# ---- block 1 ----
Block 1, placement view:
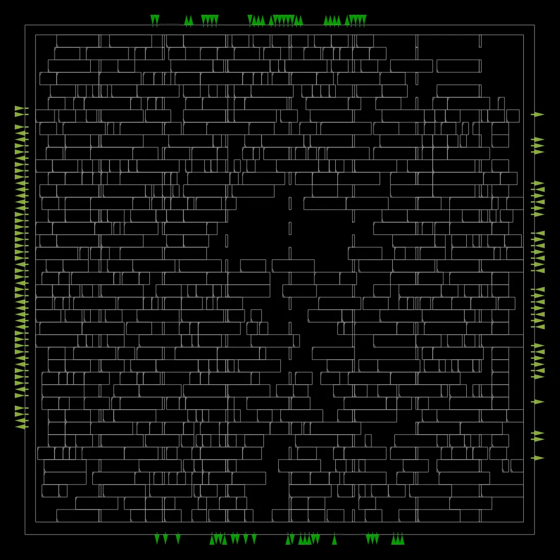

===== src/rtl/relu_pkg.sv =====
// Shared types and helpers for the ReLU vector sequencer.
package relu_pkg;

  typedef enum logic [1:0] {
    IDLE = 2'd0,
    RUN  = 2'd1,
    DONE = 2'd2
  } relu_seq_state_e;

  // Number of datapath beats needed to sweep an n-element vector with p lanes.
  function automatic int relu_beats(int n, int p);
    return n / p;
  endfunction

endpackage


===== src/rtl/relu_lane.sv =====
// P-lane combinational rectifier: max(0,x) per lane plus a mask of the lanes
// that were negative (and therefore clamped).
module relu_lane
  import relu_pkg::*;
#(
  parameter int WIDTH = 16,
  parameter int P     = 2
) (
  input  logic signed [WIDTH-1:0] din    [P],
  output logic signed [WIDTH-1:0] dout   [P],
  output logic        [P-1:0]     is_neg
);

  // Sign bit alone decides the clamp; zero passes through and is not flagged.
  always_comb begin
    for (int i = 0; i < P; i++) begin
      is_neg[i] = din[i][WIDTH-1];
      dout[i]   = din[i][WIDTH-1] ? '0 : din[i];
    end
  end

endmodule


===== src/rtl/relu_seq_ctrl.sv =====
// Vector ReLU sequencer: captures an N-element vector, rectifies it P lanes
// per cycle over N/P beats, then offers the result with a clamped-element
// count on a valid/ready output.
//
// state | meaning
// IDLE  | waiting for a vector; in_ready=1
// RUN   | sweeping buffer through relu_lane one beat per cycle
// DONE  | result held on out_vec/neg_count until out_ready; in_ready=out_ready
module relu_seq_ctrl
  import relu_pkg::*;
#(
  parameter int WIDTH = 16,
  parameter int N     = 4,
  parameter int P     = 2
) (
  input  logic                     clk,
  input  logic                     rst_n,
  input  logic                     in_valid,
  output logic                     in_ready,
  input  logic signed [WIDTH-1:0]  in_vec    [0:N-1],
  output logic                     out_valid,
  input  logic                     out_ready,
  output logic signed [WIDTH-1:0]  out_vec   [0:N-1],
  output logic [$clog2(N+1)-1:0]   neg_count,
  output logic                     busy
);

  localparam int BEATS = relu_beats(N, P);
  localparam int BW    = (BEATS > 1) ? $clog2(BEATS) : 1;
  localparam int CW    = $clog2(N + 1);
  localparam logic [BW-1:0] LAST_BEAT = BW'(BEATS - 1);

  if ((N % P) != 0) begin : g_cfg_check
    $error("relu_seq_ctrl: N (%0d) must be a multiple of P (%0d)", N, P);
  end

  relu_seq_state_e state, state_nxt;
  logic [BW-1:0]            beat;
  logic signed [WIDTH-1:0]  vbuf     [0:N-1];
  logic signed [WIDTH-1:0]  lane_din [P];
  logic signed [WIDTH-1:0]  lane_dout[P];
  logic [P-1:0]             lane_neg;
  logic [CW-1:0]            lane_neg_cnt;
  logic                     capture;

  relu_lane #(.WIDTH(WIDTH), .P(P)) u_lane (
    .din    (lane_din),
    .dout   (lane_dout),
    .is_neg (lane_neg)
  );

  // State register.
  always_ff @(posedge clk or negedge rst_n) begin
    if (!rst_n) state <= IDLE;
    else        state <= state_nxt;
  end

  // Next-state decode; DONE with out_ready retires and may start the next vector on the same edge.
  always_comb begin
    state_nxt = state;
    unique case (state)
      IDLE: if (in_valid)            state_nxt = RUN;
      RUN:  if (beat == LAST_BEAT)   state_nxt = DONE;
      DONE: if (out_ready)           state_nxt = in_valid ? RUN : IDLE;
      default:                       state_nxt = IDLE;
    endcase
  end

  // Output decode from registered state; in_ready follows out_ready only in DONE.
  always_comb begin
    in_ready  = 1'b0;
    out_valid = 1'b0;
    busy      = (state != IDLE);
    unique case (state)
      IDLE:    in_ready = 1'b1;
      RUN:     in_ready = 1'b0;
      DONE: begin
        in_ready  = out_ready;
        out_valid = 1'b1;
      end
      default: in_ready = 1'b0;
    endcase
    capture = in_valid & in_ready;
  end

  // Select the current beat's slice of the buffer and popcount its clamp mask.
  always_comb begin
    lane_neg_cnt = '0;
    for (int i = 0; i < P; i++) begin
      lane_din[i]  = vbuf[int'(beat) * P + i];
      lane_neg_cnt = lane_neg_cnt + CW'(lane_neg[i]);
    end
  end

  // Datapath: capture on handshake, write one slice of out_vec per RUN beat.
  always_ff @(posedge clk or negedge rst_n) begin
    if (!rst_n) begin
      beat      <= '0;
      neg_count <= '0;
      for (int i = 0; i < N; i++) begin
        vbuf[i]    <= '0;
        out_vec[i] <= '0;
      end
    end else if (capture) begin
      beat      <= '0;
      neg_count <= '0;
      for (int i = 0; i < N; i++) vbuf[i] <= in_vec[i];
    end else if (state == RUN) begin
      for (int i = 0; i < P; i++) out_vec[int'(beat) * P + i] <= lane_dout[i];
      neg_count <= neg_count + lane_neg_cnt;
      beat      <= (beat == LAST_BEAT) ? '0 : beat + BW'(1);
    end
  end

endmodule


===== config.mk =====
export PLATFORM = sky130hd
export DESIGN_NAME = relu_seq_ctrl
export DESIGN_NICKNAME = d
export VERILOG_FILES = /design/src/rtl/relu_pkg.sv /design/src/rtl/relu_lane.sv /design/src/rtl/relu_seq_ctrl.sv
export SDC_FILE = /design/constraint.sdc
export NUM_CORES = 1
export LEC_CHECK = 0
export CAP_MARGIN = 10
export CORE_MARGIN = 2
export CORE_UTILIZATION = 50
export DETAILED_ROUTE_END_ITERATION = 10
export GPL_TIMING_DRIVEN = 0
export PLACE_DENSITY = 0.82
export SLEW_MARGIN = 20
export SYNTH_ARGS = -nofsm -noshare
export SYNTH_HDL_FRONTEND = slang
export SYNTH_SLANG_ARGS = --single-unit

===== constraint.sdc =====
create_clock -name clk -period 2 [get_ports clk]
set_input_delay 0.6 -clock clk [delete_from_list [all_inputs] [get_ports clk]]
set_output_delay 0.6 -clock clk [all_outputs]
set_load 0.01 [all_outputs]

# ---- block 2 ----
`src/rtl/mem_port_arbiter.sv`:
```
// Shares one memory port between the instruction-fetch and load/store requesters.
// Each access runs for a fixed number of memory cycles. A fetch of EOF_ADDR halts all further traffic.
module mem_port_arbiter #(
  parameter int                ADDR_W   = 32,
  parameter int                DATA_W   = 32,
  parameter int                MEM_LAT  = 1,
  parameter logic [ADDR_W-1:0] EOF_ADDR = {ADDR_W{1'b1}}
) (
  input  logic              clk,
  input  logic              rst,
  input  logic              if_req,
  input  logic [ADDR_W-1:0] if_addr,
  output logic              if_ready,
  output logic [DATA_W-1:0] if_instr,
  input  logic              d_req,
  input  logic              d_we,
  input  logic [ADDR_W-1:0] d_addr,
  input  logic [DATA_W-1:0] d_wdata,
  output logic              d_ready,
  output logic [DATA_W-1:0] d_rdata,
  output logic [ADDR_W-1:0] m_addr,
  output logic [DATA_W-1:0] m_wdata,
  output logic              m_read,
  output logic              m_write,
  input  logic [DATA_W-1:0] m_rdata,
  output logic              halted
);

  typedef enum logic [2:0] {
    S_IDLE  = 3'd0,
    S_FETCH = 3'd1,
    S_DATA  = 3'd2,
    S_DONE  = 3'd3,
    S_HALT  = 3'd4
  } state_t;

  localparam logic [3:0] LAT_M1 = 4'(MEM_LAT - 1);

  state_t            r_state;
  state_t            w_next_state;
  logic [3:0]        r_cnt;
  logic              r_last_d;
  logic              r_we;
  logic [ADDR_W-1:0] r_addr;
  logic [DATA_W-1:0] r_wdata;
  logic [DATA_W-1:0] r_if_instr;
  logic [DATA_W-1:0] r_d_rdata;
  logic              w_grant_f;
  logic              w_grant_d;
  logic              w_eof;
  logic              w_busy;

  assign w_eof  = (if_addr == EOF_ADDR);
  assign w_busy = (r_state == S_FETCH) || (r_state == S_DATA);

  always_comb begin
    w_grant_f    = 1'b0;
    w_grant_d    = 1'b0;
    w_next_state = r_state;
    case (r_state)
      S_IDLE: begin
        if (if_req && d_req) begin
          w_grant_f = r_last_d;
          w_grant_d = !r_last_d;
        end else begin
          w_grant_f = if_req;
          w_grant_d = d_req;
        end
        if (w_grant_f)      w_next_state = w_eof ? S_HALT : S_FETCH;
        else if (w_grant_d) w_next_state = S_DATA;
      end
      S_FETCH, S_DATA: if (r_cnt == 4'd0) w_next_state = S_DONE;
      S_DONE:          w_next_state = S_IDLE;
      S_HALT:          w_next_state = S_HALT;
      default:         w_next_state = S_IDLE;
    endcase
  end

  always_comb begin
    m_read   = (r_state == S_FETCH) || ((r_state == S_DATA) && !r_we);
    m_write  = (r_state == S_DATA) && r_we;
    m_addr   = w_busy ? r_addr : '0;
    m_wdata  = m_write ? r_wdata : '0;
    if_ready = (r_state == S_DONE) && !r_last_d;
    d_ready  = (r_state == S_DONE) && r_last_d;
    halted   = (r_state == S_HALT);
    if_instr = r_if_instr;
    d_rdata  = r_d_rdata;
  end

  always_ff @(posedge clk) begin
    if (rst) begin
      r_state    <= S_IDLE;
      r_cnt      <= 4'd0;
      // Reset as if fetch was granted last, so data wins the first tie.
      r_last_d   <= 1'b0;
      r_we       <= 1'b0;
      r_addr     <= '0;
      r_wdata    <= '0;
      r_if_instr <= '0;
      r_d_rdata  <= '0;
    end else begin
      r_state <= w_next_state;
      if (r_state == S_IDLE) begin
        if (w_grant_f && !w_eof) begin
          r_addr   <= if_addr;
          r_we     <= 1'b0;
          r_wdata  <= '0;
          r_cnt    <= LAT_M1;
          r_last_d <= 1'b0;
        end else if (w_grant_d) begin
          r_addr   <= d_addr;
          r_we     <= d_we;
          r_wdata  <= d_wdata;
          r_cnt    <= LAT_M1;
          r_last_d <= 1'b1;
        end
      end
      if (w_busy) begin
        if (r_cnt != 4'd0) begin
          r_cnt <= r_cnt - 4'd1;
        end else if (r_state == S_FETCH) begin
          r_if_instr <= m_rdata;
        end else if (!r_we) begin
          r_d_rdata <= m_rdata;
        end
      end
    end
  end

endmodule

```
`config.mk`:
```
export PLATFORM = sky130hd
export DESIGN_NAME = mem_port_arbiter
export DESIGN_NICKNAME = d
export VERILOG_FILES = /design/src/rtl/mem_port_arbiter.sv
export SDC_FILE = /design/constraint.sdc
export NUM_CORES = 1
export LEC_CHECK = 0
export CORE_MARGIN = 10
export CORE_UTILIZATION = 38
export DETAILED_ROUTE_END_ITERATION = 8
export GPL_ROUTABILITY_DRIVEN = 1
export PLACE_DENSITY = 0.78
export SLEW_MARGIN = 0
export SYNTH_ARGS = -nofsm -noshare
export SYNTH_HDL_FRONTEND = slang
export SYNTH_SLANG_ARGS = --single-unit
```
`constraint.sdc`:
```
create_clock -name clk -period 2.2 [get_ports clk]
set_clock_uncertainty 0.1 [all_clocks]
set_input_delay 0.22 -clock clk [delete_from_list [all_inputs] [get_ports clk]]
set_output_delay 0.22 -clock clk [all_outputs]
set_load 0.01 [all_outputs]
```
# ---- block 3 ----
$ cat config.mk
export PLATFORM = sky130hd
export DESIGN_NAME = spi_register_master
export DESIGN_NICKNAME = d
export VERILOG_FILES = /design/src/rtl/spi_register_master_pkg.sv /design/src/rtl/spi_register_master_fifo.sv /design/src/rtl/spi_register_master.sv
export SDC_FILE = /design/constraint.sdc
export NUM_CORES = 1
export LEC_CHECK = 0
export CAP_MARGIN = 0
export CORE_MARGIN = 2
export CORE_UTILIZATION = 60
export CTS_CLUSTER_DIAMETER = 100
export DETAILED_ROUTE_END_ITERATION = 8
export HOLD_SLACK_MARGIN = 0.03
export PLACE_DENSITY_LB_ADDON = 0.2
export SETUP_SLACK_MARGIN = 0.02
export SLEW_MARGIN = 10
export SYNTH_ARGS = -nofsm -noshare
export SYNTH_HDL_FRONTEND = slang
export SYNTH_SLANG_ARGS = --single-unit
$ cat constraint.sdc
create_clock -name i_Clock -period 8.8 [get_ports i_Clock]
set_clock_uncertainty 0.2 [all_clocks]
set_input_delay 0.88 -clock i_Clock [delete_from_list [all_inputs] [get_ports i_Clock]]
set_output_delay 0.88 -clock i_Clock [all_outputs]
set_load 0.005 [all_outputs]
$ cat src/rtl/spi_register_master_pkg.sv
// Shared definitions for the synth SPI register interface: frame layout,
// register-number fields, parameter codes and the queued write request type.
package spi_register_master_pkg;

    localparam int SPI_FRAME_BITS = 32;
    localparam int SPI_WRITE_FLAG = 31;

    localparam int REG_PARAM_W  = 7;
    localparam int REG_INDEX_W  = 8;
    localparam int REG_NUMBER_W = REG_PARAM_W + REG_INDEX_W;
    localparam int REG_VALUE_W  = 16;

    localparam logic [5:0] VOICE_OP_PARAM_FIRST = 6'h00;
    localparam logic [5:0] VOICE_OP_PARAM_LAST  = 6'h06;
    localparam logic [5:0] GLOBAL_PARAM_FIRST   = 6'h00;
    localparam logic [5:0] GLOBAL_PARAM_LAST    = 6'h01;

    typedef struct packed {
        logic [REG_NUMBER_W-1:0] number;
        logic [REG_VALUE_W-1:0]  value;
    } reg_write_t;

    function automatic logic [SPI_FRAME_BITS-1:0] frame_word(input reg_write_t w);
        return {1'b1, w.number, w.value};
    endfunction

endpackage

$ cat src/rtl/spi_register_master_fifo.sv
// Synchronous write-request queue; data storage is not reset, only pointers and count.
module spi_cmd_fifo
    import spi_register_master_pkg::*;
#(
    parameter int DEPTH = 4
) (
    input  logic                     i_Clock,
    input  logic                     i_Reset,
    input  logic                     i_Push,
    input  reg_write_t               i_Data,
    input  logic                     i_Pop,
    output reg_write_t               o_Data,
    output logic                     o_Full,
    output logic                     o_Empty,
    output logic [$clog2(DEPTH):0]   o_Count
);
    localparam int AW = $clog2(DEPTH);

    reg_write_t        mem [DEPTH];
    logic [AW-1:0]     wrPtr;
    logic [AW-1:0]     rdPtr;
    logic [AW:0]       count;
    logic              doPush;
    logic              doPop;

    assign doPush  = i_Push && !o_Full;
    assign doPop   = i_Pop && !o_Empty;
    assign o_Full  = (count == (AW+1)'(DEPTH));
    assign o_Empty = (count == '0);
    assign o_Count = count;
    assign o_Data  = mem[rdPtr];

    always_ff @(posedge i_Clock) begin
        if (i_Reset) begin
            wrPtr <= '0;
            rdPtr <= '0;
            count <= '0;
        end else begin
            if (doPush) wrPtr <= wrPtr + AW'(1);
            if (doPop)  rdPtr <= rdPtr + AW'(1);
            case ({doPush, doPop})
                2'b10:   count <= count + (AW+1)'(1);
                2'b01:   count <= count - (AW+1)'(1);
                default: count <= count;
            endcase
        end
    end

    always_ff @(posedge i_Clock) begin
        if (doPush) mem[wrPtr] <= i_Data;
    end

endmodule

$ cat src/rtl/spi_register_master.sv
// Host-side SPI mode-0 initiator: serializes queued register writes as 32-bit
// MSB-first frames and captures the synth's 16-bit sample from MISO.
module spi_register_master
    import spi_register_master_pkg::*;
#(
    parameter int CLKS_PER_HALF_SCK = 4,
    parameter int FRAME_GAP_CLKS    = 8,
    parameter int FIFO_DEPTH        = 4
) (
    input  logic                    i_Clock,
    input  logic                    i_Reset,
    input  logic                    i_WriteValid,
    output logic                    o_WriteReady,
    input  logic [REG_NUMBER_W-1:0] i_WriteNumber,
    input  logic [REG_VALUE_W-1:0]  i_WriteValue,
    output logic                    o_Busy,
    output logic                    o_SampleValid,
    output logic signed [15:0]      o_Sample,
    output logic                    o_SPI_SCK,
    output logic                    o_SPI_MOSI,
    input  logic                    i_SPI_MISO,
    output logic                    o_SPI_CS_N
);
    localparam int HW = $clog2(CLKS_PER_HALF_SCK + 1);
    localparam int GW = $clog2(FRAME_GAP_CLKS + 1);

    localparam logic [1:0] StateIdle  = 2'd0;
    localparam logic [1:0] StateLoad  = 2'd1;
    localparam logic [1:0] StateShift = 2'd2;
    localparam logic [1:0] StateGap   = 2'd3;

    localparam logic [5:0]    LastBit    = 6'(SPI_FRAME_BITS - 1);
    localparam logic [HW-1:0] HalfReload = HW'(CLKS_PER_HALF_SCK - 1);

    logic [1:0]                 state;
    logic [HW-1:0]              halfCnt;
    logic [GW-1:0]              gapCnt;
    logic [5:0]                 bitCnt;
    logic [SPI_FRAME_BITS-1:0]  txShift;
    logic [SPI_FRAME_BITS-1:0]  rxShift;
    logic                       readyEn;
    logic                       sck;
    logic                       mosi;
    logic                       csN;
    logic                       sampleValid;
    logic signed [15:0]         sample;

    reg_write_t                 fifoData;
    logic                       fifoFull;
    logic                       fifoEmpty;
    logic [$clog2(FIFO_DEPTH):0] fifoCount;

    logic pushEn, popEn, halfDone, riseEn, fallEn;

    assign o_WriteReady  = readyEn && !fifoFull;
    assign pushEn        = i_WriteValid && o_WriteReady;
    assign o_Busy        = (fifoCount != '0) || (state != StateIdle);
    assign o_SampleValid = sampleValid;
    assign o_Sample      = sample;
    assign o_SPI_SCK     = sck;
    assign o_SPI_MOSI    = mosi;
    assign o_SPI_CS_N    = csN;

    spi_cmd_fifo #(.DEPTH(FIFO_DEPTH)) cmdFifo (
        .i_Clock (i_Clock),
        .i_Reset (i_Reset),
        .i_Push  (pushEn),
        .i_Data  ({i_WriteNumber, i_WriteValue}),
        .i_Pop   (popEn),
        .o_Data  (fifoData),
        .o_Full  (fifoFull),
        .o_Empty (fifoEmpty),
        .o_Count (fifoCount)
    );

    always_comb begin
        halfDone = (halfCnt == '0);
        popEn    = (state == StateIdle) && !fifoEmpty;
        riseEn   = halfDone && ((state == StateLoad) ||
                   ((state == StateShift) && !sck && (bitCnt != LastBit)));
        fallEn   = halfDone && (state == StateShift) && sck;
    end

    // Shift registers: tx loads on pop and advances on SCK fall; rx samples MISO on SCK rise
    always_ff @(posedge i_Clock) begin
        if (popEn)       txShift <= frame_word(fifoData);
        else if (fallEn) txShift <= {txShift[SPI_FRAME_BITS-2:0], 1'b0};
        if (riseEn)      rxShift <= {rxShift[SPI_FRAME_BITS-2:0], i_SPI_MISO};
    end

    always_ff @(posedge i_Clock) begin
        if (i_Reset) begin
            state       <= StateIdle;
            halfCnt     <= '0;
            gapCnt      <= '0;
            bitCnt      <= '0;
            readyEn     <= 1'b0;
            sck         <= 1'b0;
            mosi        <= 1'b0;
            csN         <= 1'b1;
            sampleValid <= 1'b0;
            sample      <= '0;
        end else begin
            readyEn     <= 1'b1;
            sampleValid <= 1'b0;
            case (state)
                StateIdle: begin
                    if (popEn) begin
                        state   <= StateLoad;
                        halfCnt <= HW'(CLKS_PER_HALF_SCK);
                    end
                end
                StateLoad: begin
                    csN    <= 1'b0;
                    mosi   <= txShift[SPI_FRAME_BITS-1];
                    bitCnt <= '0;
                    if (halfDone) begin
                        sck     <= 1'b1;
                        halfCnt <= HalfReload;
                        state   <= StateShift;
                    end else begin
                        halfCnt <= halfCnt - HW'(1);
                    end
                end
                StateShift: begin
                    if (!halfDone) begin
                        halfCnt <= halfCnt - HW'(1);
                    end else if (sck) begin
                        sck     <= 1'b0;
                        mosi    <= txShift[SPI_FRAME_BITS-2];
                        halfCnt <= HalfReload;
                    end else if (bitCnt == LastBit) begin
                        // Low half of the last bit ends the frame
                        csN         <= 1'b1;
                        mosi        <= 1'b0;
                        sampleValid <= 1'b1;
                        sample      <= $signed(rxShift[SPI_FRAME_BITS-1:SPI_FRAME_BITS-16]);
                        gapCnt      <= GW'(FRAME_GAP_CLKS - 1);
                        state       <= StateGap;
                    end else begin
                        sck     <= 1'b1;
                        bitCnt  <= bitCnt + 6'd1;
                        halfCnt <= HalfReload;
                    end
                end
                default: begin
                    if (gapCnt == '0) state <= StateIdle;
                    else              gapCnt <= gapCnt - GW'(1);
                end
            endcase
        end
    end

endmodule
# ---- block 4 ----
File: config.mk
export PLATFORM = sky130hd
export DESIGN_NAME = alpha_reverse_buffer
export DESIGN_NICKNAME = d
export VERILOG_FILES = /design/src/rtl/alpha_reverse_buffer.sv
export SDC_FILE = /design/constraint.sdc
export NUM_CORES = 1
export LEC_CHECK = 0
export CAP_MARGIN = 10
export CELL_PAD_IN_SITES_DETAIL_PLACEMENT = 1
export CELL_PAD_IN_SITES_GLOBAL_PLACEMENT = 2
export CORE_MARGIN = 10
export CORE_UTILIZATION = 48
export DETAILED_ROUTE_END_ITERATION = 12
export GPL_TIMING_DRIVEN = 0
export MAX_ROUTING_LAYER = met4
export PLACE_DENSITY = 0.84
export SYNTH_ARGS = -nofsm -noshare
export SYNTH_HDL_FRONTEND = slang
export SYNTH_SLANG_ARGS = --single-unit
File: constraint.sdc
create_clock -name clk -period 13.23 [get_ports clk]
set_input_delay 3.3075 -clock clk [delete_from_list [all_inputs] [get_ports clk]]
set_output_delay 3.3075 -clock clk [all_outputs]
set_load 0.005 [all_outputs]
File: src/rtl/alpha_reverse_buffer.sv
// alpha_reverse_buffer: captures one alpha vector per trellis step into a
// ping-pong bank pair and replays each completed block in reverse step order
// for the backward (beta/LLR) stage.
module alpha_reverse_buffer #(
    parameter int unsigned BITS    = 16,
    parameter int unsigned STATES  = 4,
    parameter int unsigned SYMBOLS = 10,
    localparam int unsigned IDX_W  = $clog2(SYMBOLS)
) (
    input  logic             clk,
    input  logic             reset_n,
    input  logic             in_valid,
    input  logic             block_start,
    input  logic [BITS-1:0]  AlphaMetric [STATES],
    output logic             in_ready,
    input  logic             out_ready,
    output logic             out_valid,
    output logic [BITS-1:0]  out_alpha [STATES],
    output logic [IDX_W-1:0] out_index,
    output logic             out_last,
    output logic             overflow
);

    localparam logic [IDX_W-1:0] LAST_IDX   = IDX_W'(SYMBOLS - 1);
    localparam logic [IDX_W-1:0] PENULT_IDX = IDX_W'(SYMBOLS - 2);

    typedef enum logic {
        RD_IDLE = 1'b0,
        RD_RUN  = 1'b1
    } rd_state_t;

    // Storage: two banks of SYMBOLS vectors
    logic [BITS-1:0]  r_mem [2][SYMBOLS][STATES];
    logic [1:0]       r_full;
    logic [1:0]       w_full_nxt;

    // Write side
    logic             r_wr_bank;
    logic [IDX_W-1:0] r_wr_cnt;
    logic             r_wr_active;
    logic             r_overflow;
    logic             w_in_ready;
    logic             w_wr_store;
    logic             w_wr_drop;
    logic             w_wr_done;
    logic [IDX_W-1:0] w_wr_idx;

    // Read side
    rd_state_t        r_state;
    rd_state_t        w_state_nxt;
    logic             r_rd_bank;
    logic             w_rd_bank_nxt;
    logic             w_rd_other;
    logic [IDX_W-1:0] r_rd_cnt;
    logic [IDX_W-1:0] w_rd_cnt_nxt;
    logic             w_rd_free;
    logic             r_out_valid;
    logic             w_out_valid_nxt;
    logic [IDX_W-1:0] r_out_index;
    logic [IDX_W-1:0] w_out_index_nxt;
    logic             r_out_last;
    logic             w_out_last_nxt;
    logic [BITS-1:0]  r_out_alpha [STATES];
    logic [BITS-1:0]  w_out_alpha_nxt [STATES];

    // Write bank is open whenever it does not hold an unread block
    assign w_in_ready = !r_full[r_wr_bank];
    assign w_rd_other = ~r_rd_bank;

    // Write acceptance decode: store, drop, and block completion
    always_comb begin
        w_wr_store = 1'b0;
        w_wr_drop  = 1'b0;
        w_wr_idx   = r_wr_cnt;
        if (in_valid) begin
            if (!w_in_ready) begin
                w_wr_drop = 1'b1;
            end else if (block_start) begin
                w_wr_store = 1'b1;
                w_wr_idx   = '0;
            end else if (r_wr_active) begin
                w_wr_store = 1'b1;
            end else begin
                w_wr_drop = 1'b1;
            end
        end
        w_wr_done = w_wr_store && (w_wr_idx == LAST_IDX);
    end

    // Vector storage; contents need no reset since full flags gate all reads
    always_ff @(posedge clk) begin
        if (w_wr_store) begin
            r_mem[r_wr_bank][w_wr_idx] <= AlphaMetric;
        end
    end

    // Write pointer, block tracking and sticky overflow
    always_ff @(posedge clk) begin
        if (!reset_n) begin
            r_wr_bank   <= 1'b0;
            r_wr_cnt    <= '0;
            r_wr_active <= 1'b0;
            r_overflow  <= 1'b0;
        end else begin
            if (w_wr_drop) begin
                r_overflow <= 1'b1;
            end
            if (w_wr_store) begin
                if (w_wr_done) begin
                    r_wr_bank   <= ~r_wr_bank;
                    r_wr_cnt    <= '0;
                    r_wr_active <= 1'b0;
                end else begin
                    r_wr_cnt    <= w_wr_idx + IDX_W'(1);
                    r_wr_active <= 1'b1;
                end
            end
        end
    end

    // Full flags: write completion and read release never target the same bank
    always_comb begin
        w_full_nxt = r_full;
        if (w_rd_free) begin
            w_full_nxt[r_rd_bank] = 1'b0;
        end
        if (w_wr_done) begin
            w_full_nxt[r_wr_bank] = 1'b1;
        end
    end

    // Full flag register
    always_ff @(posedge clk) begin
        if (!reset_n) begin
            r_full <= '0;
        end else begin
            r_full <= w_full_nxt;
        end
    end

    // Read FSM next state and output load selection
    always_comb begin
        w_state_nxt     = r_state;
        w_rd_bank_nxt   = r_rd_bank;
        w_rd_cnt_nxt    = r_rd_cnt;
        w_rd_free       = 1'b0;
        w_out_valid_nxt = r_out_valid;
        w_out_index_nxt = r_out_index;
        w_out_last_nxt  = r_out_last;
        w_out_alpha_nxt = r_out_alpha;
        case (r_state)
            RD_IDLE: begin
                if (r_full[r_rd_bank]) begin
                    w_out_alpha_nxt = r_mem[r_rd_bank][LAST_IDX];
                    w_out_index_nxt = LAST_IDX;
                    w_out_last_nxt  = 1'b0;
                    w_out_valid_nxt = 1'b1;
                    w_rd_cnt_nxt    = PENULT_IDX;
                    w_state_nxt     = RD_RUN;
                end
            end
            RD_RUN: begin
                if (r_out_valid && out_ready) begin
                    if (r_out_last) begin
                        // Block drained: release bank, chain into the other if ready
                        w_rd_free     = 1'b1;
                        w_rd_bank_nxt = w_rd_other;
                        if (r_full[w_rd_other]) begin
                            w_out_alpha_nxt = r_mem[w_rd_other][LAST_IDX];
                            w_out_index_nxt = LAST_IDX;
                            w_out_last_nxt  = 1'b0;
                            w_rd_cnt_nxt    = PENULT_IDX;
                        end else begin
                            w_out_valid_nxt = 1'b0;
                            w_state_nxt     = RD_IDLE;
                        end
                    end else begin
                        w_out_alpha_nxt = r_mem[r_rd_bank][r_rd_cnt];
                        w_out_index_nxt = r_rd_cnt;
                        w_out_last_nxt  = (r_rd_cnt == '0);
                        w_rd_cnt_nxt    = r_rd_cnt - IDX_W'(1);
                    end
                end
            end
            default: begin
                w_state_nxt = RD_IDLE;
            end
        endcase
    end

    // Read FSM state and registered outputs
    always_ff @(posedge clk) begin
        if (!reset_n) begin
            r_state     <= RD_IDLE;
            r_rd_bank   <= 1'b0;
            r_rd_cnt    <= '0;
            r_out_valid <= 1'b0;
            r_out_index <= '0;
            r_out_last  <= 1'b0;
            r_out_alpha <= '{default: '0};
        end else begin
            r_state     <= w_state_nxt;
            r_rd_bank   <= w_rd_bank_nxt;
            r_rd_cnt    <= w_rd_cnt_nxt;
            r_out_valid <= w_out_valid_nxt;
            r_out_index <= w_out_index_nxt;
            r_out_last  <= w_out_last_nxt;
            r_out_alpha <= w_out_alpha_nxt;
        end
    end

    assign in_ready  = w_in_ready;
    assign out_valid = r_out_valid;
    assign out_alpha = r_out_alpha;
    assign out_index = r_out_index;
    assign out_last  = r_out_last;
    assign overflow  = r_overflow;

endmodule

Block 1, placement by cell class:
Bar = 20 um.
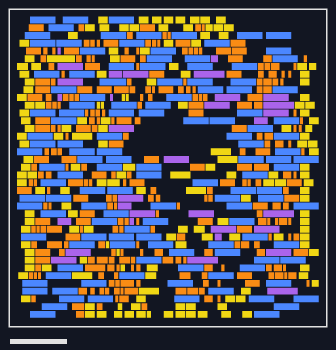
| color | class | cells | share of their area |
|---|---|---|---|
| yellow | remaining buffers and delay cells | 161 | 21% |
| blue | registers | 130 | 42% |
| purple | clock drivers and dummy loads | 32 | 8.6% |
| orange | remaining logic cells | 279 | 28% |

Block 1, clock wires, drivers and flops:
Bar = 20 um.
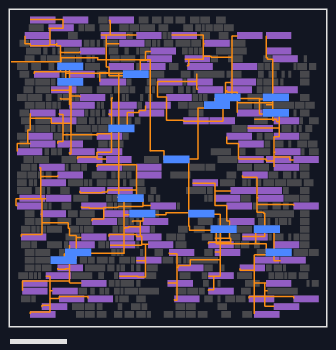
[orange] clock wires | length: 1570 um
[blue] clock-net drivers | count: 17
[purple] flip-flops | count: 130
routed clock nets: 18

About 'placement view' of block 1:
fraction of standard cell area that is sequential: 41.1%
floorplan core area: 11300 sq um
total number of tap cells: 143
count of standard-cell rows: 39

==> run notes, block 1 <==
Numbers from the implementation run.

The flow ran to the end, and the final reports show no timing, DRC or antenna violations. For this block, the initial DRC count from the detailed router was between 200 and 250. The post-route total power is 0.0133 W. The number of setup violations in the final report is 0. In the final report, the number of hold violations comes to 0.

Among all stages on the critical path, the maximum delay recorded is 0.60 ns. Traced cell by cell, the critical path runs through clkdlybuf4s50_1. For reference, the post-synthesis area per instance comes to 13.1 sq um. The area fraction in full adders, half adders and majority gates is less than 1%. The total internal power is just over 0.009 W. The post-route clock skew is between 0.008 and 0.009 ns. In this run, power in combinational logic comes to 0.00522 W. The post-synth tally of flip-flops with integrated enable is 0. From synthesis to final layout, the design area changed by 38.5%. The number of violations of the max-capacitance limit is 0. Synthesis inferred approximately 130 register bits. In the synthesized netlist the dominant register cell turns out to be sky130_fd_sc_hd__dfrtp_1. The finished layout holds approximately 750 standard cells, fillers aside. For this block, wires on met1 add up to 5310 um. The count of H-tree levels built during CTS is 4. The mapped netlist covers around 5700 sq um. Summed over all cells, the static leakage comes to between 3 and 4 nW.
Block 4, clock wires, drivers and flops:
Bar = 100 um.
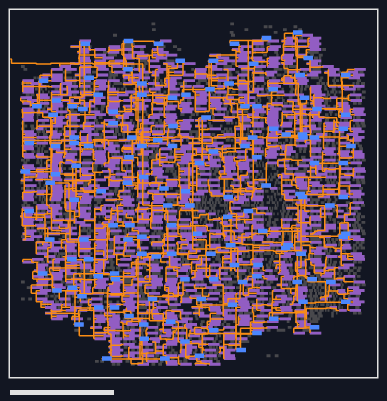
[blue] clock-net drivers | count: 140
[purple] flip-flops | count: 1366
[orange] clock wires | length: 15800 um
flops lie: all over the die
routed clock nets: 141

Block 4, placement view:
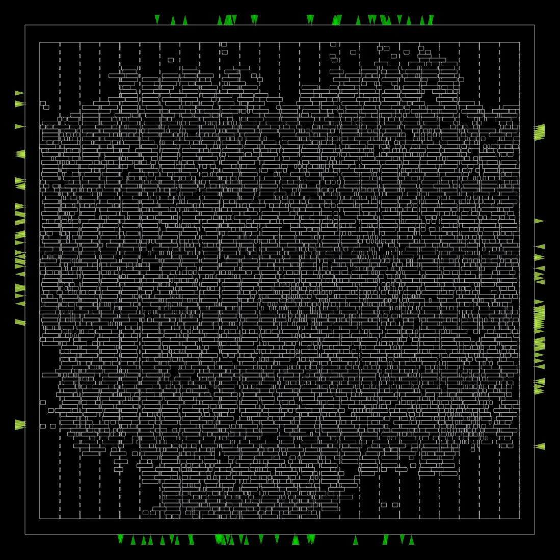
final core occ: 57.1%
total number of tap cells: 1476
count of standard-cell rows: 121
tally of non-filler cells in the final layout: 4844

==> run notes, block 4 <==
Numbers from the implementation run.

The final number of max-transition violations is 0. The largest single stage delay on the critical path is about 0.72 ns. Averaged over all synthesized cells, the footprint is between 15 and 20 sq um. In this run the top signal layer used is met4. The flip-flop cell with the highest count after synthesis is sky130_fd_sc_hd__edfxtp_1. For this block, wires on met1 add up to between 60000 and 70000 um. The largest vdd supply drop is between 100 and 150 uV. In the final routed layout, each cell accounts on average for 33.7 um. sky130_fd_sc_hd__edfxtp_1 is the most common cell in the netlist. In the layout the commonest cells are sky130_fd_sc_hd__edfxtp_1 (1280), sky130_fd_sc_hd__mux2i_1 (251), sky130_fd_sc_hd__mux2_2 (154). Entering global routing, the biggest net connects 25 pins. The worst hold path begins at overflow$_SDFFE_PN0P_. In the final report, the number of endpoints failing setup comes to 0. The reported net switching power is 0.00175 W. The multi-input logic area is approximately 12000 sq um.

The post-route clock skew is 0.0325 ns. The final hold slack is about 0.51 ns. The total routing usage reported by global routing is between 20% and 30%.

The run finished with clean final reports. The setup slack after placement is approximately 6.2 ns. The area fraction in full adders, half adders and majority gates is 0.0473%. The post-synth tally of flip-flops with integrated enable is between 1000 and 1500. The share of the core area taken by cells at floorplan is 48.5%.

By area the synthesized netlist is led by sky130_fd_sc_hd__edfxtp_1 (73%), sky130_fd_sc_hd__mux2i_1 (4.7%), sky130_fd_sc_hd__mux4_2 (4.3%). Across all checked pins, the minimum headroom to the slew limit is around 16%. Global routing consumed, on the met1 layer, 31.8% of the routing resources. Buffers inserted to repair hold after CTS numbered 0. Per the final report, the share of cell area in clock cells is roughly 7.0%. The most critical setup path has its startpoint at in_valid. The chip occupies roughly 120000 sq um. The sequential cell area fraction in the yosys report is 75.9%. Buffers inserted during clock tree synthesis total 140.

In this run the most used layer during global routing was met2. The combinational share of cell area is 19.0%. The group drawing the most power is sequential cells.

Summing the areas of all and, or, nand and nor instances in the mapped netlist gives between 1.5 and 2% of the synthesized area. The synthesized area is 52900 sq um. The stage logs contain a warning count of 28.

The number of antenna violations at the first check in global routing is 13. The critical path in the final layout is reported with a setup slack of a little under 7 ns. The number of cells traversed by the worst hold path is 2. The most numerous cell type found on the critical path is sky130_fd_sc_hd__buf_6. Synthesis produced a netlist with a net count of 2891. The power in combinational cells is approximately 0.00014 W.
Block 3, clock wires, drivers and flops:
Bar = 50 um.
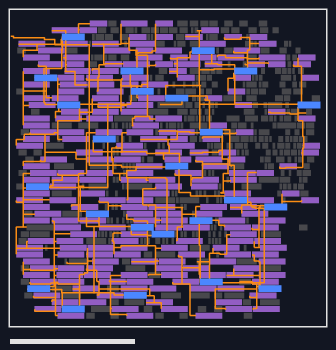
[orange] clock wires | length: 2560 um
[blue] clock-net drivers | count: 24
[purple] flip-flops | count: 233
flops lie: all over the die
routed clock nets: 25

==> run notes, block 3 <==
Numbers from the implementation run.

The run finished with clean final reports. The kind of start point of the critical path is a register. For this run, design rule violations remaining after detail routing come to 0. The global-route layer with the greatest usage is met2. After clock tree synthesis, the flow added hold-fix buffers numbering 0. Per the power-grid run, VDD falls by no more than 198 uV. Counting tap cells, the placed design contains a total of approximately 800 instances. The timing report gives the clock slew at the launch and capture registers of the worst setup and hold paths as approximately 0.06 ns. STA lists the startpoint of the worst register-to-register path as state[0]$_SDFFE_PP0P_. In this run the standard cell core region covers 14600 sq um.

approximately 290 cells are multi-input combinational gates. The overall overflow remaining after global route is 0. Per the OpenROAD floorplan log, the height of the die is between 100 and 150 um. The depth of the worst register-to-register path is 11. Looking at the cell usage after synthesis, the top flip-flop cell is sky130_fd_sc_hd__edfxtp_1. The peak per-stage delay on the critical path is roughly 0.47 ns. The post-route netlist has roughly 14% of its cells at a drive strength greater than 1. The number of search-and-repair iterations in the first detailed-routing pass is 5. The type of destination of the critical path is a primary output. After routing, the total negative slack on setup checks comes to 0 ns.

Entering global routing, the biggest net connects between 40 and 50 pins. The shortest clock period the worst path allows after layout is 3.37 ns. The count of H-tree levels built during CTS is 1. The root buffer cell is sky130_fd_sc_hd__clkbuf_16. Walking the critical path from launch to capture passes 5 cell instances.

The script extracted a net switching power of 0.000934 W. The register with the most flip-flops in the layout has ~120 of them. The combinational share of cell area is 21.5%. The clock network power consumption is about 0.0010 W. Of the total power, the clock network draws 31.0%. Per the post-synthesis report, the nets total 618.
Block 2, gate families picked out:
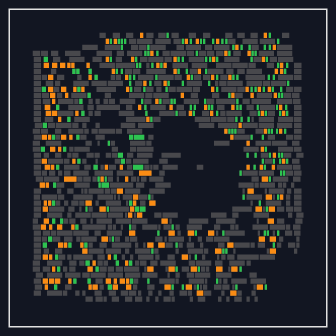
| color | family | cells | most used | where |
|---|---|---|---|---|
| orange | aoi and oai cells | 173 | a21oi_1 | all over the die |
| green | nand cells | 215 | nand2_1 | all over the die |

Block 2, placement by cell class:
Bar = 50 um.
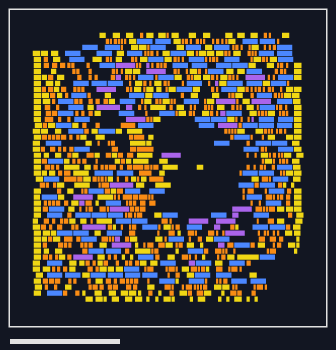
| color | class | cells | share of their area |
|---|---|---|---|
| orange | remaining logic cells | 520 | 31% |
| purple | clock drivers and dummy loads | 32 | 6.6% |
| yellow | remaining buffers and delay cells | 306 | 32% |
| blue | registers | 137 | 30% |

==> run notes, block 2 <==
Numbers from the implementation run.

The run finished with clean final reports. The hold path endpoint is r_wdata[10]$_SDFFE_PP0P_. The type of destination of the critical path is a primary output. The power in combinational cells is around 0.0039 W. Among logic cells in the layout, the one with the most instances is sky130_fd_sc_hd__clkdlybuf4s50_1. Looking at the critical path, the single cell with the biggest stage delay is sky130_fd_sc_hd__dfxtp_2. The reported net switching power is ~0.0034 W. The share of post-route cells with drive strength above 1 is approximately an eighth. In the synthesized netlist, the cells that appear most often are sky130_fd_sc_hd__nand2_1 (165), sky130_fd_sc_hd__dfxtp_1 (137), sky130_fd_sc_hd__a21oi_1 (102), sky130_fd_sc_hd__and2_1 (64), sky130_fd_sc_hd__clkbuf_1 (43).

The count of sequential standard cells is approximately 140. 518 cells are multi-input combinational gates. Listed in order, past its start point the critical path passes nand2b_4 -> a21oi_4 -> buf_6 -> buf_4 -> and2_1 -> clkdlybuf4s15_1. Per the power-grid run, VDD falls by no more than slightly below 600 uV. The proportion of cell area occupied by registers is 29.3%.

The number of setup violations in the final report is 0. For this run, the detailed router's first-pass iteration total came to 5. The leakage power of the design is between 3 and 4 nW. For the worst setup path, the data arrival time is 1.81 ns. The sum of routed wire length over all layers is ~20000 um.

The detailed-routed wire length on met3 is slightly above 2000 um. The count of inverters other than clock inverters in the layout is 2. The post-route core utilization is between 60% and 70%. The cell count after synthesis came out at around 700.

The number of vias after detailed routing is approximately 6000. The post-CTS resize count is ~86. Warnings raised by the tools during the run amount to 26. The group drawing the most power is combinational logic.

The slew check shows that the tightest pin keeps a relative margin of about three fifths.

==> layout pictures side by side <==
Metal 2.
panel A
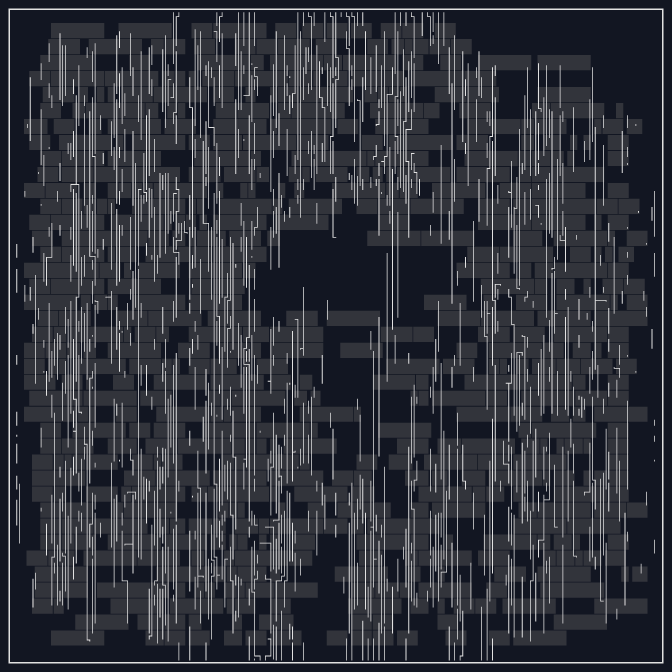
panel B
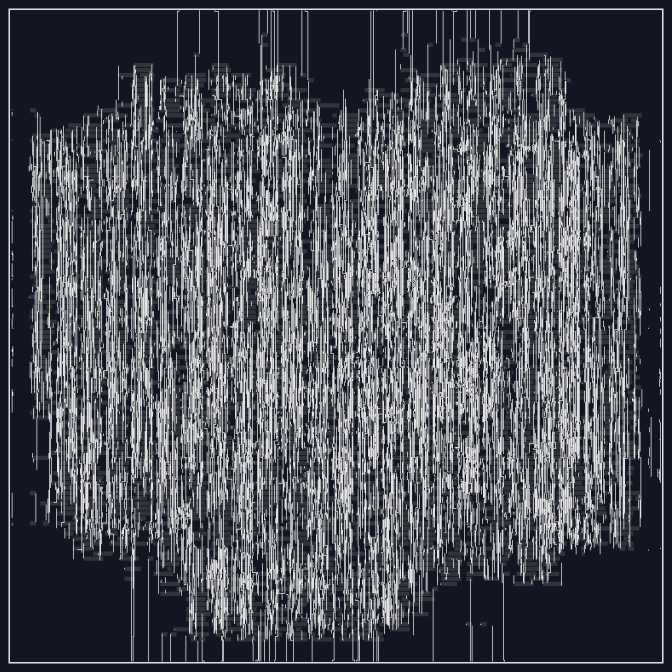
panel C
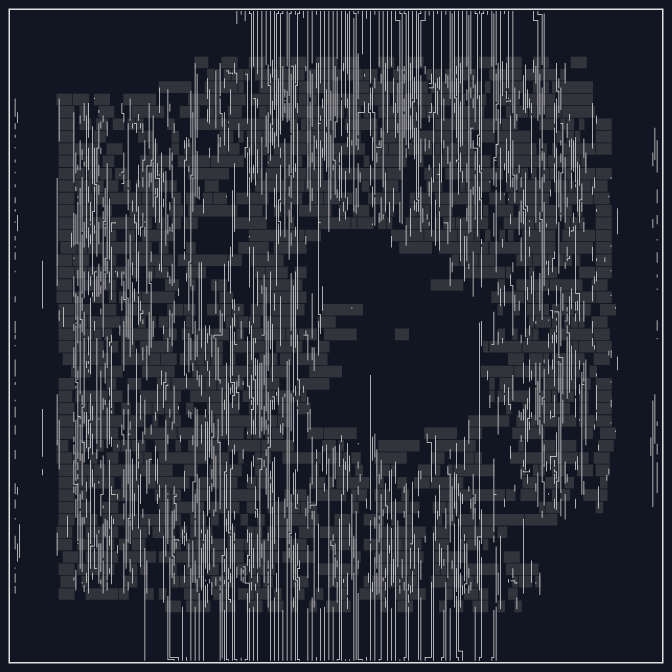
panel D
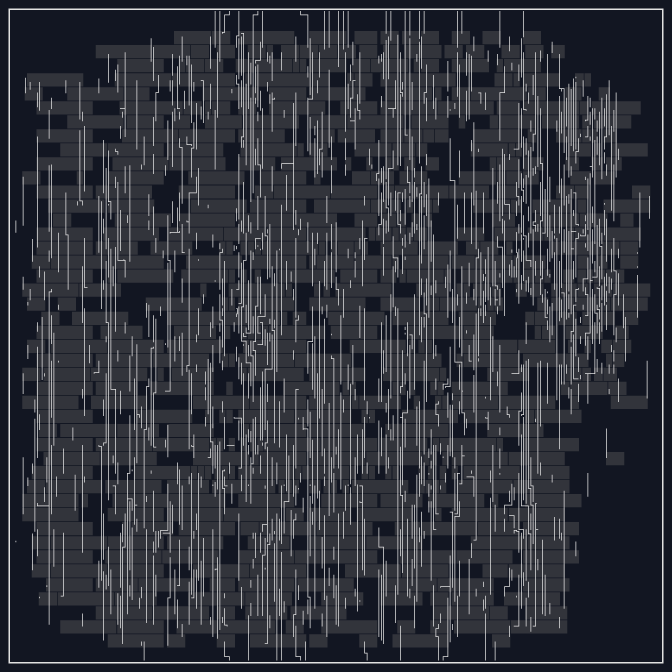
| from | picture |
|---|---|
| block 1 | panel A |
| block 4 | panel B |
| block 3 | panel D |
| block 2 | panel C |


# ---- block 5 ----
`src/rtl/mc_pkg.sv`:
```
// Shared types and encodings for the multicycle MIPS main control unit.
package mc_pkg;

  typedef enum logic [3:0] {
    S_IDLE   = 4'd0,
    S_FETCH  = 4'd1,
    S_DECODE = 4'd2,
    S_MEMADR = 4'd3,
    S_MEMRD  = 4'd4,
    S_MEMWB  = 4'd5,
    S_MEMWR  = 4'd6,
    S_EXEC   = 4'd7,
    S_ALUWB  = 4'd8,
    S_BRANCH = 4'd9,
    S_JUMP   = 4'd10,
    S_ADDIEX = 4'd11,
    S_ADDIWB = 4'd12
  } state_t;

  localparam logic [2:0] ALU_AND = 3'b000;
  localparam logic [2:0] ALU_OR  = 3'b001;
  localparam logic [2:0] ALU_ADD = 3'b010;
  localparam logic [2:0] ALU_SUB = 3'b011;

  localparam logic [5:0] OP_RTYPE = 6'b000000;
  localparam logic [5:0] OP_LW    = 6'b100011;
  localparam logic [5:0] OP_SW    = 6'b101011;
  localparam logic [5:0] OP_BEQ   = 6'b000100;
  localparam logic [5:0] OP_ADDI  = 6'b001000;
  localparam logic [5:0] OP_J     = 6'b000010;

  localparam logic [5:0] FN_ADD = 6'b100000;
  localparam logic [5:0] FN_SUB = 6'b100010;
  localparam logic [5:0] FN_AND = 6'b100100;
  localparam logic [5:0] FN_OR  = 6'b100101;

  localparam logic [1:0] SRCB_B      = 2'b00;
  localparam logic [1:0] SRCB_FOUR   = 2'b01;
  localparam logic [1:0] SRCB_IMM    = 2'b10;
  localparam logic [1:0] SRCB_IMM_SH = 2'b11;

  localparam logic [1:0] PCSRC_ALU    = 2'b00;
  localparam logic [1:0] PCSRC_ALUOUT = 2'b01;
  localparam logic [1:0] PCSRC_JUMP   = 2'b10;

endpackage

```
`src/rtl/alu_op_decoder.sv`:
```
// R-type funct field to ALU operation; funct_valid flags supported functions.
module alu_op_decoder
  import mc_pkg::*;
(
  input  logic [5:0] funct,
  output logic [2:0] alu_op,
  output logic       funct_valid
);

  always_comb begin
    alu_op      = ALU_ADD;
    funct_valid = 1'b1;
    case (funct)
      FN_ADD:  alu_op = ALU_ADD;
      FN_SUB:  alu_op = ALU_SUB;
      FN_AND:  alu_op = ALU_AND;
      FN_OR:   alu_op = ALU_OR;
      default: funct_valid = 1'b0;
    endcase
  end

endmodule

```
`src/rtl/mc_control_fsm.sv`:
```
// Multicycle MIPS main control FSM (Moore, plus FETCH/BRANCH Mealy enables).
// Define MC_JUMP_EN to support the j instruction through the JUMP state.
module mc_control_fsm
  import mc_pkg::*;
(
  input  logic       clk,
  input  logic       rst_n,
  input  logic [5:0] opcode,
  input  logic [5:0] funct,
  input  logic       zero,
  input  logic       mem_ready,
  output logic [2:0] alu_op,
  output logic       alu_src_a,
  output logic [1:0] alu_src_b,
  output logic [1:0] pc_source,
  output logic       pc_en,
  output logic       iord,
  output logic       mem_read,
  output logic       mem_write,
  output logic       ir_write,
  output logic       reg_dst,
  output logic       mem_to_reg,
  output logic       reg_write,
  output logic       illegal,
  output logic [3:0] state
);

  state_t     state_r;
  logic       illegal_r;
  logic [2:0] dec_alu_op;
  logic       funct_valid;

  alu_op_decoder u_dec (
    .funct       (funct),
    .alu_op      (dec_alu_op),
    .funct_valid (funct_valid)
  );

  always_ff @(posedge clk) begin
    if (!rst_n) begin
      state_r   <= S_IDLE;
      illegal_r <= 1'b0;
    end else begin
      case (state_r)
        S_IDLE:   state_r <= S_FETCH;
        S_FETCH:  if (mem_ready) state_r <= S_DECODE;
        S_DECODE: begin
          case (opcode)
            OP_LW, OP_SW: state_r <= S_MEMADR;
            // Bad funct is caught here so EXEC only ever sees legal R-types.
            OP_RTYPE: begin
              if (funct_valid) begin
                state_r <= S_EXEC;
              end else begin
                state_r   <= S_FETCH;
                illegal_r <= 1'b1;
              end
            end
            OP_BEQ:  state_r <= S_BRANCH;
            OP_ADDI: state_r <= S_ADDIEX;
`ifdef MC_JUMP_EN
            OP_J:    state_r <= S_JUMP;
`endif
            default: begin
              state_r   <= S_FETCH;
              illegal_r <= 1'b1;
            end
          endcase
        end
        S_MEMADR: state_r <= (opcode == OP_SW) ? S_MEMWR : S_MEMRD;
        S_MEMRD:  if (mem_ready) state_r <= S_MEMWB;
        S_MEMWR:  if (mem_ready) state_r <= S_FETCH;
        S_EXEC:   state_r <= S_ALUWB;
        S_ADDIEX: state_r <= S_ADDIWB;
        S_MEMWB, S_ALUWB, S_BRANCH, S_ADDIWB: state_r <= S_FETCH;
`ifdef MC_JUMP_EN
        S_JUMP:   state_r <= S_FETCH;
`endif
        default:  state_r <= S_IDLE;
      endcase
    end
  end

  // Control decode from the current state.
  always_comb begin
    alu_op     = ALU_ADD;
    alu_src_a  = 1'b0;
    alu_src_b  = SRCB_B;
    pc_source  = PCSRC_ALU;
    pc_en      = 1'b0;
    iord       = 1'b0;
    mem_read   = 1'b0;
    mem_write  = 1'b0;
    ir_write   = 1'b0;
    reg_dst    = 1'b0;
    mem_to_reg = 1'b0;
    reg_write  = 1'b0;
    case (state_r)
      S_IDLE: alu_op = ALU_AND;
      S_FETCH: begin
        mem_read  = 1'b1;
        alu_src_b = SRCB_FOUR;
        ir_write  = mem_ready;
        pc_en     = mem_ready;
      end
      S_DECODE: alu_src_b = SRCB_IMM_SH;
      S_MEMADR, S_ADDIEX: begin
        alu_src_a = 1'b1;
        alu_src_b = SRCB_IMM;
      end
      S_MEMRD: begin
        mem_read = 1'b1;
        iord     = 1'b1;
      end
      S_MEMWB: begin
        reg_write  = 1'b1;
        mem_to_reg = 1'b1;
      end
      S_MEMWR: begin
        mem_write = 1'b1;
        iord      = 1'b1;
      end
      S_EXEC: begin
        alu_src_a = 1'b1;
        alu_op    = dec_alu_op;
      end
      S_ALUWB: begin
        reg_write = 1'b1;
        reg_dst   = 1'b1;
      end
      S_BRANCH: begin
        alu_src_a = 1'b1;
        alu_op    = ALU_SUB;
        pc_source = PCSRC_ALUOUT;
        pc_en     = zero;
      end
      S_ADDIWB: reg_write = 1'b1;
`ifdef MC_JUMP_EN
      S_JUMP: begin
        pc_source = PCSRC_JUMP;
        pc_en     = 1'b1;
      end
`endif
      default: alu_op = ALU_AND;
    endcase
  end

  assign illegal = illegal_r;
  assign state   = state_r;

endmodule

```
`config.mk`:
```
export PLATFORM = sky130hd
export DESIGN_NAME = mc_control_fsm
export DESIGN_NICKNAME = d
export VERILOG_FILES = /design/src/rtl/mc_pkg.sv /design/src/rtl/alu_op_decoder.sv /design/src/rtl/mc_control_fsm.sv
export SDC_FILE = /design/constraint.sdc
export NUM_CORES = 1
export LEC_CHECK = 0
export CORE_ASPECT_RATIO = 1.1
export CORE_MARGIN = 2
export CORE_UTILIZATION = 39
export DETAILED_ROUTE_END_ITERATION = 10
export PLACE_DENSITY = 0.93
export RECOVER_POWER = 25
export SLEW_MARGIN = 15
export SYNTH_ARGS = -nofsm -noshare
export SYNTH_HDL_FRONTEND = slang
export SYNTH_SLANG_ARGS = --single-unit
```
`constraint.sdc`:
```
create_clock -name clk -period 2.9 [get_ports clk]
set_input_delay 0.58 -clock clk [delete_from_list [all_inputs] [get_ports clk]]
set_output_delay 0.58 -clock clk [all_outputs]
set_load 0.01 [all_outputs]
```
# ---- block 6 ----
## src/rtl/bit_count_pkg.sv

```systemverilog
// Shared types and constants for the bit-count scheduler and its arbiter.
// Optional watchdog build macro: BIT_COUNT_SCHED_WATCHDOG_EN.
package bit_count_pkg;

  typedef enum logic [1:0] {
    S_IDLE = 2'd0,
    S_LOAD = 2'd1,
    S_RUN  = 2'd2,
    S_REL  = 2'd3
  } state_t;

  // Extra S_RUN cycles tolerated beyond DATA_W before the watchdog fires.
  localparam int WDOG_LIMIT = 4;

  function automatic int clog2_res(input int data_w);
    return $clog2(data_w + 1);
  endfunction

endpackage

```

## src/rtl/bit_count_scheduler_rr_arbiter.sv

```systemverilog
// Combinational round-robin pick: first set request at or after i_ptr,
// wrapping modulo N_REQ. The pointer register lives in the caller.
module rr_arbiter #(
  parameter int N_REQ = 2
) (
  input  logic [N_REQ-1:0]         i_req,
  input  logic [$clog2(N_REQ)-1:0] i_ptr,
  output logic [N_REQ-1:0]         o_grant,
  output logic [$clog2(N_REQ)-1:0] o_index,
  output logic                     o_valid
);

  localparam int ID_W = $clog2(N_REQ);

  logic [ID_W:0]   w_sum;
  logic [ID_W-1:0] w_j;

  always_comb begin
    // NOTE: every output and temporary gets a default before the loop so no
    // path through the block leaves a value unassigned (no latch inferred).
    o_grant = '0;
    o_index = '0;
    o_valid = 1'b0;
    w_sum   = '0;
    w_j     = '0;
    for (int k = 0; k < N_REQ; k++) begin
      w_sum = {1'b0, i_ptr} + (ID_W+1)'(k);
      if (w_sum >= (ID_W+1)'(N_REQ)) w_j = ID_W'(w_sum - (ID_W+1)'(N_REQ));
      else                           w_j = w_sum[ID_W-1:0];
      if (!o_valid && i_req[w_j]) begin
        o_valid      = 1'b1;
        o_index      = w_j;
        o_grant[w_j] = 1'b1;
      end
    end
  end

endmodule

```

## src/rtl/bit_count_scheduler.sv

```systemverilog
// Shares one bit-counter among N_REQ requesters: round-robin grant, start/done
// handshake, tagged result. Optional watchdog: BIT_COUNT_SCHED_WATCHDOG_EN.
module bit_count_scheduler
  import bit_count_pkg::*;
#(
  parameter int N_REQ  = 2,
  parameter int DATA_W = 8,
  parameter int RES_W  = clog2_res(DATA_W)
) (
  input  logic                      clk,
  input  logic                      reset,
  input  logic [N_REQ-1:0]          req,
  input  logic [N_REQ*DATA_W-1:0]   req_data,
  output logic [N_REQ-1:0]          grant,
  output logic                      resp_valid,
  output logic [$clog2(N_REQ)-1:0]  resp_id,
  output logic [RES_W-1:0]          resp_count,
  output logic                      cnt_s,
  output logic [DATA_W-1:0]         cnt_a,
  input  logic                      cnt_done,
  input  logic [RES_W-1:0]          cnt_result
`ifdef BIT_COUNT_SCHED_WATCHDOG_EN
  ,
  output logic                      err
`endif
);

  localparam int ID_W = $clog2(N_REQ);

  state_t            r_state;
  logic [ID_W-1:0]   r_ptr;
  logic [ID_W-1:0]   r_cur_id;
  logic [N_REQ-1:0]  r_grant;
  logic              r_resp_valid;
  logic [ID_W-1:0]   r_resp_id;
  logic [RES_W-1:0]  r_resp_count;
  logic [DATA_W-1:0] r_cnt_a;

  logic [N_REQ-1:0]  w_arb_grant;
  logic [ID_W-1:0]   w_arb_idx;
  logic              w_arb_valid;
  logic [ID_W-1:0]   w_ptr_next;
  logic              w_start;
  logic [DATA_W-1:0] w_ops [N_REQ];

  rr_arbiter #(.N_REQ(N_REQ)) u_arb (
    .i_req   (req),
    .i_ptr   (r_ptr),
    .o_grant (w_arb_grant),
    .o_index (w_arb_idx),
    .o_valid (w_arb_valid)
  );

  always_comb begin
    for (int i = 0; i < N_REQ; i++) w_ops[i] = req_data[i*DATA_W +: DATA_W];
  end

  assign w_ptr_next = (w_arb_idx == ID_W'(N_REQ-1)) ? '0 : w_arb_idx + 1'b1;
  // A done level left over from an earlier job blocks arbitration until it clears.
  assign w_start    = w_arb_valid && !cnt_done;

`ifdef BIT_COUNT_SCHED_WATCHDOG_EN
  localparam int RUN_CNT_W = $clog2(DATA_W + WDOG_LIMIT + 1);
  logic [RUN_CNT_W-1:0] r_run_cnt;
  logic                 r_err;
  logic                 w_timeout;

  assign w_timeout = (r_run_cnt == RUN_CNT_W'(DATA_W + WDOG_LIMIT));
  assign err       = r_err;

  always_ff @(posedge clk or posedge reset) begin
    if (reset)                  r_run_cnt <= '0;
    else if (r_state == S_RUN)  r_run_cnt <= r_run_cnt + 1'b1;
    else                        r_run_cnt <= '0;
  end
`endif

  always_ff @(posedge clk or posedge reset) begin
    if (reset) begin
      r_state      <= S_IDLE;
      r_ptr        <= '0;
      r_cur_id     <= '0;
      r_grant      <= '0;
      r_resp_valid <= 1'b0;
      r_resp_id    <= '0;
      r_resp_count <= '0;
      r_cnt_a      <= '0;
`ifdef BIT_COUNT_SCHED_WATCHDOG_EN
      r_err        <= 1'b0;
`endif
    end else begin
      // NOTE: all state here uses non-blocking assignments so every register
      // samples pre-edge values and the block order cannot create races.
      r_grant      <= '0;
      r_resp_valid <= 1'b0;
      case (r_state)
        S_IDLE: begin
          if (w_start) begin
            r_cnt_a  <= w_ops[w_arb_idx];
            r_cur_id <= w_arb_idx;
            r_grant  <= w_arb_grant;
            r_ptr    <= w_ptr_next;
            r_state  <= S_LOAD;
          end
        end
        S_LOAD: r_state <= S_RUN;
        S_RUN: begin
          if (cnt_done) begin
            r_resp_count <= cnt_result;
            r_resp_id    <= r_cur_id;
            r_resp_valid <= 1'b1;
            r_state      <= S_REL;
          end
`ifdef BIT_COUNT_SCHED_WATCHDOG_EN
          else if (w_timeout) begin
            r_resp_count <= '0;
            r_resp_id    <= r_cur_id;
            r_resp_valid <= 1'b1;
            r_err        <= 1'b1;
            r_state      <= S_REL;
          end
`endif
        end
        S_REL:   if (!cnt_done) r_state <= S_IDLE;
        default: r_state <= S_IDLE;
      endcase
    end
  end

  // Start is decoded from state so reset drops it asynchronously.
  assign cnt_s      = (r_state == S_RUN);
  assign cnt_a      = r_cnt_a;
  assign grant      = r_grant;
  assign resp_valid = r_resp_valid;
  assign resp_id    = r_resp_id;
  assign resp_count = r_resp_count;

endmodule

```

## config.mk

```make
export PLATFORM = sky130hd
export DESIGN_NAME = bit_count_scheduler
export DESIGN_NICKNAME = d
export VERILOG_FILES = /design/src/rtl/bit_count_pkg.sv /design/src/rtl/bit_count_scheduler_rr_arbiter.sv /design/src/rtl/bit_count_scheduler.sv
export SDC_FILE = /design/constraint.sdc
export NUM_CORES = 1
export LEC_CHECK = 0
export CAP_MARGIN = 40
export CORE_ASPECT_RATIO = 1.4
export CORE_MARGIN = 4
export CORE_UTILIZATION = 40
export CTS_BUF_LIST = sky130_fd_sc_hd__clkbuf_16
export CTS_CLUSTER_DIAMETER = 150
export DETAILED_ROUTE_END_ITERATION = 7
export PLACE_DENSITY_LB_ADDON = 0.12
export SLEW_MARGIN = 20
export SYNTH_ARGS = -nofsm -noshare
export SYNTH_HDL_FRONTEND = slang
export SYNTH_HIERARCHICAL = 1
export SYNTH_SLANG_ARGS = --single-unit
```

## constraint.sdc

```tcl
create_clock -name clk -period 1.72 [get_ports clk]
set_clock_uncertainty 0.1 [all_clocks]
set_input_delay 0.258 -clock clk [delete_from_list [all_inputs] [get_ports clk]]
set_output_delay 0.258 -clock clk [all_outputs]
set_load 0.05 [all_outputs]
```

Block 6, gate families picked out:
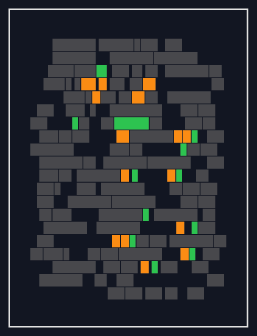
| color | family | cells | most used |
|---|---|---|---|
| orange | aoi and oai cells | 15 | o21ai_0 |
| green | nand cells | 12 | nand2_1 |

==> run notes, block 6 <==
Numbers from the implementation run.

The total count of hold-check failures in the final report is 0. The setup slack of the worst register-to-register path is between 0.1 and 0.15 ns. STA classifies the critical path endpoint as a register. The reported net switching power is about 0.0012 W.

The die is about 49 um wide. Summed over all layers, the global routing overflow is 0. The classification of the worst-slack hold path is input port to asynchronous set/reset pin. The clock buffer instance count of the final layout is 3. The count of sequential standard cells is 20. The logic gate share of total power is between 50% and 60%. The synthesis report lists the Yosys warning total as 6. The power in sequential cells is between 0.0007 and 0.0008 W. Yosys reports a chip area of 953 sq um. The shortest clock period the worst path allows after layout is between 1.5 and 2 ns. On met1, the global router reports a usage of about 15%. The report counts max-capacitance violations totalling 0. According to the I/O placement log, the pin count is about 42. The depth of the worst register-to-register path is 5. The run finished with clean final reports. After synthesis the cells add up to 953 sq um.

On the worst path, the slowest cell contributes a delay of 0.37 ns. The number of vias after detailed routing is roughly 760. The layout report gives the register share of total cell area as between 30% and 40%.

The sequential cell area fraction in the yosys report is between 50% and 60%. The simple-gate share of the synthesized area is 12.2%. The area added between synthesis and finish is 57.5%. The commonest cells after synthesis are sky130_fd_sc_hd__dfrtp_1 (20), sky130_fd_sc_hd__nand2_1 (10), sky130_fd_sc_hd__mux2i_1 (8), sky130_fd_sc_hd__o21ai_0 (8), sky130_fd_sc_hd__mux2_2 (6). At the end of the flow, the number of nets in the layout was 161. Per the detail_route report, routed wire per instance is 13.1 um. Looking at the group totals, the largest power group turns out to be combinational logic. In this run, CTS created clock tree buffers numbering 3. The detailed router used layers up to and including met4. The violation count after the first detailed-routing iteration is 10. The largest vdd supply drop is about 1100 uV. For this run, asynchronously set or reset flops after synthesis account for 100%.
Block 5, gate families picked out:
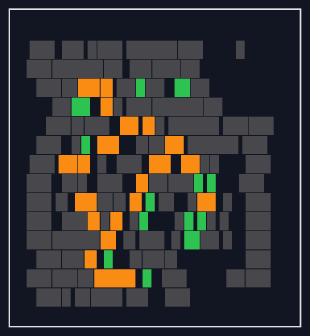
| color | family | cells | most used |
|---|---|---|---|
| green | nand cells | 13 | nand2_1 |
| orange | aoi and oai cells | 20 | a21oi_1 |

Block 5, placement view:
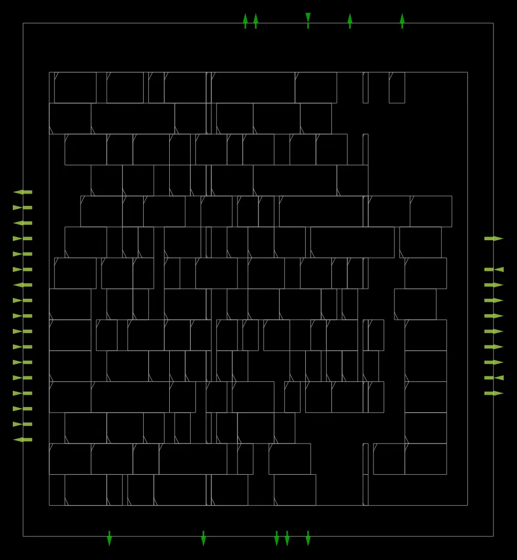
tally of non-filler cells in the final layout: 140
number of filler cells placed in the layout: 128

==> run notes, block 5 <==
Numbers from the implementation run.

In the final layout, non-clock buffers account for a little under two fifths of the cell area. The beginning of the worst register-to-register path is state[1]$_SDFFE_PN0P_. The commonest cells after synthesis are sky130_fd_sc_hd__nor2_1 (13), sky130_fd_sc_hd__nand2_1 (10), sky130_fd_sc_hd__a21oi_1 (7), sky130_fd_sc_hd__nor3_1 (7), sky130_fd_sc_hd__dfxtp_1 (5). The proportion of cell area occupied by registers is 10.2%. The flow ran to the end, and the final reports show no timing, DRC or antenna violations. The overall overflow remaining after global route is 0. The most used flip-flop cell after synthesis is sky130_fd_sc_hd__dfxtp_1.

After synthesis, flip-flops and latches occupy between 10% and 20% of the total area. The required time of the critical path is 2.32 ns. The final number of max-transition violations is 0. The maximum fanout along the worst path is 3. The number of cells on the critical path is 6.

Data on the critical path arrives at its endpoint at 2.21 ns. For reference, the most critical setup path is categorized as input port to primary output. On met2, the global router reports a usage of 35.0%. Total power for the finished layout comes to approximately 0.00027 W. The leading cell type by number of instances after synthesis is sky130_fd_sc_hd__nor2_1. The length of routed wiring on met1 is about 700 um.

# ---- block 7 ----
Block 7, metal 2:
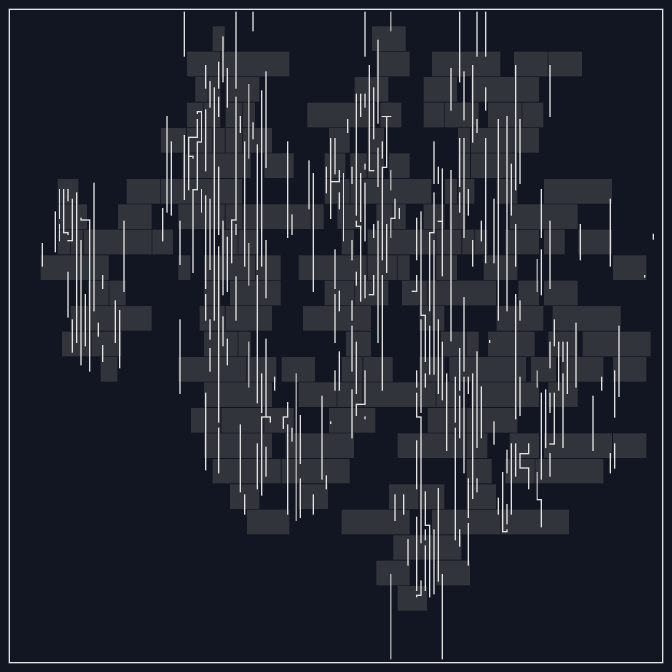

### config.mk
export PLATFORM = sky130hd
export DESIGN_NAME = csa_accumulator
export DESIGN_NICKNAME = d
export VERILOG_FILES = /design/src/rtl/csa_acc_pkg.sv /design/src/rtl/FullAdder.sv /design/src/rtl/csa_row.sv /design/src/rtl/csa_accumulator.sv
export SDC_FILE = /design/constraint.sdc
export NUM_CORES = 1
export LEC_CHECK = 0
export CORE_MARGIN = 1
export CORE_UTILIZATION = 32
export DETAILED_ROUTE_END_ITERATION = 16
export PLACE_DENSITY = 0.59
export RECOVER_POWER = 100
export SYNTH_ARGS = -nofsm -noshare
export SYNTH_HDL_FRONTEND = slang
export SYNTH_SLANG_ARGS = --single-unit
### constraint.sdc
create_clock -name clk -period 2.05 [get_ports clk]
set_clock_uncertainty 0.05 [all_clocks]
set_input_delay 0.3075 -clock clk [delete_from_list [all_inputs] [get_ports clk]]
set_output_delay 0.3075 -clock clk [all_outputs]
set_load 0.05 [all_outputs]
### src/rtl/csa_acc_pkg.sv
// Shared types and width helper for the streaming carry-save accumulator.
package csa_acc_pkg;

    typedef enum logic [1:0] {ACCUM, RESOLVE, DONE} csa_acc_state_t;

    function automatic int csa_acc_sw(int m, int n);
        return n + $clog2(m);
    endfunction

endpackage

### src/rtl/FullAdder.sv
// Single-bit full adder: sum and majority carry of three inputs.
module FullAdder (
    input  logic a,
    input  logic b,
    input  logic ci,
    output logic s,
    output logic co
);

    assign s  = a ^ b ^ ci;
    assign co = (a & b) | (a & ci) | (b & ci);

endmodule

### src/rtl/csa_row.sv
// Combinational 3:2 compressor row; carry vector is returned pre-shifted by one.
module csa_row #(
    parameter int W = 8
) (
    input  logic [W-1:0] a,
    input  logic [W-1:0] b,
    input  logic [W-1:0] c,
    output logic [W-1:0] s,
    output logic [W-1:0] cy
);

    logic [W-1:0] maj;

    // The top bit's carry would be shifted out, so only its sum is formed.
    for (genvar i = 0; i < W - 1; i++) begin : g_fa
        FullAdder u_fa (
            .a  (a[i]),
            .b  (b[i]),
            .ci (c[i]),
            .s  (s[i]),
            .co (maj[i])
        );
    end

    assign s[W-1]   = a[W-1] ^ b[W-1] ^ c[W-1];
    assign maj[W-1] = 1'b0;
    assign cy       = {maj[W-2:0], 1'b0};

endmodule

### src/rtl/csa_accumulator.sv
// Streaming M-operand adder: carry-save accumulation, then a bit-serial ripple
// resolve of S+C into out_sum, presented on a valid/ready output.
module csa_accumulator
    import csa_acc_pkg::*;
#(
    parameter int M = 6,
    parameter int N = 4,
    localparam int SW = csa_acc_sw(M, N)
) (
    input  logic          clk,
    input  logic          rst,
    input  logic          in_valid,
    output logic          in_ready,
    input  logic [N-1:0]  in_data,
    output logic          out_valid,
    input  logic          out_ready,
    output logic [SW-1:0] out_sum
);

    localparam int CW = $clog2(M);
    localparam int KW = $clog2(SW);
    localparam logic [CW-1:0] CNT_LAST = CW'(M - 1);
    localparam logic [KW-1:0] K_LAST   = KW'(SW - 1);

    csa_acc_state_t state_q, state_d;
    logic [CW-1:0]  cnt_q, cnt_d;
    logic [SW-1:0]  s_q, s_d;
    logic [SW-1:0]  c_q, c_d;
    logic [KW-1:0]  k_q, k_d;
    logic           r_q, r_d;
    logic           ov_d;
    logic [SW-1:0]  sum_d;

    logic [SW-1:0]  x;
    logic [SW-1:0]  row_s;
    logic [SW-1:0]  row_cy;
    logic           fa_s;
    logic           fa_co;

    assign x        = {{(SW - N){1'b0}}, in_data};
    assign in_ready = (state_q == ACCUM) && !rst;

    csa_row #(.W(SW)) u_row (
        .a  (s_q),
        .b  (c_q),
        .c  (x),
        .s  (row_s),
        .cy (row_cy)
    );

    FullAdder u_fa (
        .a  (s_q[k_q]),
        .b  (c_q[k_q]),
        .ci (r_q),
        .s  (fa_s),
        .co (fa_co)
    );

    always_comb begin
        state_d = state_q;
        cnt_d   = cnt_q;
        s_d     = s_q;
        c_d     = c_q;
        k_d     = k_q;
        r_d     = r_q;
        ov_d    = out_valid;
        sum_d   = out_sum;
        case (state_q)
            ACCUM: begin
                if (in_valid && in_ready) begin
                    s_d = row_s;
                    c_d = row_cy;
                    if (cnt_q == CNT_LAST) begin
                        cnt_d   = '0;
                        k_d     = '0;
                        r_d     = 1'b0;
                        state_d = RESOLVE;
                    end else begin
                        cnt_d = cnt_q + CW'(1);
                    end
                end
            end
            RESOLVE: begin
                sum_d[k_q] = fa_s;
                // Carry out of the top bit is always zero since the total fits in SW bits.
                if (k_q == K_LAST) begin
                    k_d     = '0;
                    r_d     = 1'b0;
                    ov_d    = 1'b1;
                    state_d = DONE;
                end else begin
                    k_d = k_q + KW'(1);
                    r_d = fa_co;
                end
            end
            DONE: begin
                if (out_ready) begin
                    ov_d    = 1'b0;
                    s_d     = '0;
                    c_d     = '0;
                    state_d = ACCUM;
                end
            end
            default: state_d = ACCUM;
        endcase
    end

    always_ff @(posedge clk) begin
        if (rst) begin
            state_q   <= ACCUM;
            cnt_q     <= '0;
            s_q       <= '0;
            c_q       <= '0;
            k_q       <= '0;
            r_q       <= 1'b0;
            out_valid <= 1'b0;
            out_sum   <= '0;
        end else begin
            state_q   <= state_d;
            cnt_q     <= cnt_d;
            s_q       <= s_d;
            c_q       <= c_d;
            k_q       <= k_d;
            r_q       <= r_d;
            out_valid <= ov_d;
            out_sum   <= sum_d;
        end
    end

endmodule

# ---- block 8 ----
File: src/rtl/fp_align_ctrl.sv
// Operand-alignment sequencer for the FP add/sub front end: orders two single-precision
// operands, drives the external right shifter and returns the aligned mantissa pair.
module fp_align_ctrl #(
    parameter int EXP_W = 8,
    parameter int MAN_W = 24,
    parameter int SEL_W = 5
) (
    input  logic             clk,
    input  logic             rst_n,
    input  logic             in_valid,
    output logic             in_ready,
    input  logic [31:0]      op_a,
    input  logic [31:0]      op_b,
    output logic [SEL_W-1:0] sh_sel,
    output logic [MAN_W-1:0] sh_f,
    input  logic [MAN_W-1:0] sh_q,
    output logic             out_valid,
    input  logic             out_ready,
    output logic [MAN_W-1:0] big_man,
    output logic [MAN_W-1:0] sml_man,
    output logic [EXP_W-1:0] exp_out,
    output logic             sign_big,
    output logic             sign_sml,
    output logic             swapped,
    output logic             sticky
);
    localparam int FRAC_W = MAN_W - 1;
    localparam int SGN_B  = FRAC_W + EXP_W;
    localparam logic [EXP_W-1:0] SAT_E  = EXP_W'((1 << SEL_W) - 1);
    localparam logic [EXP_W-1:0] MAN_WE = EXP_W'(MAN_W);

    typedef enum logic [1:0] {IDLE, ALIGN, HOLD} state_t;
    state_t r_state, w_next;

    logic [EXP_W-1:0] w_exp_a, w_exp_b, w_eexp_a, w_eexp_b;
    logic [EXP_W-1:0] w_eexp_big, w_eexp_sml, w_diff;
    logic [MAN_W-1:0] w_man_a, w_man_b, w_man_big, w_man_sml, w_mask;
    logic [SEL_W-1:0] w_sel;
    logic             w_a_big, w_sticky, w_accept, w_capture;

    // Denormals decode with effective exponent 1 and no hidden bit.
    assign w_exp_a  = op_a[FRAC_W +: EXP_W];
    assign w_exp_b  = op_b[FRAC_W +: EXP_W];
    assign w_eexp_a = (w_exp_a == '0) ? EXP_W'(1) : w_exp_a;
    assign w_eexp_b = (w_exp_b == '0) ? EXP_W'(1) : w_exp_b;
    assign w_man_a  = {(w_exp_a != '0), op_a[FRAC_W-1:0]};
    assign w_man_b  = {(w_exp_b != '0), op_b[FRAC_W-1:0]};

    assign w_a_big    = {w_eexp_a, w_man_a} >= {w_eexp_b, w_man_b};
    assign w_man_big  = w_a_big ? w_man_a  : w_man_b;
    assign w_man_sml  = w_a_big ? w_man_b  : w_man_a;
    assign w_eexp_big = w_a_big ? w_eexp_a : w_eexp_b;
    assign w_eexp_sml = w_a_big ? w_eexp_b : w_eexp_a;
    assign w_diff     = w_eexp_big - w_eexp_sml;
    assign w_sel      = (w_diff > SAT_E) ? SEL_W'(SAT_E) : w_diff[SEL_W-1:0];

    // Sticky is taken from the bits below the shift point, independent of the shifter.
    assign w_mask   = (w_diff >= MAN_WE) ? '1 : ~({MAN_W{1'b1}} << w_diff);
    assign w_sticky = |(w_man_sml & w_mask);

    assign w_accept  = (r_state == IDLE) && in_valid;
    assign w_capture = (r_state == ALIGN);

    logic [MAN_W-1:0] r_big_q;
    logic [EXP_W-1:0] r_exp_q;
    logic             r_sgn_big_q, r_sgn_sml_q, r_swp_q, r_stk_q;

    always_ff @(posedge clk or negedge rst_n) begin
        if (!rst_n) begin
            sh_sel      <= '0;
            sh_f        <= '0;
            r_big_q     <= '0;
            r_exp_q     <= '0;
            r_sgn_big_q <= 1'b0;
            r_sgn_sml_q <= 1'b0;
            r_swp_q     <= 1'b0;
            r_stk_q     <= 1'b0;
        end else if (w_accept) begin
            sh_sel      <= w_sel;
            sh_f        <= w_man_sml;
            r_big_q     <= w_man_big;
            r_exp_q     <= w_eexp_big;
            r_sgn_big_q <= w_a_big ? op_a[SGN_B] : op_b[SGN_B];
            r_sgn_sml_q <= w_a_big ? op_b[SGN_B] : op_a[SGN_B];
            r_swp_q     <= ~w_a_big;
            r_stk_q     <= w_sticky;
        end
    end

    always_ff @(posedge clk or negedge rst_n) begin
        if (!rst_n) begin
            big_man  <= '0;
            sml_man  <= '0;
            exp_out  <= '0;
            sign_big <= 1'b0;
            sign_sml <= 1'b0;
            swapped  <= 1'b0;
            sticky   <= 1'b0;
        end else if (w_capture) begin
            big_man  <= r_big_q;
            sml_man  <= sh_q;
            exp_out  <= r_exp_q;
            sign_big <= r_sgn_big_q;
            sign_sml <= r_sgn_sml_q;
            swapped  <= r_swp_q;
            sticky   <= r_stk_q;
        end
    end

    always_ff @(posedge clk or negedge rst_n) begin
        if (!rst_n) r_state <= IDLE;
        else        r_state <= w_next;
    end

    always_comb begin
        w_next    = r_state;
        in_ready  = 1'b0;
        out_valid = 1'b0;
        case (r_state)
            IDLE: begin
                in_ready = 1'b1;
                if (in_valid) w_next = ALIGN;
            end
            ALIGN: w_next = HOLD;
            HOLD: begin
                out_valid = 1'b1;
                if (out_ready) w_next = IDLE;
            end
            default: w_next = IDLE;
        endcase
    end
endmodule

File: config.mk
export PLATFORM = sky130hd
export DESIGN_NAME = fp_align_ctrl
export DESIGN_NICKNAME = d
export VERILOG_FILES = /design/src/rtl/fp_align_ctrl.sv
export SDC_FILE = /design/constraint.sdc
export NUM_CORES = 1
export LEC_CHECK = 0
export CAP_MARGIN = 30
export CORE_ASPECT_RATIO = 0.5
export CORE_MARGIN = 2
export CORE_UTILIZATION = 45
export DETAILED_ROUTE_END_ITERATION = 7
export HOLD_SLACK_MARGIN = 0.03
export PLACE_DENSITY_LB_ADDON = 0.15
export SKIP_CTS_REPAIR_TIMING = 1
export SYNTH_ARGS = -nofsm -noshare
export SYNTH_HDL_FRONTEND = slang
export SYNTH_SLANG_ARGS = --single-unit
File: constraint.sdc
create_clock -name clk -period 1.5 [get_ports clk]
set_clock_uncertainty 0.1 [all_clocks]
set_input_delay 0.15 -clock clk [delete_from_list [all_inputs] [get_ports clk]]
set_output_delay 0.15 -clock clk [all_outputs]
set_load 0.02 [all_outputs]
# ---- block 9 ----
### src/rtl/adder_accum.sv
// adder_accum: frame accumulator downstream of the adder.
//   Sums LEN consecutive valid samples into one frame total and presents it
//   on a valid/ready output that is held until consumed.
//   The input side is always ready (no backpressure toward the adder).
//
// Optional feature macro: ADDER_ACCUM_AVG_EN
//   defined   -> sum carries frame total >> $clog2(LEN) (LEN must be 2^n)
//   undefined -> sum carries the raw frame total
//
// Ports:
//   clk        in   clock
//   resetn     in   asynchronous active-low reset
//   valid      in   sample valid (adder valid_out)
//   din        in   [BITS-1:0] sample data (adder o)
//   clear      in   synchronous flush of frame, output valid and overrun
//   sum        out  [OUT_BITS-1:0] frame result
//   sum_valid  out  frame result valid
//   sum_ready  in   consumer accepts sum
//   overrun    out  sticky: an unconsumed result was overwritten
//   frame_pos  out  [$clog2(LEN):0] samples accumulated in current frame
module adder_accum #(
    parameter int unsigned BITS = 32,
    parameter int unsigned LEN  = 4,
    localparam int unsigned OUT_BITS = BITS + $clog2(LEN)
) (
    input  logic                  clk,
    input  logic                  resetn,
    input  logic                  valid,
    input  logic [BITS-1:0]       din,
    input  logic                  clear,
    output logic [OUT_BITS-1:0]   sum,
    output logic                  sum_valid,
    input  logic                  sum_ready,
    output logic                  overrun,
    output logic [$clog2(LEN):0]  frame_pos
);

    localparam int unsigned LB = $clog2(LEN);
    localparam int unsigned PW = LB + 1;
    localparam logic [PW-1:0] LAST_POS = PW'(LEN - 1);

    if ((LEN < 1) || (LEN > 256)) begin : g_len_range_check
        $error("adder_accum: LEN must be in 1..256");
    end

`ifdef ADDER_ACCUM_AVG_EN
    if ((LEN & (LEN - 1)) != 0) begin : g_len_pow2_check
        $error("adder_accum: LEN must be a power of two when averaging");
    end
`endif

    logic [OUT_BITS-1:0] acc_q, acc_d;
    logic [PW-1:0]       pos_q, pos_d;
    logic [OUT_BITS-1:0] sum_q, sum_d;
    logic                sv_q, sv_d;
    logic                ov_q, ov_d;

    logic [OUT_BITS-1:0] din_ext;
    logic [OUT_BITS-1:0] total;
    logic [OUT_BITS-1:0] result;
    logic                last;
    logic                xfer;

    assign din_ext = OUT_BITS'(din);
    assign total   = acc_q + din_ext;
    assign last    = (pos_q == LAST_POS);
    assign xfer    = sv_q && sum_ready;

`ifdef ADDER_ACCUM_AVG_EN
    assign result = total >> LB;
`else
    assign result = total;
`endif

    always_comb begin
        acc_d = acc_q;
        pos_d = pos_q;
        sum_d = sum_q;
        sv_d  = sv_q;
        ov_d  = ov_q;
        if (clear) begin
            // clear wins over both a same-cycle sample and a transfer; sum keeps its value
            acc_d = '0;
            pos_d = '0;
            sv_d  = 1'b0;
            ov_d  = 1'b0;
        end else begin
            if (xfer) begin
                sv_d = 1'b0;
            end
            if (valid) begin
                if (last) begin
                    acc_d = '0;
                    pos_d = '0;
                    sum_d = result;
                    sv_d  = 1'b1;
                    // overwriting a result the consumer has not taken
                    if (sv_q && !sum_ready) begin
                        ov_d = 1'b1;
                    end
                end else begin
                    acc_d = total;
                    pos_d = pos_q + PW'(1);
                end
            end
        end
    end

    always_ff @(posedge clk or negedge resetn) begin
        if (!resetn) begin
            acc_q <= '0;
            pos_q <= '0;
            sum_q <= '0;
            sv_q  <= 1'b0;
            ov_q  <= 1'b0;
        end else begin
            acc_q <= acc_d;
            pos_q <= pos_d;
            sum_q <= sum_d;
            sv_q  <= sv_d;
            ov_q  <= ov_d;
        end
    end

    assign sum       = sum_q;
    assign sum_valid = sv_q;
    assign overrun   = ov_q;
    assign frame_pos = pos_q;

endmodule

### config.mk
export PLATFORM = sky130hd
export DESIGN_NAME = adder_accum
export DESIGN_NICKNAME = d
export VERILOG_FILES = /design/src/rtl/adder_accum.sv
export SDC_FILE = /design/constraint.sdc
export NUM_CORES = 1
export LEC_CHECK = 0
export ABC_CLOCK_PERIOD_IN_PS = 3100
export CAP_MARGIN = 20
export CORE_MARGIN = 2
export CORE_UTILIZATION = 50
export DETAILED_ROUTE_END_ITERATION = 16
export PLACE_DENSITY = 0.76
export SYNTH_ARGS = -nofsm -noshare
export SYNTH_HDL_FRONTEND = slang
export SYNTH_SLANG_ARGS = --single-unit
### constraint.sdc
create_clock -name clk -period 3.1 [get_ports clk]
set_input_delay 0.62 -clock clk [delete_from_list [all_inputs] [get_ports clk]]
set_output_delay 0.62 -clock clk [all_outputs]
set_load 0.1 [all_outputs]
Block 8, gate families picked out:
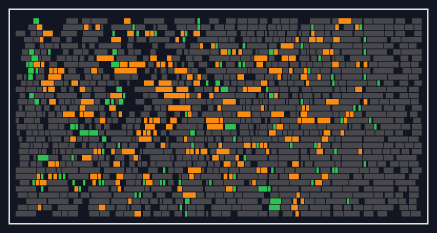
| color | family | cells | most used | where |
|---|---|---|---|---|
| green | nand cells | 109 | nand2_1 | all over the die |
| orange | aoi and oai cells | 201 | o21ai_1 | all over the die |

==> run notes, block 8 <==
Numbers from the implementation run.

The flow ran to the end, but the final reports show violations. The checks that failed: setup timing. The leakage power of the design is 6.80 nW. The final timing report derives a shortest allowable period of 4.22 ns. For reference, the top cells by area after synthesis are sky130_fd_sc_hd__dfrtp_1 (44%), sky130_fd_sc_hd__mux2_2 (9.7%), sky130_fd_sc_hd__ha_1 (5.8%).

The total internal power is 0.0125 W. The tightest min-delay check is of the input port to register type. The simple-gate share of the synthesized area is 14.9%.

The power in sequential cells is 0.00594 W. The final total negative setup slack is -103.27 ns. The cell-mix breakdown from Yosys lists the adder-cell area share as about 5.8%. Setup repair after global routing could not meet its margin everywhere. For reference, the clock transition at the flip-flops on the worst setup and hold paths is 0.07 ns. The and-or/or-and share of the synthesized area is between 10% and 20%. The maximum fanout along the worst path is 4. The number of antenna diodes in the final layout is 1. Per the detail_route log, met3 wirelength is ~2200 um.

The number of cell instances after yosys synthesis is 768. The post-route fraction of the period consumed by the critical path is 281%. The number of clock buffers inserted by TritonCTS is 17. The critical path start-end classification is input port to register. The final timing report gives a worst setup slack of -2.72 ns. The number of setup violations in the final report is 66. The synthesized area is 7160 sq um. The first global-routing pass estimated 38400 um of wire.

Per the OpenROAD floorplan log, the width of the die is about 180 um. The library cell occupying the most area in the post-synthesis netlist is sky130_fd_sc_hd__dfrtp_1. The count of inverters other than clock inverters in the layout is 38. The count of inserted tapcells is 204. The final hold violation count recorded for this run is 0. The post-route non-filler standard cell count is approximately 1400. After floorplanning, the core was divided into 32 placement rows. The peak per-stage delay on the critical path is ~0.56 ns. The final number of max-transition violations is 0. The HPWL after detailed placement is between 15000 and 20000 um.

The number of global-route vias before repair was 7147. By count the netlist is led by sky130_fd_sc_hd__dfrtp_1 (127), sky130_fd_sc_hd__nand2_1 (85), sky130_fd_sc_hd__nor2_1 (83), sky130_fd_sc_hd__a21oi_1 (76), sky130_fd_sc_hd__o21ai_0 (74). In this run the power density over the cells is between 1500 and 2000 nW/um^2. The count of unique library cells instantiated by Yosys is 72. The CTS tree is done.

The global routing report lists met1 layer usage as 38.0%.
Block 9, gate families picked out:
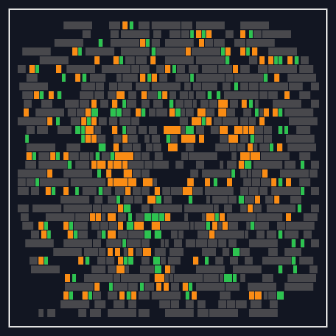
| color | family | cells | most used | where |
|---|---|---|---|---|
| green | nand cells | 116 | nand2_1 | all over the die |
| orange | aoi and oai cells | 142 | o21ai_0 | all over the die |

Block 9, placement by cell class:
Bar = 20 um.
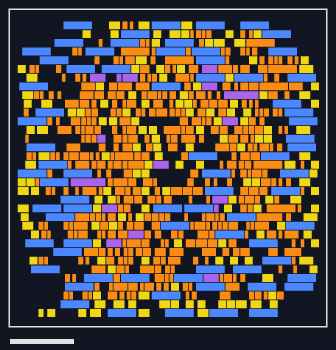
| color | class | cells | share of their area |
|---|---|---|---|
| blue | registers | 73 | 31% |
| orange | remaining logic cells | 414 | 45% |
| yellow | remaining buffers and delay cells | 150 | 20% |
| purple | clock drivers and dummy loads | 16 | 3.8% |

==> run notes, block 9 <==
Numbers from the implementation run.

The finished layout reports a core utilization of 70.0%. The number of setup violations in the final report is 0. The cell family contributing the most delay on the critical path is AND-OR/OR-AND gates. The total count of hold-check failures in the final report is 0. The relative max-transition margin is between 30% and 40%. The kind of start point of the critical path is an input port. The proportion of cell area occupied by registers is ~30%.

Per the OpenROAD floorplan log, the width of the die is slightly below 100 um. Sequential cells consume a total of roughly 0.0013 W. The total number of multi-input combinational cells is 406. The run finished with clean final reports. The post-synth tally of flip-flops with integrated enable is 0. The sum of routed wire length over all layers is 12100 um. The layout stage reports a final design area of about 6100 sq um. The flow measured a signed area growth from synthesis to layout of 36.3%. The fraction of met2 tracks used by global routing is 40.7%.

CTS placed an instance of sky130_fd_sc_hd__clkbuf_8 at the clock tree root. The overall overflow remaining after global route is 0. The classification of the worst-slack hold path is input port to asynchronous set/reset pin. Before CTS, the worst setup slack after placement is -0.442 ns.
Block 7, clock wires, drivers and flops:
Bar = 20 um.
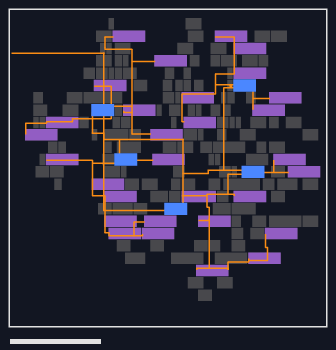
[purple] flip-flops | count: 30
[orange] clock wires | length: 416 um
[blue] clock-net drivers | count: 5
routed clock nets: 6

Block 7, placement by cell class:
Bar = 20 um.
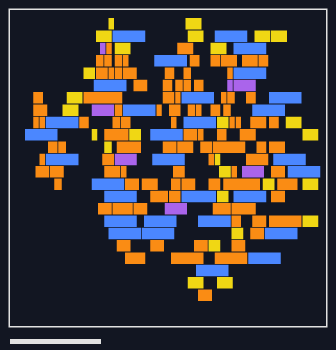
| color | class | cells | share of their area |
|---|---|---|---|
| orange | remaining logic cells | 101 | 47% |
| blue | registers | 30 | 35% |
| purple | clock drivers and dummy loads | 7 | 4.4% |
| yellow | remaining buffers and delay cells | 27 | 13% |

Notes on 'metal 2' of block 7 above:
share of all routed wire: 48%
main direction: vertical
nets with wire on the layer: 158
wire length on this layer: 1430 um

==> run notes, block 7 <==
Numbers from the implementation run.

The run finished with clean final reports. The share of the Yosys chip area taken by registers is approximately two fifths. Setup repair after global routing could not meet its margin everywhere. The post-synth register bit count is 30. OpenSTA lists the critical path endpoint as out_sum[6]$_SDFFE_PP0P_. In the Yosys report the total cell count is around 140. Power comes to roughly 0.0011 W. The setup slack of the worst register-to-register path is ~0.026 ns. The peak per-stage delay on the critical path is around 0.56 ns. According to the report, the first pass of detailed routing completed in 4 iterations.

The clock tree has to reach 30 sinks. For reference, the most critical setup path is categorized as register to register. The logic gate share of total power is between 8 and 9%.

Multi-input gates account for between 40 and 50% of the area. Counting flops with an async set or reset pin after synthesis yields a share of 0%. Once layout is done, the placed cells without fillers occupy 1780 sq um.

By instance count after routing, the leading logic cell types are sky130_fd_sc_hd__dfxtp_1 (29), sky130_fd_sc_hd__a22o_1 (13), sky130_fd_sc_hd__nand2_1 (10). Summed over all routing layers, the global router reports a total usage of 13.7%. For this configuration, the core starts out at a cell density of 33.4%. Summing the areas of all xor and xnor instances in the mapped netlist gives less than 1% of the synthesized area. Per the layout area report, the register area comes to around 600 sq um.

The count of antenna diodes in the layout is 0.

==> gallery <==
Placement view.
picture 1
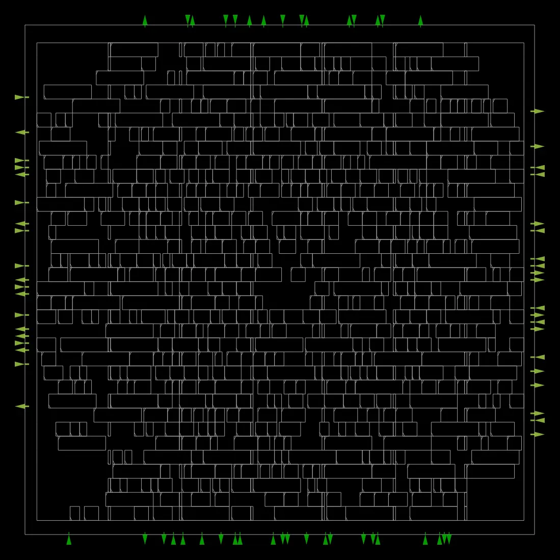
picture 2
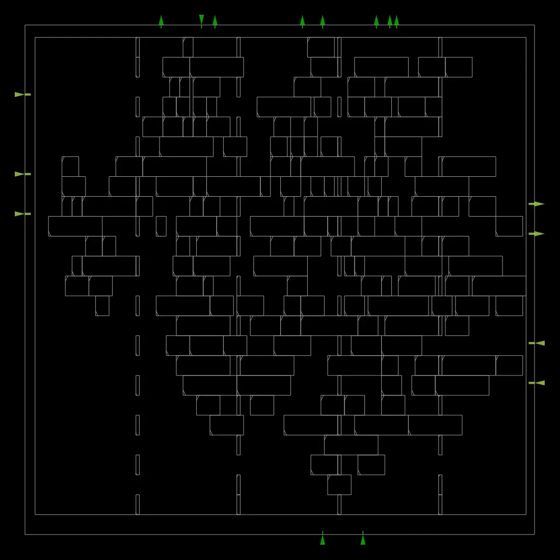
picture 3
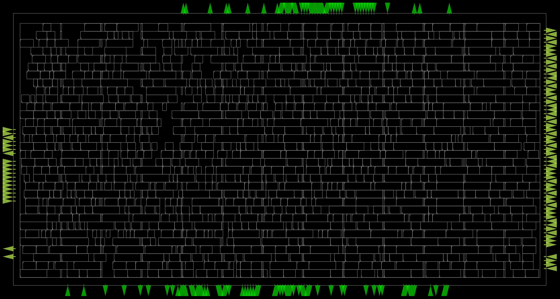
The one with the fewest cells is picture 2.
The one with the most cells is picture 3.
Picture 3 comes from block 8.
Picture 1 comes from block 9.
Picture 2 comes from block 7.


# ---- block 10 ----
Block 10, clock wires, drivers and flops:
Bar = 20 um.
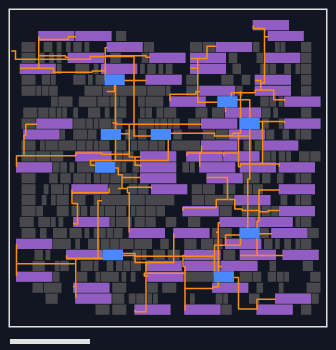

File: config.mk
export PLATFORM = sky130hd
export DESIGN_NAME = bcd2bin_16
export DESIGN_NICKNAME = d
export VERILOG_FILES = /design/src/rtl/bcd2bin_16.sv
export SDC_FILE = /design/constraint.sdc
export NUM_CORES = 1
export LEC_CHECK = 0
export CORE_UTILIZATION = 55
export DETAILED_ROUTE_END_ITERATION = 10
export PLACE_DENSITY_LB_ADDON = 0.3
export SLEW_MARGIN = 10
export SYNTH_ARGS = -nofsm -noshare
export SYNTH_HDL_FRONTEND = slang
export SYNTH_SLANG_ARGS = --single-unit
File: constraint.sdc
create_clock -name clk -period 1.64 [get_ports clk]
set_input_delay 0.246 -clock clk [delete_from_list [all_inputs] [get_ports clk]]
set_output_delay 0.246 -clock clk [all_outputs]
set_load 0.05 [all_outputs]
File: src/rtl/bcd2bin_16.sv
// bcd2bin_16: iterative 5-digit BCD to binary converter (reverse double-dabble, one step per clock)
module bcd2bin_16 #(
  parameter int N_DIGITS = 5,
  parameter int BIN_W    = 17
) (
  input  logic                    clk,
  input  logic                    rst_n,
  input  logic                    start,
  input  logic [4*N_DIGITS-1:0]   bcd_in,
  output logic [BIN_W-1:0]        bin_out,
  output logic                    busy,
  output logic                    done,
  output logic                    err
);
  localparam int W  = 4 * N_DIGITS;
  localparam int CW = $clog2(W + 1);
  typedef enum logic [1:0] {IDLE, SHIFT, FINISH} state_t;
  state_t         state_q;
  logic [W-1:0]   bcd_q, bin_q, bcd_sh, bcd_d, bin_d;
  logic [CW-1:0]  cnt_q;
  logic           inv_q, in_bad;
  assign bcd_sh = bcd_q >> 1;
  assign bin_d  = {bcd_q[0], bin_q[W-1:1]};
  // Flag any incoming digit outside 0..9
  always_comb begin
    in_bad = 1'b0;
    for (int i = 0; i < N_DIGITS; i++) in_bad = in_bad | (bcd_in[4*i+:4] > 4'd9);
  end
  // One reverse double-dabble step: shifted digits of 8 or more lose 3
  always_comb begin
    bcd_d = bcd_sh;
    for (int i = 0; i < N_DIGITS; i++)
      bcd_d[4*i+:4] = (bcd_sh[4*i+:4] >= 4'd8) ? bcd_sh[4*i+:4] - 4'd3 : bcd_sh[4*i+:4];
  end
  // Control FSM with datapath registers and registered handshake outputs
  always_ff @(posedge clk or negedge rst_n) begin
    if (!rst_n) begin
      state_q <= IDLE;
      bcd_q   <= '0;
      bin_q   <= '0;
      cnt_q   <= '0;
      inv_q   <= 1'b0;
      bin_out <= '0;
      busy    <= 1'b0;
      done    <= 1'b0;
      err     <= 1'b0;
    end else begin
      done <= 1'b0;
      case (state_q)
        IDLE: if (start) begin
          bcd_q   <= bcd_in;
          bin_q   <= '0;
          inv_q   <= in_bad;
          cnt_q   <= in_bad ? '0 : CW'(W);
          busy    <= 1'b1;
          state_q <= in_bad ? FINISH : SHIFT;
        end
        SHIFT: begin
          bcd_q   <= bcd_d;
          bin_q   <= bin_d;
          cnt_q   <= cnt_q - 1'b1;
          state_q <= (cnt_q == CW'(1)) ? FINISH : SHIFT;
        end
        FINISH: begin
          bin_out <= inv_q ? '0 : bin_q[BIN_W-1:0];
          err     <= inv_q;
          done    <= 1'b1;
          busy    <= 1'b0;
          state_q <= IDLE;
        end
        default: state_q <= IDLE;
      endcase
    end
  end
  // Valid BCD never produces bits above BIN_W; done and busy are exclusive
  a_no_ovf: assert property (@(posedge clk) disable iff (!rst_n)
    (state_q == FINISH && !inv_q) |-> ((bin_q >> BIN_W) == '0));
  a_excl: assert property (@(posedge clk) disable iff (!rst_n) !(done && busy));
endmodule

# ---- block 11 ----
## src/rtl/snd_pkg.sv

```systemverilog
// Shared constants for the sound-core voices: the frequency divisor base
// table, LFSR tap positions, the divider halt threshold and the envelope
// direction encoding.
package snd_pkg;

  localparam int TIMER_W = 20;

  localparam logic [6:0] DIV_BASE [8] = '{7'd8, 7'd16, 7'd32, 7'd48,
                                          7'd64, 7'd80, 7'd96, 7'd112};

  localparam int LFSR_TAP0 = 0;
  localparam int LFSR_TAP1 = 1;
  localparam int SHORT_TAP = 6;

  localparam logic [3:0] SHIFT_HALT = 4'd14;
  localparam logic [3:0] SHIFT_MAX  = 4'd13;

  typedef enum logic {
    ENV_DOWN = 1'b0,
    ENV_UP   = 1'b1
  } env_dir_t;

endpackage

```

## src/rtl/snd_envelope.sv

```systemverilog
// Volume envelope shared by the sound-core voices. Direction and period are
// captured on start; every period-th tick the volume moves one step towards
// the rail and saturates there. A captured period of 0 freezes the volume.
import snd_pkg::*;

module snd_envelope #(
  parameter int VOL_W = 4,
  parameter int ENV_W = 3
) (
  input  logic             clk,
  input  logic             reset,
  input  logic             start,
  input  logic             tick,
  input  logic [VOL_W-1:0] vol_init,
  input  logic             env_dir,
  input  logic [ENV_W-1:0] env_period,
  output logic [VOL_W-1:0] volume
);

  localparam logic [VOL_W-1:0] VOL_MAX = '1;

  env_dir_t         dir_q;
  logic [ENV_W-1:0] period_q;
  logic [ENV_W-1:0] timer;

  // Start reloads everything; a tick counts the timer down and, on the tick
  // that would bring it to zero, reloads it and nudges the volume.
  always_ff @(posedge clk) begin
    if (reset) begin
      volume   <= '0;
      dir_q    <= ENV_DOWN;
      period_q <= '0;
      timer    <= '0;
    end else if (start) begin
      volume   <= vol_init;
      dir_q    <= env_dir_t'(env_dir);
      period_q <= env_period;
      timer    <= env_period;
    end else if (tick && (period_q != '0)) begin
      if (timer <= ENV_W'(1)) begin
        timer <= period_q;
        if ((dir_q == ENV_UP) && (volume != VOL_MAX))
          volume <= volume + VOL_W'(1);
        else if ((dir_q == ENV_DOWN) && (volume != '0))
          volume <= volume - VOL_W'(1);
      end else begin
        timer <= timer - ENV_W'(1);
      end
    end
  end

endmodule

```

## src/rtl/noise_channel_gen.sv

```systemverilog
// Noise voice: LFSR stepped by a programmable divider, volume envelope,
// length counter and stereo panning with registered outputs.
// Optional macro NOISE_CH_DAC_GATE_EN: vol_init = 0 with env_dir = 0 turns
// the DAC off, blocking starts and stopping a running channel.
import snd_pkg::*;

module noise_channel_gen #(
  parameter int LFSR_W = 15,
  parameter int VOL_W  = 4,
  parameter int LEN_W  = 6,
  parameter int ENV_W  = 3
) (
  input  logic             clk,
  input  logic             reset,
  input  logic             len_tick,
  input  logic             env_tick,
  input  logic [LEN_W-1:0] len_load,
  input  logic [VOL_W-1:0] vol_init,
  input  logic             env_dir,
  input  logic [ENV_W-1:0] env_period,
  input  logic [3:0]       clk_shift,
  input  logic             width_mode,
  input  logic [2:0]       div_code,
  input  logic             trigger,
  input  logic             len_en,
  input  logic             pan_l,
  input  logic             pan_r,
  output logic [VOL_W-1:0] left,
  output logic [VOL_W-1:0] right,
  output logic             active
);

  localparam logic [LEN_W:0] LEN_FULL = (LEN_W+1)'(1) << LEN_W;

  logic [LFSR_W-1:0]  lfsr;
  logic [LFSR_W-1:0]  lfsr_next;
  logic [TIMER_W-1:0] freq_timer;
  logic [TIMER_W-1:0] reload_val;
  logic [3:0]         shift_eff;
  logic               halted;
  logic [LEN_W:0]     len_ctr;
  logic [VOL_W-1:0]   volume;
  logic [VOL_W-1:0]   sample;
  logic               start;
`ifdef NOISE_CH_DAC_GATE_EN
  logic               dac_off;
`endif

  // Start condition, optionally blocked while the DAC is gated off.
  always_comb begin
`ifdef NOISE_CH_DAC_GATE_EN
    dac_off = (vol_init == '0) && (env_dir == 1'b0);
    start   = trigger && !dac_off;
`else
    start   = trigger;
`endif
  end

  // Divider reload from the live shift/divisor; large shifts halt the LFSR.
  always_comb begin
    halted     = (clk_shift >= SHIFT_HALT);
    shift_eff  = halted ? SHIFT_MAX : clk_shift;
    reload_val = (TIMER_W'(DIV_BASE[div_code]) << shift_eff) - TIMER_W'(1);
  end

  // One LFSR step; short mode also feeds the new bit into bit 6.
  always_comb begin
    lfsr_next = {lfsr[LFSR_TAP0] ^ lfsr[LFSR_TAP1], lfsr[LFSR_W-1:1]};
    if (width_mode)
      lfsr_next[SHORT_TAP] = lfsr[LFSR_TAP0] ^ lfsr[LFSR_TAP1];
  end

  // Frequency timer and LFSR keep running whether or not the channel is active.
  always_ff @(posedge clk) begin
    if (reset) begin
      lfsr       <= '1;
      freq_timer <= '0;
    end else if (start) begin
      lfsr       <= '1;
      freq_timer <= reload_val;
    end else if (freq_timer == '0) begin
      freq_timer <= reload_val;
      if (!halted)
        lfsr <= lfsr_next;
    end else begin
      freq_timer <= freq_timer - TIMER_W'(1);
    end
  end

  // Length counter owns the active flag; start wins over a same-cycle tick.
  always_ff @(posedge clk) begin
    if (reset) begin
      active  <= 1'b0;
      len_ctr <= '0;
    end else if (start) begin
      active  <= 1'b1;
      len_ctr <= LEN_FULL - {1'b0, len_load};
`ifdef NOISE_CH_DAC_GATE_EN
    end else if (active && dac_off) begin
      active  <= 1'b0;
`endif
    end else if (len_tick && len_en && active && (len_ctr != '0)) begin
      len_ctr <= len_ctr - (LEN_W+1)'(1);
      if (len_ctr == (LEN_W+1)'(1))
        active <= 1'b0;
    end
  end

  snd_envelope #(
    .VOL_W(VOL_W),
    .ENV_W(ENV_W)
  ) u_env (
    .clk        (clk),
    .reset      (reset),
    .start      (start),
    .tick       (env_tick && active),
    .vol_init   (vol_init),
    .env_dir    (env_dir),
    .env_period (env_period),
    .volume     (volume)
  );

  // Current sample is the volume when running and the LFSR output bit is low.
  always_comb begin
    sample = (active && !lfsr[0]) ? volume : '0;
  end

  // Registered panned outputs.
  always_ff @(posedge clk) begin
    if (reset) begin
      left  <= '0;
      right <= '0;
    end else begin
      left  <= pan_l ? sample : '0;
      right <= pan_r ? sample : '0;
    end
  end

endmodule

```

## config.mk

```make
export PLATFORM = sky130hd
export DESIGN_NAME = noise_channel_gen
export DESIGN_NICKNAME = d
export VERILOG_FILES = /design/src/rtl/snd_pkg.sv /design/src/rtl/snd_envelope.sv /design/src/rtl/noise_channel_gen.sv
export SDC_FILE = /design/constraint.sdc
export NUM_CORES = 1
export LEC_CHECK = 0
export CORE_MARGIN = 2
export CORE_UTILIZATION = 58
export CTS_BUF_LIST = sky130_fd_sc_hd__clkbuf_16
export CTS_CLUSTER_SIZE = 25
export DETAILED_ROUTE_END_ITERATION = 8
export HOLD_SLACK_MARGIN = 0.05
export PLACE_DENSITY = 0.81
export SLEW_MARGIN = 20
export SYNTH_ARGS = -nofsm -noshare
export SYNTH_HDL_FRONTEND = slang
export SYNTH_HIERARCHICAL = 1
export SYNTH_SLANG_ARGS = --single-unit
export TNS_END_PERCENT = 10
```

## constraint.sdc

```tcl
create_clock -name clk -period 4 [get_ports clk]
set_input_delay 0.8 -clock clk [delete_from_list [all_inputs] [get_ports clk]]
set_output_delay 0.8 -clock clk [all_outputs]
set_load 0.01 [all_outputs]
```


==> screenshots <==
Gate families picked out.
(a)
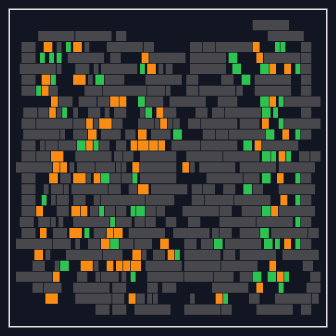
(b)
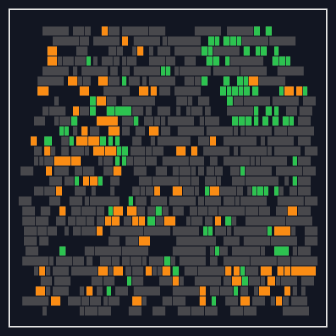
(b) is block 11.
(a) is block 10.

Block 11, clock wires, drivers and flops:
Bar = 20 um.
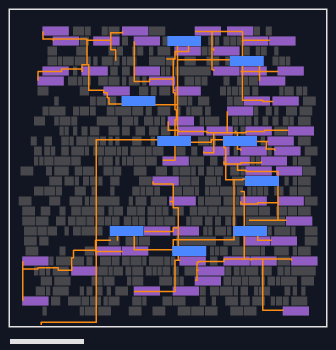
[orange] clock wires | length: 792 um
[blue] clock-net drivers | count: 9
[purple] flip-flops | count: 62
flops lie: all over the die

==> run notes, block 11 <==
Numbers from the implementation run.

The flow ran to the end, and the final reports show no timing, DRC or antenna violations. Looking at the post-CTS report, the setup buffer insertion count equals 0. The register with the most flip-flops in the layout has 20 of them. For reference, the top cells by count after synthesis are sky130_fd_sc_hd__dfxtp_1 (62), sky130_fd_sc_hd__nor2_1 (52), sky130_fd_sc_hd__nand2_1 (49), sky130_fd_sc_hd__nand3_1 (39), sky130_fd_sc_hd__xnor2_1 (22).

The number of warnings reported in the yosys synthesis log is 6. For the worst reg-to-reg path, the startpoint reported by OpenROAD is freq_timer[2]$_SDFF_PP0_. The data arrival time reported for the critical path is 3.60 ns. Per the layout area report, the combinational fraction of cell area is a little over half. The area figure in the yosys stat output is between 3000 and 4000 sq um. The overall overflow remaining after global route is 0.

Yosys shows that the main logic family after synthesis is simple AND/OR/NAND/NOR gates. The number of placed instances, taps included is between 500 and 600. In the final timing run, aggregate negative setup slack is 0 ns. The share of total power dissipated in the clock network is between 40% and 50%.

For this design the top-level I/O count stands at 39. The standard cell with the maximum stage delay on the critical path is sky130_fd_sc_hd__or4b_2. The total number of multi-input combinational cells is ~370.
Block 10, metal 2:
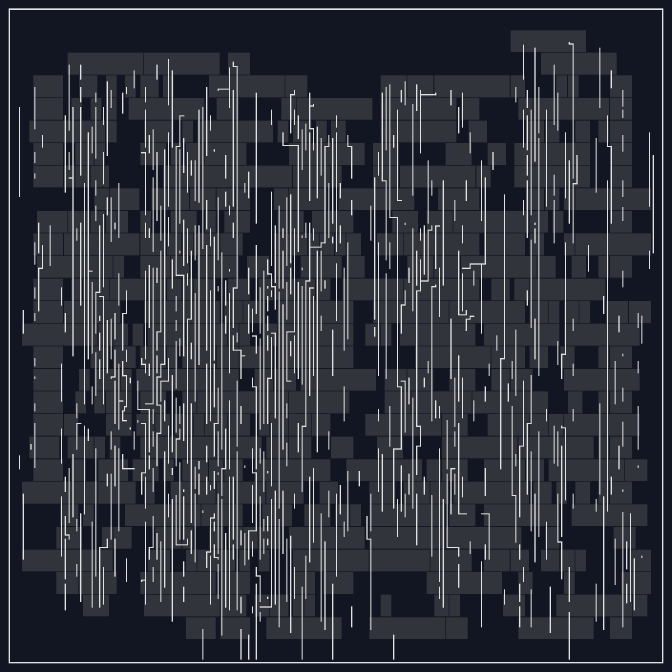
main direction: vertical
wire length on this layer: 3320 um
longest straight run: 39.8 um
share of all routed wire: 49%

## Picture notes: 'clock wires, drivers and flops' of block 10
[purple] flip-flops | count: 68
[orange] clock wires | length: 865 um
[blue] clock-net drivers | count: 9
routed clock nets: 10
flops lie: all over the die

==> run notes, block 10 <==
Numbers from the implementation run.

The detailed-routed wire length on met3 is 415 um. The number of fillers in the final layout is around 450. Counting instances in the post-synthesis netlist gives the leading cell types as sky130_fd_sc_hd__dfrtp_1 (68), sky130_fd_sc_hd__nand2_1 (34), sky130_fd_sc_hd__o21ai_0 (30), sky130_fd_sc_hd__nand2b_1 (24), sky130_fd_sc_hd__a22o_1 (21).

The length of routed wiring on met1 is approximately 2900 um. The clock network power consumption is between 0.0015 and 0.002 W. Summed over all layers, the global routing overflow is 0. In this run the tools logged warnings totalling 35. Routing resource usage on met2 recorded by global route was a little over two fifths.

The cell count after synthesis came out at about 320. Summing over every cut layer, the via total after detailed routing is 2528. Multi-input gates account for 33.6% of the area.

The final total negative setup slack is 0 ns. Per the repair_timing log after CTS, setup buffers inserted total 0. Cells fill a little under three quarters of the core in the end.

The area growth from synthesis to layout is 24.1%. The flow ran to the end, and the final reports show no timing, DRC or antenna violations. Note, the detailed placer reported a final HPWL of 4770 um. The global-route met3 utilization is between 4 and 5%. Counting every net in the synthesized netlist gives 352. Entering global routing, the biggest net connects 33 pins.

# ---- block 12 ----
Block 12, placement by cell class:
Bar = 100 um.
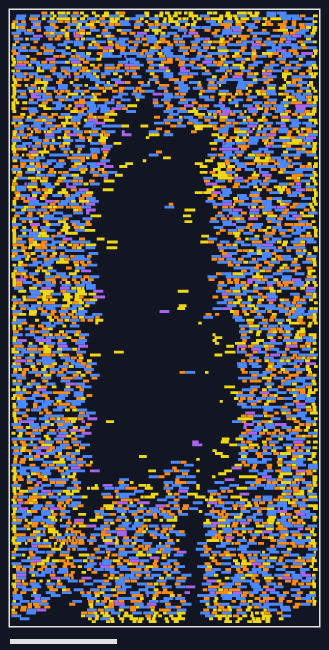

**src/rtl/conv_window_gen_if.sv**
```systemverilog
// Column-in / window-out bundle for conv_window_gen.
// WINGEN_POS_EN adds the win_x / win_y position signals.
interface conv_window_gen_if #(
    parameter int WORDWIDTH  = 32,
    parameter int WEIGHTLEN  = 5,
    parameter int FIG_WIDTH  = 28,
    parameter int FIG_HEIGHT = 28
);
    localparam int COL_ROWS = FIG_HEIGHT - WEIGHTLEN + 1;
    localparam int XW = (FIG_WIDTH > 1) ? $clog2(FIG_WIDTH) : 1;
    localparam int YW = (COL_ROWS > 1) ? $clog2(COL_ROWS) : 1;

    logic [WORDWIDTH*WEIGHTLEN-1:0]           col_in;
    logic                                     col_valid;
    logic                                     col_ready;
    logic [WORDWIDTH*WEIGHTLEN*WEIGHTLEN-1:0] win_out;
    logic                                     win_valid;
    logic                                     win_ready;
    logic                                     frame_done;
    logic                                     overflow;
    logic                                     clr_overflow;
`ifdef WINGEN_POS_EN
    logic [XW-1:0]                            win_x;
    logic [YW-1:0]                            win_y;
`endif

    modport master (
        output col_in, col_valid, win_ready, clr_overflow,
        input  col_ready, win_out, win_valid, frame_done, overflow
`ifdef WINGEN_POS_EN
        , input win_x, win_y
`endif
    );

    modport slave (
        input  col_in, col_valid, win_ready, clr_overflow,
        output col_ready, win_out, win_valid, frame_done, overflow
`ifdef WINGEN_POS_EN
        , output win_x, win_y
`endif
    );
endinterface

```
**src/rtl/conv_window_gen.sv**
```systemverilog
// Shifts pixel columns into a KxK window and emits strided convolution windows.
// Optional WINGEN_POS_EN adds registered top-left coordinates (win_x, win_y).
module conv_window_gen #(
    parameter int WORDWIDTH  = 32,
    parameter int FIG_WIDTH  = 28,
    parameter int FIG_HEIGHT = 28,
    parameter int WEIGHTLEN  = 5,
    parameter int STRIDE     = 1
) (
    input  logic             clk,
    input  logic             rst_n,
    conv_window_gen_if.slave bus
);
    localparam int K        = WEIGHTLEN;
    localparam int COL_ROWS = FIG_HEIGHT - K + 1;
    localparam int CW       = (FIG_WIDTH > 1) ? $clog2(FIG_WIDTH) : 1;
    localparam int RW       = (COL_ROWS > 1) ? $clog2(COL_ROWS) : 1;
    localparam int PW       = (STRIDE > 1) ? $clog2(STRIDE) : 1;
    // col_cnt / row_cnt of the final emitted window of a frame
    localparam int LAST_X   = ((FIG_WIDTH - K) / STRIDE) * STRIDE + K - 1;
    localparam int LAST_Y   = ((COL_ROWS - 1) / STRIDE) * STRIDE;

    logic [WORDWIDTH-1:0]       win_reg    [K][K];
    logic [WORDWIDTH-1:0]       shift_next [K][K];
    logic [WORDWIDTH*K*K-1:0]   win_out_reg;
    logic [WORDWIDTH*K*K-1:0]   win_out_next;
    logic [CW-1:0]              col_cnt_reg;
    logic [RW-1:0]              row_cnt_reg;
    logic [PW-1:0]              x_phase_reg;
    logic [PW-1:0]              y_phase_reg;
    logic                       win_valid_reg;
    logic                       win_last_reg;
    logic                       frame_done_reg;
    logic                       overflow_reg;
    logic                       col_ready;
    logic                       accept;
    logic                       emit;
    logic                       col_wrap;
    logic                       row_wrap;
    logic                       is_last;

    assign col_ready = !win_valid_reg || bus.win_ready;
    assign accept    = bus.col_valid && col_ready;
    assign col_wrap  = (col_cnt_reg == CW'(FIG_WIDTH - 1));
    assign row_wrap  = (row_cnt_reg == RW'(COL_ROWS - 1));
    assign emit      = (col_cnt_reg >= CW'(K - 1)) && (x_phase_reg == '0) && (y_phase_reg == '0);
    assign is_last   = (col_cnt_reg == CW'(LAST_X)) && (row_cnt_reg == RW'(LAST_Y));

    genvar gi, gj;
    generate
        for (gi = 0; gi < K; gi++) begin : g_row
            for (gj = 0; gj < K - 1; gj++) begin : g_shift
                assign shift_next[gi][gj] = win_reg[gi][gj+1];
            end
            assign shift_next[gi][K-1] = bus.col_in[gi*WORDWIDTH +: WORDWIDTH];
            for (gj = 0; gj < K; gj++) begin : g_pack
                assign win_out_next[(gi*K+gj)*WORDWIDTH +: WORDWIDTH] = shift_next[gi][gj];
            end
        end
    endgenerate

    always_ff @(posedge clk or negedge rst_n) begin
        if (!rst_n) begin
            win_reg <= '{default: '0};
        end else if (accept) begin
            win_reg <= shift_next;
        end
    end

    // Position and stride-phase counters; phases restart at row / frame starts
    always_ff @(posedge clk or negedge rst_n) begin
        if (!rst_n) begin
            col_cnt_reg <= '0;
            row_cnt_reg <= '0;
            x_phase_reg <= '0;
            y_phase_reg <= '0;
        end else if (accept) begin
            if (col_wrap) begin
                col_cnt_reg <= '0;
                x_phase_reg <= '0;
                if (row_wrap) begin
                    row_cnt_reg <= '0;
                    y_phase_reg <= '0;
                end else begin
                    row_cnt_reg <= row_cnt_reg + 1'b1;
                    y_phase_reg <= (y_phase_reg == PW'(STRIDE - 1)) ? '0 : y_phase_reg + 1'b1;
                end
            end else begin
                col_cnt_reg <= col_cnt_reg + 1'b1;
                if (col_cnt_reg >= CW'(K - 1)) begin
                    x_phase_reg <= (x_phase_reg == PW'(STRIDE - 1)) ? '0 : x_phase_reg + 1'b1;
                end
            end
        end
    end

    always_ff @(posedge clk or negedge rst_n) begin
        if (!rst_n) begin
            win_out_reg    <= '0;
            win_valid_reg  <= 1'b0;
            win_last_reg   <= 1'b0;
            frame_done_reg <= 1'b0;
            overflow_reg   <= 1'b0;
        end else begin
            if (accept && emit) begin
                win_out_reg   <= win_out_next;
                win_valid_reg <= 1'b1;
                win_last_reg  <= is_last;
            end else if (bus.win_ready) begin
                win_valid_reg <= 1'b0;
            end
            frame_done_reg <= win_valid_reg && bus.win_ready && win_last_reg;
            // A new drop outranks a coincident clear
            if (bus.col_valid && !col_ready) begin
                overflow_reg <= 1'b1;
            end else if (bus.clr_overflow) begin
                overflow_reg <= 1'b0;
            end
        end
    end

`ifdef WINGEN_POS_EN
    logic [CW-1:0] win_x_reg;
    logic [RW-1:0] win_y_reg;

    always_ff @(posedge clk or negedge rst_n) begin
        if (!rst_n) begin
            win_x_reg <= '0;
            win_y_reg <= '0;
        end else if (accept && emit) begin
            win_x_reg <= col_cnt_reg - CW'(K - 1);
            win_y_reg <= row_cnt_reg;
        end
    end

    assign bus.win_x = win_x_reg;
    assign bus.win_y = win_y_reg;
`endif

    assign bus.col_ready  = col_ready;
    assign bus.win_out    = win_out_reg;
    assign bus.win_valid  = win_valid_reg;
    assign bus.frame_done = frame_done_reg;
    assign bus.overflow   = overflow_reg;
endmodule

```
**src/flat_wrapper.sv**
```systemverilog
// flat-port wrapper written by rule: the top's interface ports become plain ports
module conv_window_gen_flat 
#(
    parameter int WORDWIDTH  = 32,
    parameter int FIG_WIDTH  = 28,
    parameter int FIG_HEIGHT = 28,
    parameter int WEIGHTLEN  = 5,
    parameter int STRIDE     = 1
)
  (clk, rst_n, bus_col_in, bus_col_valid, bus_win_ready, bus_clr_overflow, bus_col_ready, bus_win_out, bus_win_valid, bus_frame_done, bus_overflow);
  conv_window_gen_if #(.WORDWIDTH(WORDWIDTH), .WEIGHTLEN(WEIGHTLEN), .FIG_WIDTH(FIG_WIDTH), .FIG_HEIGHT(FIG_HEIGHT)) bus_i ();
  input  logic clk;
  input  logic rst_n;
  input wire logic [$bits(bus_i.col_in)-1:0] bus_col_in;
  input wire logic [$bits(bus_i.col_valid)-1:0] bus_col_valid;
  input wire logic [$bits(bus_i.win_ready)-1:0] bus_win_ready;
  input wire logic [$bits(bus_i.clr_overflow)-1:0] bus_clr_overflow;
  output wire logic [$bits(bus_i.col_ready)-1:0] bus_col_ready;
  output wire logic [$bits(bus_i.win_out)-1:0] bus_win_out;
  output wire logic [$bits(bus_i.win_valid)-1:0] bus_win_valid;
  output wire logic [$bits(bus_i.frame_done)-1:0] bus_frame_done;
  output wire logic [$bits(bus_i.overflow)-1:0] bus_overflow;
  assign bus_i.col_in = bus_col_in;
  assign bus_i.col_valid = bus_col_valid;
  assign bus_i.win_ready = bus_win_ready;
  assign bus_i.clr_overflow = bus_clr_overflow;
  assign bus_col_ready = bus_i.col_ready;
  assign bus_win_out = bus_i.win_out;
  assign bus_win_valid = bus_i.win_valid;
  assign bus_frame_done = bus_i.frame_done;
  assign bus_overflow = bus_i.overflow;
  conv_window_gen #(.WORDWIDTH(WORDWIDTH), .FIG_WIDTH(FIG_WIDTH), .FIG_HEIGHT(FIG_HEIGHT), .WEIGHTLEN(WEIGHTLEN), .STRIDE(STRIDE)) u_core (.clk(clk), .rst_n(rst_n), .bus(bus_i));
endmodule
```
**config.mk**
```make
export PLATFORM = sky130hd
export DESIGN_NAME = conv_window_gen_flat
export DESIGN_NICKNAME = d
export VERILOG_FILES = /design/src/rtl/conv_window_gen_if.sv /design/src/rtl/conv_window_gen.sv /design/src/flat_wrapper.sv
export SDC_FILE = /design/constraint.sdc
export NUM_CORES = 2
export LEC_CHECK = 0
export CAP_MARGIN = 20
export CORE_ASPECT_RATIO = 2
export CORE_MARGIN = 1
export CORE_UTILIZATION = 35
export DETAILED_ROUTE_END_ITERATION = 16
export GPL_TIMING_DRIVEN = 0
export PLACE_DENSITY = 0.6
export SYNTH_ARGS = -nofsm -noshare
export SYNTH_HDL_FRONTEND = slang
export SYNTH_SLANG_ARGS = --single-unit
```
**constraint.sdc**
```tcl
create_clock -name clk -period 1.8 [get_ports clk]
set_clock_uncertainty 0.1 [all_clocks]
set_input_delay 0.27 -clock clk [delete_from_list [all_inputs] [get_ports clk]]
set_output_delay 0.27 -clock clk [all_outputs]
set_load 0.01 [all_outputs]
```
# ---- block 13 ----
===== config.mk =====
export PLATFORM = sky130hd
export DESIGN_NAME = sram_shift_reg_reader
export DESIGN_NICKNAME = d
export VERILOG_FILES = /design/src/rtl/sram_shift_reg_reader.sv
export SDC_FILE = /design/constraint.sdc
export NUM_CORES = 1
export LEC_CHECK = 0
export ABC_AREA = 1
export CORE_MARGIN = 2
export CORE_UTILIZATION = 40
export DETAILED_ROUTE_END_ITERATION = 10
export PLACE_DENSITY = 0.63
export SLEW_MARGIN = 25
export SYNTH_ARGS = -nofsm -noshare
export SYNTH_HDL_FRONTEND = slang
export SYNTH_SLANG_ARGS = --single-unit
export TNS_END_PERCENT = 1

===== constraint.sdc =====
create_clock -name clk_i -period 5 [get_ports clk_i]
set_clock_uncertainty 0.1 [all_clocks]
set_input_delay 1.25 -clock clk_i [delete_from_list [all_inputs] [get_ports clk_i]]
set_output_delay 1.25 -clock clk_i [all_outputs]
set_load 0.02 [all_outputs]

===== src/rtl/sram_shift_reg_reader.sv =====
// SRAM shift register reader: waits for settled read data, pops words
// and serialises them LSB-first into a framed valid/ready chunk stream.
module sram_shift_reg_reader #(
  parameter int unsigned DataWidth     = 32,
  parameter int unsigned OutWidth      = 8,
  parameter int unsigned BlockLenWidth = 12
) (
  input  logic                     clk_i,
  input  logic                     rst_ni,
  input  logic                     clear_i,
  input  logic                     fifo_empty_i,
  input  logic [DataWidth-1:0]     fifo_front_data_i,
  input  logic                     fifo_push_i,
  output logic                     fifo_pop_o,
  input  logic [BlockLenWidth-1:0] block_len_i,
  output logic [OutWidth-1:0]      data_o,
  output logic                     valid_o,
  input  logic                     ready_i,
  output logic                     last_o
);

  localparam int unsigned NumChunks = DataWidth / OutWidth;
  localparam int unsigned IdxW =
    (NumChunks > 1) ? $clog2(NumChunks) : 1;
  localparam logic [IdxW-1:0] LastIdx = IdxW'(NumChunks - 1);
  localparam logic [BlockLenWidth-1:0] BlkOne = BlockLenWidth'(1);

  if (DataWidth % OutWidth != 0) begin : g_width_chk
    $error("DataWidth must be a multiple of OutWidth");
  end

  logic [NumChunks-1:0][OutWidth-1:0] word_q;
  logic                               word_valid_q;
  logic [IdxW-1:0]                    idx_q;
  logic [BlockLenWidth-1:0]           blk_cnt_q;
  logic                               rd_ok_q;

  logic hs;
  logic final_hs;
  logic load;
  logic framing_on;
  logic blk_last;

  assign hs       = word_valid_q & ready_i;
  assign final_hs = hs & (idx_q == LastIdx);
  assign load     = rd_ok_q & ~fifo_empty_i & ~fifo_push_i &
                    ~clear_i & (~word_valid_q | final_hs);

  assign framing_on = (block_len_i != '0);
  assign blk_last   = framing_on &
                      (blk_cnt_q == block_len_i - BlkOne);

  assign fifo_pop_o = load;
  assign valid_o    = word_valid_q;
  assign data_o     = word_q[idx_q];
  assign last_o     = word_valid_q & blk_last;

  // SRAM read data is stale for one cycle after any pointer move
  always_ff @(posedge clk_i or negedge rst_ni) begin
    if (!rst_ni) begin
      rd_ok_q <= 1'b0;
    end else begin
      rd_ok_q <= ~fifo_empty_i & ~fifo_push_i &
                 ~fifo_pop_o & ~clear_i;
    end
  end

  // word capture and chunk index; flush beats load beats handshake
  always_ff @(posedge clk_i or negedge rst_ni) begin
    if (!rst_ni) begin
      word_q       <= '0;
      word_valid_q <= 1'b0;
      idx_q        <= '0;
    end else if (clear_i) begin
      word_valid_q <= 1'b0;
      idx_q        <= '0;
    end else if (load) begin
      word_q       <= fifo_front_data_i;
      word_valid_q <= 1'b1;
      idx_q        <= '0;
    end else if (hs) begin
      if (final_hs) begin
        word_valid_q <= 1'b0;
        idx_q        <= '0;
      end else begin
        idx_q <= idx_q + IdxW'(1);
      end
    end
  end

  // block counter, wraps after the programmed last chunk
  always_ff @(posedge clk_i or negedge rst_ni) begin
    if (!rst_ni) begin
      blk_cnt_q <= '0;
    end else if (clear_i) begin
      blk_cnt_q <= '0;
    end else if (hs) begin
      if (blk_last || !framing_on) begin
        blk_cnt_q <= '0;
      end else begin
        blk_cnt_q <= blk_cnt_q + BlkOne;
      end
    end
  end

  a_no_pop_empty: assert property (
    @(posedge clk_i) disable iff (!rst_ni)
    !(fifo_pop_o && fifo_empty_i));

  a_no_pop_push: assert property (
    @(posedge clk_i) disable iff (!rst_ni)
    !(fifo_pop_o && fifo_push_i));

  a_stable_bp: assert property (
    @(posedge clk_i) disable iff (!rst_ni)
    (valid_o && !ready_i && !clear_i) |=>
      ($stable(data_o) && $stable(last_o) && valid_o));

endmodule


# ---- block 14 ----
File: src/rtl/xalu_ise_ctrl.sv
// rtl/xalu_ise_ctrl.sv - issue/writeback controller for a downstream custom ALU (ISE)
// Optional macro XALU_ISE_CTRL_TIMEOUT_EN: multi-cycle EXEC wait bounded by WAIT_MAX.
module xalu_ise_ctrl #(
    parameter int unsigned WAIT_MAX = 4
) (
    input  logic        ise_clk,
    input  logic        ise_rst,
    input  logic        flush,
    input  logic        req_valid,
    output logic        req_ready,
    input  logic [4:0]  req_fn,
    input  logic [6:0]  req_imm,
    input  logic [31:0] req_rs1,
    input  logic [31:0] req_rs2,
    input  logic [4:0]  req_rd,
    output logic        rsp_valid,
    input  logic        rsp_ready,
    output logic [31:0] rsp_data,
    output logic [4:0]  rsp_rd,
    output logic        rsp_err,
    output logic [4:0]  ise_fn,
    output logic [6:0]  ise_imm,
    output logic [31:0] ise_in1,
    output logic [31:0] ise_in2,
    output logic        ise_val,
    input  logic        ise_oval,
    input  logic [31:0] ise_out
);

    if (WAIT_MAX < 1 || WAIT_MAX > 15) begin : g_bad_wait_max
        $error("xalu_ise_ctrl: WAIT_MAX must be in 1..15");
    end

    typedef enum logic [1:0] {IDLE, EXEC, RESP} state_t;

    state_t      state;
    logic [4:0]  fn_q;
    logic [6:0]  imm_q;
    logic [31:0] rs1_q;
    logic [31:0] rs2_q;
    logic [4:0]  rd_q;
    logic [31:0] rsp_data_q;
    logic        rsp_err_q;
    logic        exec_timeout;

`ifdef XALU_ISE_CTRL_TIMEOUT_EN
    localparam logic [3:0] WAIT_LAST = 4'(WAIT_MAX - 1);
    logic [3:0] wait_cnt;
    // Counter stops at WAIT_LAST because reaching it ends EXEC, so it never wraps.
    assign exec_timeout = (wait_cnt == WAIT_LAST);
`else
    assign exec_timeout = 1'b1;
`endif

    always_ff @(posedge ise_clk) begin
        if (ise_rst) begin
            state      <= IDLE;
            fn_q       <= '0;
            imm_q      <= '0;
            rs1_q      <= '0;
            rs2_q      <= '0;
            rd_q       <= '0;
            rsp_data_q <= '0;
            rsp_err_q  <= 1'b0;
`ifdef XALU_ISE_CTRL_TIMEOUT_EN
            wait_cnt   <= '0;
`endif
        end else if (flush) begin
            state <= IDLE;
        end else begin
            case (state)
                IDLE: begin
                    if (req_valid) begin
                        fn_q  <= req_fn;
                        imm_q <= req_imm;
                        rs1_q <= req_rs1;
                        rs2_q <= req_rs2;
                        rd_q  <= req_rd;
                        state <= EXEC;
`ifdef XALU_ISE_CTRL_TIMEOUT_EN
                        wait_cnt <= '0;
`endif
                    end
                end
                EXEC: begin
                    if (ise_oval) begin
                        rsp_data_q <= ise_out;
                        rsp_err_q  <= 1'b0;
                        state      <= RESP;
                    end else if (exec_timeout) begin
                        rsp_data_q <= '0;
                        rsp_err_q  <= 1'b1;
                        state      <= RESP;
                    end
`ifdef XALU_ISE_CTRL_TIMEOUT_EN
                    else begin
                        wait_cnt <= wait_cnt + 4'd1;
                    end
`endif
                end
                RESP: begin
                    if (rsp_ready) begin
                        state <= IDLE;
                    end
                end
                default: state <= IDLE;
            endcase
        end
    end

    assign req_ready = (state == IDLE);
    assign ise_val   = (state == EXEC);
    assign rsp_valid = (state == RESP);
    assign rsp_data  = rsp_data_q;
    assign rsp_err   = rsp_err_q;
    assign rsp_rd    = rd_q;
    assign ise_fn    = fn_q;
    assign ise_imm   = imm_q;
    assign ise_in1   = rs1_q;
    assign ise_in2   = rs2_q;

endmodule

File: config.mk
export PLATFORM = sky130hd
export DESIGN_NAME = xalu_ise_ctrl
export DESIGN_NICKNAME = d
export VERILOG_FILES = /design/src/rtl/xalu_ise_ctrl.sv
export SDC_FILE = /design/constraint.sdc
export NUM_CORES = 1
export LEC_CHECK = 0
export ABC_AREA = 1
export CAP_MARGIN = 15
export CORE_MARGIN = 2
export CORE_UTILIZATION = 42
export DETAILED_ROUTE_END_ITERATION = 16
export HOLD_SLACK_MARGIN = 0.05
export PLACE_DENSITY = 0.79
export REMOVE_ABC_BUFFERS = 1
export SETUP_SLACK_MARGIN = 0.3
export SYNTH_ARGS = -nofsm -noshare
export SYNTH_HDL_FRONTEND = slang
export SYNTH_SLANG_ARGS = --single-unit
export TNS_END_PERCENT = 20
File: constraint.sdc
create_clock -name ise_clk -period 1.3 [get_ports ise_clk]
set_input_delay 0.26 -clock ise_clk [delete_from_list [all_inputs] [get_ports ise_clk]]
set_output_delay 0.26 -clock ise_clk [all_outputs]
set_load 0.005 [all_outputs]
# ---- block 15 ----
==> config.mk <==
export PLATFORM = sky130hd
export DESIGN_NAME = game_ctrl
export DESIGN_NICKNAME = d
export VERILOG_FILES = /design/src/rtl/game_ctrl.sv
export SDC_FILE = /design/constraint.sdc
export NUM_CORES = 1
export LEC_CHECK = 0
export ABC_AREA = 1
export CAP_MARGIN = 30
export CORE_MARGIN = 2
export CORE_UTILIZATION = 30
export CTS_BUF_LIST = sky130_fd_sc_hd__clkbuf_4 sky130_fd_sc_hd__clkbuf_8
export CTS_CLUSTER_SIZE = 8
export DETAILED_ROUTE_END_ITERATION = 12
export SYNTH_ARGS = -nofsm -noshare
export SYNTH_HDL_FRONTEND = slang
export SYNTH_SLANG_ARGS = --single-unit
==> constraint.sdc <==
create_clock -name clk -period 1.7 [get_ports clk]
set_clock_uncertainty 0.05 [all_clocks]
set_input_delay 0.34 -clock clk [delete_from_list [all_inputs] [get_ports clk]]
set_output_delay 0.34 -clock clk [all_outputs]
set_load 0.02 [all_outputs]
==> src/rtl/game_ctrl.sv <==
// Pong referee: detects goals from ball pixels, paces serves in frames, tracks points and game over.
// Optional GAME_CTRL_SERVE_ALT_EN: serve direction alternates every point instead of facing the conceder.
module game_ctrl #(
  parameter int WIN_SCORE    = 7,
  parameter int SERVE_FRAMES = 60,
  parameter int GOAL_LEFT    = 16,
  parameter int GOAL_RIGHT   = 623
) (
  input  logic       clk,
  input  logic       reset,
  input  logic       start_n,
  input  logic       vsync,
  input  logic [9:0] hcount,
  input  logic       ball_sig,
  output logic       score_pulse_p1,
  output logic       score_pulse_p2,
  output logic       ball_hold,
  output logic       serve_dir,
  output logic       game_over,
  output logic       winner,
  output logic [3:0] p1_points,
  output logic [3:0] p2_points
);

  localparam logic [9:0] GOAL_L     = 10'(GOAL_LEFT);
  localparam logic [9:0] GOAL_R     = 10'(GOAL_RIGHT);
  localparam logic [7:0] SERVE_LAST = 8'(SERVE_FRAMES - 1);
  localparam logic [3:0] WIN_N      = 4'(WIN_SCORE);

  typedef enum logic [2:0] {IDLE, SERVE, PLAY, POINT, OVER} state_t;

  state_t     state;
  logic [7:0] serve_cnt;
  logic       goal_l;
  logic       goal_r;
  logic       start_s1;
  logic       start_s2;
  logic       start_s2_d;
  logic       start_press;
  logic       vsync_d;
  logic       frame_tick;
  logic [3:0] p1_next;
  logic [3:0] p2_next;

  // Button is asynchronous, so it is synchronized before edge detection
  always_ff @(posedge clk or negedge reset) begin
    if (!reset) begin
      start_s1    <= 1'b1;
      start_s2    <= 1'b1;
      start_s2_d  <= 1'b1;
      start_press <= 1'b0;
      vsync_d     <= 1'b0;
      frame_tick  <= 1'b0;
    end else begin
      start_s1    <= start_n;
      start_s2    <= start_s1;
      start_s2_d  <= start_s2;
      start_press <= start_s2_d & ~start_s2;
      vsync_d     <= vsync;
      frame_tick  <= vsync_d & ~vsync;
    end
  end

  assign p1_next = (p1_points == 4'd15) ? p1_points : p1_points + 4'd1;
  assign p2_next = (p2_points == 4'd15) ? p2_points : p2_points + 4'd1;

  // Referee FSM; the scorer is remembered by which pulse is high during POINT
  always_ff @(posedge clk or negedge reset) begin
    if (!reset) begin
      state          <= IDLE;
      serve_cnt      <= 8'd0;
      goal_l         <= 1'b0;
      goal_r         <= 1'b0;
      score_pulse_p1 <= 1'b0;
      score_pulse_p2 <= 1'b0;
      ball_hold      <= 1'b1;
      serve_dir      <= 1'b1;
      game_over      <= 1'b0;
      winner         <= 1'b0;
      p1_points      <= 4'd0;
      p2_points      <= 4'd0;
    end else begin
      score_pulse_p1 <= 1'b0;
      score_pulse_p2 <= 1'b0;
      case (state)
        IDLE: begin
          if (start_press) begin
            state     <= SERVE;
            serve_cnt <= 8'd0;
            goal_l    <= 1'b0;
            goal_r    <= 1'b0;
          end
        end
        SERVE: begin
          if (frame_tick) begin
            if (serve_cnt == SERVE_LAST) begin
              state     <= PLAY;
              ball_hold <= 1'b0;
            end else begin
              serve_cnt <= serve_cnt + 8'd1;
            end
          end
        end
        PLAY: begin
          if (ball_sig && hcount <= GOAL_L) goal_l <= 1'b1;
          if (ball_sig && hcount >= GOAL_R) goal_r <= 1'b1;
          // A left goal takes priority when both sides were hit in one frame
          if (frame_tick && (goal_l || goal_r)) begin
            state <= POINT;
            if (goal_l) score_pulse_p2 <= 1'b1;
            else        score_pulse_p1 <= 1'b1;
          end
        end
        POINT: begin
          goal_l    <= 1'b0;
          goal_r    <= 1'b0;
          serve_cnt <= 8'd0;
          ball_hold <= 1'b1;
`ifdef GAME_CTRL_SERVE_ALT_EN
          serve_dir <= ~serve_dir;
`else
          serve_dir <= score_pulse_p1;
`endif
          if (score_pulse_p2) begin
            p2_points <= p2_next;
            if (p2_next == WIN_N) begin
              state     <= OVER;
              game_over <= 1'b1;
              winner    <= 1'b1;
            end else begin
              state <= SERVE;
            end
          end else begin
            p1_points <= p1_next;
            if (p1_next == WIN_N) begin
              state     <= OVER;
              game_over <= 1'b1;
              winner    <= 1'b0;
            end else begin
              state <= SERVE;
            end
          end
        end
        OVER: begin
          if (start_press) begin
            state     <= SERVE;
            serve_cnt <= 8'd0;
            p1_points <= 4'd0;
            p2_points <= 4'd0;
            serve_dir <= 1'b1;
            game_over <= 1'b0;
          end
        end
        default: state <= IDLE;
      endcase
    end
  end

endmodule

Block 14, placement by cell class:
Bar = 20 um.
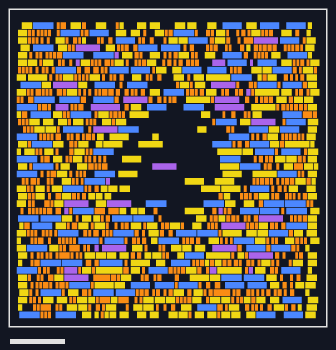
| color | class | cells | share of their area |
|---|---|---|---|
| orange | remaining logic cells | 651 | 31% |
| yellow | remaining buffers and delay cells | 295 | 36% |
| purple | clock drivers and dummy loads | 32 | 6.4% |
| blue | registers | 116 | 27% |

Block 14, clock wires, drivers and flops:
Bar = 20 um.
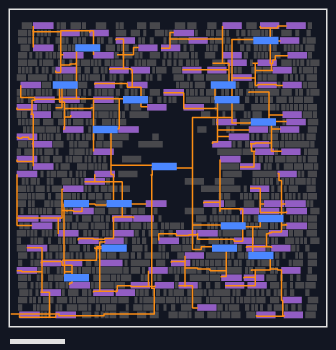
[orange] clock wires | length: 1590 um
[purple] flip-flops | count: 116
[blue] clock-net drivers | count: 17
routed clock nets: 18
flops lie: all over the die

==> run notes, block 14 <==
Numbers from the implementation run.

The report gives the cell count of the worst hold path as 2. The type of destination of the critical path is a primary output. The area of the chip is 13400 sq um. The die is ~120 um tall. The smallest setup slack after layout is -0.173 ns. The length of routed wiring on met1 is 6700 um. For this floorplan the total number of well-tap instances is ~170. The number of cells on the critical path is 3.

Traced cell by cell, the critical path runs through buf_6 -> nor2_4 -> buf_2. The flow ran to the end, but the final reports show violations. The max-slew check reports its worst relative slack as 83.0%. The detailed-routed wire length on met3 is 1770 um.

The checks that failed: setup timing. The worst path uses 113% of the clock period. Across the whole layout, multi-input logic makes up 24.4% of the cell area. Detailed routing placed a total of 8510 um of wire on met2. Summing all multi-input logic gate instances after layout gives 2260 sq um. The violation count after the first detailed-routing iteration is approximately 310. The final antenna diode tally reported by the flow is 0. The number of fillers in the final layout is a little under 900. After layout, the inverter instance count without clock inverters stands at approximately 150. The top routing layer in use is met4. The routed layout has approximately 5800 vias.

After layout the clock buffers and inverters come to roughly 6.2% of cell area. Per the layout area report, the register area comes to 2400 sq um. In the final timing run, aggregate negative setup slack is -8.46 ns. The number of buffers inserted by hold repair at cts is 0. The reported net switching power is between 0.002 and 0.003 W. Yosys shows that the main logic family after synthesis is simple AND/OR/NAND/NOR gates. The total of buffers placed on input and output ports is 235. The global routing report lists met1 layer usage as between 20% and 30%.

The shortest clock period the worst path allows after layout is about 1.5 ns. Summing the areas of all xor and xnor instances in the mapped netlist gives 0% of the synthesized area. Among all stages on the critical path, the largest delay is contributed by sky130_fd_sc_hd__dfxtp_4. The final report lists the setup-violating endpoint count as about 86. Setup repair after global routing could not meet its margin everywhere.

Warnings raised by the tools during the run amount to 27.
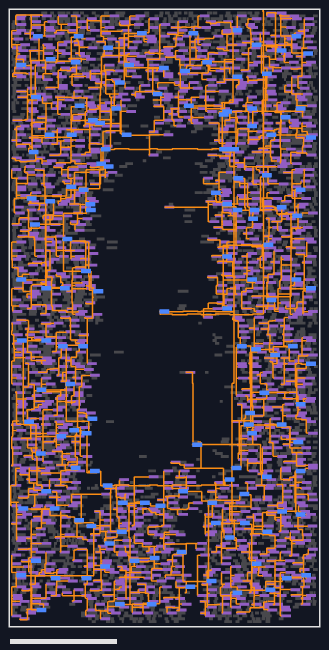
Block 12: clock wires, drivers and flops
Bar = 100 um.
[orange] clock wires | length: 19200 um
[blue] clock-net drivers | count: 144
[purple] flip-flops | count: 1454
flops lie: all over the die
routed clock nets: 145

About 'placement by cell class' of block 12:
| color | class | cells | share of their area |
|---|---|---|---|
| yellow | remaining buffers and delay cells | 1264 | 21% |
| orange | remaining logic cells | 1489 | 26% |
| purple | clock drivers and dummy loads | 240 | 5.8% |
| blue | registers | 1454 | 47% |

==> run notes, block 12 <==
Numbers from the implementation run.

The run finished, with violations left. The final reports fail on hold timing, setup timing. The number of setup violations in the final report is roughly 1700.

The number of global-route vias before repair is about 34000. The final timing report derives a shortest allowable period of around 2.1 ns. The number of antenna violations at the first check in global routing was 3. The final timing report gives a worst setup slack of -0.338 ns. The number of multi-input combinational cells in the layout is ~1500. For this run, the post-layout net count is approximately 4500. The library cell occupying the most area in the post-synthesis netlist is sky130_fd_sc_hd__dfrtp_1. The sequential power share is 41.6%. The largest vdd supply drop is 1200 uV. The flip-flop count of the largest register, all copies and words added is about 800.

The power report puts the net switching power at about 0.040 W. The final hold slack is -0.677 ns. The area share of the largest cell type after synthesis is a little over three fifths.

For this design, the sink count on the clock tree is ~1500. In the post-route report, total wirelength is listed as 178000 um. For this run, the detailed router reports a per-instance via density of 4.72. Power attributed to the clock group is 0.0296 W. The top-level port count is 969.

Per the synth stats, the proportion of register bits with asynchronous set or reset is 100%. The overall overflow remaining after global route is 0. Synthesis instantiated 31 different standard cells from the library. Grouping non-sequential cells by family puts the most area in multiplexers. The share of total power dissipated in combinational logic is between 30% and 40%. The maximum fanout along the worst path is 10. The length of routed wiring on met1 is 66100 um.

Detailed placement reports a standard cell area of slightly above 70000 sq um. The most prevalent standard cell on the critical path is sky130_fd_sc_hd__buf_12. The cell family contributing the most delay on the critical path is buffers and inverters.

The count of antenna-violating nets left after detailed routing is 0. The most frequent logic cell in the layout is sky130_fd_sc_hd__dfrtp_1. The share of post-route cells with drive strength above 1 is 45.0%. The total count of hold-check failures in the final report is about 640. The power in combinational cells is roughly 0.046 W.

The clock buffer and inverter area fraction after layout is 5.62%. The area inside the core boundary is about 170000 sq um. The commonest cells after synthesis are sky130_fd_sc_hd__dfrtp_1 (1454), sky130_fd_sc_hd__mux2_4 (778), sky130_fd_sc_hd__mux2_2 (647), sky130_fd_sc_hd__buf_12 (77), sky130_fd_sc_hd__buf_2 (52).

The number of warnings reported in the yosys synthesis log is 0.
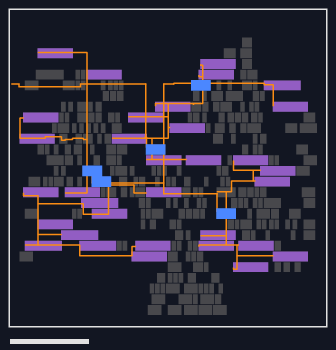
Block 15: clock wires, drivers and flops
Bar = 20 um.
[purple] flip-flops | count: 33
[blue] clock-net drivers | count: 5
[orange] clock wires | length: 478 um
routed clock nets: 6

Block 15, metal 2:
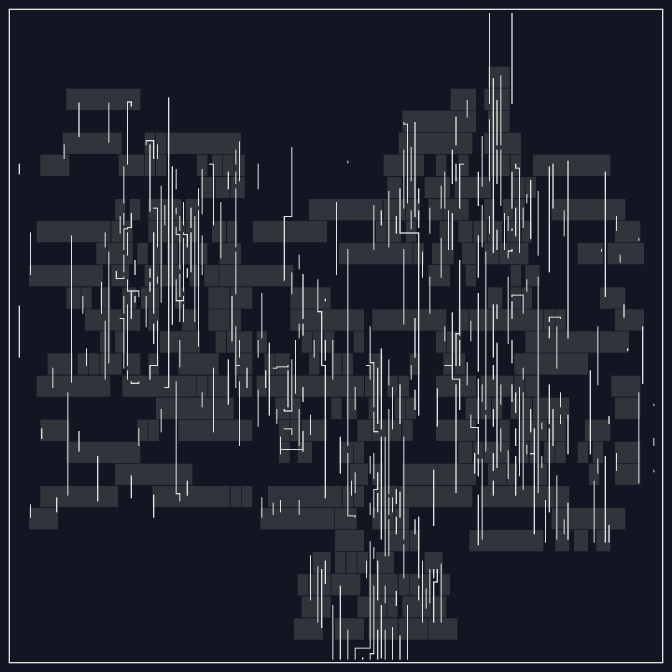
nets with wire on the layer: 230
main direction: vertical
wire length on this layer: 1670 um

==> run notes, block 15 <==
Numbers from the implementation run.

Tracing the worst setup path back leads to its startpoint at score_pulse_p1$_DFF_PN0_. Row generation in the floorplan step produced 27 rows. The via-per-instance ratio is 4.59.

The clock edge transition at the registers on the reported setup and hold paths is around 0.070 ns. The transition time at the pin with the least slew margin is a little under 0.3 ns. The register with the most flip-flops in the layout has 8 of them. The flow reports that the clock network draws approximately 22% of the design power. The floorplan net count is roughly 250. For the worst-skew pair, the clock arrives at the later sink with an insertion delay of between 0.2 and 0.3 ns.

Per the final report, max-transition violations number 0. The layout contains a multi-input combinational cell count of 166. The number of vias after detailed routing is approximately 1600. Among cell families on the critical path, the largest total delay comes from buffers and inverters. The number of antenna violations at the first check in global routing came to 0. The total routing usage reported by global routing is between 10% and 20%. The number of global-route vias before repair is around 1400. The flow ran to the end, and the final reports show no timing, DRC or antenna violations.

Of the total synthesized cell area, the portion taken by full adders, half adders and majority gates is roughly 2.1%. After the flow finishes, the layout carries non-filler instances totaling around 350. The total count of hold-check failures in the final report is 0. The number of cell instances after yosys synthesis is roughly 230.

The tightest hold path in the finished design has a slack of 0.307 ns. The sum of routed wire length over all layers is ~3800 um. Summed over all nets, wire length on met3 after detailed routing comes to 121 um. The proportion of cell area occupied by registers is about 36%.
Block 13, metal 2:
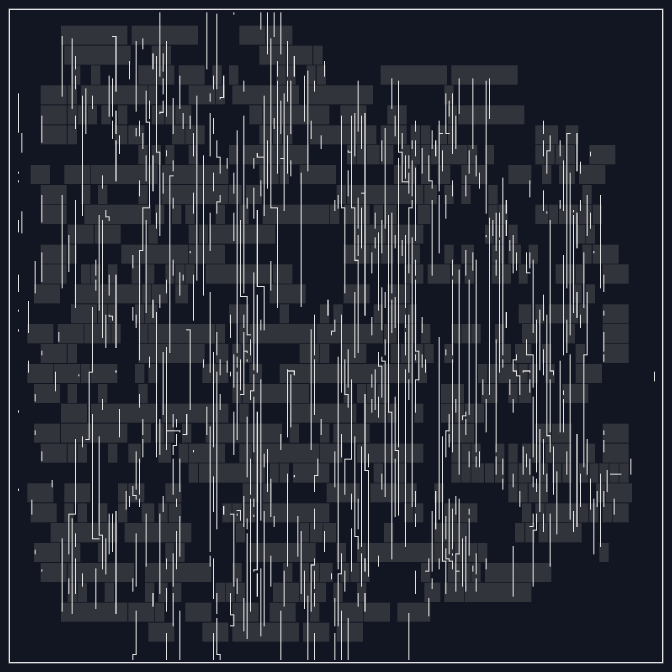
nets with wire on the layer: 395
share of all routed wire: 48%

==> run notes, block 13 <==
Numbers from the implementation run.

The die span in y is a little under 90 um. Routability-driven placement finished with a final weighted congestion of between 0.9 and 1. The maximum fanout along the worst path is 4. The total internal power is about 0.00064 W.

In the post-synthesis netlist, the cell with the most instances is sky130_fd_sc_hd__nand2_1. The clock edge transition at the registers on the reported setup and hold paths is ~0.080 ns. The arrival time reported for the critical path endpoint is 3.08 ns. The fraction of registers with async set or reset after synthesis is 100%. The gate count after technology mapping is approximately 430. The flow ran to the end, and the final reports show no timing, DRC or antenna violations. Walking the worst path, the cells encountered are clkdlybuf4s50_1 -> inv_2 -> ha_1 -> inv_1 -> nand2_1 -> nand2_1 -> nor2_1 -> nand2_1 -> nor2_1 -> nand2_1 -> nor2_1 -> nand3_2 -> nor2_2 -> dlymetal6s2s_1. The synthesis report lists the Yosys warning total as 0.

The number of search-and-repair iterations in the first detailed-routing pass is 4. The total count of hold-check failures in the final report is 0. The number of cell rows is 31.

The setup check on the worst reg-to-reg path leaves a slack of ~3.0 ns. Measured on the finished design, the core utilization comes to 51.6%. The number of clock buffers inserted by TritonCTS is 5. The launch point of the worst path is block_len_i[0].

The floorplan net count is between 400 and 500. The worst min-delay path startpoint is word_q[12]$_DFFE_PN0P_.

# ---- block 16 ----
Block 16, placement view:
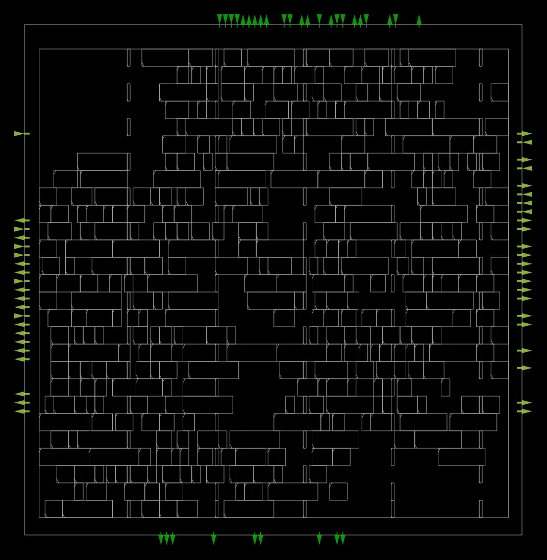

## config.mk

```make
export PLATFORM = sky130hd
export DESIGN_NAME = fetch_seq_ctrl_flat
export DESIGN_NICKNAME = d
export VERILOG_FILES = /design/src/rtl/fetch_seq_ctrl_pkg.sv /design/src/rtl/fetch_seq_ctrl_if.sv /design/src/rtl/fetch_seq_ctrl_sat_counter.sv /design/src/rtl/fetch_seq_ctrl.sv /design/src/flat_wrapper.sv
export SDC_FILE = /design/constraint.sdc
export NUM_CORES = 1
export LEC_CHECK = 0
export ABC_AREA = 0
export CAP_MARGIN = 20
export CORE_AREA = 2 2 76 78
export DETAILED_ROUTE_END_ITERATION = 10
export DIE_AREA = 0 0 78 80
export GPL_ROUTABILITY_DRIVEN = 0
export HOLD_SLACK_MARGIN = 0.08
export PLACE_DENSITY = 0.87
export SLEW_MARGIN = 20
export SYNTH_ARGS = -nofsm -noshare
export SYNTH_HDL_FRONTEND = slang
export SYNTH_SLANG_ARGS = --single-unit
export TNS_END_PERCENT = 10
```

## constraint.sdc

```tcl
create_clock -name clk -period 2.25 [get_ports clk]
set_input_delay 0.225 -clock clk [delete_from_list [all_inputs] [get_ports clk]]
set_output_delay 0.225 -clock clk [all_outputs]
set_load 0.1 [all_outputs]
```

## src/rtl/fetch_seq_ctrl_pkg.sv

```systemverilog
// Shared encodings and defaults for the fetch sequencing controller.
// Imported by the controller and its counter sub-module.
package fetch_seq_ctrl_pkg;

  localparam int FLUSH_DEPTH_DEF = 3;
  localparam int FLUSH_CNT_W     = 4;

  typedef enum logic [1:0] {
    ST_RUN   = 2'b00,
    ST_FLUSH = 2'b01,
    ST_HALT  = 2'b10
  } state_e;

endpackage

```

## src/rtl/fetch_seq_ctrl_if.sv

```systemverilog
// Pipeline-side signal bundle of the fetch sequencing controller.
// The master modport belongs to the pipeline, the slave modport to the controller.
interface fetch_seq_ctrl_if #(
  parameter int ADDR_W = 16,
  parameter int CNT_W  = 16
);
  logic              redirect_i;
  logic [ADDR_W-1:0] redirect_target_i;
  logic              stall_req_i;
  logic              halt_i;
  logic              resume_i;
  logic              pc_en_o;
  logic              if_valid_o;
  logic              flush_o;
  logic              halted_o;
  logic [1:0]        state_o;
  logic [ADDR_W-1:0] last_target_o;
  logic [CNT_W-1:0]  redirect_cnt_o;
  logic [CNT_W-1:0]  stall_cnt_o;

  modport master (
    output redirect_i, redirect_target_i, stall_req_i, halt_i, resume_i,
    input  pc_en_o, if_valid_o, flush_o, halted_o, state_o,
           last_target_o, redirect_cnt_o, stall_cnt_o
  );

  modport slave (
    input  redirect_i, redirect_target_i, stall_req_i, halt_i, resume_i,
    output pc_en_o, if_valid_o, flush_o, halted_o, state_o,
           last_target_o, redirect_cnt_o, stall_cnt_o
  );
endinterface

```

## src/rtl/fetch_seq_ctrl_sat_counter.sv

```systemverilog
// Saturating up-counter with synchronous clear; sticks at all-ones.
// Used for the redirect and stall performance counters.
module sat_counter #(
  parameter int CNT_W = 16
) (
  input  logic             clk,
  input  logic             clr,
  input  logic             inc_en,
  output logic [CNT_W-1:0] cnt_o
);

  logic [CNT_W-1:0] cnt_q, cnt_d;

  // NOTE: give every always_comb output a default first so no path leaves it unassigned (latch).
  always_comb begin
    cnt_d = cnt_q;
    if (clr) begin
      cnt_d = '0;
    end else if (inc_en && (cnt_q != '1)) begin
      cnt_d = cnt_q + CNT_W'(1);
    end
  end

  // NOTE: sequential state uses non-blocking assignments so all flops update from pre-edge values.
  always_ff @(posedge clk) begin
    cnt_q <= cnt_d;
  end

  assign cnt_o = cnt_q;

endmodule

```

## src/rtl/fetch_seq_ctrl.sv

```systemverilog
// Instruction-fetch sequencing controller: PC enable, fetch-valid, wrong-path
// flush after a redirect, HALT/resume handling and saturating perf counters.
module fetch_seq_ctrl
  import fetch_seq_ctrl_pkg::*;
#(
  parameter int ADDR_W      = 16,
  parameter int FLUSH_DEPTH = FLUSH_DEPTH_DEF,
  parameter int CNT_W       = 16
) (
  input logic             clk,
  input logic             rst,
  fetch_seq_ctrl_if.slave bus
);

  localparam logic [FLUSH_CNT_W-1:0] FLUSH_LOAD =
    (FLUSH_DEPTH > 0) ? FLUSH_CNT_W'(FLUSH_DEPTH - 1) : '0;

  state_e                 state_q, state_d;
  logic [FLUSH_CNT_W-1:0] fcnt_q, fcnt_d;
  logic [ADDR_W-1:0]      last_target_q, last_target_d;

  logic in_run, in_flush, in_halt;
  logic redirect_acc, stall_cnt_en;

  assign in_run   = (state_q == ST_RUN);
  assign in_flush = (state_q == ST_FLUSH);
  assign in_halt  = (state_q == ST_HALT);

  // Redirects and halts seen outside RUN come from killed instructions.
  assign redirect_acc = in_run & bus.redirect_i & ~bus.halt_i;
  assign stall_cnt_en = bus.stall_req_i & ~in_halt;

  always_comb begin
    state_d       = state_q;
    fcnt_d        = fcnt_q;
    last_target_d = last_target_q;
    if (rst) begin
      state_d       = ST_RUN;
      fcnt_d        = '0;
      last_target_d = '0;
    end else begin
      case (state_q)
        ST_RUN: begin
          if (bus.halt_i) begin
            state_d = ST_HALT;
          end else if (bus.redirect_i) begin
            last_target_d = bus.redirect_target_i;
            if (FLUSH_DEPTH > 0) begin
              state_d = ST_FLUSH;
              fcnt_d  = FLUSH_LOAD;
            end
          end
        end
        ST_FLUSH: begin
          if (!bus.stall_req_i) begin
            if (fcnt_q == '0) state_d = ST_RUN;
            else              fcnt_d  = fcnt_q - FLUSH_CNT_W'(1);
          end
        end
        ST_HALT: begin
          if (bus.resume_i) state_d = ST_RUN;
        end
        default: state_d = ST_RUN;
      endcase
    end
  end

  always_ff @(posedge clk) begin
    state_q       <= state_d;
    fcnt_q        <= fcnt_d;
    last_target_q <= last_target_d;
  end

  // Moore flags decode straight from the state flop; pc_en must react to a stall in-cycle.
  assign bus.if_valid_o    = in_run;
  assign bus.flush_o       = in_flush;
  assign bus.halted_o      = in_halt;
  assign bus.state_o       = state_q;
  assign bus.last_target_o = last_target_q;
  assign bus.pc_en_o       = (in_run | in_flush) & ~bus.stall_req_i & ~(in_run & bus.halt_i);

  sat_counter #(.CNT_W(CNT_W)) u_redirect_cnt (
    .clk    (clk),
    .clr    (rst),
    .inc_en (redirect_acc),
    .cnt_o  (bus.redirect_cnt_o)
  );

  sat_counter #(.CNT_W(CNT_W)) u_stall_cnt (
    .clk    (clk),
    .clr    (rst),
    .inc_en (stall_cnt_en),
    .cnt_o  (bus.stall_cnt_o)
  );

endmodule

```

## src/flat_wrapper.sv

```systemverilog
// flat-port wrapper written by rule: the top's interface ports become plain ports
module fetch_seq_ctrl_flat import fetch_seq_ctrl_pkg::*;
#(
  parameter int ADDR_W      = 16,
  parameter int FLUSH_DEPTH = FLUSH_DEPTH_DEF,
  parameter int CNT_W       = 16
)
  (clk, rst, bus_redirect_i, bus_redirect_target_i, bus_stall_req_i, bus_halt_i, bus_resume_i, bus_pc_en_o, bus_if_valid_o, bus_flush_o, bus_halted_o, bus_state_o, bus_last_target_o, bus_redirect_cnt_o, bus_stall_cnt_o);
  fetch_seq_ctrl_if #(.ADDR_W(ADDR_W), .CNT_W(CNT_W)) bus_i ();
  input logic clk;
  input logic rst;
  input wire logic [$bits(bus_i.redirect_i)-1:0] bus_redirect_i;
  input wire logic [$bits(bus_i.redirect_target_i)-1:0] bus_redirect_target_i;
  input wire logic [$bits(bus_i.stall_req_i)-1:0] bus_stall_req_i;
  input wire logic [$bits(bus_i.halt_i)-1:0] bus_halt_i;
  input wire logic [$bits(bus_i.resume_i)-1:0] bus_resume_i;
  output wire logic [$bits(bus_i.pc_en_o)-1:0] bus_pc_en_o;
  output wire logic [$bits(bus_i.if_valid_o)-1:0] bus_if_valid_o;
  output wire logic [$bits(bus_i.flush_o)-1:0] bus_flush_o;
  output wire logic [$bits(bus_i.halted_o)-1:0] bus_halted_o;
  output wire logic [$bits(bus_i.state_o)-1:0] bus_state_o;
  output wire logic [$bits(bus_i.last_target_o)-1:0] bus_last_target_o;
  output wire logic [$bits(bus_i.redirect_cnt_o)-1:0] bus_redirect_cnt_o;
  output wire logic [$bits(bus_i.stall_cnt_o)-1:0] bus_stall_cnt_o;
  assign bus_i.redirect_i = bus_redirect_i;
  assign bus_i.redirect_target_i = bus_redirect_target_i;
  assign bus_i.stall_req_i = bus_stall_req_i;
  assign bus_i.halt_i = bus_halt_i;
  assign bus_i.resume_i = bus_resume_i;
  assign bus_pc_en_o = bus_i.pc_en_o;
  assign bus_if_valid_o = bus_i.if_valid_o;
  assign bus_flush_o = bus_i.flush_o;
  assign bus_halted_o = bus_i.halted_o;
  assign bus_state_o = bus_i.state_o;
  assign bus_last_target_o = bus_i.last_target_o;
  assign bus_redirect_cnt_o = bus_i.redirect_cnt_o;
  assign bus_stall_cnt_o = bus_i.stall_cnt_o;
  fetch_seq_ctrl #(.ADDR_W(ADDR_W), .FLUSH_DEPTH(FLUSH_DEPTH), .CNT_W(CNT_W)) u_core (.clk(clk), .rst(rst), .bus(bus_i));
endmodule
```

# ---- block 17 ----
===== src/rtl/step_sequencer.sv =====
// step_sequencer: timestep sequencer for the 4-register, 10-bit-instruction
// processor. Fetches one instruction per valid/ready handshake, decodes its
// length (2, 3 or 4 steps), drives t/instr_out to the instruction controller,
// and cross-checks the controller's clr strobe against the decoded length.
//
// Build option: define SINGLE_STEP_EN to gate every FETCH/EX transition on
// the step input; undefined, step is ignored and the sequencer free-runs.
module step_sequencer #(
   parameter int unsigned CNT_W = 8
) (
   input  logic             clk,
   input  logic             rst_n,
   input  logic             run,
   input  logic [9:0]       instr_in,
   input  logic             instr_valid,
   output logic             instr_ready,
   input  logic             clr,
   input  logic             step,
   output logic [1:0]       t,
   output logic [9:0]       instr_out,
   output logic             busy,
   output logic             done,
   output logic             illegal,
   output logic             seq_err,
   output logic [CNT_W-1:0] retired
);

   typedef enum logic [2:0] {
      IDLE  = 3'd0,
      FETCH = 3'd1,
      EX1   = 3'd2,
      EX2   = 3'd3,
      EX3   = 3'd4
   } state_t;

   state_t           state;
   logic [1:0]       t_q;
   logic [9:0]       ir_q;
   logic [1:0]       last_q;     // timestep value of the final EX state
   logic             ill_q;      // captured instruction has an illegal opcode
   logic             done_q;
   logic             illegal_q;
   logic             seq_err_q;
   logic [CNT_W-1:0] retired_q;
   logic             adv;
   logic             is_last;

   // Final timestep for an instruction: 1 (EX1), 2 (EX2) or 3 (EX3).
   function automatic logic [1:0] decode_last(input logic [9:0] instr);
      logic [1:0] last;
      last = 2'd3;
      if (instr[9]) begin
         last = 2'd3;
      end else begin
         case (instr[3:0])
            4'b0000, 4'b0001:                   last = 2'd1;
            4'b0100, 4'b0101:                   last = 2'd2;
            4'b1100, 4'b1101, 4'b1110, 4'b1111: last = 2'd1;
            default:                            last = 2'd3;
         endcase
      end
      return last;
   endfunction

   // Opcodes with FN 1100-1111 are undefined (immediate forms are always legal).
   function automatic logic decode_illegal(input logic [9:0] instr);
      return (!instr[9]) && (instr[3:2] == 2'b11);
   endfunction

`ifdef SINGLE_STEP_EN
   assign adv = step;
`else
   logic unused_step;
   assign unused_step = step;
   assign adv         = 1'b1;
`endif

   assign is_last     = (t_q == last_q);
   assign instr_ready = (state == FETCH) && adv;
   assign instr_out   = (state == FETCH) ? instr_in : ir_q;
   assign t           = t_q;
   assign busy        = (state != IDLE);
   assign done        = done_q;
   assign illegal     = illegal_q;
   assign seq_err     = seq_err_q;
   assign retired     = retired_q;

   // Sequencer FSM with registered timestep, status pulses and counters.
   always_ff @(posedge clk or negedge rst_n) begin
      if (!rst_n) begin
         state     <= IDLE;
         t_q       <= '0;
         ir_q      <= '0;
         last_q    <= '0;
         ill_q     <= 1'b0;
         done_q    <= 1'b0;
         illegal_q <= 1'b0;
         seq_err_q <= 1'b0;
         retired_q <= '0;
      end else begin
         done_q    <= 1'b0;
         illegal_q <= 1'b0;
         case (state)
            IDLE: begin
               t_q <= 2'd0;
               if (run) begin
                  state <= FETCH;
               end
            end
            FETCH: begin
               if (instr_valid && adv) begin
                  ir_q   <= instr_in;
                  last_q <= decode_last(instr_in);
                  ill_q  <= decode_illegal(instr_in);
                  state  <= EX1;
                  t_q    <= 2'd1;
               end
            end
            EX1, EX2, EX3: begin
               if (adv) begin
                  if (clr != is_last) begin
                     seq_err_q <= 1'b1;
                  end
                  if (is_last) begin
                     state     <= run ? FETCH : IDLE;
                     t_q       <= 2'd0;
                     done_q    <= 1'b1;
                     illegal_q <= ill_q;
                     retired_q <= retired_q + 1'b1;
                  end else begin
                     state <= (state == EX1) ? EX2 : EX3;
                     t_q   <= t_q + 2'd1;
                  end
               end
            end
            default: begin
               state <= IDLE;
               t_q   <= 2'd0;
            end
         endcase
      end
   end

endmodule


===== config.mk =====
export PLATFORM = sky130hd
export DESIGN_NAME = step_sequencer
export DESIGN_NICKNAME = d
export VERILOG_FILES = /design/src/rtl/step_sequencer.sv
export SDC_FILE = /design/constraint.sdc
export NUM_CORES = 1
export LEC_CHECK = 0
export ABC_AREA = 1
export ABC_CLOCK_PERIOD_IN_PS = 1100
export CAP_MARGIN = 20
export CORE_UTILIZATION = 43
export CTS_CLUSTER_SIZE = 12
export DETAILED_ROUTE_END_ITERATION = 6
export PLACE_DENSITY = 0.75
export SLEW_MARGIN = 0
export SYNTH_ARGS = -nofsm -noshare
export SYNTH_HDL_FRONTEND = slang
export SYNTH_SLANG_ARGS = --single-unit

===== constraint.sdc =====
create_clock -name clk -period 1.1 [get_ports clk]
set_input_delay 0.275 -clock clk [delete_from_list [all_inputs] [get_ports clk]]
set_output_delay 0.275 -clock clk [all_outputs]
set_load 0.01 [all_outputs]

# ---- block 18 ----
==> src/rtl/aoi_bist_pkg.sv <==
// Shared definitions for the AOI BIST controller: FSM states, vector count,
// MISR polynomial and the golden AOI response.
package aoi_bist_pkg;

    typedef enum logic [1:0] {
        S_IDLE   = 2'd0,
        S_SETTLE = 2'd1,
        S_SAMPLE = 2'd2,
        S_DONE   = 2'd3
    } state_t;

    localparam int          NUM_VEC   = 32;
    localparam logic [15:0] MISR_POLY = 16'h1021;

    // x[4]=x_in1 .. x[0]=x_in5
    function automatic logic aoi_golden(input logic [4:0] x);
        return ~((x[4] & x[3]) | (x[2] & x[1]) | x[0]);
    endfunction

endpackage

==> src/rtl/aoi_misr16.sv <==
// 16-bit Galois MISR (x^16+x^12+x^5+1), one shift per enable, din folded into feedback.
// clear reloads SEED synchronously; rst_n reloads it asynchronously.
module aoi_misr16
    import aoi_bist_pkg::*;
#(
    parameter logic [15:0] SEED = 16'hFFFF
) (
    input  logic        clk,
    input  logic        rst_n,
    input  logic        clear,
    input  logic        en,
    input  logic        din,
    output logic [15:0] sig
);

    logic fb;

    assign fb = sig[15] ^ din;

    always_ff @(posedge clk or negedge rst_n) begin
        if (!rst_n) begin
            sig <= SEED;
        end else if (clear) begin
            sig <= SEED;
        end else if (en) begin
            sig <= {sig[14:0], 1'b0} ^ (fb ? MISR_POLY : 16'h0000);
        end
    end

endmodule

==> src/rtl/aoi_bist_ctrl.sv <==
// Exhaustive 32-vector BIST for a 5-input AOI gate; each vector takes SETTLE_CYC+1 cycles.
// Optional response signature enabled by macro AOI_BIST_SIG_EN (otherwise sig is tied to zero).
module aoi_bist_ctrl
    import aoi_bist_pkg::*;
#(
    parameter int          SETTLE_CYC = 2,
    parameter logic [15:0] SIG_SEED   = 16'hFFFF
) (
    input  logic        clk,
    input  logic        rst_n,
    input  logic        start,
    output logic [4:0]  x_out,
    input  logic        y_in,
    output logic        busy,
    output logic        done,
    output logic        pass,
    output logic [5:0]  err_cnt,
    output logic [4:0]  first_err_vec,
    output logic [15:0] sig
);

    state_t     state;
    logic [3:0] settle_cnt;
    logic       accept;
    logic       mismatch;

    assign accept   = ((state == S_IDLE) || (state == S_DONE)) && start;
    assign mismatch = (y_in != aoi_golden(x_out));
    assign pass     = done && (err_cnt == 6'd0);

    always_ff @(posedge clk or negedge rst_n) begin
        if (!rst_n) begin
            state         <= S_IDLE;
            x_out         <= 5'd0;
            settle_cnt    <= 4'd0;
            busy          <= 1'b0;
            done          <= 1'b0;
            err_cnt       <= 6'd0;
            first_err_vec <= 5'd0;
        end else begin
            case (state)
                S_IDLE, S_DONE: begin
                    if (start) begin
                        state         <= S_SETTLE;
                        x_out         <= 5'd0;
                        settle_cnt    <= 4'd0;
                        busy          <= 1'b1;
                        done          <= 1'b0;
                        err_cnt       <= 6'd0;
                        first_err_vec <= 5'd0;
                    end
                end
                S_SETTLE: begin
                    if (settle_cnt == 4'(SETTLE_CYC - 1)) begin
                        state      <= S_SAMPLE;
                        settle_cnt <= 4'd0;
                    end else begin
                        settle_cnt <= settle_cnt + 4'd1;
                    end
                end
                S_SAMPLE: begin
                    if (mismatch) begin
                        err_cnt <= err_cnt + 6'd1;
                        if (err_cnt == 6'd0) begin
                            first_err_vec <= x_out;
                        end
                    end
                    if (x_out == 5'(NUM_VEC - 1)) begin
                        state <= S_DONE;
                        busy  <= 1'b0;
                        done  <= 1'b1;
                    end else begin
                        x_out <= x_out + 5'd1;
                        state <= S_SETTLE;
                    end
                end
                default: state <= S_IDLE;
            endcase
        end
    end

`ifdef AOI_BIST_SIG_EN
    aoi_misr16 #(
        .SEED (SIG_SEED)
    ) u_misr (
        .clk   (clk),
        .rst_n (rst_n),
        .clear (accept),
        .en    (state == S_SAMPLE),
        .din   (y_in),
        .sig   (sig)
    );
`else
    logic [15:0] unused_seed;
    logic        unused_accept;

    assign unused_seed   = SIG_SEED;
    assign unused_accept = accept;
    assign sig           = 16'h0000;
`endif

endmodule

==> config.mk <==
export PLATFORM = sky130hd
export DESIGN_NAME = aoi_bist_ctrl
export DESIGN_NICKNAME = d
export VERILOG_FILES = /design/src/rtl/aoi_bist_pkg.sv /design/src/rtl/aoi_misr16.sv /design/src/rtl/aoi_bist_ctrl.sv
export SDC_FILE = /design/constraint.sdc
export NUM_CORES = 1
export LEC_CHECK = 0
export CORE_UTILIZATION = 45
export CTS_BUF_LIST = sky130_fd_sc_hd__clkbuf_16
export DETAILED_ROUTE_END_ITERATION = 7
export PLACE_DENSITY_LB_ADDON = 0.1
export SETUP_SLACK_MARGIN = 0.15
export SYNTH_ARGS = -nofsm -noshare
export SYNTH_HDL_FRONTEND = slang
export SYNTH_SLANG_ARGS = --single-unit
==> constraint.sdc <==
create_clock -name clk -period 2.26 [get_ports clk]
set_input_delay 0.339 -clock clk [delete_from_list [all_inputs] [get_ports clk]]
set_output_delay 0.339 -clock clk [all_outputs]
set_load 0.02 [all_outputs]
# ---- block 19 ----
[config.mk]
export PLATFORM = sky130hd
export DESIGN_NAME = sar_sequencer
export DESIGN_NICKNAME = d
export VERILOG_FILES = /design/src/rtl/sar_sequencer.sv
export SDC_FILE = /design/constraint.sdc
export NUM_CORES = 1
export LEC_CHECK = 0
export CAP_MARGIN = 25
export CORE_MARGIN = 10
export CORE_UTILIZATION = 47
export CTS_BUF_LIST = sky130_fd_sc_hd__clkbuf_16
export CTS_CLUSTER_SIZE = 10
export DETAILED_ROUTE_END_ITERATION = 10
export GPL_ROUTABILITY_DRIVEN = 0
export PLACE_DENSITY = 0.88
export SKIP_CTS_REPAIR_TIMING = 1
export SLEW_MARGIN = 15
export SYNTH_ARGS = -nofsm -noshare
export SYNTH_HDL_FRONTEND = slang
export SYNTH_SLANG_ARGS = --single-unit
export TNS_END_PERCENT = 20
[constraint.sdc]
create_clock -name clk -period 6.4 [get_ports clk]
set_clock_uncertainty 0.15 [all_clocks]
set_input_delay 1.28 -clock clk [delete_from_list [all_inputs] [get_ports clk]]
set_output_delay 1.28 -clock clk [all_outputs]
set_load 0.03 [all_outputs]
[src/rtl/sar_sequencer.sv]
// sar_sequencer -- timing controller for the SAR conversion loop.
//
// Generates the seq_init / seq_comp / seq_update strobe sequence that drives
// the SAR register and comparator for a programmable number of bit cycles,
// then captures the SAR register value as the conversion result.
//
// Ports:
//   clk          system clock, all logic on its rising edge
//   rst_n        synchronous, active-low reset
//   start        conversion request, sampled only in IDLE
//   abort        synchronous cancel of a running conversion
//   cfg_tinit    seq_init high time in clk cycles (0 treated as 1)
//   cfg_tcomp    seq_comp high time in clk cycles (0 treated as 1)
//   cfg_tupd     seq_update high time in clk cycles (0 treated as 1)
//   cfg_ncycles  bit cycles per conversion (0 or > NBITS treated as NBITS)
//   dac_state    current SAR register value
//   seq_init     init strobe to the SAR logic
//   seq_comp     comparator strobe
//   seq_update   update strobe to the SAR logic
//   busy         conversion in progress
//   done         one-cycle pulse, result valid
//   result       captured conversion value
module sar_sequencer #(
  parameter int NBITS = 16,
  parameter int CYCW  = 8,
  parameter int CNTW  = $clog2(NBITS + 1)
) (
  input  logic             clk,
  input  logic             rst_n,
  input  logic             start,
  input  logic             abort,
  input  logic [CYCW-1:0]  cfg_tinit,
  input  logic [CYCW-1:0]  cfg_tcomp,
  input  logic [CYCW-1:0]  cfg_tupd,
  input  logic [CNTW-1:0]  cfg_ncycles,
  input  logic [NBITS-1:0] dac_state,
  output logic             seq_init,
  output logic             seq_comp,
  output logic             seq_update,
  output logic             busy,
  output logic             done,
  output logic [NBITS-1:0] result
);

  typedef enum logic [1:0] {
    IDLE = 2'd0,
    INIT = 2'd1,
    COMP = 2'd2,
    UPD  = 2'd3
  } state_t;

  state_t state, next_state;

  // Phase counter counts down to 0; it holds (duration - 1) at phase entry.
  logic [CYCW-1:0] phase_cnt;
  logic [CNTW-1:0] bit_cnt;

  // Latched, already-clamped configuration of the running conversion.
  logic [CYCW-1:0] tcomp_m1;
  logic [CYCW-1:0] tupd_m1;
  logic [CNTW-1:0] n_lat;

  logic accept;
  logic phase_last;
  logic bit_last;
  logic complete;

  // Duration field to reload value; a zero duration behaves as one cycle.
  function automatic logic [CYCW-1:0] dur_m1(input logic [CYCW-1:0] d);
    return (d == '0) ? '0 : d - CYCW'(1);
  endfunction

  assign accept     = (state == IDLE) && start && !abort;
  assign phase_last = (phase_cnt == '0);
  assign bit_last   = ((bit_cnt + CNTW'(1)) == n_lat);
  assign complete   = (state == UPD) && phase_last && bit_last && !abort;

  // State register plus the datapath registers that move with it.
  always_ff @(posedge clk) begin
    // NOTE: sequential state uses non-blocking assignments so every register
    // samples pre-edge values and simulation matches the synthesized flops.
    if (!rst_n) begin
      // NOTE: the latched config is reset too, even though it is always
      // rewritten before use, so no X ever leaks out of a fresh reset.
      state     <= IDLE;
      phase_cnt <= '0;
      bit_cnt   <= '0;
      tcomp_m1  <= '0;
      tupd_m1   <= '0;
      n_lat     <= '0;
      done      <= 1'b0;
      result    <= '0;
    end else begin
      state <= next_state;
      done  <= complete;
      if (complete) begin
        result <= dac_state;
      end

      case (state)
        IDLE: begin
          if (accept) begin
            tcomp_m1  <= dur_m1(cfg_tcomp);
            tupd_m1   <= dur_m1(cfg_tupd);
            n_lat     <= (cfg_ncycles == '0 || cfg_ncycles > CNTW'(NBITS))
                         ? CNTW'(NBITS) : cfg_ncycles;
            phase_cnt <= dur_m1(cfg_tinit);
            bit_cnt   <= '0;
          end
        end
        INIT: phase_cnt <= phase_last ? tcomp_m1 : phase_cnt - CYCW'(1);
        COMP: phase_cnt <= phase_last ? tupd_m1  : phase_cnt - CYCW'(1);
        UPD: begin
          if (phase_last) begin
            bit_cnt   <= bit_cnt + CNTW'(1);
            phase_cnt <= tcomp_m1;
          end else begin
            phase_cnt <= phase_cnt - CYCW'(1);
          end
        end
        default: phase_cnt <= '0;
      endcase
    end
  end

  // Next-state logic; abort returns any busy state to IDLE.
  always_comb begin
    // NOTE: default assignment first so no path leaves next_state unassigned,
    // which would otherwise infer a latch.
    next_state = state;
    case (state)
      IDLE: if (accept) next_state = INIT;
      INIT: begin
        if (abort)           next_state = IDLE;
        else if (phase_last) next_state = COMP;
      end
      COMP: begin
        if (abort)           next_state = IDLE;
        else if (phase_last) next_state = UPD;
      end
      UPD: begin
        if (abort)           next_state = IDLE;
        else if (phase_last) next_state = bit_last ? IDLE : COMP;
      end
      default: next_state = IDLE;
    endcase
  end

  // Outputs decode from the state register only, so at most one strobe is
  // high and phases abut with no gap cycle.
  always_comb begin
    seq_init   = 1'b0;
    seq_comp   = 1'b0;
    seq_update = 1'b0;
    case (state)
      INIT:    seq_init   = 1'b1;
      COMP:    seq_comp   = 1'b1;
      UPD:     seq_update = 1'b1;
      default: ;
    endcase
    busy = (state != IDLE);
  end

endmodule

Block 18, metal 2:
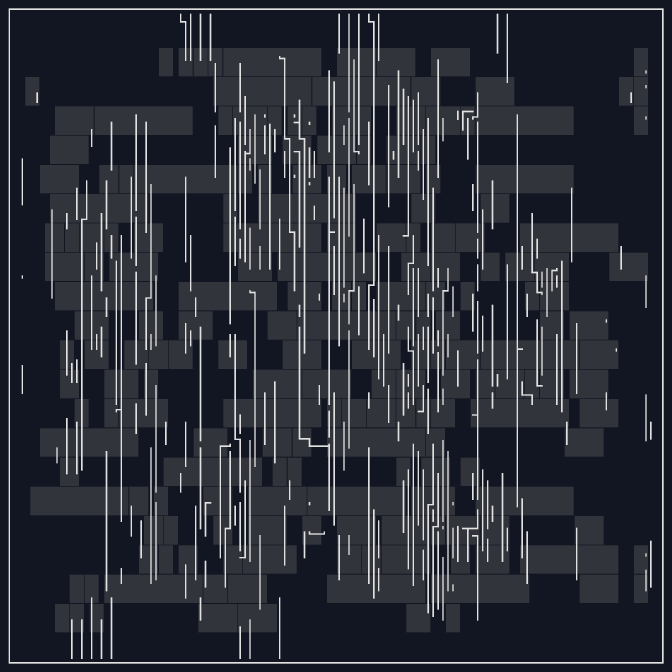
share of all routed wire: 48%
wire length on this layer: 1550 um

==> run notes, block 18 <==
Numbers from the implementation run.

The flow ran to the end, and the final reports show no timing, DRC or antenna violations. Buffers added to address setup during post-CTS repair amount to 0. At the end of routability-driven placement, the weighted congestion stood at between 0.7 and 0.8.

The layout report lists the combined flip-flop and latch area as between 600 and 700 sq um. Cells fill between 50 and 60% of the core in the end. The count of inverters other than clock inverters in the layout is 6. The final report lists the setup-violating endpoint count as 0. The most critical hold endpoint after final layout shows a slack of ~0.45 ns. Sequential cells account for a little under a third of the total power.

The number of non-clock buffers is 30. In this run the number of cells on the critical path is 6. The count of H-tree levels built during CTS is 1.

Leaving out fill and tap cells, the most frequent cells in the layout are sky130_fd_sc_hd__nand2_1 (25), sky130_fd_sc_hd__dfrtp_1 (24), sky130_fd_sc_hd__clkdlybuf4s50_1 (21). The total number of multi-input combinational cells is 132. The arrival time reported for the critical path endpoint is about 2.2 ns. The largest net degree at the start of global routing is 25. Measured on the final layout, buffering overhead outside the clock network stands at about 15%.

The fraction of met2 tracks used by global routing is between 30% and 40%. The share of post-route cells with drive strength above 1 is a little over 8%. Looking at the max-slew report, the worst-margin pin has a slew of about 0.56 ns.

Per the CTS log, the buffer count on the longest clock path is 2. The flop and latch count out of synthesis is 24. The cell-mix breakdown from Yosys lists the XOR/XNOR area share as between 1 and 1.5%. The design draws 0.00167 W. The root buffer cell is sky130_fd_sc_hd__clkbuf_16. The area of the chip is roughly 3700 sq um. The combinational share of cell area is 44.6%.

The per-cell routed wire length is approximately 13 um. Per the TritonCTS log, the buffer count is 3. STA lists the maximum fanout along the critical path as 8.

The final timing report lists a hold violation count of 0. Excluding fillers, the count of instances in the completed layout stands at around 240. The sequential cell area fraction in the yosys report is between 30% and 40%.
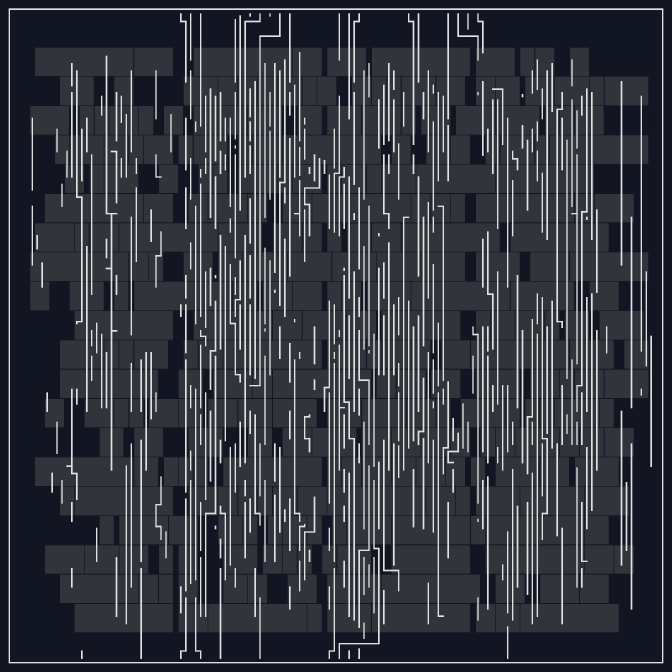
Block 17: metal 2
wire length on this layer: 2690 um
nets with wire on the layer: 277
longest straight run: 32.5 um
share of all routed wire: 53%

==> run notes, block 17 <==
Numbers from the implementation run.

The run finished, with violations left. The checks that failed: setup timing. The ratio of total power to cell area is ~2700 nW/um^2. The script extracted a net switching power of about 0.0031 W. The critical path goes through nor2_4 -> nand2_4 -> clkbuf_16 -> nand2_1 -> o21ai_2 -> buf_2. The tree is rooted in a sky130_fd_sc_hd__clkbuf_4. In this build the clock could be raised as far as ~580 MHz.

The detailed-routed wire length on met3 is 229 um. The count of nets left with antenna violations once routing finished came out at 0. STA lists the maximum fanout along the critical path as 5. The most frequently used library cell after synthesis is sky130_fd_sc_hd__nand2_1.

The number of search-and-repair iterations in the first detailed-routing pass is 4. The deepest clock path buffer count is 2. The register with the most flip-flops in the layout has 10 of them.

Once iteration 0 of detailed routing completed, the report listed around 90 DRC markers. The DRC violations left is 0. Counting pins that exceed their max-slew limit in the final report gives 0. Checking hold timing, the worst path is listed with class input port to asynchronous set/reset pin. Per the detailed-route log, wirelength across all metal layers totals 5100 um. In this run the number of H-tree levels came out at 2. The data arrival time reported for the critical path is 1.46 ns. The worst-case max-slew headroom was logged as between 80% and 90%. Setup repair after global routing could not meet its margin everywhere. The standard cell with the maximum stage delay on the critical path is sky130_fd_sc_hd__dfrtp_1. The final report lists the setup-violating endpoint count as roughly 53. The repair_antennas step left the layout with diodes totalling 0. In this run switching power makes up around 43% of total power. Per the detail_route log, the uppermost layer with routed signals is met4. The final timing report gives a worst setup slack of -0.631 ns. The final hold violation count recorded for this run is 0. CTS saw 29 sinks.

A synthesized cell averages 8.20 sq um.
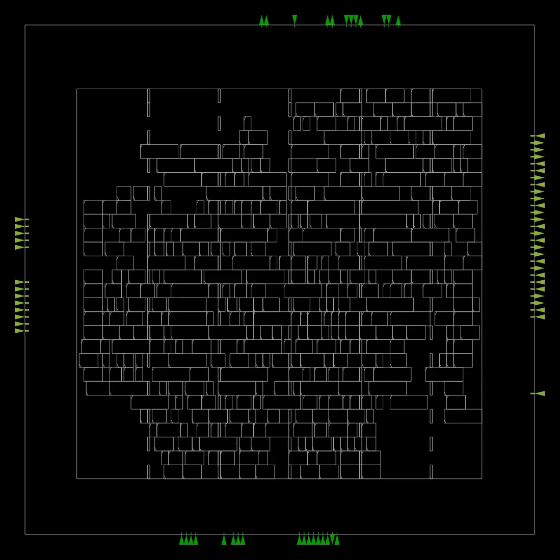
Block 19: placement view
floorplan core area: 6030 sq um
total number of tap cells: 75
count of standard-cell rows: 28
sequential cell count of the final layout: 53
final core occ: 64.0%

==> run notes, block 19 <==
Numbers from the implementation run.

The flow ran to the end, and the final reports show no timing, DRC or antenna violations. The later-pin clock latency in the skew report is 0.29 ns. The layout has about 520 filler cells. The slowest stage of the critical path is the sky130_fd_sc_hd__dfxtp_1 cell.

The simple-gate share of the synthesized area is between 20% and 30%. Counting tap cells, the placed design contains a total of around 490 instances. The switching component of the power was reported as between 0.0002 and 0.00025 W. Sorting the synthesized cells by how often they occur yields sky130_fd_sc_hd__nand2_1 (54), sky130_fd_sc_hd__dfxtp_1 (53), sky130_fd_sc_hd__nor2_1 (42), sky130_fd_sc_hd__mux2i_1 (24), sky130_fd_sc_hd__a21oi_1 (21). The fraction of registers with async set or reset after synthesis is 0%. The arrival time reported for the critical path endpoint is roughly 2.4 ns. By area the synthesized netlist is led by sky130_fd_sc_hd__dfxtp_1 (36%), sky130_fd_sc_hd__mux2i_1 (8.1%), sky130_fd_sc_hd__nand2_1 (6.8%). The largest contributor to cell area by class is combinational gates. The total routing usage reported by global routing is between 15 and 20%. The area added between synthesis and finish is 29.7%. The vertical die dimension reported for this design is 99.5 um. After layout, the inverter instance count without clock inverters stands at 14.

The detailed router reported a total wirelength of roughly 7900 um. Measured against the total synthesized area, the mux share comes to under 10%. The top cell types in the final layout, fill and taps aside, are sky130_fd_sc_hd__clkdlybuf4s50_1 (69), sky130_fd_sc_hd__nand2_1 (54), sky130_fd_sc_hd__dfxtp_1 (53). The number of violations of the max-capacitance limit is 0. The worst-case max-slew headroom was logged as 34.1%. The number of antenna violations at the first check in global routing was 0.
Block 16, gate families picked out:
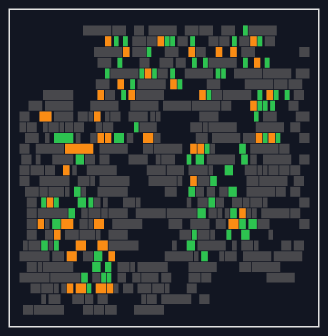
| color | family | cells | most used |
|---|---|---|---|
| green | nand cells | 72 | nand2_1 |
| orange | aoi and oai cells | 43 | a21oi_1 |

Block 16, placement by cell class:
Bar = 20 um.
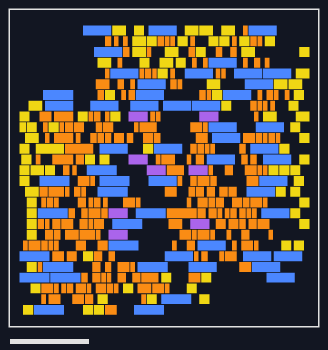
| color | class | cells | share of their area |
|---|---|---|---|
| orange | remaining logic cells | 229 | 41% |
| purple | clock drivers and dummy loads | 8 | 3.4% |
| yellow | remaining buffers and delay cells | 84 | 21% |
| blue | registers | 54 | 34% |

About 'placement view' of block 16:
final core occ: 61.3%
floorplan core area: 5410 sq um
fraction of standard cell area that is sequential: 33.3%
tally of non-filler cells in the final layout: 447

==> run notes, block 16 <==
Numbers from the implementation run.

The run finished with clean final reports. Counting the warning lines in the Yosys log gives 0. The number of antenna violations at the first check in global routing is 0. Dividing the detail-routed via count by the number of cells gives just over 5. After synthesis, the share of flip-flops with an asynchronous set or reset is 0%. The final timing report lists clock skew as slightly above 0.005 ns. The worst min-delay path startpoint is rst. The post-route fraction of the period consumed by the critical path is 87.2%. The number of cells on the critical path is 6. In the final layout, the fill cell count is a little under 500. The run reported a max-capacitance violation count of 0. The DRC violations left is 0. Routed signal wires occupy layers up through met4. After Yosys synthesis, AND-OR and OR-AND compound gates account for 10.5% of the synthesized area. Per the STA report, the cell with the highest stage delay on the worst path is sky130_fd_sc_hd__a2111oi_0.

The simple-gate share of the synthesized area is between 20 and 30%. The cell area that synthesis handed to floorplanning was ~2400 sq um. After routing the design area is between 3000 and 4000 sq um. The die span in y is 80 um. In the post-route analysis, the smallest setup slack over all paths is approximately 0.29 ns. The number of setup violations in the final report is 0.

In the synthesized netlist, the cells that appear most often are sky130_fd_sc_hd__dfxtp_1 (54), sky130_fd_sc_hd__nand2_1 (45), sky130_fd_sc_hd__nor2_1 (35), sky130_fd_sc_hd__a21oi_1 (27), sky130_fd_sc_hd__xnor2_1 (18). The clock edge transition at the registers on the reported setup and hold paths is 0.10 ns. In this run the remaining antenna-violating nets after routing total 0. Looking at the max-slew report, the worst-margin pin has a slew of slightly above 0.6 ns.

In this run, the synthesized area fraction spent on xor and xnor cells is recorded as between 8 and 9%. Leaving out fill and tap cells, the most frequent cell in the layout is sky130_fd_sc_hd__buf_4. By instance count after routing, the leading logic cell types are sky130_fd_sc_hd__buf_4 (62), sky130_fd_sc_hd__nand2_1 (45), sky130_fd_sc_hd__dfxtp_1 (37). The type of destination of the critical path is a register. The timing report notes that buffer and inverter cells on the critical path total 0. The count of H-tree levels built during CTS is 2. The clock buffer and inverter area fraction after layout is 3.32%.

The fraction of met2 tracks used by global routing is 32.6%. Averaged over all synthesized cells, the footprint is about 8.3 sq um. At the placement stage, the worst setup path has a slack of 0.0592 ns. Per Yosys stat, the portion of area used by sequential elements is between 40% and 50%.

The total internal power is around 0.0014 W. The total routing usage reported by global routing is 18.7%. Across the whole layout, multi-input logic makes up roughly two fifths of the cell area.

# ---- block 20 ----
Block 20, gate families picked out:
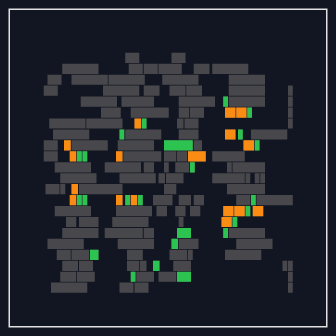

==> config.mk <==
export PLATFORM = sky130hd
export DESIGN_NAME = debounce_scheduler
export DESIGN_NICKNAME = d
export VERILOG_FILES = /design/src/rtl/debounce_scheduler.sv
export SDC_FILE = /design/constraint.sdc
export NUM_CORES = 1
export LEC_CHECK = 0
export CAP_MARGIN = 20
export CORE_MARGIN = 8
export CORE_UTILIZATION = 43
export CTS_CLUSTER_DIAMETER = 200
export DETAILED_ROUTE_END_ITERATION = 6
export PLACE_DENSITY_LB_ADDON = 0.1
export SKIP_LAST_GASP = 1
export SYNTH_ARGS = -nofsm -noshare
export SYNTH_HDL_FRONTEND = slang
export SYNTH_SLANG_ARGS = --single-unit
==> constraint.sdc <==
create_clock -name clk -period 2.5 [get_ports clk]
set_input_delay 0.5 -clock clk [delete_from_list [all_inputs] [get_ports clk]]
set_output_delay 0.5 -clock clk [all_outputs]
set_load 0.02 [all_outputs]
==> src/rtl/debounce_scheduler.sv <==
// debounce_scheduler: time-multiplexed debouncer for a bank of push buttons.
// Every raw input is synchronised continuously. A single sample slot visits one
// channel per prescaler tick, round-robin. Each channel keeps its own saturating
// agreement counter and its debounced level. A channel flips after STABLE_CNT
// consecutive visits that disagree with its current level.
// Optional feature macro: DEBOUNCE_SCHED_PULSE_EN builds the rise/fall pulse
// registers. When the macro is undefined, rise/fall are tied to zero.

module debounce_scheduler #(
    parameter int N_CH       = 4,
    parameter int TICK_DIV   = 8,
    parameter int STABLE_CNT = 12,
    localparam int SLOT_W    = (N_CH > 1) ? $clog2(N_CH) : 1
) (
    input  logic              clk,
    input  logic              reset,
    input  logic [N_CH-1:0]   in,
    input  logic              scan_en,
    output logic [N_CH-1:0]   out,
    output logic [N_CH-1:0]   rise,
    output logic [N_CH-1:0]   fall,
    output logic [SLOT_W-1:0] slot
);

    localparam int PRE_W = (TICK_DIV > 1) ? $clog2(TICK_DIV) : 1;
    localparam int CNT_W = (STABLE_CNT > 1) ? $clog2(STABLE_CNT) : 1;

    localparam logic [PRE_W-1:0]  PRE_MAX  = PRE_W'(TICK_DIV - 1);
    localparam logic [PRE_W-1:0]  PRE_ONE  = PRE_W'(1);
    localparam logic [SLOT_W-1:0] SLOT_MAX = SLOT_W'(N_CH - 1);
    localparam logic [SLOT_W-1:0] SLOT_ONE = SLOT_W'(1);
    localparam logic [CNT_W-1:0]  CNT_MAX  = CNT_W'(STABLE_CNT - 1);
    localparam logic [CNT_W-1:0]  CNT_ONE  = CNT_W'(1);

    // Two-flop synchroniser stages for the raw button levels
    logic [N_CH-1:0]   sync1_q;
    logic [N_CH-1:0]   sync2_q;

    // Scan state
    logic [PRE_W-1:0]  pre_q,  pre_d;
    logic [SLOT_W-1:0] slot_q, slot_d;
    logic [CNT_W-1:0]  cnt_q [N_CH];
    logic [CNT_W-1:0]  cnt_d [N_CH];
    logic [N_CH-1:0]   out_q,  out_d;

    // Sample slot strobe for the channel under slot_q
    logic              tick;
    logic              served_sync;
    logic              served_out;
    logic [CNT_W-1:0]  served_cnt;
    logic              served_flip;

    assign tick        = scan_en && (pre_q == PRE_MAX);
    assign served_sync = sync2_q[slot_q];
    assign served_out  = out_q[slot_q];
    assign served_cnt  = cnt_q[slot_q];
    assign served_flip = tick && (served_sync != served_out) && (served_cnt == CNT_MAX);

    // Synchronisers run regardless of scan_en
    always_ff @(posedge clk or posedge reset) begin
        if (reset) begin
            sync1_q <= '0;
            sync2_q <= '0;
        end else begin
            sync1_q <= in;
            sync2_q <= sync1_q;
        end
    end

    // Next-state for prescaler, slot pointer, served counter and level
    always_comb begin
        pre_d  = pre_q;
        slot_d = slot_q;
        cnt_d  = cnt_q;
        out_d  = out_q;

        if (scan_en) begin
            pre_d = (pre_q == PRE_MAX) ? '0 : pre_q + PRE_ONE;
        end

        if (tick) begin
            slot_d = (slot_q == SLOT_MAX) ? '0 : slot_q + SLOT_ONE;

            if (served_sync == served_out) begin
                cnt_d[slot_q] = '0;
            end else if (served_cnt == CNT_MAX) begin
                cnt_d[slot_q] = '0;
                out_d[slot_q] = served_sync;
            end else begin
                cnt_d[slot_q] = served_cnt + CNT_ONE;
            end
        end
    end

    // Scan state registers
    always_ff @(posedge clk or posedge reset) begin
        if (reset) begin
            pre_q  <= '0;
            slot_q <= '0;
            out_q  <= '0;
            for (int unsigned i = 0; i < N_CH; i++) begin
                cnt_q[i] <= '0;
            end
        end else begin
            pre_q  <= pre_d;
            slot_q <= slot_d;
            out_q  <= out_d;
            cnt_q  <= cnt_d;
        end
    end

`ifdef DEBOUNCE_SCHED_PULSE_EN
    logic [N_CH-1:0] rise_q, rise_d;
    logic [N_CH-1:0] fall_q, fall_d;

    // Edge pulses: only the served channel can flip, so at most one bit is set
    always_comb begin
        rise_d = '0;
        fall_d = '0;
        if (served_flip) begin
            rise_d[slot_q] = served_sync;
            fall_d[slot_q] = ~served_sync;
        end
    end

    // Pulse registers clear every cycle so a pulse lasts exactly one cycle,
    // even if scan_en drops right after it was issued
    always_ff @(posedge clk or posedge reset) begin
        if (reset) begin
            rise_q <= '0;
            fall_q <= '0;
        end else begin
            rise_q <= rise_d;
            fall_q <= fall_d;
        end
    end

    assign rise = rise_q;
    assign fall = fall_q;
`else
    assign rise = '0;
    assign fall = '0;
`endif

    assign out  = out_q;
    assign slot = slot_q;

`ifndef SYNTHESIS
    // Structural invariants of the scheduler
    always_ff @(posedge clk) begin
        if (!reset) begin
            assert ($onehot0(rise | fall))
                else $error("more than one edge pulse active");
            assert (slot_q <= SLOT_MAX)
                else $error("slot pointer out of range");
            for (int unsigned i = 0; i < N_CH; i++) begin
                assert (cnt_q[i] <= CNT_MAX)
                    else $error("debounce counter out of range");
            end
        end
    end
`endif

endmodule

# ---- block 21 ----
`config.mk`:
```
export PLATFORM = sky130hd
export DESIGN_NAME = fpu_issuer
export DESIGN_NICKNAME = d
export VERILOG_FILES = /design/src/rtl/fpu_pkg.sv /design/src/rtl/fpu_cmd_fifo.sv /design/src/rtl/fpu_issuer.sv
export SDC_FILE = /design/constraint.sdc
export NUM_CORES = 1
export LEC_CHECK = 0
export CORE_MARGIN = 2
export CORE_UTILIZATION = 54
export CTS_BUF_LIST = sky130_fd_sc_hd__clkbuf_8
export CTS_CLUSTER_SIZE = 12
export DETAILED_ROUTE_END_ITERATION = 12
export HOLD_SLACK_MARGIN = 0.15
export PLACE_DENSITY_LB_ADDON = 0.08
export SETUP_SLACK_MARGIN = 0.1
export SKIP_LAST_GASP = 1
export SLEW_MARGIN = 20
export SYNTH_ARGS = -nofsm -noshare
export SYNTH_HDL_FRONTEND = slang
export SYNTH_SLANG_ARGS = --single-unit
```
`constraint.sdc`:
```
create_clock -name clk -period 4.2 [get_ports clk]
set_input_delay 0.42 -clock clk [delete_from_list [all_inputs] [get_ports clk]]
set_output_delay 0.42 -clock clk [all_outputs]
set_load 0.05 [all_outputs]
```
`src/rtl/fpu_pkg.sv`:
```
// Shared widths, the command record used by the FIFO and the FPU bus,
// and the issuer FSM state encoding.
package fpu_pkg;
  localparam int OP_W   = 6;
  localparam int REG_W  = 5;
  localparam int DATA_W = 32;

  typedef struct packed {
    logic [OP_W-1:0]   op;
    logic [REG_W-1:0]  x1;
    logic [REG_W-1:0]  x2;
    logic [REG_W-1:0]  y;
    logic [DATA_W-1:0] data;
  } fpu_cmd_t;

  typedef enum logic [1:0] {ST_IDLE, ST_ISSUE, ST_GAP} issue_state_e;
endpackage

```
`src/rtl/fpu_cmd_fifo.sv`:
```
// Synchronous command FIFO; pointers carry one extra wrap bit so full and
// empty fall straight out of a pointer compare.
module fpu_cmd_fifo
  import fpu_pkg::*;
#(
  parameter int DEPTH = 4
) (
  input  logic     clk,
  input  logic     rstn,
  input  logic     push,
  input  logic     pop,
  input  fpu_cmd_t din,
  output fpu_cmd_t dout,
  output logic     full,
  output logic     empty
);
  localparam int AW = $clog2(DEPTH);
  localparam logic [AW:0] PTR_ONE = 1;

  fpu_cmd_t mem [DEPTH];
  logic [AW:0] wptr, rptr;

  assign empty = (wptr == rptr);
  assign full  = (wptr[AW] != rptr[AW]) && (wptr[AW-1:0] == rptr[AW-1:0]);
  assign dout  = mem[rptr[AW-1:0]];

  always_ff @(posedge clk or negedge rstn) begin
    if (!rstn) begin
      wptr <= '0;
      rptr <= '0;
    end else begin
      if (push && !full) wptr <= wptr + PTR_ONE;
      if (pop && !empty) rptr <= rptr + PTR_ONE;
    end
  end

  // Storage needs no reset: entries are only read behind the write pointer.
  always_ff @(posedge clk) begin
    if (push && !full) mem[wptr[AW-1:0]] <= din;
  end
endmodule

```
`src/rtl/fpu_issuer.sv`:
```
// Issues queued commands to the FPU one at a time over ready/valid and returns
// each result (or a watchdog error) through a single-entry response slot.
module fpu_issuer
  import fpu_pkg::*;
#(
  parameter int DEPTH   = 4,
  parameter int TIMEOUT = 1024
) (
  input  logic              clk,
  input  logic              rstn,
  input  logic              cmd_valid,
  output logic              cmd_ready,
  input  logic [OP_W-1:0]   cmd_op,
  input  logic [REG_W-1:0]  cmd_x1,
  input  logic [REG_W-1:0]  cmd_x2,
  input  logic [REG_W-1:0]  cmd_y,
  input  logic [DATA_W-1:0] cmd_data,
  output logic [OP_W-1:0]   operation,
  output logic [REG_W-1:0]  x1,
  output logic [REG_W-1:0]  x2,
  output logic [REG_W-1:0]  y,
  output logic [DATA_W-1:0] in_data,
  output logic              ready,
  input  logic              valid,
  input  logic              out_data1,
  input  logic [DATA_W-1:0] out_data32,
  output logic              rsp_valid,
  input  logic              rsp_ready,
  output logic [OP_W-1:0]   rsp_op,
  output logic [DATA_W-1:0] rsp_data32,
  output logic              rsp_data1,
  output logic              rsp_err
);
  localparam int WD_W = $clog2(TIMEOUT);
  localparam logic [WD_W-1:0] WD_LAST = WD_W'(TIMEOUT - 1);
  localparam logic [WD_W-1:0] WD_ONE  = 1;

  issue_state_e state, state_nxt;
  fpu_cmd_t     cmd_in, fifo_dout, bus;
  logic         fifo_full, fifo_empty, pop, timeout;
  logic [WD_W-1:0] wdog;

  assign cmd_in    = '{op: cmd_op, x1: cmd_x1, x2: cmd_x2, y: cmd_y, data: cmd_data};
  assign cmd_ready = !fifo_full;
  assign timeout   = (wdog == WD_LAST);

  assign operation = bus.op;
  assign x1        = bus.x1;
  assign x2        = bus.x2;
  assign y         = bus.y;
  assign in_data   = bus.data;

  fpu_cmd_fifo #(.DEPTH(DEPTH)) u_fifo (
    .clk   (clk),
    .rstn  (rstn),
    .push  (cmd_valid && cmd_ready),
    .pop   (pop),
    .din   (cmd_in),
    .dout  (fifo_dout),
    .full  (fifo_full),
    .empty (fifo_empty)
  );

  always_ff @(posedge clk or negedge rstn) begin
    if (!rstn) state <= ST_IDLE;
    else       state <= state_nxt;
  end

  // Issue only into an empty response slot so a result never has to wait.
  always_comb begin
    state_nxt = state;
    pop       = 1'b0;
    case (state)
      ST_IDLE:  if (!fifo_empty && !rsp_valid) begin
                  state_nxt = ST_ISSUE;
                  pop       = 1'b1;
                end
      ST_ISSUE: if (valid || timeout) state_nxt = ST_GAP;
      ST_GAP:   state_nxt = ST_IDLE;
      default:  state_nxt = ST_IDLE;
    endcase
  end

  always_ff @(posedge clk or negedge rstn) begin
    if (!rstn) begin
      bus        <= '0;
      ready      <= 1'b0;
      wdog       <= '0;
      rsp_valid  <= 1'b0;
      rsp_op     <= '0;
      rsp_data32 <= '0;
      rsp_data1  <= 1'b0;
      rsp_err    <= 1'b0;
    end else begin
      if (pop) begin
        bus   <= fifo_dout;
        ready <= 1'b1;
        wdog  <= '0;
      end
      if (state == ST_ISSUE) begin
        // A valid on the last watchdog cycle still counts as a real answer.
        if (valid || timeout) begin
          ready      <= 1'b0;
          rsp_valid  <= 1'b1;
          rsp_op     <= bus.op;
          rsp_data32 <= valid ? out_data32 : '0;
          rsp_data1  <= valid ? out_data1 : 1'b0;
          rsp_err    <= !valid;
        end else begin
          wdog <= wdog + WD_ONE;
        end
      end else if (rsp_valid && rsp_ready) begin
        rsp_valid <= 1'b0;
      end
    end
  end
endmodule

```
# ---- block 22 ----
File: src/rtl/issue_ctrl_pkg.sv
// Shared types, constants and instruction-field helpers for the issue controller.
package issue_ctrl_pkg;

  localparam int ISIZE = 32;
  localparam int ASIZE = 5;

  localparam logic [ISIZE-1:0] NOP_INST = 32'h0000_0000;
  localparam logic [5:0]       OP_RTYPE = 6'b000000;

  typedef enum logic [1:0] {
    S_IDLE  = 2'd0,
    S_RUN   = 2'd1,
    S_STALL = 2'd2,
    S_DRAIN = 2'd3
  } state_e;

  function automatic logic is_rtype(input logic [ISIZE-1:0] ins);
    return ins[31:26] == OP_RTYPE;
  endfunction

  function automatic logic [ASIZE-1:0] dest_reg(input logic [ISIZE-1:0] ins);
    return is_rtype(ins) ? ins[15:11] : ins[20:16];
  endfunction

  // Register 0 is hard-wired, so a write to it never creates a dependency.
  function automatic logic raw_hazard(input logic [ISIZE-1:0] ins,
                                      input logic             ex_valid,
                                      input logic [ASIZE-1:0] ex_waddr);
    logic rs_hit;
    logic rt_hit;
    rs_hit = (ins[25:21] == ex_waddr);
    rt_hit = is_rtype(ins) && (ins[20:16] == ex_waddr);
    return ex_valid && (ex_waddr != 5'd0) && (rs_hit || rt_hit);
  endfunction

endpackage

File: src/rtl/issue_ctrl_if.sv
// Upstream instruction handshake (valid/ready) between a source and the issue controller.
interface issue_ctrl_if;
  import issue_ctrl_pkg::*;

  logic             in_valid;
  logic             in_ready;
  logic [ISIZE-1:0] in_inst;

  modport master (output in_valid, output in_inst, input in_ready);
  modport slave  (input in_valid, input in_inst, output in_ready);
endinterface

File: src/rtl/issue_ctrl_inst_fifo.sv
// Instruction FIFO; pointers carry an extra wrap bit to tell full from empty.
module inst_fifo #(
  parameter int DEPTH = 4,
  parameter int WIDTH = 32
) (
  input  logic             clk,
  input  logic             rst_n,
  input  logic             push_i,
  input  logic             pop_i,
  input  logic [WIDTH-1:0] wdata_i,
  output logic [WIDTH-1:0] rdata_o,
  output logic             full_o,
  output logic             empty_o
);
  localparam int AW = $clog2(DEPTH);
  localparam logic [AW:0] PTR_ONE = {{AW{1'b0}}, 1'b1};

  logic [AW:0]      wr_ptr_q;
  logic [AW:0]      rd_ptr_q;
  logic [WIDTH-1:0] mem_q [DEPTH];
  logic             do_push_s;
  logic             do_pop_s;

  assign full_o    = (wr_ptr_q[AW] != rd_ptr_q[AW]) && (wr_ptr_q[AW-1:0] == rd_ptr_q[AW-1:0]);
  assign empty_o   = (wr_ptr_q == rd_ptr_q);
  assign do_push_s = push_i & ~full_o;
  assign do_pop_s  = pop_i & ~empty_o;
  assign rdata_o   = mem_q[rd_ptr_q[AW-1:0]];

  always_ff @(posedge clk or negedge rst_n) begin
    if (!rst_n) begin
      wr_ptr_q <= '0;
      rd_ptr_q <= '0;
    end else begin
      if (do_push_s) wr_ptr_q <= wr_ptr_q + PTR_ONE;
      if (do_pop_s)  rd_ptr_q <= rd_ptr_q + PTR_ONE;
    end
  end

  always_ff @(posedge clk) begin
    if (do_push_s) mem_q[wr_ptr_q[AW-1:0]] <= wdata_i;
  end
endmodule

File: src/rtl/issue_ctrl.sv
// Issue controller: buffers instructions, inserts one bubble on a RAW hazard
// against the instruction in EXE, and sequences start/halt with counters.
module issue_ctrl
  import issue_ctrl_pkg::*;
#(
  parameter int DEPTH = 4,
  parameter int CNT_W = 16
) (
  input  logic             clk,
  input  logic             rst_n,
  input  logic             start_i,
  input  logic             halt_i,
  issue_ctrl_if.slave      up,
  output logic [ISIZE-1:0] inst_o,
  output logic             busy_o,
  output logic             stall_o,
  output logic [CNT_W-1:0] issue_cnt_o,
  output logic [CNT_W-1:0] bubble_cnt_o
);
  localparam logic [CNT_W-1:0] CNT_ONE = {{(CNT_W-1){1'b0}}, 1'b1};
  localparam logic [CNT_W-1:0] CNT_MAX = {CNT_W{1'b1}};

  state_e           state_q, state_d;
  logic             halt_pend_q, halt_pend_d;
  logic [ISIZE-1:0] inst_q, inst_d;
  logic             stall_q, stall_d;
  logic             busy_q;
  logic             ex_valid_q;
  logic [ASIZE-1:0] ex_waddr_q;
  logic [CNT_W-1:0] issue_cnt_q, bubble_cnt_q;

  logic [ISIZE-1:0] head_s;
  logic             full_s, empty_s, pop_s, hazard_s;
  logic             issue_s, bubble_s, clear_s;

  assign up.in_ready = ~full_s;

  inst_fifo #(.DEPTH(DEPTH), .WIDTH(ISIZE)) u_fifo (
    .clk     (clk),
    .rst_n   (rst_n),
    .push_i  (up.in_valid),
    .pop_i   (pop_s),
    .wdata_i (up.in_inst),
    .rdata_o (head_s),
    .full_o  (full_s),
    .empty_o (empty_s)
  );

  assign hazard_s = raw_hazard(head_s, ex_valid_q, ex_waddr_q);

  always_comb begin
    state_d     = state_q;
    halt_pend_d = halt_pend_q;
    inst_d      = NOP_INST;
    stall_d     = 1'b0;
    pop_s       = 1'b0;
    issue_s     = 1'b0;
    bubble_s    = 1'b0;
    clear_s     = 1'b0;
    case (state_q)
      S_IDLE: begin
        if (start_i) begin
          state_d     = S_RUN;
          clear_s     = 1'b1;
          halt_pend_d = 1'b0;
        end else begin
          state_d = S_IDLE;
        end
      end
      S_RUN, S_DRAIN: begin
        if (empty_s) begin
          if (state_q == S_DRAIN) state_d = S_IDLE;
          else if (halt_i)        state_d = S_DRAIN;
          else                    state_d = S_RUN;
        end else if (hazard_s) begin
          // Remember a pending drain across the bubble so STALL knows where to return.
          stall_d     = 1'b1;
          bubble_s    = 1'b1;
          state_d     = S_STALL;
          halt_pend_d = halt_i | (state_q == S_DRAIN);
        end else begin
          pop_s   = 1'b1;
          inst_d  = head_s;
          issue_s = 1'b1;
          state_d = halt_i ? S_DRAIN : state_q;
        end
      end
      S_STALL: begin
        if (!empty_s) begin
          pop_s   = 1'b1;
          inst_d  = head_s;
          issue_s = 1'b1;
        end else begin
          pop_s = 1'b0;
        end
        state_d     = (halt_pend_q | halt_i) ? S_DRAIN : S_RUN;
        halt_pend_d = 1'b0;
      end
      default: state_d = S_IDLE;
    endcase
  end

  always_ff @(posedge clk or negedge rst_n) begin
    if (!rst_n) begin
      state_q      <= S_IDLE;
      halt_pend_q  <= 1'b0;
      inst_q       <= NOP_INST;
      stall_q      <= 1'b0;
      busy_q       <= 1'b0;
      ex_valid_q   <= 1'b0;
      ex_waddr_q   <= '0;
      issue_cnt_q  <= '0;
      bubble_cnt_q <= '0;
    end else begin
      state_q     <= state_d;
      halt_pend_q <= halt_pend_d;
      inst_q      <= inst_d;
      stall_q     <= stall_d;
      busy_q      <= (state_d != S_IDLE);
      ex_valid_q  <= issue_s;
      ex_waddr_q  <= issue_s ? dest_reg(head_s) : '0;
      if (clear_s)                                   issue_cnt_q <= '0;
      else if (issue_s && (issue_cnt_q != CNT_MAX))  issue_cnt_q <= issue_cnt_q + CNT_ONE;
      if (clear_s)                                   bubble_cnt_q <= '0;
      else if (bubble_s && (bubble_cnt_q != CNT_MAX)) bubble_cnt_q <= bubble_cnt_q + CNT_ONE;
    end
  end

  assign inst_o       = inst_q;
  assign stall_o      = stall_q;
  assign busy_o       = busy_q;
  assign issue_cnt_o  = issue_cnt_q;
  assign bubble_cnt_o = bubble_cnt_q;
endmodule

File: src/flat_wrapper.sv
// flat-port wrapper written by rule: the top's interface ports become plain ports
module issue_ctrl_flat import issue_ctrl_pkg::*;
#(
  parameter int DEPTH = 4,
  parameter int CNT_W = 16
)
  (clk, rst_n, start_i, halt_i, inst_o, busy_o, stall_o, issue_cnt_o, bubble_cnt_o, up_in_valid, up_in_inst, up_in_ready);
  issue_ctrl_if up_i ();
  input  logic clk;
  input  logic rst_n;
  input  logic start_i;
  input  logic halt_i;
  output logic [ISIZE-1:0] inst_o;
  output logic busy_o;
  output logic stall_o;
  output logic [CNT_W-1:0] issue_cnt_o;
  output logic [CNT_W-1:0] bubble_cnt_o;
  input wire logic [$bits(up_i.in_valid)-1:0] up_in_valid;
  input wire logic [$bits(up_i.in_inst)-1:0] up_in_inst;
  output wire logic [$bits(up_i.in_ready)-1:0] up_in_ready;
  assign up_i.in_valid = up_in_valid;
  assign up_i.in_inst = up_in_inst;
  assign up_in_ready = up_i.in_ready;
  issue_ctrl #(.DEPTH(DEPTH), .CNT_W(CNT_W)) u_core (.clk(clk), .rst_n(rst_n), .start_i(start_i), .halt_i(halt_i), .up(up_i), .inst_o(inst_o), .busy_o(busy_o), .stall_o(stall_o), .issue_cnt_o(issue_cnt_o), .bubble_cnt_o(bubble_cnt_o));
endmodule
File: config.mk
export PLATFORM = sky130hd
export DESIGN_NAME = issue_ctrl_flat
export DESIGN_NICKNAME = d
export VERILOG_FILES = /design/src/rtl/issue_ctrl_pkg.sv /design/src/rtl/issue_ctrl_if.sv /design/src/rtl/issue_ctrl_inst_fifo.sv /design/src/rtl/issue_ctrl.sv /design/src/flat_wrapper.sv
export SDC_FILE = /design/constraint.sdc
export NUM_CORES = 1
export LEC_CHECK = 0
export CAP_MARGIN = 10
export CELL_PAD_IN_SITES_DETAIL_PLACEMENT = 1
export CELL_PAD_IN_SITES_GLOBAL_PLACEMENT = 2
export CORE_ASPECT_RATIO = 0.9
export CORE_MARGIN = 1
export CORE_UTILIZATION = 36
export CTS_CLUSTER_SIZE = 16
export DETAILED_ROUTE_END_ITERATION = 10
export PLACE_DENSITY = 0.87
export SYNTH_ARGS = -nofsm -noshare
export SYNTH_HDL_FRONTEND = slang
export SYNTH_HIERARCHICAL = 1
export SYNTH_SLANG_ARGS = --single-unit
File: constraint.sdc
create_clock -name clk -period 3 [get_ports clk]
set_input_delay 0.6 -clock clk [delete_from_list [all_inputs] [get_ports clk]]
set_output_delay 0.6 -clock clk [all_outputs]
set_load 0.1 [all_outputs]
Block 20, metal 2:
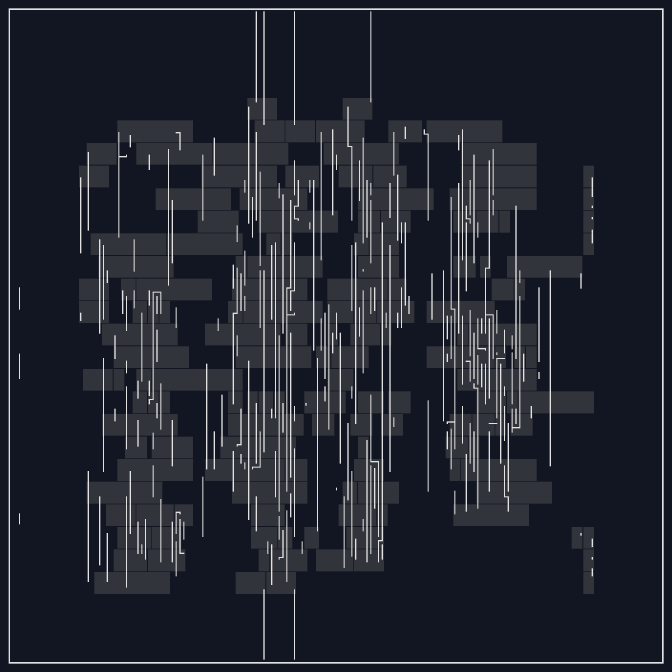
longest straight run: 38.2 um
nets with wire on the layer: 142
share of all routed wire: 49%
main direction: vertical

Notes on 'gate families picked out' of block 20 above:
| color | family | cells |
|---|---|---|
| green | nand cells | 24 |
| orange | aoi and oai cells | 17 |

==> run notes, block 20 <==
Numbers from the implementation run.

The run finished with clean final reports. The achievable clock frequency is roughly 430 MHz. The clock buffer instance count of the final layout is 5.

Post-synth the commonest register cell is sky130_fd_sc_hd__dfrtp_1. Note, the detailed placer reported a final HPWL of 2370 um. Entering global routing, the biggest net connects 34 pins. The synthesized netlist devotes less than 1% of its cell area to XOR and XNOR gates.

Each instance of the synthesized netlist takes up on average ~13 sq um. The clock passes through at most 2 buffers. The total of buffers placed on input and output ports is 12. The post-CTS resize count is 0. The number of setup violations in the final report is 0.

Looking at the clock tree report, the root buffer type is sky130_fd_sc_hd__clkbuf_8. The count of H-tree levels built during CTS is 2. For this run, the post-layout net count is 166. The synthesis log from Yosys contains 0 warnings.

The floorplan utilization is between 40 and 50%. The cell-mix breakdown from Yosys lists the compound-gate area share as roughly 7.2%. The simple-gate share of the synthesized area is 12.8%.

For this block, the routed nets add up to approximately 3200 um of wire. Per the OpenROAD floorplan log, the area of the die is roughly 6200 sq um. The violation count after the first detailed-routing iteration is 28.

The synthesized area is about 1700 sq um. The setup slack after placement is between 0.2 and 0.25 ns. The final instance area is ~2000 sq um. As reported, the later end of the worst-skew pair has a clock insertion delay of slightly below 0.3 ns.

The number of buffers and inverters on the critical path is 0. The logs give a warning total of 29. In the final run the clock tree shows a worst skew of approximately 0.0053 ns. STA classifies the critical path endpoint as a register.

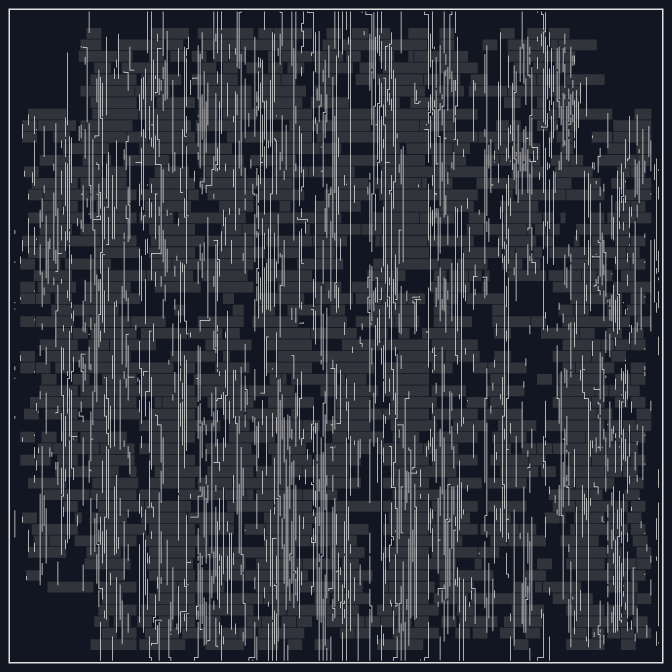
Block 21: metal 2
main direction: vertical
share of all routed wire: 50%
wire length on this layer: 11600 um
longest straight run: 70.2 um
nets with wire on the layer: 849

Block 21, gate families picked out:
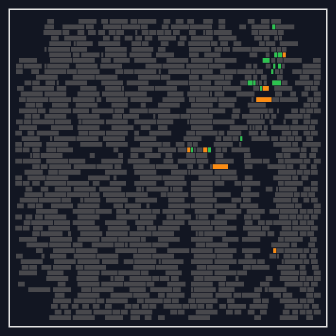
| color | family | cells | most used |
|---|---|---|---|
| orange | aoi and oai cells | 7 | a21oi_1 |
| green | nand cells | 14 | nand2_1 |

==> run notes, block 21 <==
Numbers from the implementation run.

The flow ran to the end, and the final reports show no timing, DRC or antenna violations. In the hold timing report, the worst path depth is 2. The area share of xor/xnor cells in the synthesized design is less than 1%. The flow measured a signed area growth from synthesis to layout of 26.7%. Once layout is complete, the utilization of the core stands at 70.1%.

The count of antenna diodes in the layout is 0. The library cell occupying the most area in the post-synthesis netlist is sky130_fd_sc_hd__edfxtp_1. The leading cell type by number of instances after synthesis is sky130_fd_sc_hd__edfxtp_1. Using the TritonRoute via totals, the vias-per-cell ratio works out to roughly 5.6. The number of warnings reported in the stage logs is 29. The signal on the critical path passes through xnor2_2 -> nand3_1 -> clkdlybuf4s50_1. In this run the most critical hold path is launched from out_data32[7]. The number of cells on the critical path is 3. The top cell types in the final layout, fill and taps aside, are sky130_fd_sc_hd__edfxtp_1 (212), sky130_fd_sc_hd__clkdlybuf4s50_1 (185), sky130_fd_sc_hd__dfrtp_1 (111). The number of setup violations in the final report is 0.

The detailed-routed wire length on met3 is roughly 1600 um. The final timing report lists clock skew as between 0.02 and 0.03 ns. For this run the aggregate overflow at the end of global routing stands at 0.

The area fraction in full adders, half adders and majority gates is 0.620%. The final total negative setup slack is 0 ns.
Block 22, clock wires, drivers and flops:
Bar = 50 um.
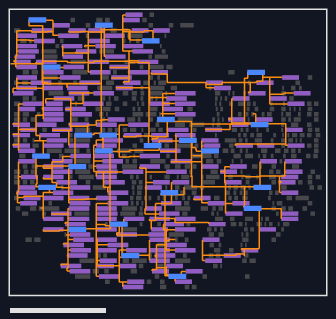
[orange] clock wires | length: 2580 um
[purple] flip-flops | count: 209
[blue] clock-net drivers | count: 23
routed clock nets: 24

Block 22, placement by cell class:
Bar = 50 um.
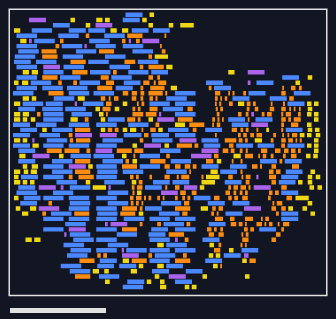
| color | class | cells | share of their area |
|---|---|---|---|
| blue | registers | 209 | 57% |
| purple | clock drivers and dummy loads | 42 | 7.0% |
| yellow | remaining buffers and delay cells | 137 | 12% |
| orange | remaining logic cells | 308 | 25% |

==> run notes, block 22 <==
Numbers from the implementation run.

The run finished with clean final reports. The largest single stage delay on the critical path is about 0.56 ns. The setup check on the worst reg-to-reg path leaves a slack of 0.0002 ns. The final max-slew violation count recorded for this run is 0. Broken down by cell family, the worst path's largest delay share belongs to AND-OR/OR-AND gates. The main logic family after synthesis is simple AND/OR/NAND/NOR gates. Per the timing report, the biggest fanout along the worst path comes to 24. Per the post-route antenna check, the number of violating nets is 0. The global-route met3 utilization is 2.97%. The simple-gate share of the synthesized area is between 10 and 15%. The shortest clock period the worst path allows after layout is between 2 and 3 ns. The number of search-and-repair iterations in the first detailed-routing pass is 5. The count of antenna diodes in the layout is 1.

The number of warnings reported in the yosys synthesis log is 6. For reference, XOR and XNOR gates occupy 2.22% of the area reported after synthesis. TritonRoute output was used to compute an average wire per cell of around 21 um. The arrival time reported for the critical path endpoint is around 3.4 ns.

The violation count after the first detailed-routing iteration is between 400 and 500. The largest contributor to cell area by class is flip-flops and latches. For this block, the routed nets add up to between 20000 and 25000 um of wire. The number of violations of the max-capacitance limit is 0. Once detailed placement completed, the half-perimeter wirelength came to between 10000 and 15000 um.

Counting the buffers created by CTS gives 23. The final instance area is approximately 11000 sq um. In this run the number of cells on the critical path is 9. In the final design database the tool counted 723 nets. The number of cell instances after yosys synthesis is between 500 and 600. The total of buffers placed on input and output ports is around 100. The overall overflow remaining after global route is 0. TritonCTS built the clock tree. The setup slack after placement is -0.0191 ns. There are about 210 flip-flops and latches.

## Gallery

Placement view.
image #1
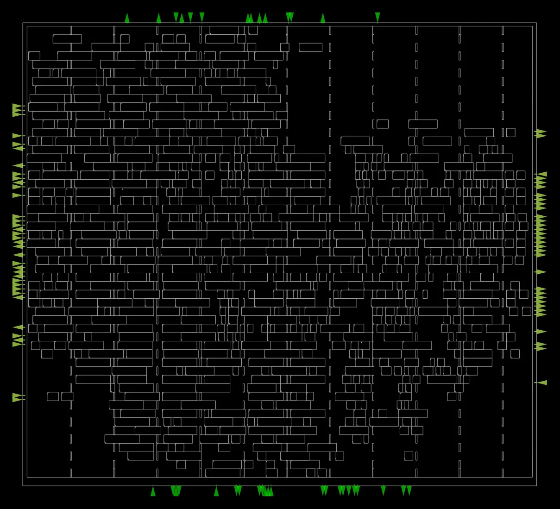
image #2
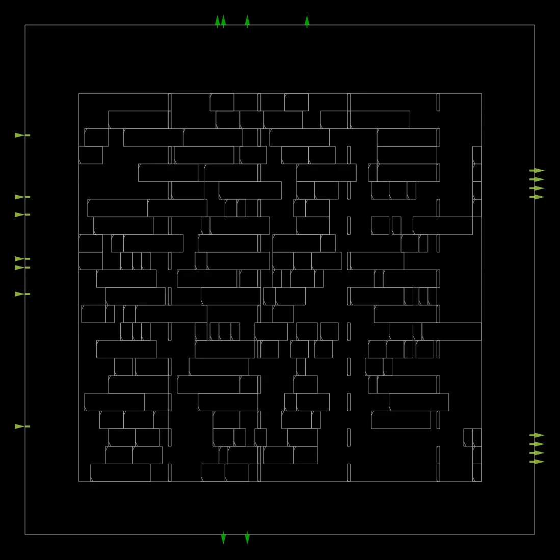
image #3
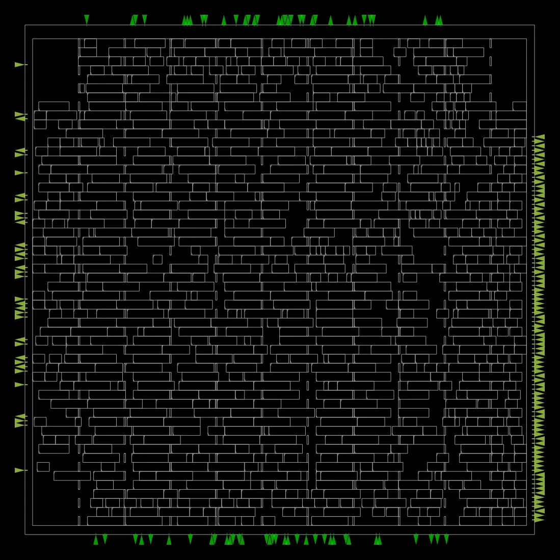
Block 22 is image #1.
Block 20 is image #2.
Block 21 is image #3.
- highest utilization: image #3
- fewest sequential cells: image #2


# ---- block 23 ----
--- config.mk ---
export PLATFORM = sky130hd
export DESIGN_NAME = tcp_rx_app_sink
export DESIGN_NICKNAME = d
export VERILOG_FILES = /design/src/rtl/tcp_app_pkg.sv /design/src/rtl/tcp_rx_app_sink_keep_popcount.sv /design/src/rtl/tcp_rx_app_sink.sv
export SDC_FILE = /design/constraint.sdc
export NUM_CORES = 1
export LEC_CHECK = 0
export CAP_MARGIN = 20
export CELL_PAD_IN_SITES_DETAIL_PLACEMENT = 1
export CELL_PAD_IN_SITES_GLOBAL_PLACEMENT = 1
export CORE_AREA = 3 3 360 362
export CTS_BUF_LIST = sky130_fd_sc_hd__clkbuf_8 sky130_fd_sc_hd__clkbuf_16
export CTS_CLUSTER_SIZE = 24
export DETAILED_ROUTE_END_ITERATION = 10
export DIE_AREA = 0 0 363 365
export HOLD_SLACK_MARGIN = 0.08
export PLACE_DENSITY_LB_ADDON = 0.1
export RECOVER_POWER = 25
export SLEW_MARGIN = 0
export SYNTH_ARGS = -nofsm -noshare
export SYNTH_HDL_FRONTEND = slang
export SYNTH_SLANG_ARGS = --single-unit
--- constraint.sdc ---
create_clock -name aclk -period 9.55 [get_ports aclk]
set_input_delay 1.91 -clock aclk [delete_from_list [all_inputs] [get_ports aclk]]
set_output_delay 1.91 -clock aclk [all_outputs]
set_load 0.02 [all_outputs]
--- src/rtl/tcp_app_pkg.sv ---
// Shared field layout and FSM state type for the TCP rx application sink.
package tcp_app_pkg;
  localparam int SID_W      = 16;
  localparam int LEN_W      = 16;
  localparam int SID_LSB    = 0;
  localparam int LEN_LSB    = 16;
  localparam int CLOSED_BIT = 80;
  localparam int NOTIF_W    = 88;
  localparam int RDPKG_W    = 32;

  typedef enum logic [1:0] {
    ST_IDLE,
    ST_REQ,
    ST_META,
    ST_DATA
  } app_st_e;
endpackage

--- src/rtl/tcp_rx_app_sink_keep_popcount.sv ---
// Byte-enable popcount with an optional output register; a side tag rides
// along with the same latency so the consumer can pair count and context.
module keep_popcount #(
  parameter int KEEP_W  = 64,
  parameter int TAG_W   = 1,
  parameter bit REG_OUT = 1'b1
) (
  input  logic                       i_clk,
  input  logic                       i_rstn,
  input  logic                       i_vld,
  input  logic [KEEP_W-1:0]          i_keep,
  input  logic [TAG_W-1:0]           i_tag,
  output logic                       o_vld,
  output logic [$clog2(KEEP_W+1)-1:0] o_cnt,
  output logic [TAG_W-1:0]           o_tag
);
  localparam int CNT_W = $clog2(KEEP_W+1);

  logic [CNT_W-1:0] w_sum;

  always_comb begin
    w_sum = '0;
    for (int i = 0; i < KEEP_W; i++) w_sum = w_sum + CNT_W'(i_keep[i]);
  end

  generate
    if (REG_OUT) begin : g_reg
      logic             r_vld;
      logic [CNT_W-1:0] r_cnt;
      logic [TAG_W-1:0] r_tag;
      always_ff @(posedge i_clk) begin
        if (!i_rstn) begin
          r_vld <= 1'b0;
          r_cnt <= '0;
          r_tag <= '0;
        end else begin
          r_vld <= i_vld;
          r_cnt <= w_sum;
          r_tag <= i_tag;
        end
      end
      assign o_vld = r_vld;
      assign o_cnt = r_cnt;
      assign o_tag = r_tag;
    end else begin : g_comb
      assign o_vld = i_vld;
      assign o_cnt = w_sum;
      assign o_tag = i_tag;
    end
  endgenerate
endmodule

--- src/rtl/tcp_rx_app_sink.sv ---
// Application-side responder to the TCP stack rx path with windowed counters.
// Optional RX_LEN_CHECK_EN adds a sticky len_err per-package length check.
module tcp_rx_app_sink
  import tcp_app_pkg::*;
#(
  parameter int          DATA_WIDTH    = 512,
  parameter logic [63:0] WINDOW_CYCLES = 64'd750000000
) (
  input  logic                    aclk,
  input  logic                    aresetn,
  input  logic                    s_notif_valid,
  output logic                    s_notif_ready,
  input  logic [NOTIF_W-1:0]      s_notif_data,
  output logic                    m_rdpkg_valid,
  input  logic                    m_rdpkg_ready,
  output logic [RDPKG_W-1:0]      m_rdpkg_data,
  input  logic                    s_rxmeta_valid,
  output logic                    s_rxmeta_ready,
  input  logic [SID_W-1:0]        s_rxmeta_data,
  input  logic                    s_rxdata_valid,
  output logic                    s_rxdata_ready,
  input  logic [DATA_WIDTH-1:0]   s_rxdata_data,
  input  logic [DATA_WIDTH/8-1:0] s_rxdata_keep,
  input  logic                    s_rxdata_last,
  output logic [63:0]             rx_byte_cnt,
  output logic [31:0]             rx_pkt_cnt,
  output logic [63:0]             rx_cycles,
  output logic [31:0]             close_cnt,
`ifdef RX_LEN_CHECK_EN
  output logic                    len_err,
`endif
  output logic                    sid_err
);
  localparam int KEEP_W = DATA_WIDTH/8;
  localparam int PC_W   = $clog2(KEEP_W+1);
  localparam bit PC_REG = (DATA_WIDTH >= 512);

  app_st_e          r_st;
  logic [SID_W-1:0] r_sid;
  logic [LEN_W-1:0] r_len;
  logic             r_rcvd_first;

  logic             w_notif_hs, w_rdpkg_hs, w_meta_hs, w_beat_hs, w_clr;
  logic [SID_W-1:0] w_nsid;
  logic [LEN_W-1:0] w_nlen;
  logic             w_pc_vld;
  logic [PC_W-1:0]  w_pc_cnt;
  logic [1:0]       w_pc_tag;

  assign w_notif_hs = s_notif_valid  & s_notif_ready;
  assign w_rdpkg_hs = m_rdpkg_valid  & m_rdpkg_ready;
  assign w_meta_hs  = s_rxmeta_valid & s_rxmeta_ready;
  assign w_beat_hs  = s_rxdata_valid & s_rxdata_ready;
  assign w_clr      = (rx_cycles == WINDOW_CYCLES);
  assign w_nsid     = s_notif_data[SID_LSB +: SID_W];
  assign w_nlen     = s_notif_data[LEN_LSB +: LEN_W];

  // Tag = {beat fell in a window-clear cycle, last beat}
  keep_popcount #(.KEEP_W(KEEP_W), .TAG_W(2), .REG_OUT(PC_REG)) u_pc (
    .i_clk  (aclk),
    .i_rstn (aresetn),
    .i_vld  (w_beat_hs),
    .i_keep (s_rxdata_keep),
    .i_tag  ({w_clr, s_rxdata_last}),
    .o_vld  (w_pc_vld),
    .o_cnt  (w_pc_cnt),
    .o_tag  (w_pc_tag)
  );

  always_ff @(posedge aclk) begin
    if (!aresetn) begin
      r_st           <= ST_IDLE;
      s_notif_ready  <= 1'b0;
      m_rdpkg_valid  <= 1'b0;
      m_rdpkg_data   <= '0;
      s_rxmeta_ready <= 1'b0;
      s_rxdata_ready <= 1'b0;
      r_sid          <= '0;
      r_len          <= '0;
      close_cnt      <= '0;
      sid_err        <= 1'b0;
    end else begin
      case (r_st)
        ST_IDLE: begin
          s_notif_ready <= 1'b1;
          if (w_notif_hs) begin
            r_sid <= w_nsid;
            r_len <= w_nlen;
            if (s_notif_data[CLOSED_BIT]) begin
              close_cnt <= close_cnt + 32'd1;
            end else if (w_nlen != '0) begin
              r_st          <= ST_REQ;
              s_notif_ready <= 1'b0;
              m_rdpkg_valid <= 1'b1;
              m_rdpkg_data  <= {w_nlen, w_nsid};
            end
          end
        end
        ST_REQ: if (w_rdpkg_hs) begin
          m_rdpkg_valid  <= 1'b0;
          s_rxmeta_ready <= 1'b1;
          r_st           <= ST_META;
        end
        ST_META: if (w_meta_hs) begin
          if (s_rxmeta_data != r_sid) sid_err <= 1'b1;
          s_rxmeta_ready <= 1'b0;
          s_rxdata_ready <= 1'b1;
          r_st           <= ST_DATA;
        end
        ST_DATA: if (w_beat_hs && s_rxdata_last) begin
          s_rxdata_ready <= 1'b0;
          s_notif_ready  <= 1'b1;
          r_st           <= ST_IDLE;
        end
        default: r_st <= ST_IDLE;
      endcase
    end
  end

  // Window clear beats any same-cycle increment; a same-cycle notification re-arms.
  always_ff @(posedge aclk) begin
    if (!aresetn) begin
      r_rcvd_first <= 1'b0;
      rx_cycles    <= '0;
      rx_byte_cnt  <= '0;
      rx_pkt_cnt   <= '0;
    end else if (w_clr) begin
      r_rcvd_first <= w_notif_hs;
      rx_cycles    <= '0;
      rx_byte_cnt  <= '0;
      rx_pkt_cnt   <= '0;
    end else begin
      r_rcvd_first <= r_rcvd_first | w_notif_hs;
      if (r_rcvd_first) rx_cycles <= rx_cycles + 64'd1;
      if (w_pc_vld && !w_pc_tag[1]) rx_byte_cnt <= rx_byte_cnt + 64'(w_pc_cnt);
      if (w_beat_hs && s_rxdata_last) rx_pkt_cnt <= rx_pkt_cnt + 32'd1;
    end
  end

`ifdef RX_LEN_CHECK_EN
  logic [LEN_W-1:0] r_acc;
  logic [LEN_W:0]   w_acc_sum;

  assign w_acc_sum = {1'b0, r_acc} + (LEN_W+1)'(w_pc_cnt);

  always_ff @(posedge aclk) begin
    if (!aresetn) begin
      r_acc   <= '0;
      len_err <= 1'b0;
    end else if (w_pc_vld) begin
      if (w_pc_tag[0]) begin
        if (w_acc_sum != {1'b0, r_len}) len_err <= 1'b1;
        r_acc <= '0;
      end else begin
        if (w_acc_sum > {1'b0, r_len}) len_err <= 1'b1;
        r_acc <= w_acc_sum[LEN_W-1:0];
      end
    end
  end

  logic w_unused;
  assign w_unused = ^{s_rxdata_data, s_notif_data[NOTIF_W-1:CLOSED_BIT+1],
                      s_notif_data[CLOSED_BIT-1:LEN_LSB+LEN_W]};
`else
  logic w_unused;
  assign w_unused = ^{s_rxdata_data, s_notif_data[NOTIF_W-1:CLOSED_BIT+1],
                      s_notif_data[CLOSED_BIT-1:LEN_LSB+LEN_W], r_len, w_pc_tag[0]};
`endif
endmodule
# ---- block 24 ----
### config.mk
export PLATFORM = sky130hd
export DESIGN_NAME = btn_press_conditioner
export DESIGN_NICKNAME = d
export VERILOG_FILES = /design/src/rtl/btn_press_conditioner.sv
export SDC_FILE = /design/constraint.sdc
export NUM_CORES = 1
export LEC_CHECK = 0
export CELL_PAD_IN_SITES_DETAIL_PLACEMENT = 1
export CELL_PAD_IN_SITES_GLOBAL_PLACEMENT = 1
export CORE_MARGIN = 10
export CORE_UTILIZATION = 30
export CTS_CLUSTER_DIAMETER = 60
export DETAILED_ROUTE_END_ITERATION = 8
export PLACE_DENSITY = 0.66
export SLEW_MARGIN = 5
export SYNTH_ARGS = -nofsm -noshare
export SYNTH_HDL_FRONTEND = slang
export SYNTH_SLANG_ARGS = --single-unit
### constraint.sdc
create_clock -name clk -period 3.1 [get_ports clk]
set_input_delay 0.465 -clock clk [delete_from_list [all_inputs] [get_ports clk]]
set_output_delay 0.465 -clock clk [all_outputs]
set_load 0.05 [all_outputs]
### src/rtl/btn_press_conditioner.sv
// Button press conditioner: synchronises the four raw active-low buttons,
// debounces press and release, rejects multi-button patterns and emits one
// single-cycle press code per accepted physical press.
//
// Output handshake: btn_valid is a one-cycle strobe with no ready/back-pressure.
// btn_code carries the active-low button pattern in the same cycle and is
// 4'b1111 in every other cycle. multi_err is a separate one-cycle strobe and
// is never high together with btn_valid.
module btn_press_conditioner #(
  parameter int DB_CYCLES = 1_000_000,
  localparam int CW = $clog2(DB_CYCLES)
) (
  input  logic       clk,
  input  logic       rst,
  input  logic [3:0] btn_raw,
  output logic [3:0] btn_code,
  output logic       btn_valid,
  output logic       btn_held,
  output logic       multi_err
);

  typedef enum logic [1:0] {
    IDLE     = 2'd0,
    PRESS_DB = 2'd1,
    HELD     = 2'd2,
    REL_DB   = 2'd3
  } state_t;

  localparam logic [CW-1:0] CNT_LAST = CW'(DB_CYCLES - 1);
  localparam logic [3:0]    NO_BTN   = 4'b1111;

  logic [3:0]    sync1_q, sync2_q;
  state_t        state_q, state_d;
  logic [CW-1:0] cnt_q, cnt_d;
  logic [3:0]    cand_q, cand_d;
  logic [3:0]    code_q, code_d;
  logic          valid_q, valid_d;
  logic          merr_q, merr_d;

  // Exactly one bit of the captured pattern is low (one button pressed).
  logic [3:0] cand_low;
  logic       cand_single;
  assign cand_low    = ~cand_q;
  assign cand_single = (cand_low != 4'd0) && ((cand_low & (cand_low - 4'd1)) == 4'd0);

  // Two-flop synchroniser; the second stage is the only value the FSM uses.
  always_ff @(posedge clk or posedge rst) begin
    if (rst) begin
      sync1_q <= NO_BTN;
      sync2_q <= NO_BTN;
    end else begin
      sync1_q <= btn_raw;
      sync2_q <= sync1_q;
    end
  end

  // State, debounce counter, captured pattern and registered output strobes.
  always_ff @(posedge clk or posedge rst) begin
    if (rst) begin
      state_q <= IDLE;
      cnt_q   <= '0;
      cand_q  <= NO_BTN;
      code_q  <= NO_BTN;
      valid_q <= 1'b0;
      merr_q  <= 1'b0;
    end else begin
      state_q <= state_d;
      cnt_q   <= cnt_d;
      cand_q  <= cand_d;
      code_q  <= code_d;
      valid_q <= valid_d;
      merr_q  <= merr_d;
    end
  end

  // Next-state logic; strobes default to idle so they last exactly one cycle.
  always_comb begin
    state_d = state_q;
    cnt_d   = cnt_q;
    cand_d  = cand_q;
    code_d  = NO_BTN;
    valid_d = 1'b0;
    merr_d  = 1'b0;
    unique case (state_q)
      IDLE: begin
        if (sync2_q != NO_BTN) begin
          cand_d  = sync2_q;
          cnt_d   = '0;
          state_d = PRESS_DB;
        end
      end
      PRESS_DB: begin
        // A change on the final count cycle still wins: no strobe.
        if (sync2_q != cand_q) begin
          cnt_d   = '0;
          state_d = IDLE;
        end else if (cnt_q == CNT_LAST) begin
          if (cand_single) begin
            code_d  = cand_q;
            valid_d = 1'b1;
          end else begin
            merr_d  = 1'b1;
          end
          cnt_d   = '0;
          state_d = HELD;
        end else begin
          cnt_d = cnt_q + CW'(1);
        end
      end
      HELD: begin
        // Pattern changes while held are ignored until a full release.
        if (sync2_q == NO_BTN) begin
          cnt_d   = '0;
          state_d = REL_DB;
        end
      end
      REL_DB: begin
        if (sync2_q != NO_BTN) begin
          cnt_d   = '0;
          state_d = HELD;
        end else if (cnt_q == CNT_LAST) begin
          cnt_d   = '0;
          state_d = IDLE;
        end else begin
          cnt_d = cnt_q + CW'(1);
        end
      end
      default: begin
        cnt_d   = '0;
        state_d = IDLE;
      end
    endcase
  end

  assign btn_code  = code_q;
  assign btn_valid = valid_q;
  assign multi_err = merr_q;
  assign btn_held  = (state_q == HELD) || (state_q == REL_DB);

endmodule

# ---- block 25 ----
`config.mk`:
```
export PLATFORM = sky130hd
export DESIGN_NAME = btc_host_driver
export DESIGN_NICKNAME = d
export VERILOG_FILES = /design/src/rtl/btc_host_pkg.sv /design/src/rtl/btc_lzc256.sv /design/src/rtl/btc_host_driver.sv
export SDC_FILE = /design/constraint.sdc
export NUM_CORES = 2
export LEC_CHECK = 0
export CAP_MARGIN = 20
export CORE_MARGIN = 1.5
export CORE_UTILIZATION = 60
export DETAILED_ROUTE_END_ITERATION = 10
export PLACE_DENSITY_LB_ADDON = 0.3
export SLEW_MARGIN = 20
export SYNTH_ARGS = -nofsm -noshare
export SYNTH_HDL_FRONTEND = slang
export SYNTH_HIERARCHICAL = 1
export SYNTH_SLANG_ARGS = --single-unit
export TNS_END_PERCENT = 5
```
`constraint.sdc`:
```
create_clock -name clk -period 9.5 [get_ports clk]
set_clock_uncertainty 0.05 [all_clocks]
set_input_delay 1.9 -clock clk [delete_from_list [all_inputs] [get_ports clk]]
set_output_delay 1.9 -clock clk [all_outputs]
set_load 0.01 [all_outputs]
```
`src/rtl/btc_host_pkg.sv`:
```
// Shared definitions for the miner ASIC host driver.
//  - state_e    : controller state encoding
//  - HASH_BYTES : bytes returned by the chip per hash
//  - NONCE_BYTES: nonce bytes appended to the stored header
//  - LZ_W       : width of a leading-zero count (0..256)
//  - hash_le    : reorders a captured hash (byte0 in the top byte) into its
//                 little-endian numeric value (byte31 in the top byte)
package btc_host_pkg;

  typedef enum logic [2:0] {
    ST_IDLE  = 3'd0,
    ST_START = 3'd1,
    ST_FEED  = 3'd2,
    ST_READ  = 3'd3,
    ST_CHECK = 3'd4
  } state_e;

  localparam int HASH_BYTES  = 32;
  localparam int NONCE_BYTES = 4;
  localparam int LZ_W        = 9;

  function automatic logic [255:0] hash_le(input logic [255:0] h);
    logic [255:0] r;
    r = {<<8{h}};
    return r;
  endfunction

endpackage

```
`src/rtl/btc_lzc256.sv`:
```
// Combinational 256-bit leading-zero counter.
// Ports:
//  vec_i : value to score, bit 255 is the most significant
//  lz_o  : number of zero bits above the highest set bit; 256 when vec_i == 0
module btc_lzc256
  import btc_host_pkg::*;
(
  input  logic [255:0]     vec_i,
  output logic [LZ_W-1:0]  lz_o
);

  // Scan upwards so the highest set bit is the last one to write the count.
  always_comb begin
    lz_o = 9'd256;
    for (int i = 0; i < 256; i++) begin
      if (vec_i[i]) begin
        lz_o = 9'(255 - i);
      end else begin
        lz_o = lz_o;
      end
    end
  end

endmodule

```
`src/rtl/btc_host_driver.sv`:
```
// Host-side master for the miner ASIC byte handshake.
// Streams a block header (stored bytes plus a little-endian nonce) to the chip
// on request, collects the 32-byte hash it returns, scores the hash by leading
// zeros and reports a hit.
//
// Optional feature macro: NONCE_SWEEP_EN
//  defined   : after a miss the nonce increments (wrapping) and another hash is
//              started, until a hit or nonce == nonce_end_i
//  undefined : one hash per go_i, nonce_end_i unused
//
// Ports:
//  clk, rst_n          clock, asynchronous active-low reset
//  hdr_we_i/addr/wdata header byte write port (dropped while busy)
//  nonce_start_i       first nonce, latched on go
//  nonce_end_i         last nonce of a sweep
//  target_zeros_i      leading zero bits required for a hit (0..256)
//  go_i                start a job (sampled in IDLE only)
//  busy_o              job in progress
//  result_valid_o      one-cycle pulse per finished hash or timeout abort
//  hit_o               qualifies result_valid_o
//  err_o               timeout abort, sticky until the next go
//  nonce_out_o         nonce of the reported hash
//  hash_out_o          captured hash, byte0 in [255:248]
//  chip_start_o/rdy_o/data_o   host -> ASIC handshake
//  chip_rq_i/done_i/hash_i     ASIC -> host handshake
module btc_host_driver
  import btc_host_pkg::*;
#(
  parameter int HDR_BYTES      = 80,
  parameter int TIMEOUT_CYCLES = 4096
) (
  input  logic          clk,
  input  logic          rst_n,
  input  logic          hdr_we_i,
  input  logic [6:0]    hdr_addr_i,
  input  logic [7:0]    hdr_wdata_i,
  input  logic [31:0]   nonce_start_i,
  input  logic [31:0]   nonce_end_i,
  input  logic [8:0]    target_zeros_i,
  input  logic          go_i,
  output logic          busy_o,
  output logic          result_valid_o,
  output logic          hit_o,
  output logic          err_o,
  output logic [31:0]   nonce_out_o,
  output logic [255:0]  hash_out_o,
  output logic          chip_start_o,
  output logic          chip_rdy_o,
  output logic [7:0]    chip_data_o,
  input  logic          chip_rq_i,
  input  logic          chip_done_i,
  input  logic [7:0]    chip_hash_i
);

  localparam int STORE_BYTES = HDR_BYTES - NONCE_BYTES;
  localparam int TMO_W       = $clog2(TIMEOUT_CYCLES + 1);

  logic [7:0]       hdr_q [STORE_BYTES];
  state_e           state_q, state_d;
  logic [6:0]       k_q, k_d;
  logic [TMO_W-1:0] tmo_q, tmo_d;
  logic [31:0]      nonce_q, nonce_d;
  logic [255:0]     hash_q, hash_d;
  logic             busy_q, busy_d;
  logic             rv_q, rv_d;
  logic             hit_q, hit_d;
  logic             err_q, err_d;
  logic [31:0]      nonce_out_q, nonce_out_d;
  logic             start_q, start_d;
  logic             rdy_q, rdy_d;
  logic [7:0]       data_q, data_d;

  logic             xfer_s;
  logic             tmo_hit_s;
  logic             hit_now_s;
  logic [LZ_W-1:0]  lz_s;
  logic [255:0]     lz_vec_s;
  logic [7:0]       hidx_s;
  logic [1:0]       nonce_idx_s;
  logic [7:0]       feed_byte_s;

  assign xfer_s    = chip_rq_i & rdy_q;
  assign tmo_hit_s = (tmo_q == TMO_W'(TIMEOUT_CYCLES - 1));
  // Hash byte k lands in the k-th byte from the top: bit offset (31-k)*8.
  assign hidx_s      = {~k_q[4:0], 3'b000};
  assign nonce_idx_s = 2'(k_d - 7'(STORE_BYTES));
  assign lz_vec_s    = hash_le(hash_q);
  assign hit_now_s   = (lz_s >= target_zeros_i);

  btc_lzc256 u_lzc (
    .vec_i (lz_vec_s),
    .lz_o  (lz_s)
  );

`ifdef NONCE_SWEEP_EN
  logic last_nonce_s;
  assign last_nonce_s = (nonce_q == nonce_end_i);
`else
  logic nonce_end_unused_s;
  assign nonce_end_unused_s = ^nonce_end_i;
`endif

  // Header byte store: writable only while idle, cleared by reset.
  always_ff @(posedge clk or negedge rst_n) begin
    if (!rst_n) begin
      for (int i = 0; i < STORE_BYTES; i++) begin
        hdr_q[i] <= 8'h00;
      end
    end else if (hdr_we_i && (state_q == ST_IDLE) && (hdr_addr_i < 7'(STORE_BYTES))) begin
      hdr_q[hdr_addr_i] <= hdr_wdata_i;
    end
  end

  // Byte presented to the chip for feed index k_d: header, then nonce LE, then zeros.
  always_comb begin
    feed_byte_s = 8'h00;
    if (k_d < 7'(STORE_BYTES)) begin
      feed_byte_s = hdr_q[k_d];
    end else if (k_d < 7'(HDR_BYTES)) begin
      case (nonce_idx_s)
        2'd0:    feed_byte_s = nonce_q[7:0];
        2'd1:    feed_byte_s = nonce_q[15:8];
        2'd2:    feed_byte_s = nonce_q[23:16];
        2'd3:    feed_byte_s = nonce_q[31:24];
        default: feed_byte_s = 8'h00;
      endcase
    end else begin
      feed_byte_s = 8'h00;
    end
  end

  // Data only changes with k, so it is stable from rdy rise to the transfer edge.
  assign data_d = (state_d == ST_FEED) ? feed_byte_s : 8'h00;

  // Controller state register and all registered outputs.
  always_ff @(posedge clk or negedge rst_n) begin
    if (!rst_n) begin
      state_q     <= ST_IDLE;
      k_q         <= 7'd0;
      tmo_q       <= '0;
      nonce_q     <= 32'h0;
      hash_q      <= 256'h0;
      busy_q      <= 1'b0;
      rv_q        <= 1'b0;
      hit_q       <= 1'b0;
      err_q       <= 1'b0;
      nonce_out_q <= 32'h0;
      start_q     <= 1'b0;
      rdy_q       <= 1'b0;
      data_q      <= 8'h00;
    end else begin
      state_q     <= state_d;
      k_q         <= k_d;
      tmo_q       <= tmo_d;
      nonce_q     <= nonce_d;
      hash_q      <= hash_d;
      busy_q      <= busy_d;
      rv_q        <= rv_d;
      hit_q       <= hit_d;
      err_q       <= err_d;
      nonce_out_q <= nonce_out_d;
      start_q     <= start_d;
      rdy_q       <= rdy_d;
      data_q      <= data_d;
    end
  end

  // Next-state and output logic.
  always_comb begin
    state_d     = state_q;
    k_d         = k_q;
    tmo_d       = tmo_q;
    nonce_d     = nonce_q;
    hash_d      = hash_q;
    rv_d        = 1'b0;
    hit_d       = 1'b0;
    err_d       = err_q;
    nonce_out_d = nonce_out_q;
    start_d     = 1'b0;

    case (state_q)
      ST_IDLE: begin
        if (go_i) begin
          nonce_d = nonce_start_i;
          err_d   = 1'b0;
          k_d     = 7'd0;
          state_d = ST_START;
        end else begin
          state_d = ST_IDLE;
        end
      end

      ST_START: begin
        k_d = 7'd0;
        if (!chip_done_i) begin
          start_d = 1'b1;
          tmo_d   = '0;
          state_d = ST_FEED;
        end else begin
          state_d = ST_START;
        end
      end

      ST_FEED: begin
        // Done takes priority: a coincident request belongs to the hash phase.
        if (chip_done_i) begin
          k_d     = 7'd0;
          tmo_d   = '0;
          state_d = ST_READ;
        end else if (xfer_s) begin
          k_d   = (k_q < 7'(HDR_BYTES)) ? (k_q + 7'd1) : k_q;
          tmo_d = '0;
        end else if (tmo_hit_s) begin
          err_d       = 1'b1;
          rv_d        = 1'b1;
          nonce_out_d = nonce_q;
          state_d     = ST_IDLE;
        end else begin
          tmo_d = tmo_q + TMO_W'(1);
        end
      end

      ST_READ: begin
        if (xfer_s) begin
          hash_d[hidx_s +: 8] = chip_hash_i;
          tmo_d = '0;
          if (k_q == 7'(HASH_BYTES - 1)) begin
            state_d = ST_CHECK;
          end else begin
            k_d = k_q + 7'd1;
          end
        end else if (tmo_hit_s) begin
          err_d       = 1'b1;
          rv_d        = 1'b1;
          nonce_out_d = nonce_q;
          state_d     = ST_IDLE;
        end else begin
          tmo_d = tmo_q + TMO_W'(1);
        end
      end

      ST_CHECK: begin
        rv_d        = 1'b1;
        hit_d       = hit_now_s;
        nonce_out_d = nonce_q;
`ifdef NONCE_SWEEP_EN
        if (!hit_now_s && !last_nonce_s) begin
          nonce_d = nonce_q + 32'd1;
          state_d = ST_START;
        end else begin
          state_d = ST_IDLE;
        end
`else
        state_d = ST_IDLE;
`endif
      end

      default: begin
        state_d = ST_IDLE;
      end
    endcase

    busy_d = (state_d != ST_IDLE);
    // rdy is a single-cycle answer to rq, only offered while transferring.
    rdy_d  = chip_rq_i & ~rdy_q & ((state_d == ST_FEED) || (state_d == ST_READ));
  end

  assign busy_o         = busy_q;
  assign result_valid_o = rv_q;
  assign hit_o          = hit_q;
  assign err_o          = err_q;
  assign nonce_out_o    = nonce_out_q;
  assign hash_out_o     = hash_q;
  assign chip_start_o   = start_q;
  assign chip_rdy_o     = rdy_q;
  assign chip_data_o    = data_q;

endmodule

```

## Gallery

Clock wires, drivers and flops.
shot_01.png
Bar = 20 um.
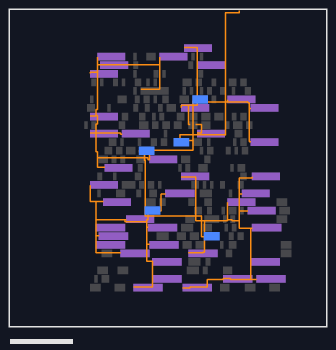
shot_02.png
Bar = 100 um.
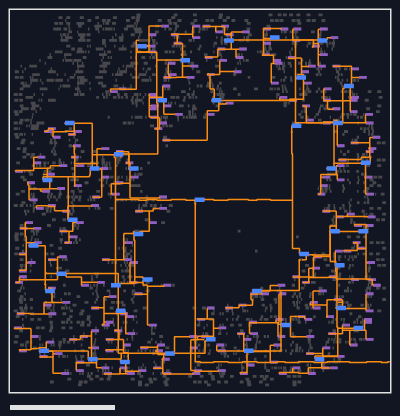
shot_03.png
Bar = 100 um.
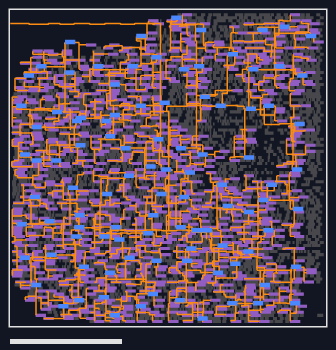
- block 25 = shot_03.png
- block 23 = shot_02.png
- block 24 = shot_01.png

Key to shot_02.png:
[orange] clock wires | length: 6630 um
[blue] clock-net drivers | count: 42
[purple] flip-flops | count: 257
routed clock nets: 43
flops lie: all over the die

Block 23, placement view:
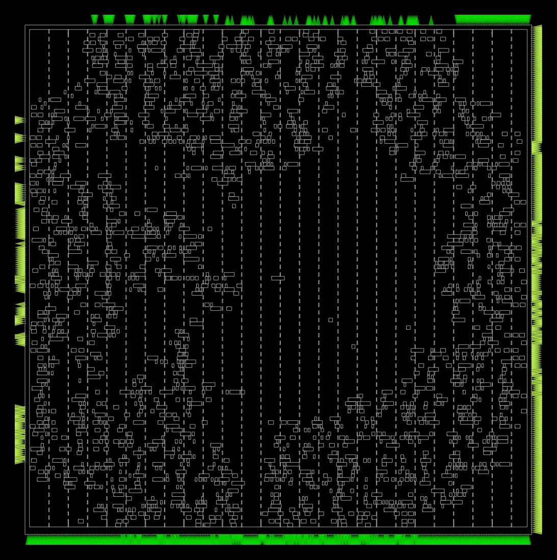
fraction of standard cell area that is sequential: 25.6%
sequential cell count of the final layout: 257
floorplan core area: 127000 sq um

==> run notes, block 23 <==
Numbers from the implementation run.

The number of global-route vias before repair was around 13000. The synthesized design contains 0 enable-type register cells. The standard cell area after detailed placement is 18700 sq um. The deepest clock path buffer count is 3. The number of cell rows is 131. The number of search-and-repair iterations in the first detailed-routing pass is 4. Per the area breakdown, the dominant cell category is combinational gates.

The die span in y is ~370 um. The post-route core utilization is ~16%. The checks that failed: capacitance limit, slew limit.

Per the final report, max-transition violations number roughly 140. The violation count after the first detailed-routing iteration is about 340. The total number of multi-input combinational cells is 1135. For this block, the routed nets add up to approximately 60000 um of wire. The flow ran to the end, but the final reports show violations. The critical path start-end classification is input port to register. The leading cell type by number of instances after synthesis is sky130_fd_sc_hd__dfxtp_1. The maximum fanout along the worst path is 2. Of all the cell area in the finished design, the clock network holds ~6.9%. The family with the most delay on the worst path is adder cells. The number of buffers and inverters on the critical path is 2. Max-cap violations in this run came to 2. The wire length on met2 is 27100 um. The standard cell with the maximum stage delay on the critical path is sky130_fd_sc_hd__fa_1. The count of unique library cells instantiated by Yosys is ~47. The ratio of total power to cell area is 241 nW/um^2. The total internal power is 0.00306 W.

After the last flow step, the layout net total stands at 2705. The flip-flop cell with the highest count after synthesis is sky130_fd_sc_hd__dfxtp_1. Listed in order, past its start point the critical path passes clkdlybuf4s50_1 -> ha_1 -> inv_1 -> fa_1 -> fa_1 -> fa_1 -> fa_1 -> fa_1 -> fa_1 -> fa_1 -> fa_1 -> fa_1 -> fa_1 -> nor2b_1 -> o21ai_0 -> nand2b_1 -> xnor2_1 -> nor2_1. Setup repair after global routing left no endpoint under its margin.

The storage element area is just over 5000 sq um. Per the cell usage report, the commonest logic cell in the layout is sky130_fd_sc_hd__clkdlybuf4s50_1. Hold timing on the final database bottoms out at a slack of about 0.46 ns. The overall overflow remaining after global route is 0.

Global routing consumed, on the met2 layer, roughly 14% of the routing resources. The post-route total power is about 0.0048 W. Walking the critical path from launch to capture passes 18 cell instances. Between clock sinks in the finished design, the worst skew comes to around 0.017 ns. The number of fillers in the final layout is 14900.

The per-cell routed wire length is ~17 um. For this floorplan the total number of well-tap instances is 1662. For this run, the final setup violation count is recorded as 0.
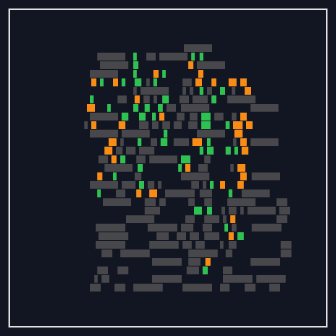
Block 24: gate families picked out
| color | family | cells | most used |
|---|---|---|---|
| green | nand cells | 47 | nand2_1 |
| orange | aoi and oai cells | 36 | o21ai_0 |

Block 24, metal 2:
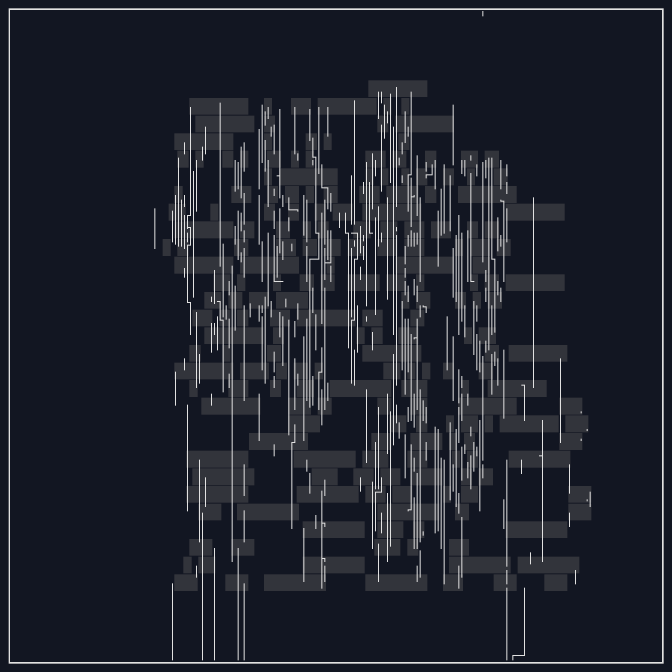
longest straight run: 45.6 um
main direction: vertical
share of all routed wire: 50%
wire length on this layer: 2220 um
nets with wire on the layer: 194

==> run notes, block 24 <==
Numbers from the implementation run.

The number of cell rows is 29. Once the clock tree was built, the setup fixing pass inserted 0 buffers. The clock sink count is ~40.

The shortest clock period the worst path allows after layout is 2.68 ns. The report counts max-capacitance violations totalling 0. The arrival time reported for the critical path endpoint is between 2 and 3 ns.

The post-CTS resize count is 0. Checking hold timing, the worst path is listed with class register to register. The run finished with clean final reports. The count of antenna diodes in the layout is 0.

The clock network power share is ~33%. In the final layout, excluding clock buffers the buffer count is 15. The DRC violation total left in the routed layout is recorded as 0. Per STA, the library cell used most along the worst path is sky130_fd_sc_hd__nand2_1.

The largest vdd supply drop is a little under 200 uV. The post-route clock skew is approximately 0.011 ns.
Block 25, placement view:
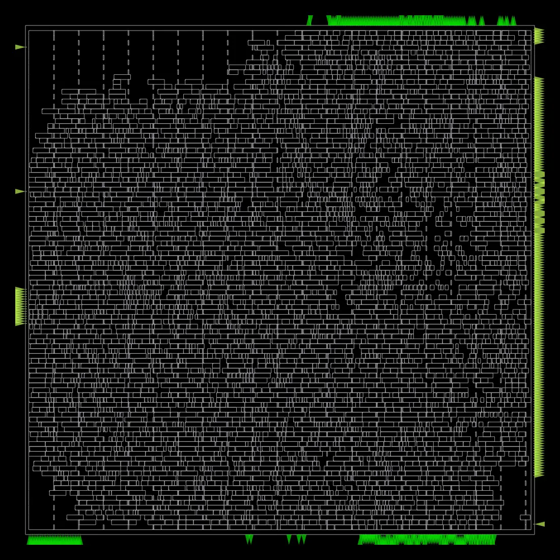
total number of tap cells: 1040
final core occ: 70.9%
fraction of standard cell area that is sequential: 44.0%
floorplan core area: 77500 sq um

==> run notes, block 25 <==
Numbers from the implementation run.

The clock buffer instance count of the final layout is ~140. The storage element area is roughly 24000 sq um. The number of cells on the worst hold path is listed as 1. The area figure in the yosys stat output is around 47000 sq um.

Per the synthesis report, the adder-cell share of the synthesized area is less than 1%. The post-route fraction of the period consumed by the critical path is 65.2%. The count of inverters other than clock inverters in the layout is around 70. The total internal power is ~0.0082 W.

The flow reports an fmax of about 160 MHz. After synthesis, the largest family of logic cells by area is multiplexers. Per the post-route antenna check, the number of violating nets is 0. Final hold analysis gives a worst-case slack of about 0.45 ns.

The number of vias after detailed routing is around 37000. In this design, the stage delay of the slowest critical-path cell is 0.64 ns. The clock network power share is 31.9%.

The number of non-clock buffers is about 420. The run finished with clean final reports. The synthesized area is about 47000 sq um.

The layout summary lists the proportion of cells stronger than drive strength 1 as about a quarter.


## Gallery

Placement by cell class.
Plate I
Bar = 10 um.
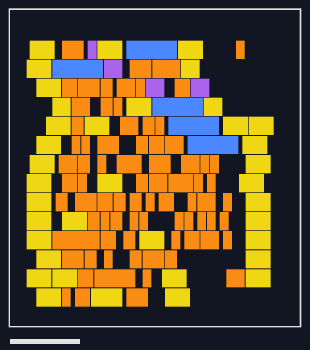
Plate II
Bar = 50 um.
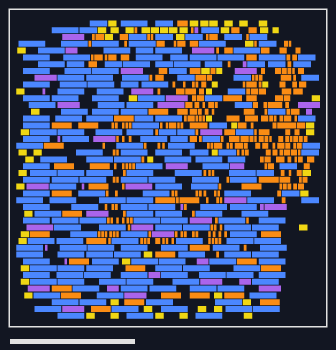
Plate III
Bar = 20 um.
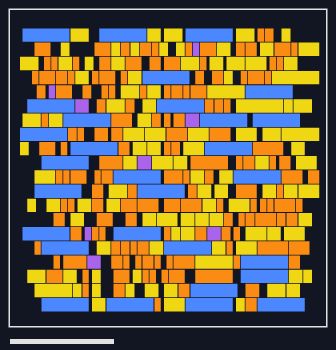
Plate IV
Bar = 100 um.
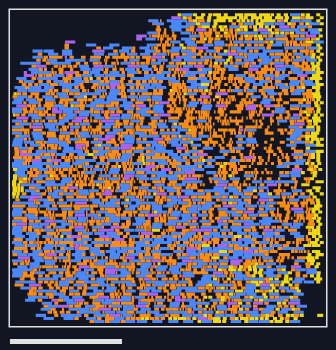
Plate V
Bar = 20 um.
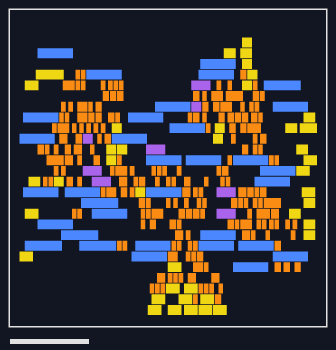
Plate VI
Bar = 20 um.
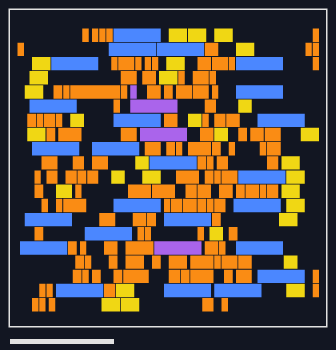
Of these, highest utilization: Plate III
Block 5 is Plate I.
Block 17 is Plate III.
Block 18 is Plate VI.
Block 3 is Plate II.
Block 15 is Plate V.
Block 25 is Plate IV.


==> layout pictures side by side <==
Metal 2.
picture 1
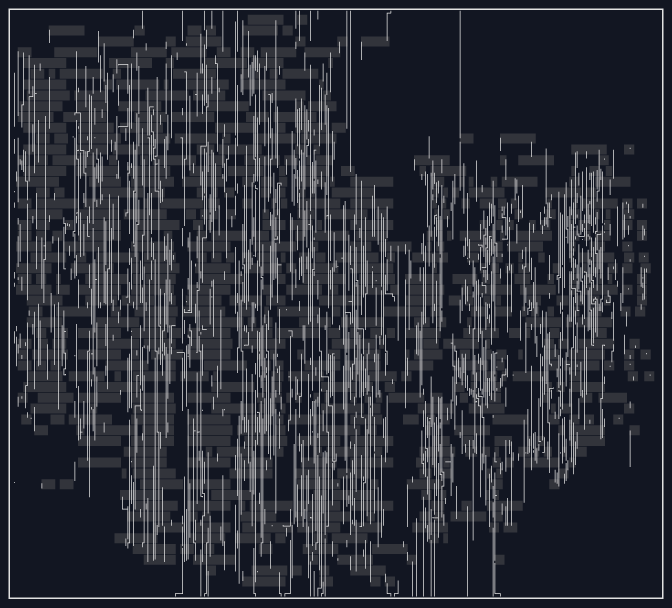
picture 2
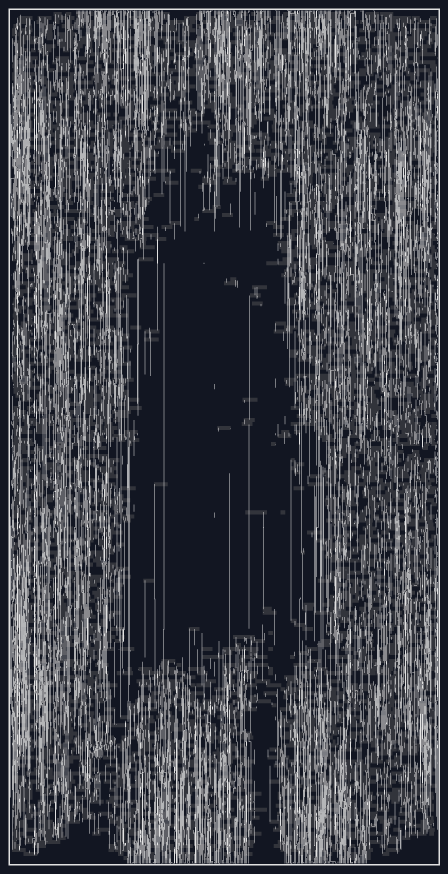
picture 3
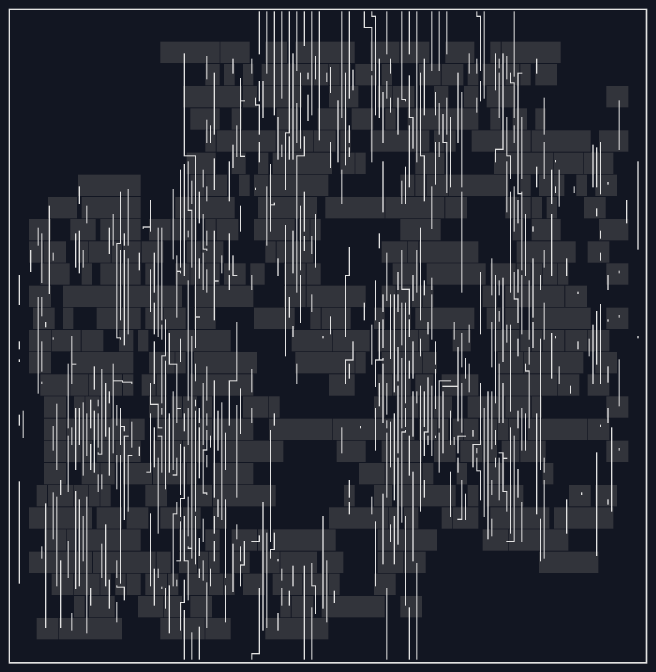
picture 4
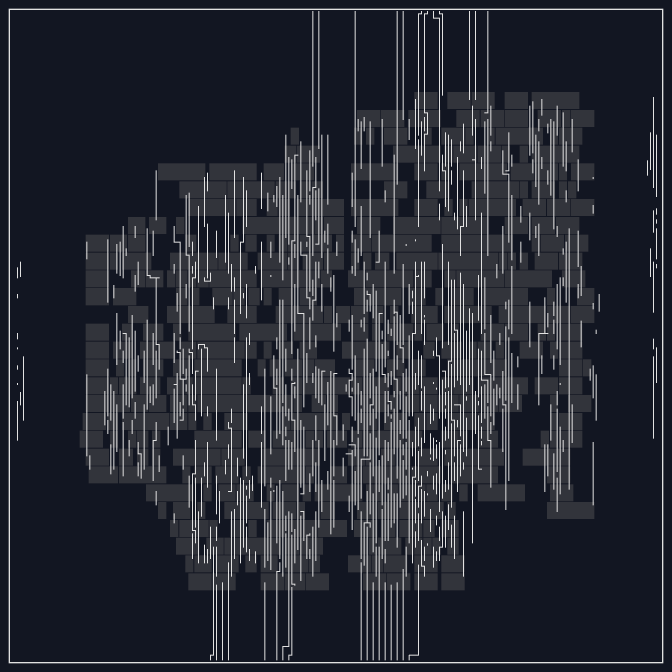
picture 5
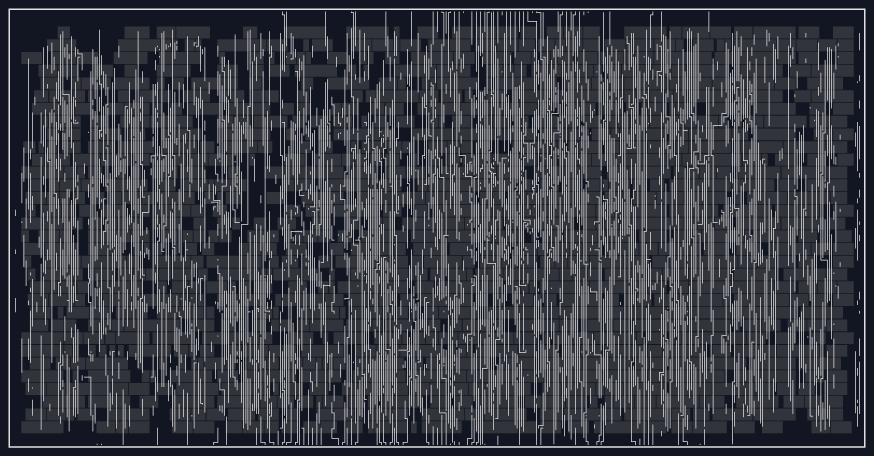
picture 6
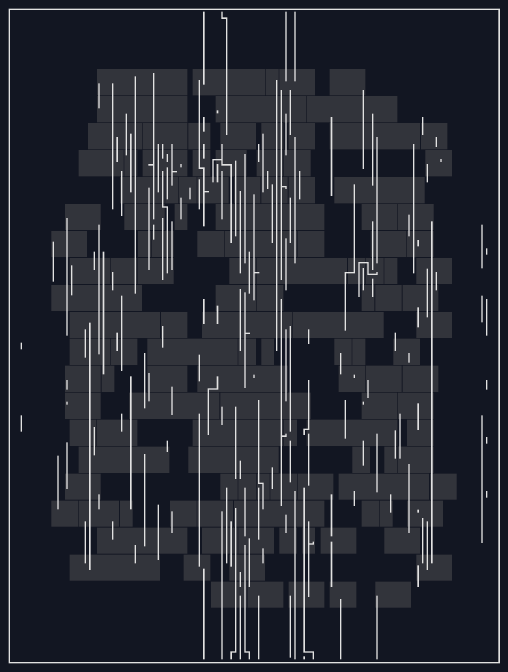
- block 6 = picture 6
- block 22 = picture 1
- block 16 = picture 3
- block 8 = picture 5
- block 19 = picture 4
- block 12 = picture 2

Power figures rest on the tool's default switching activity, not on a simulated workload.
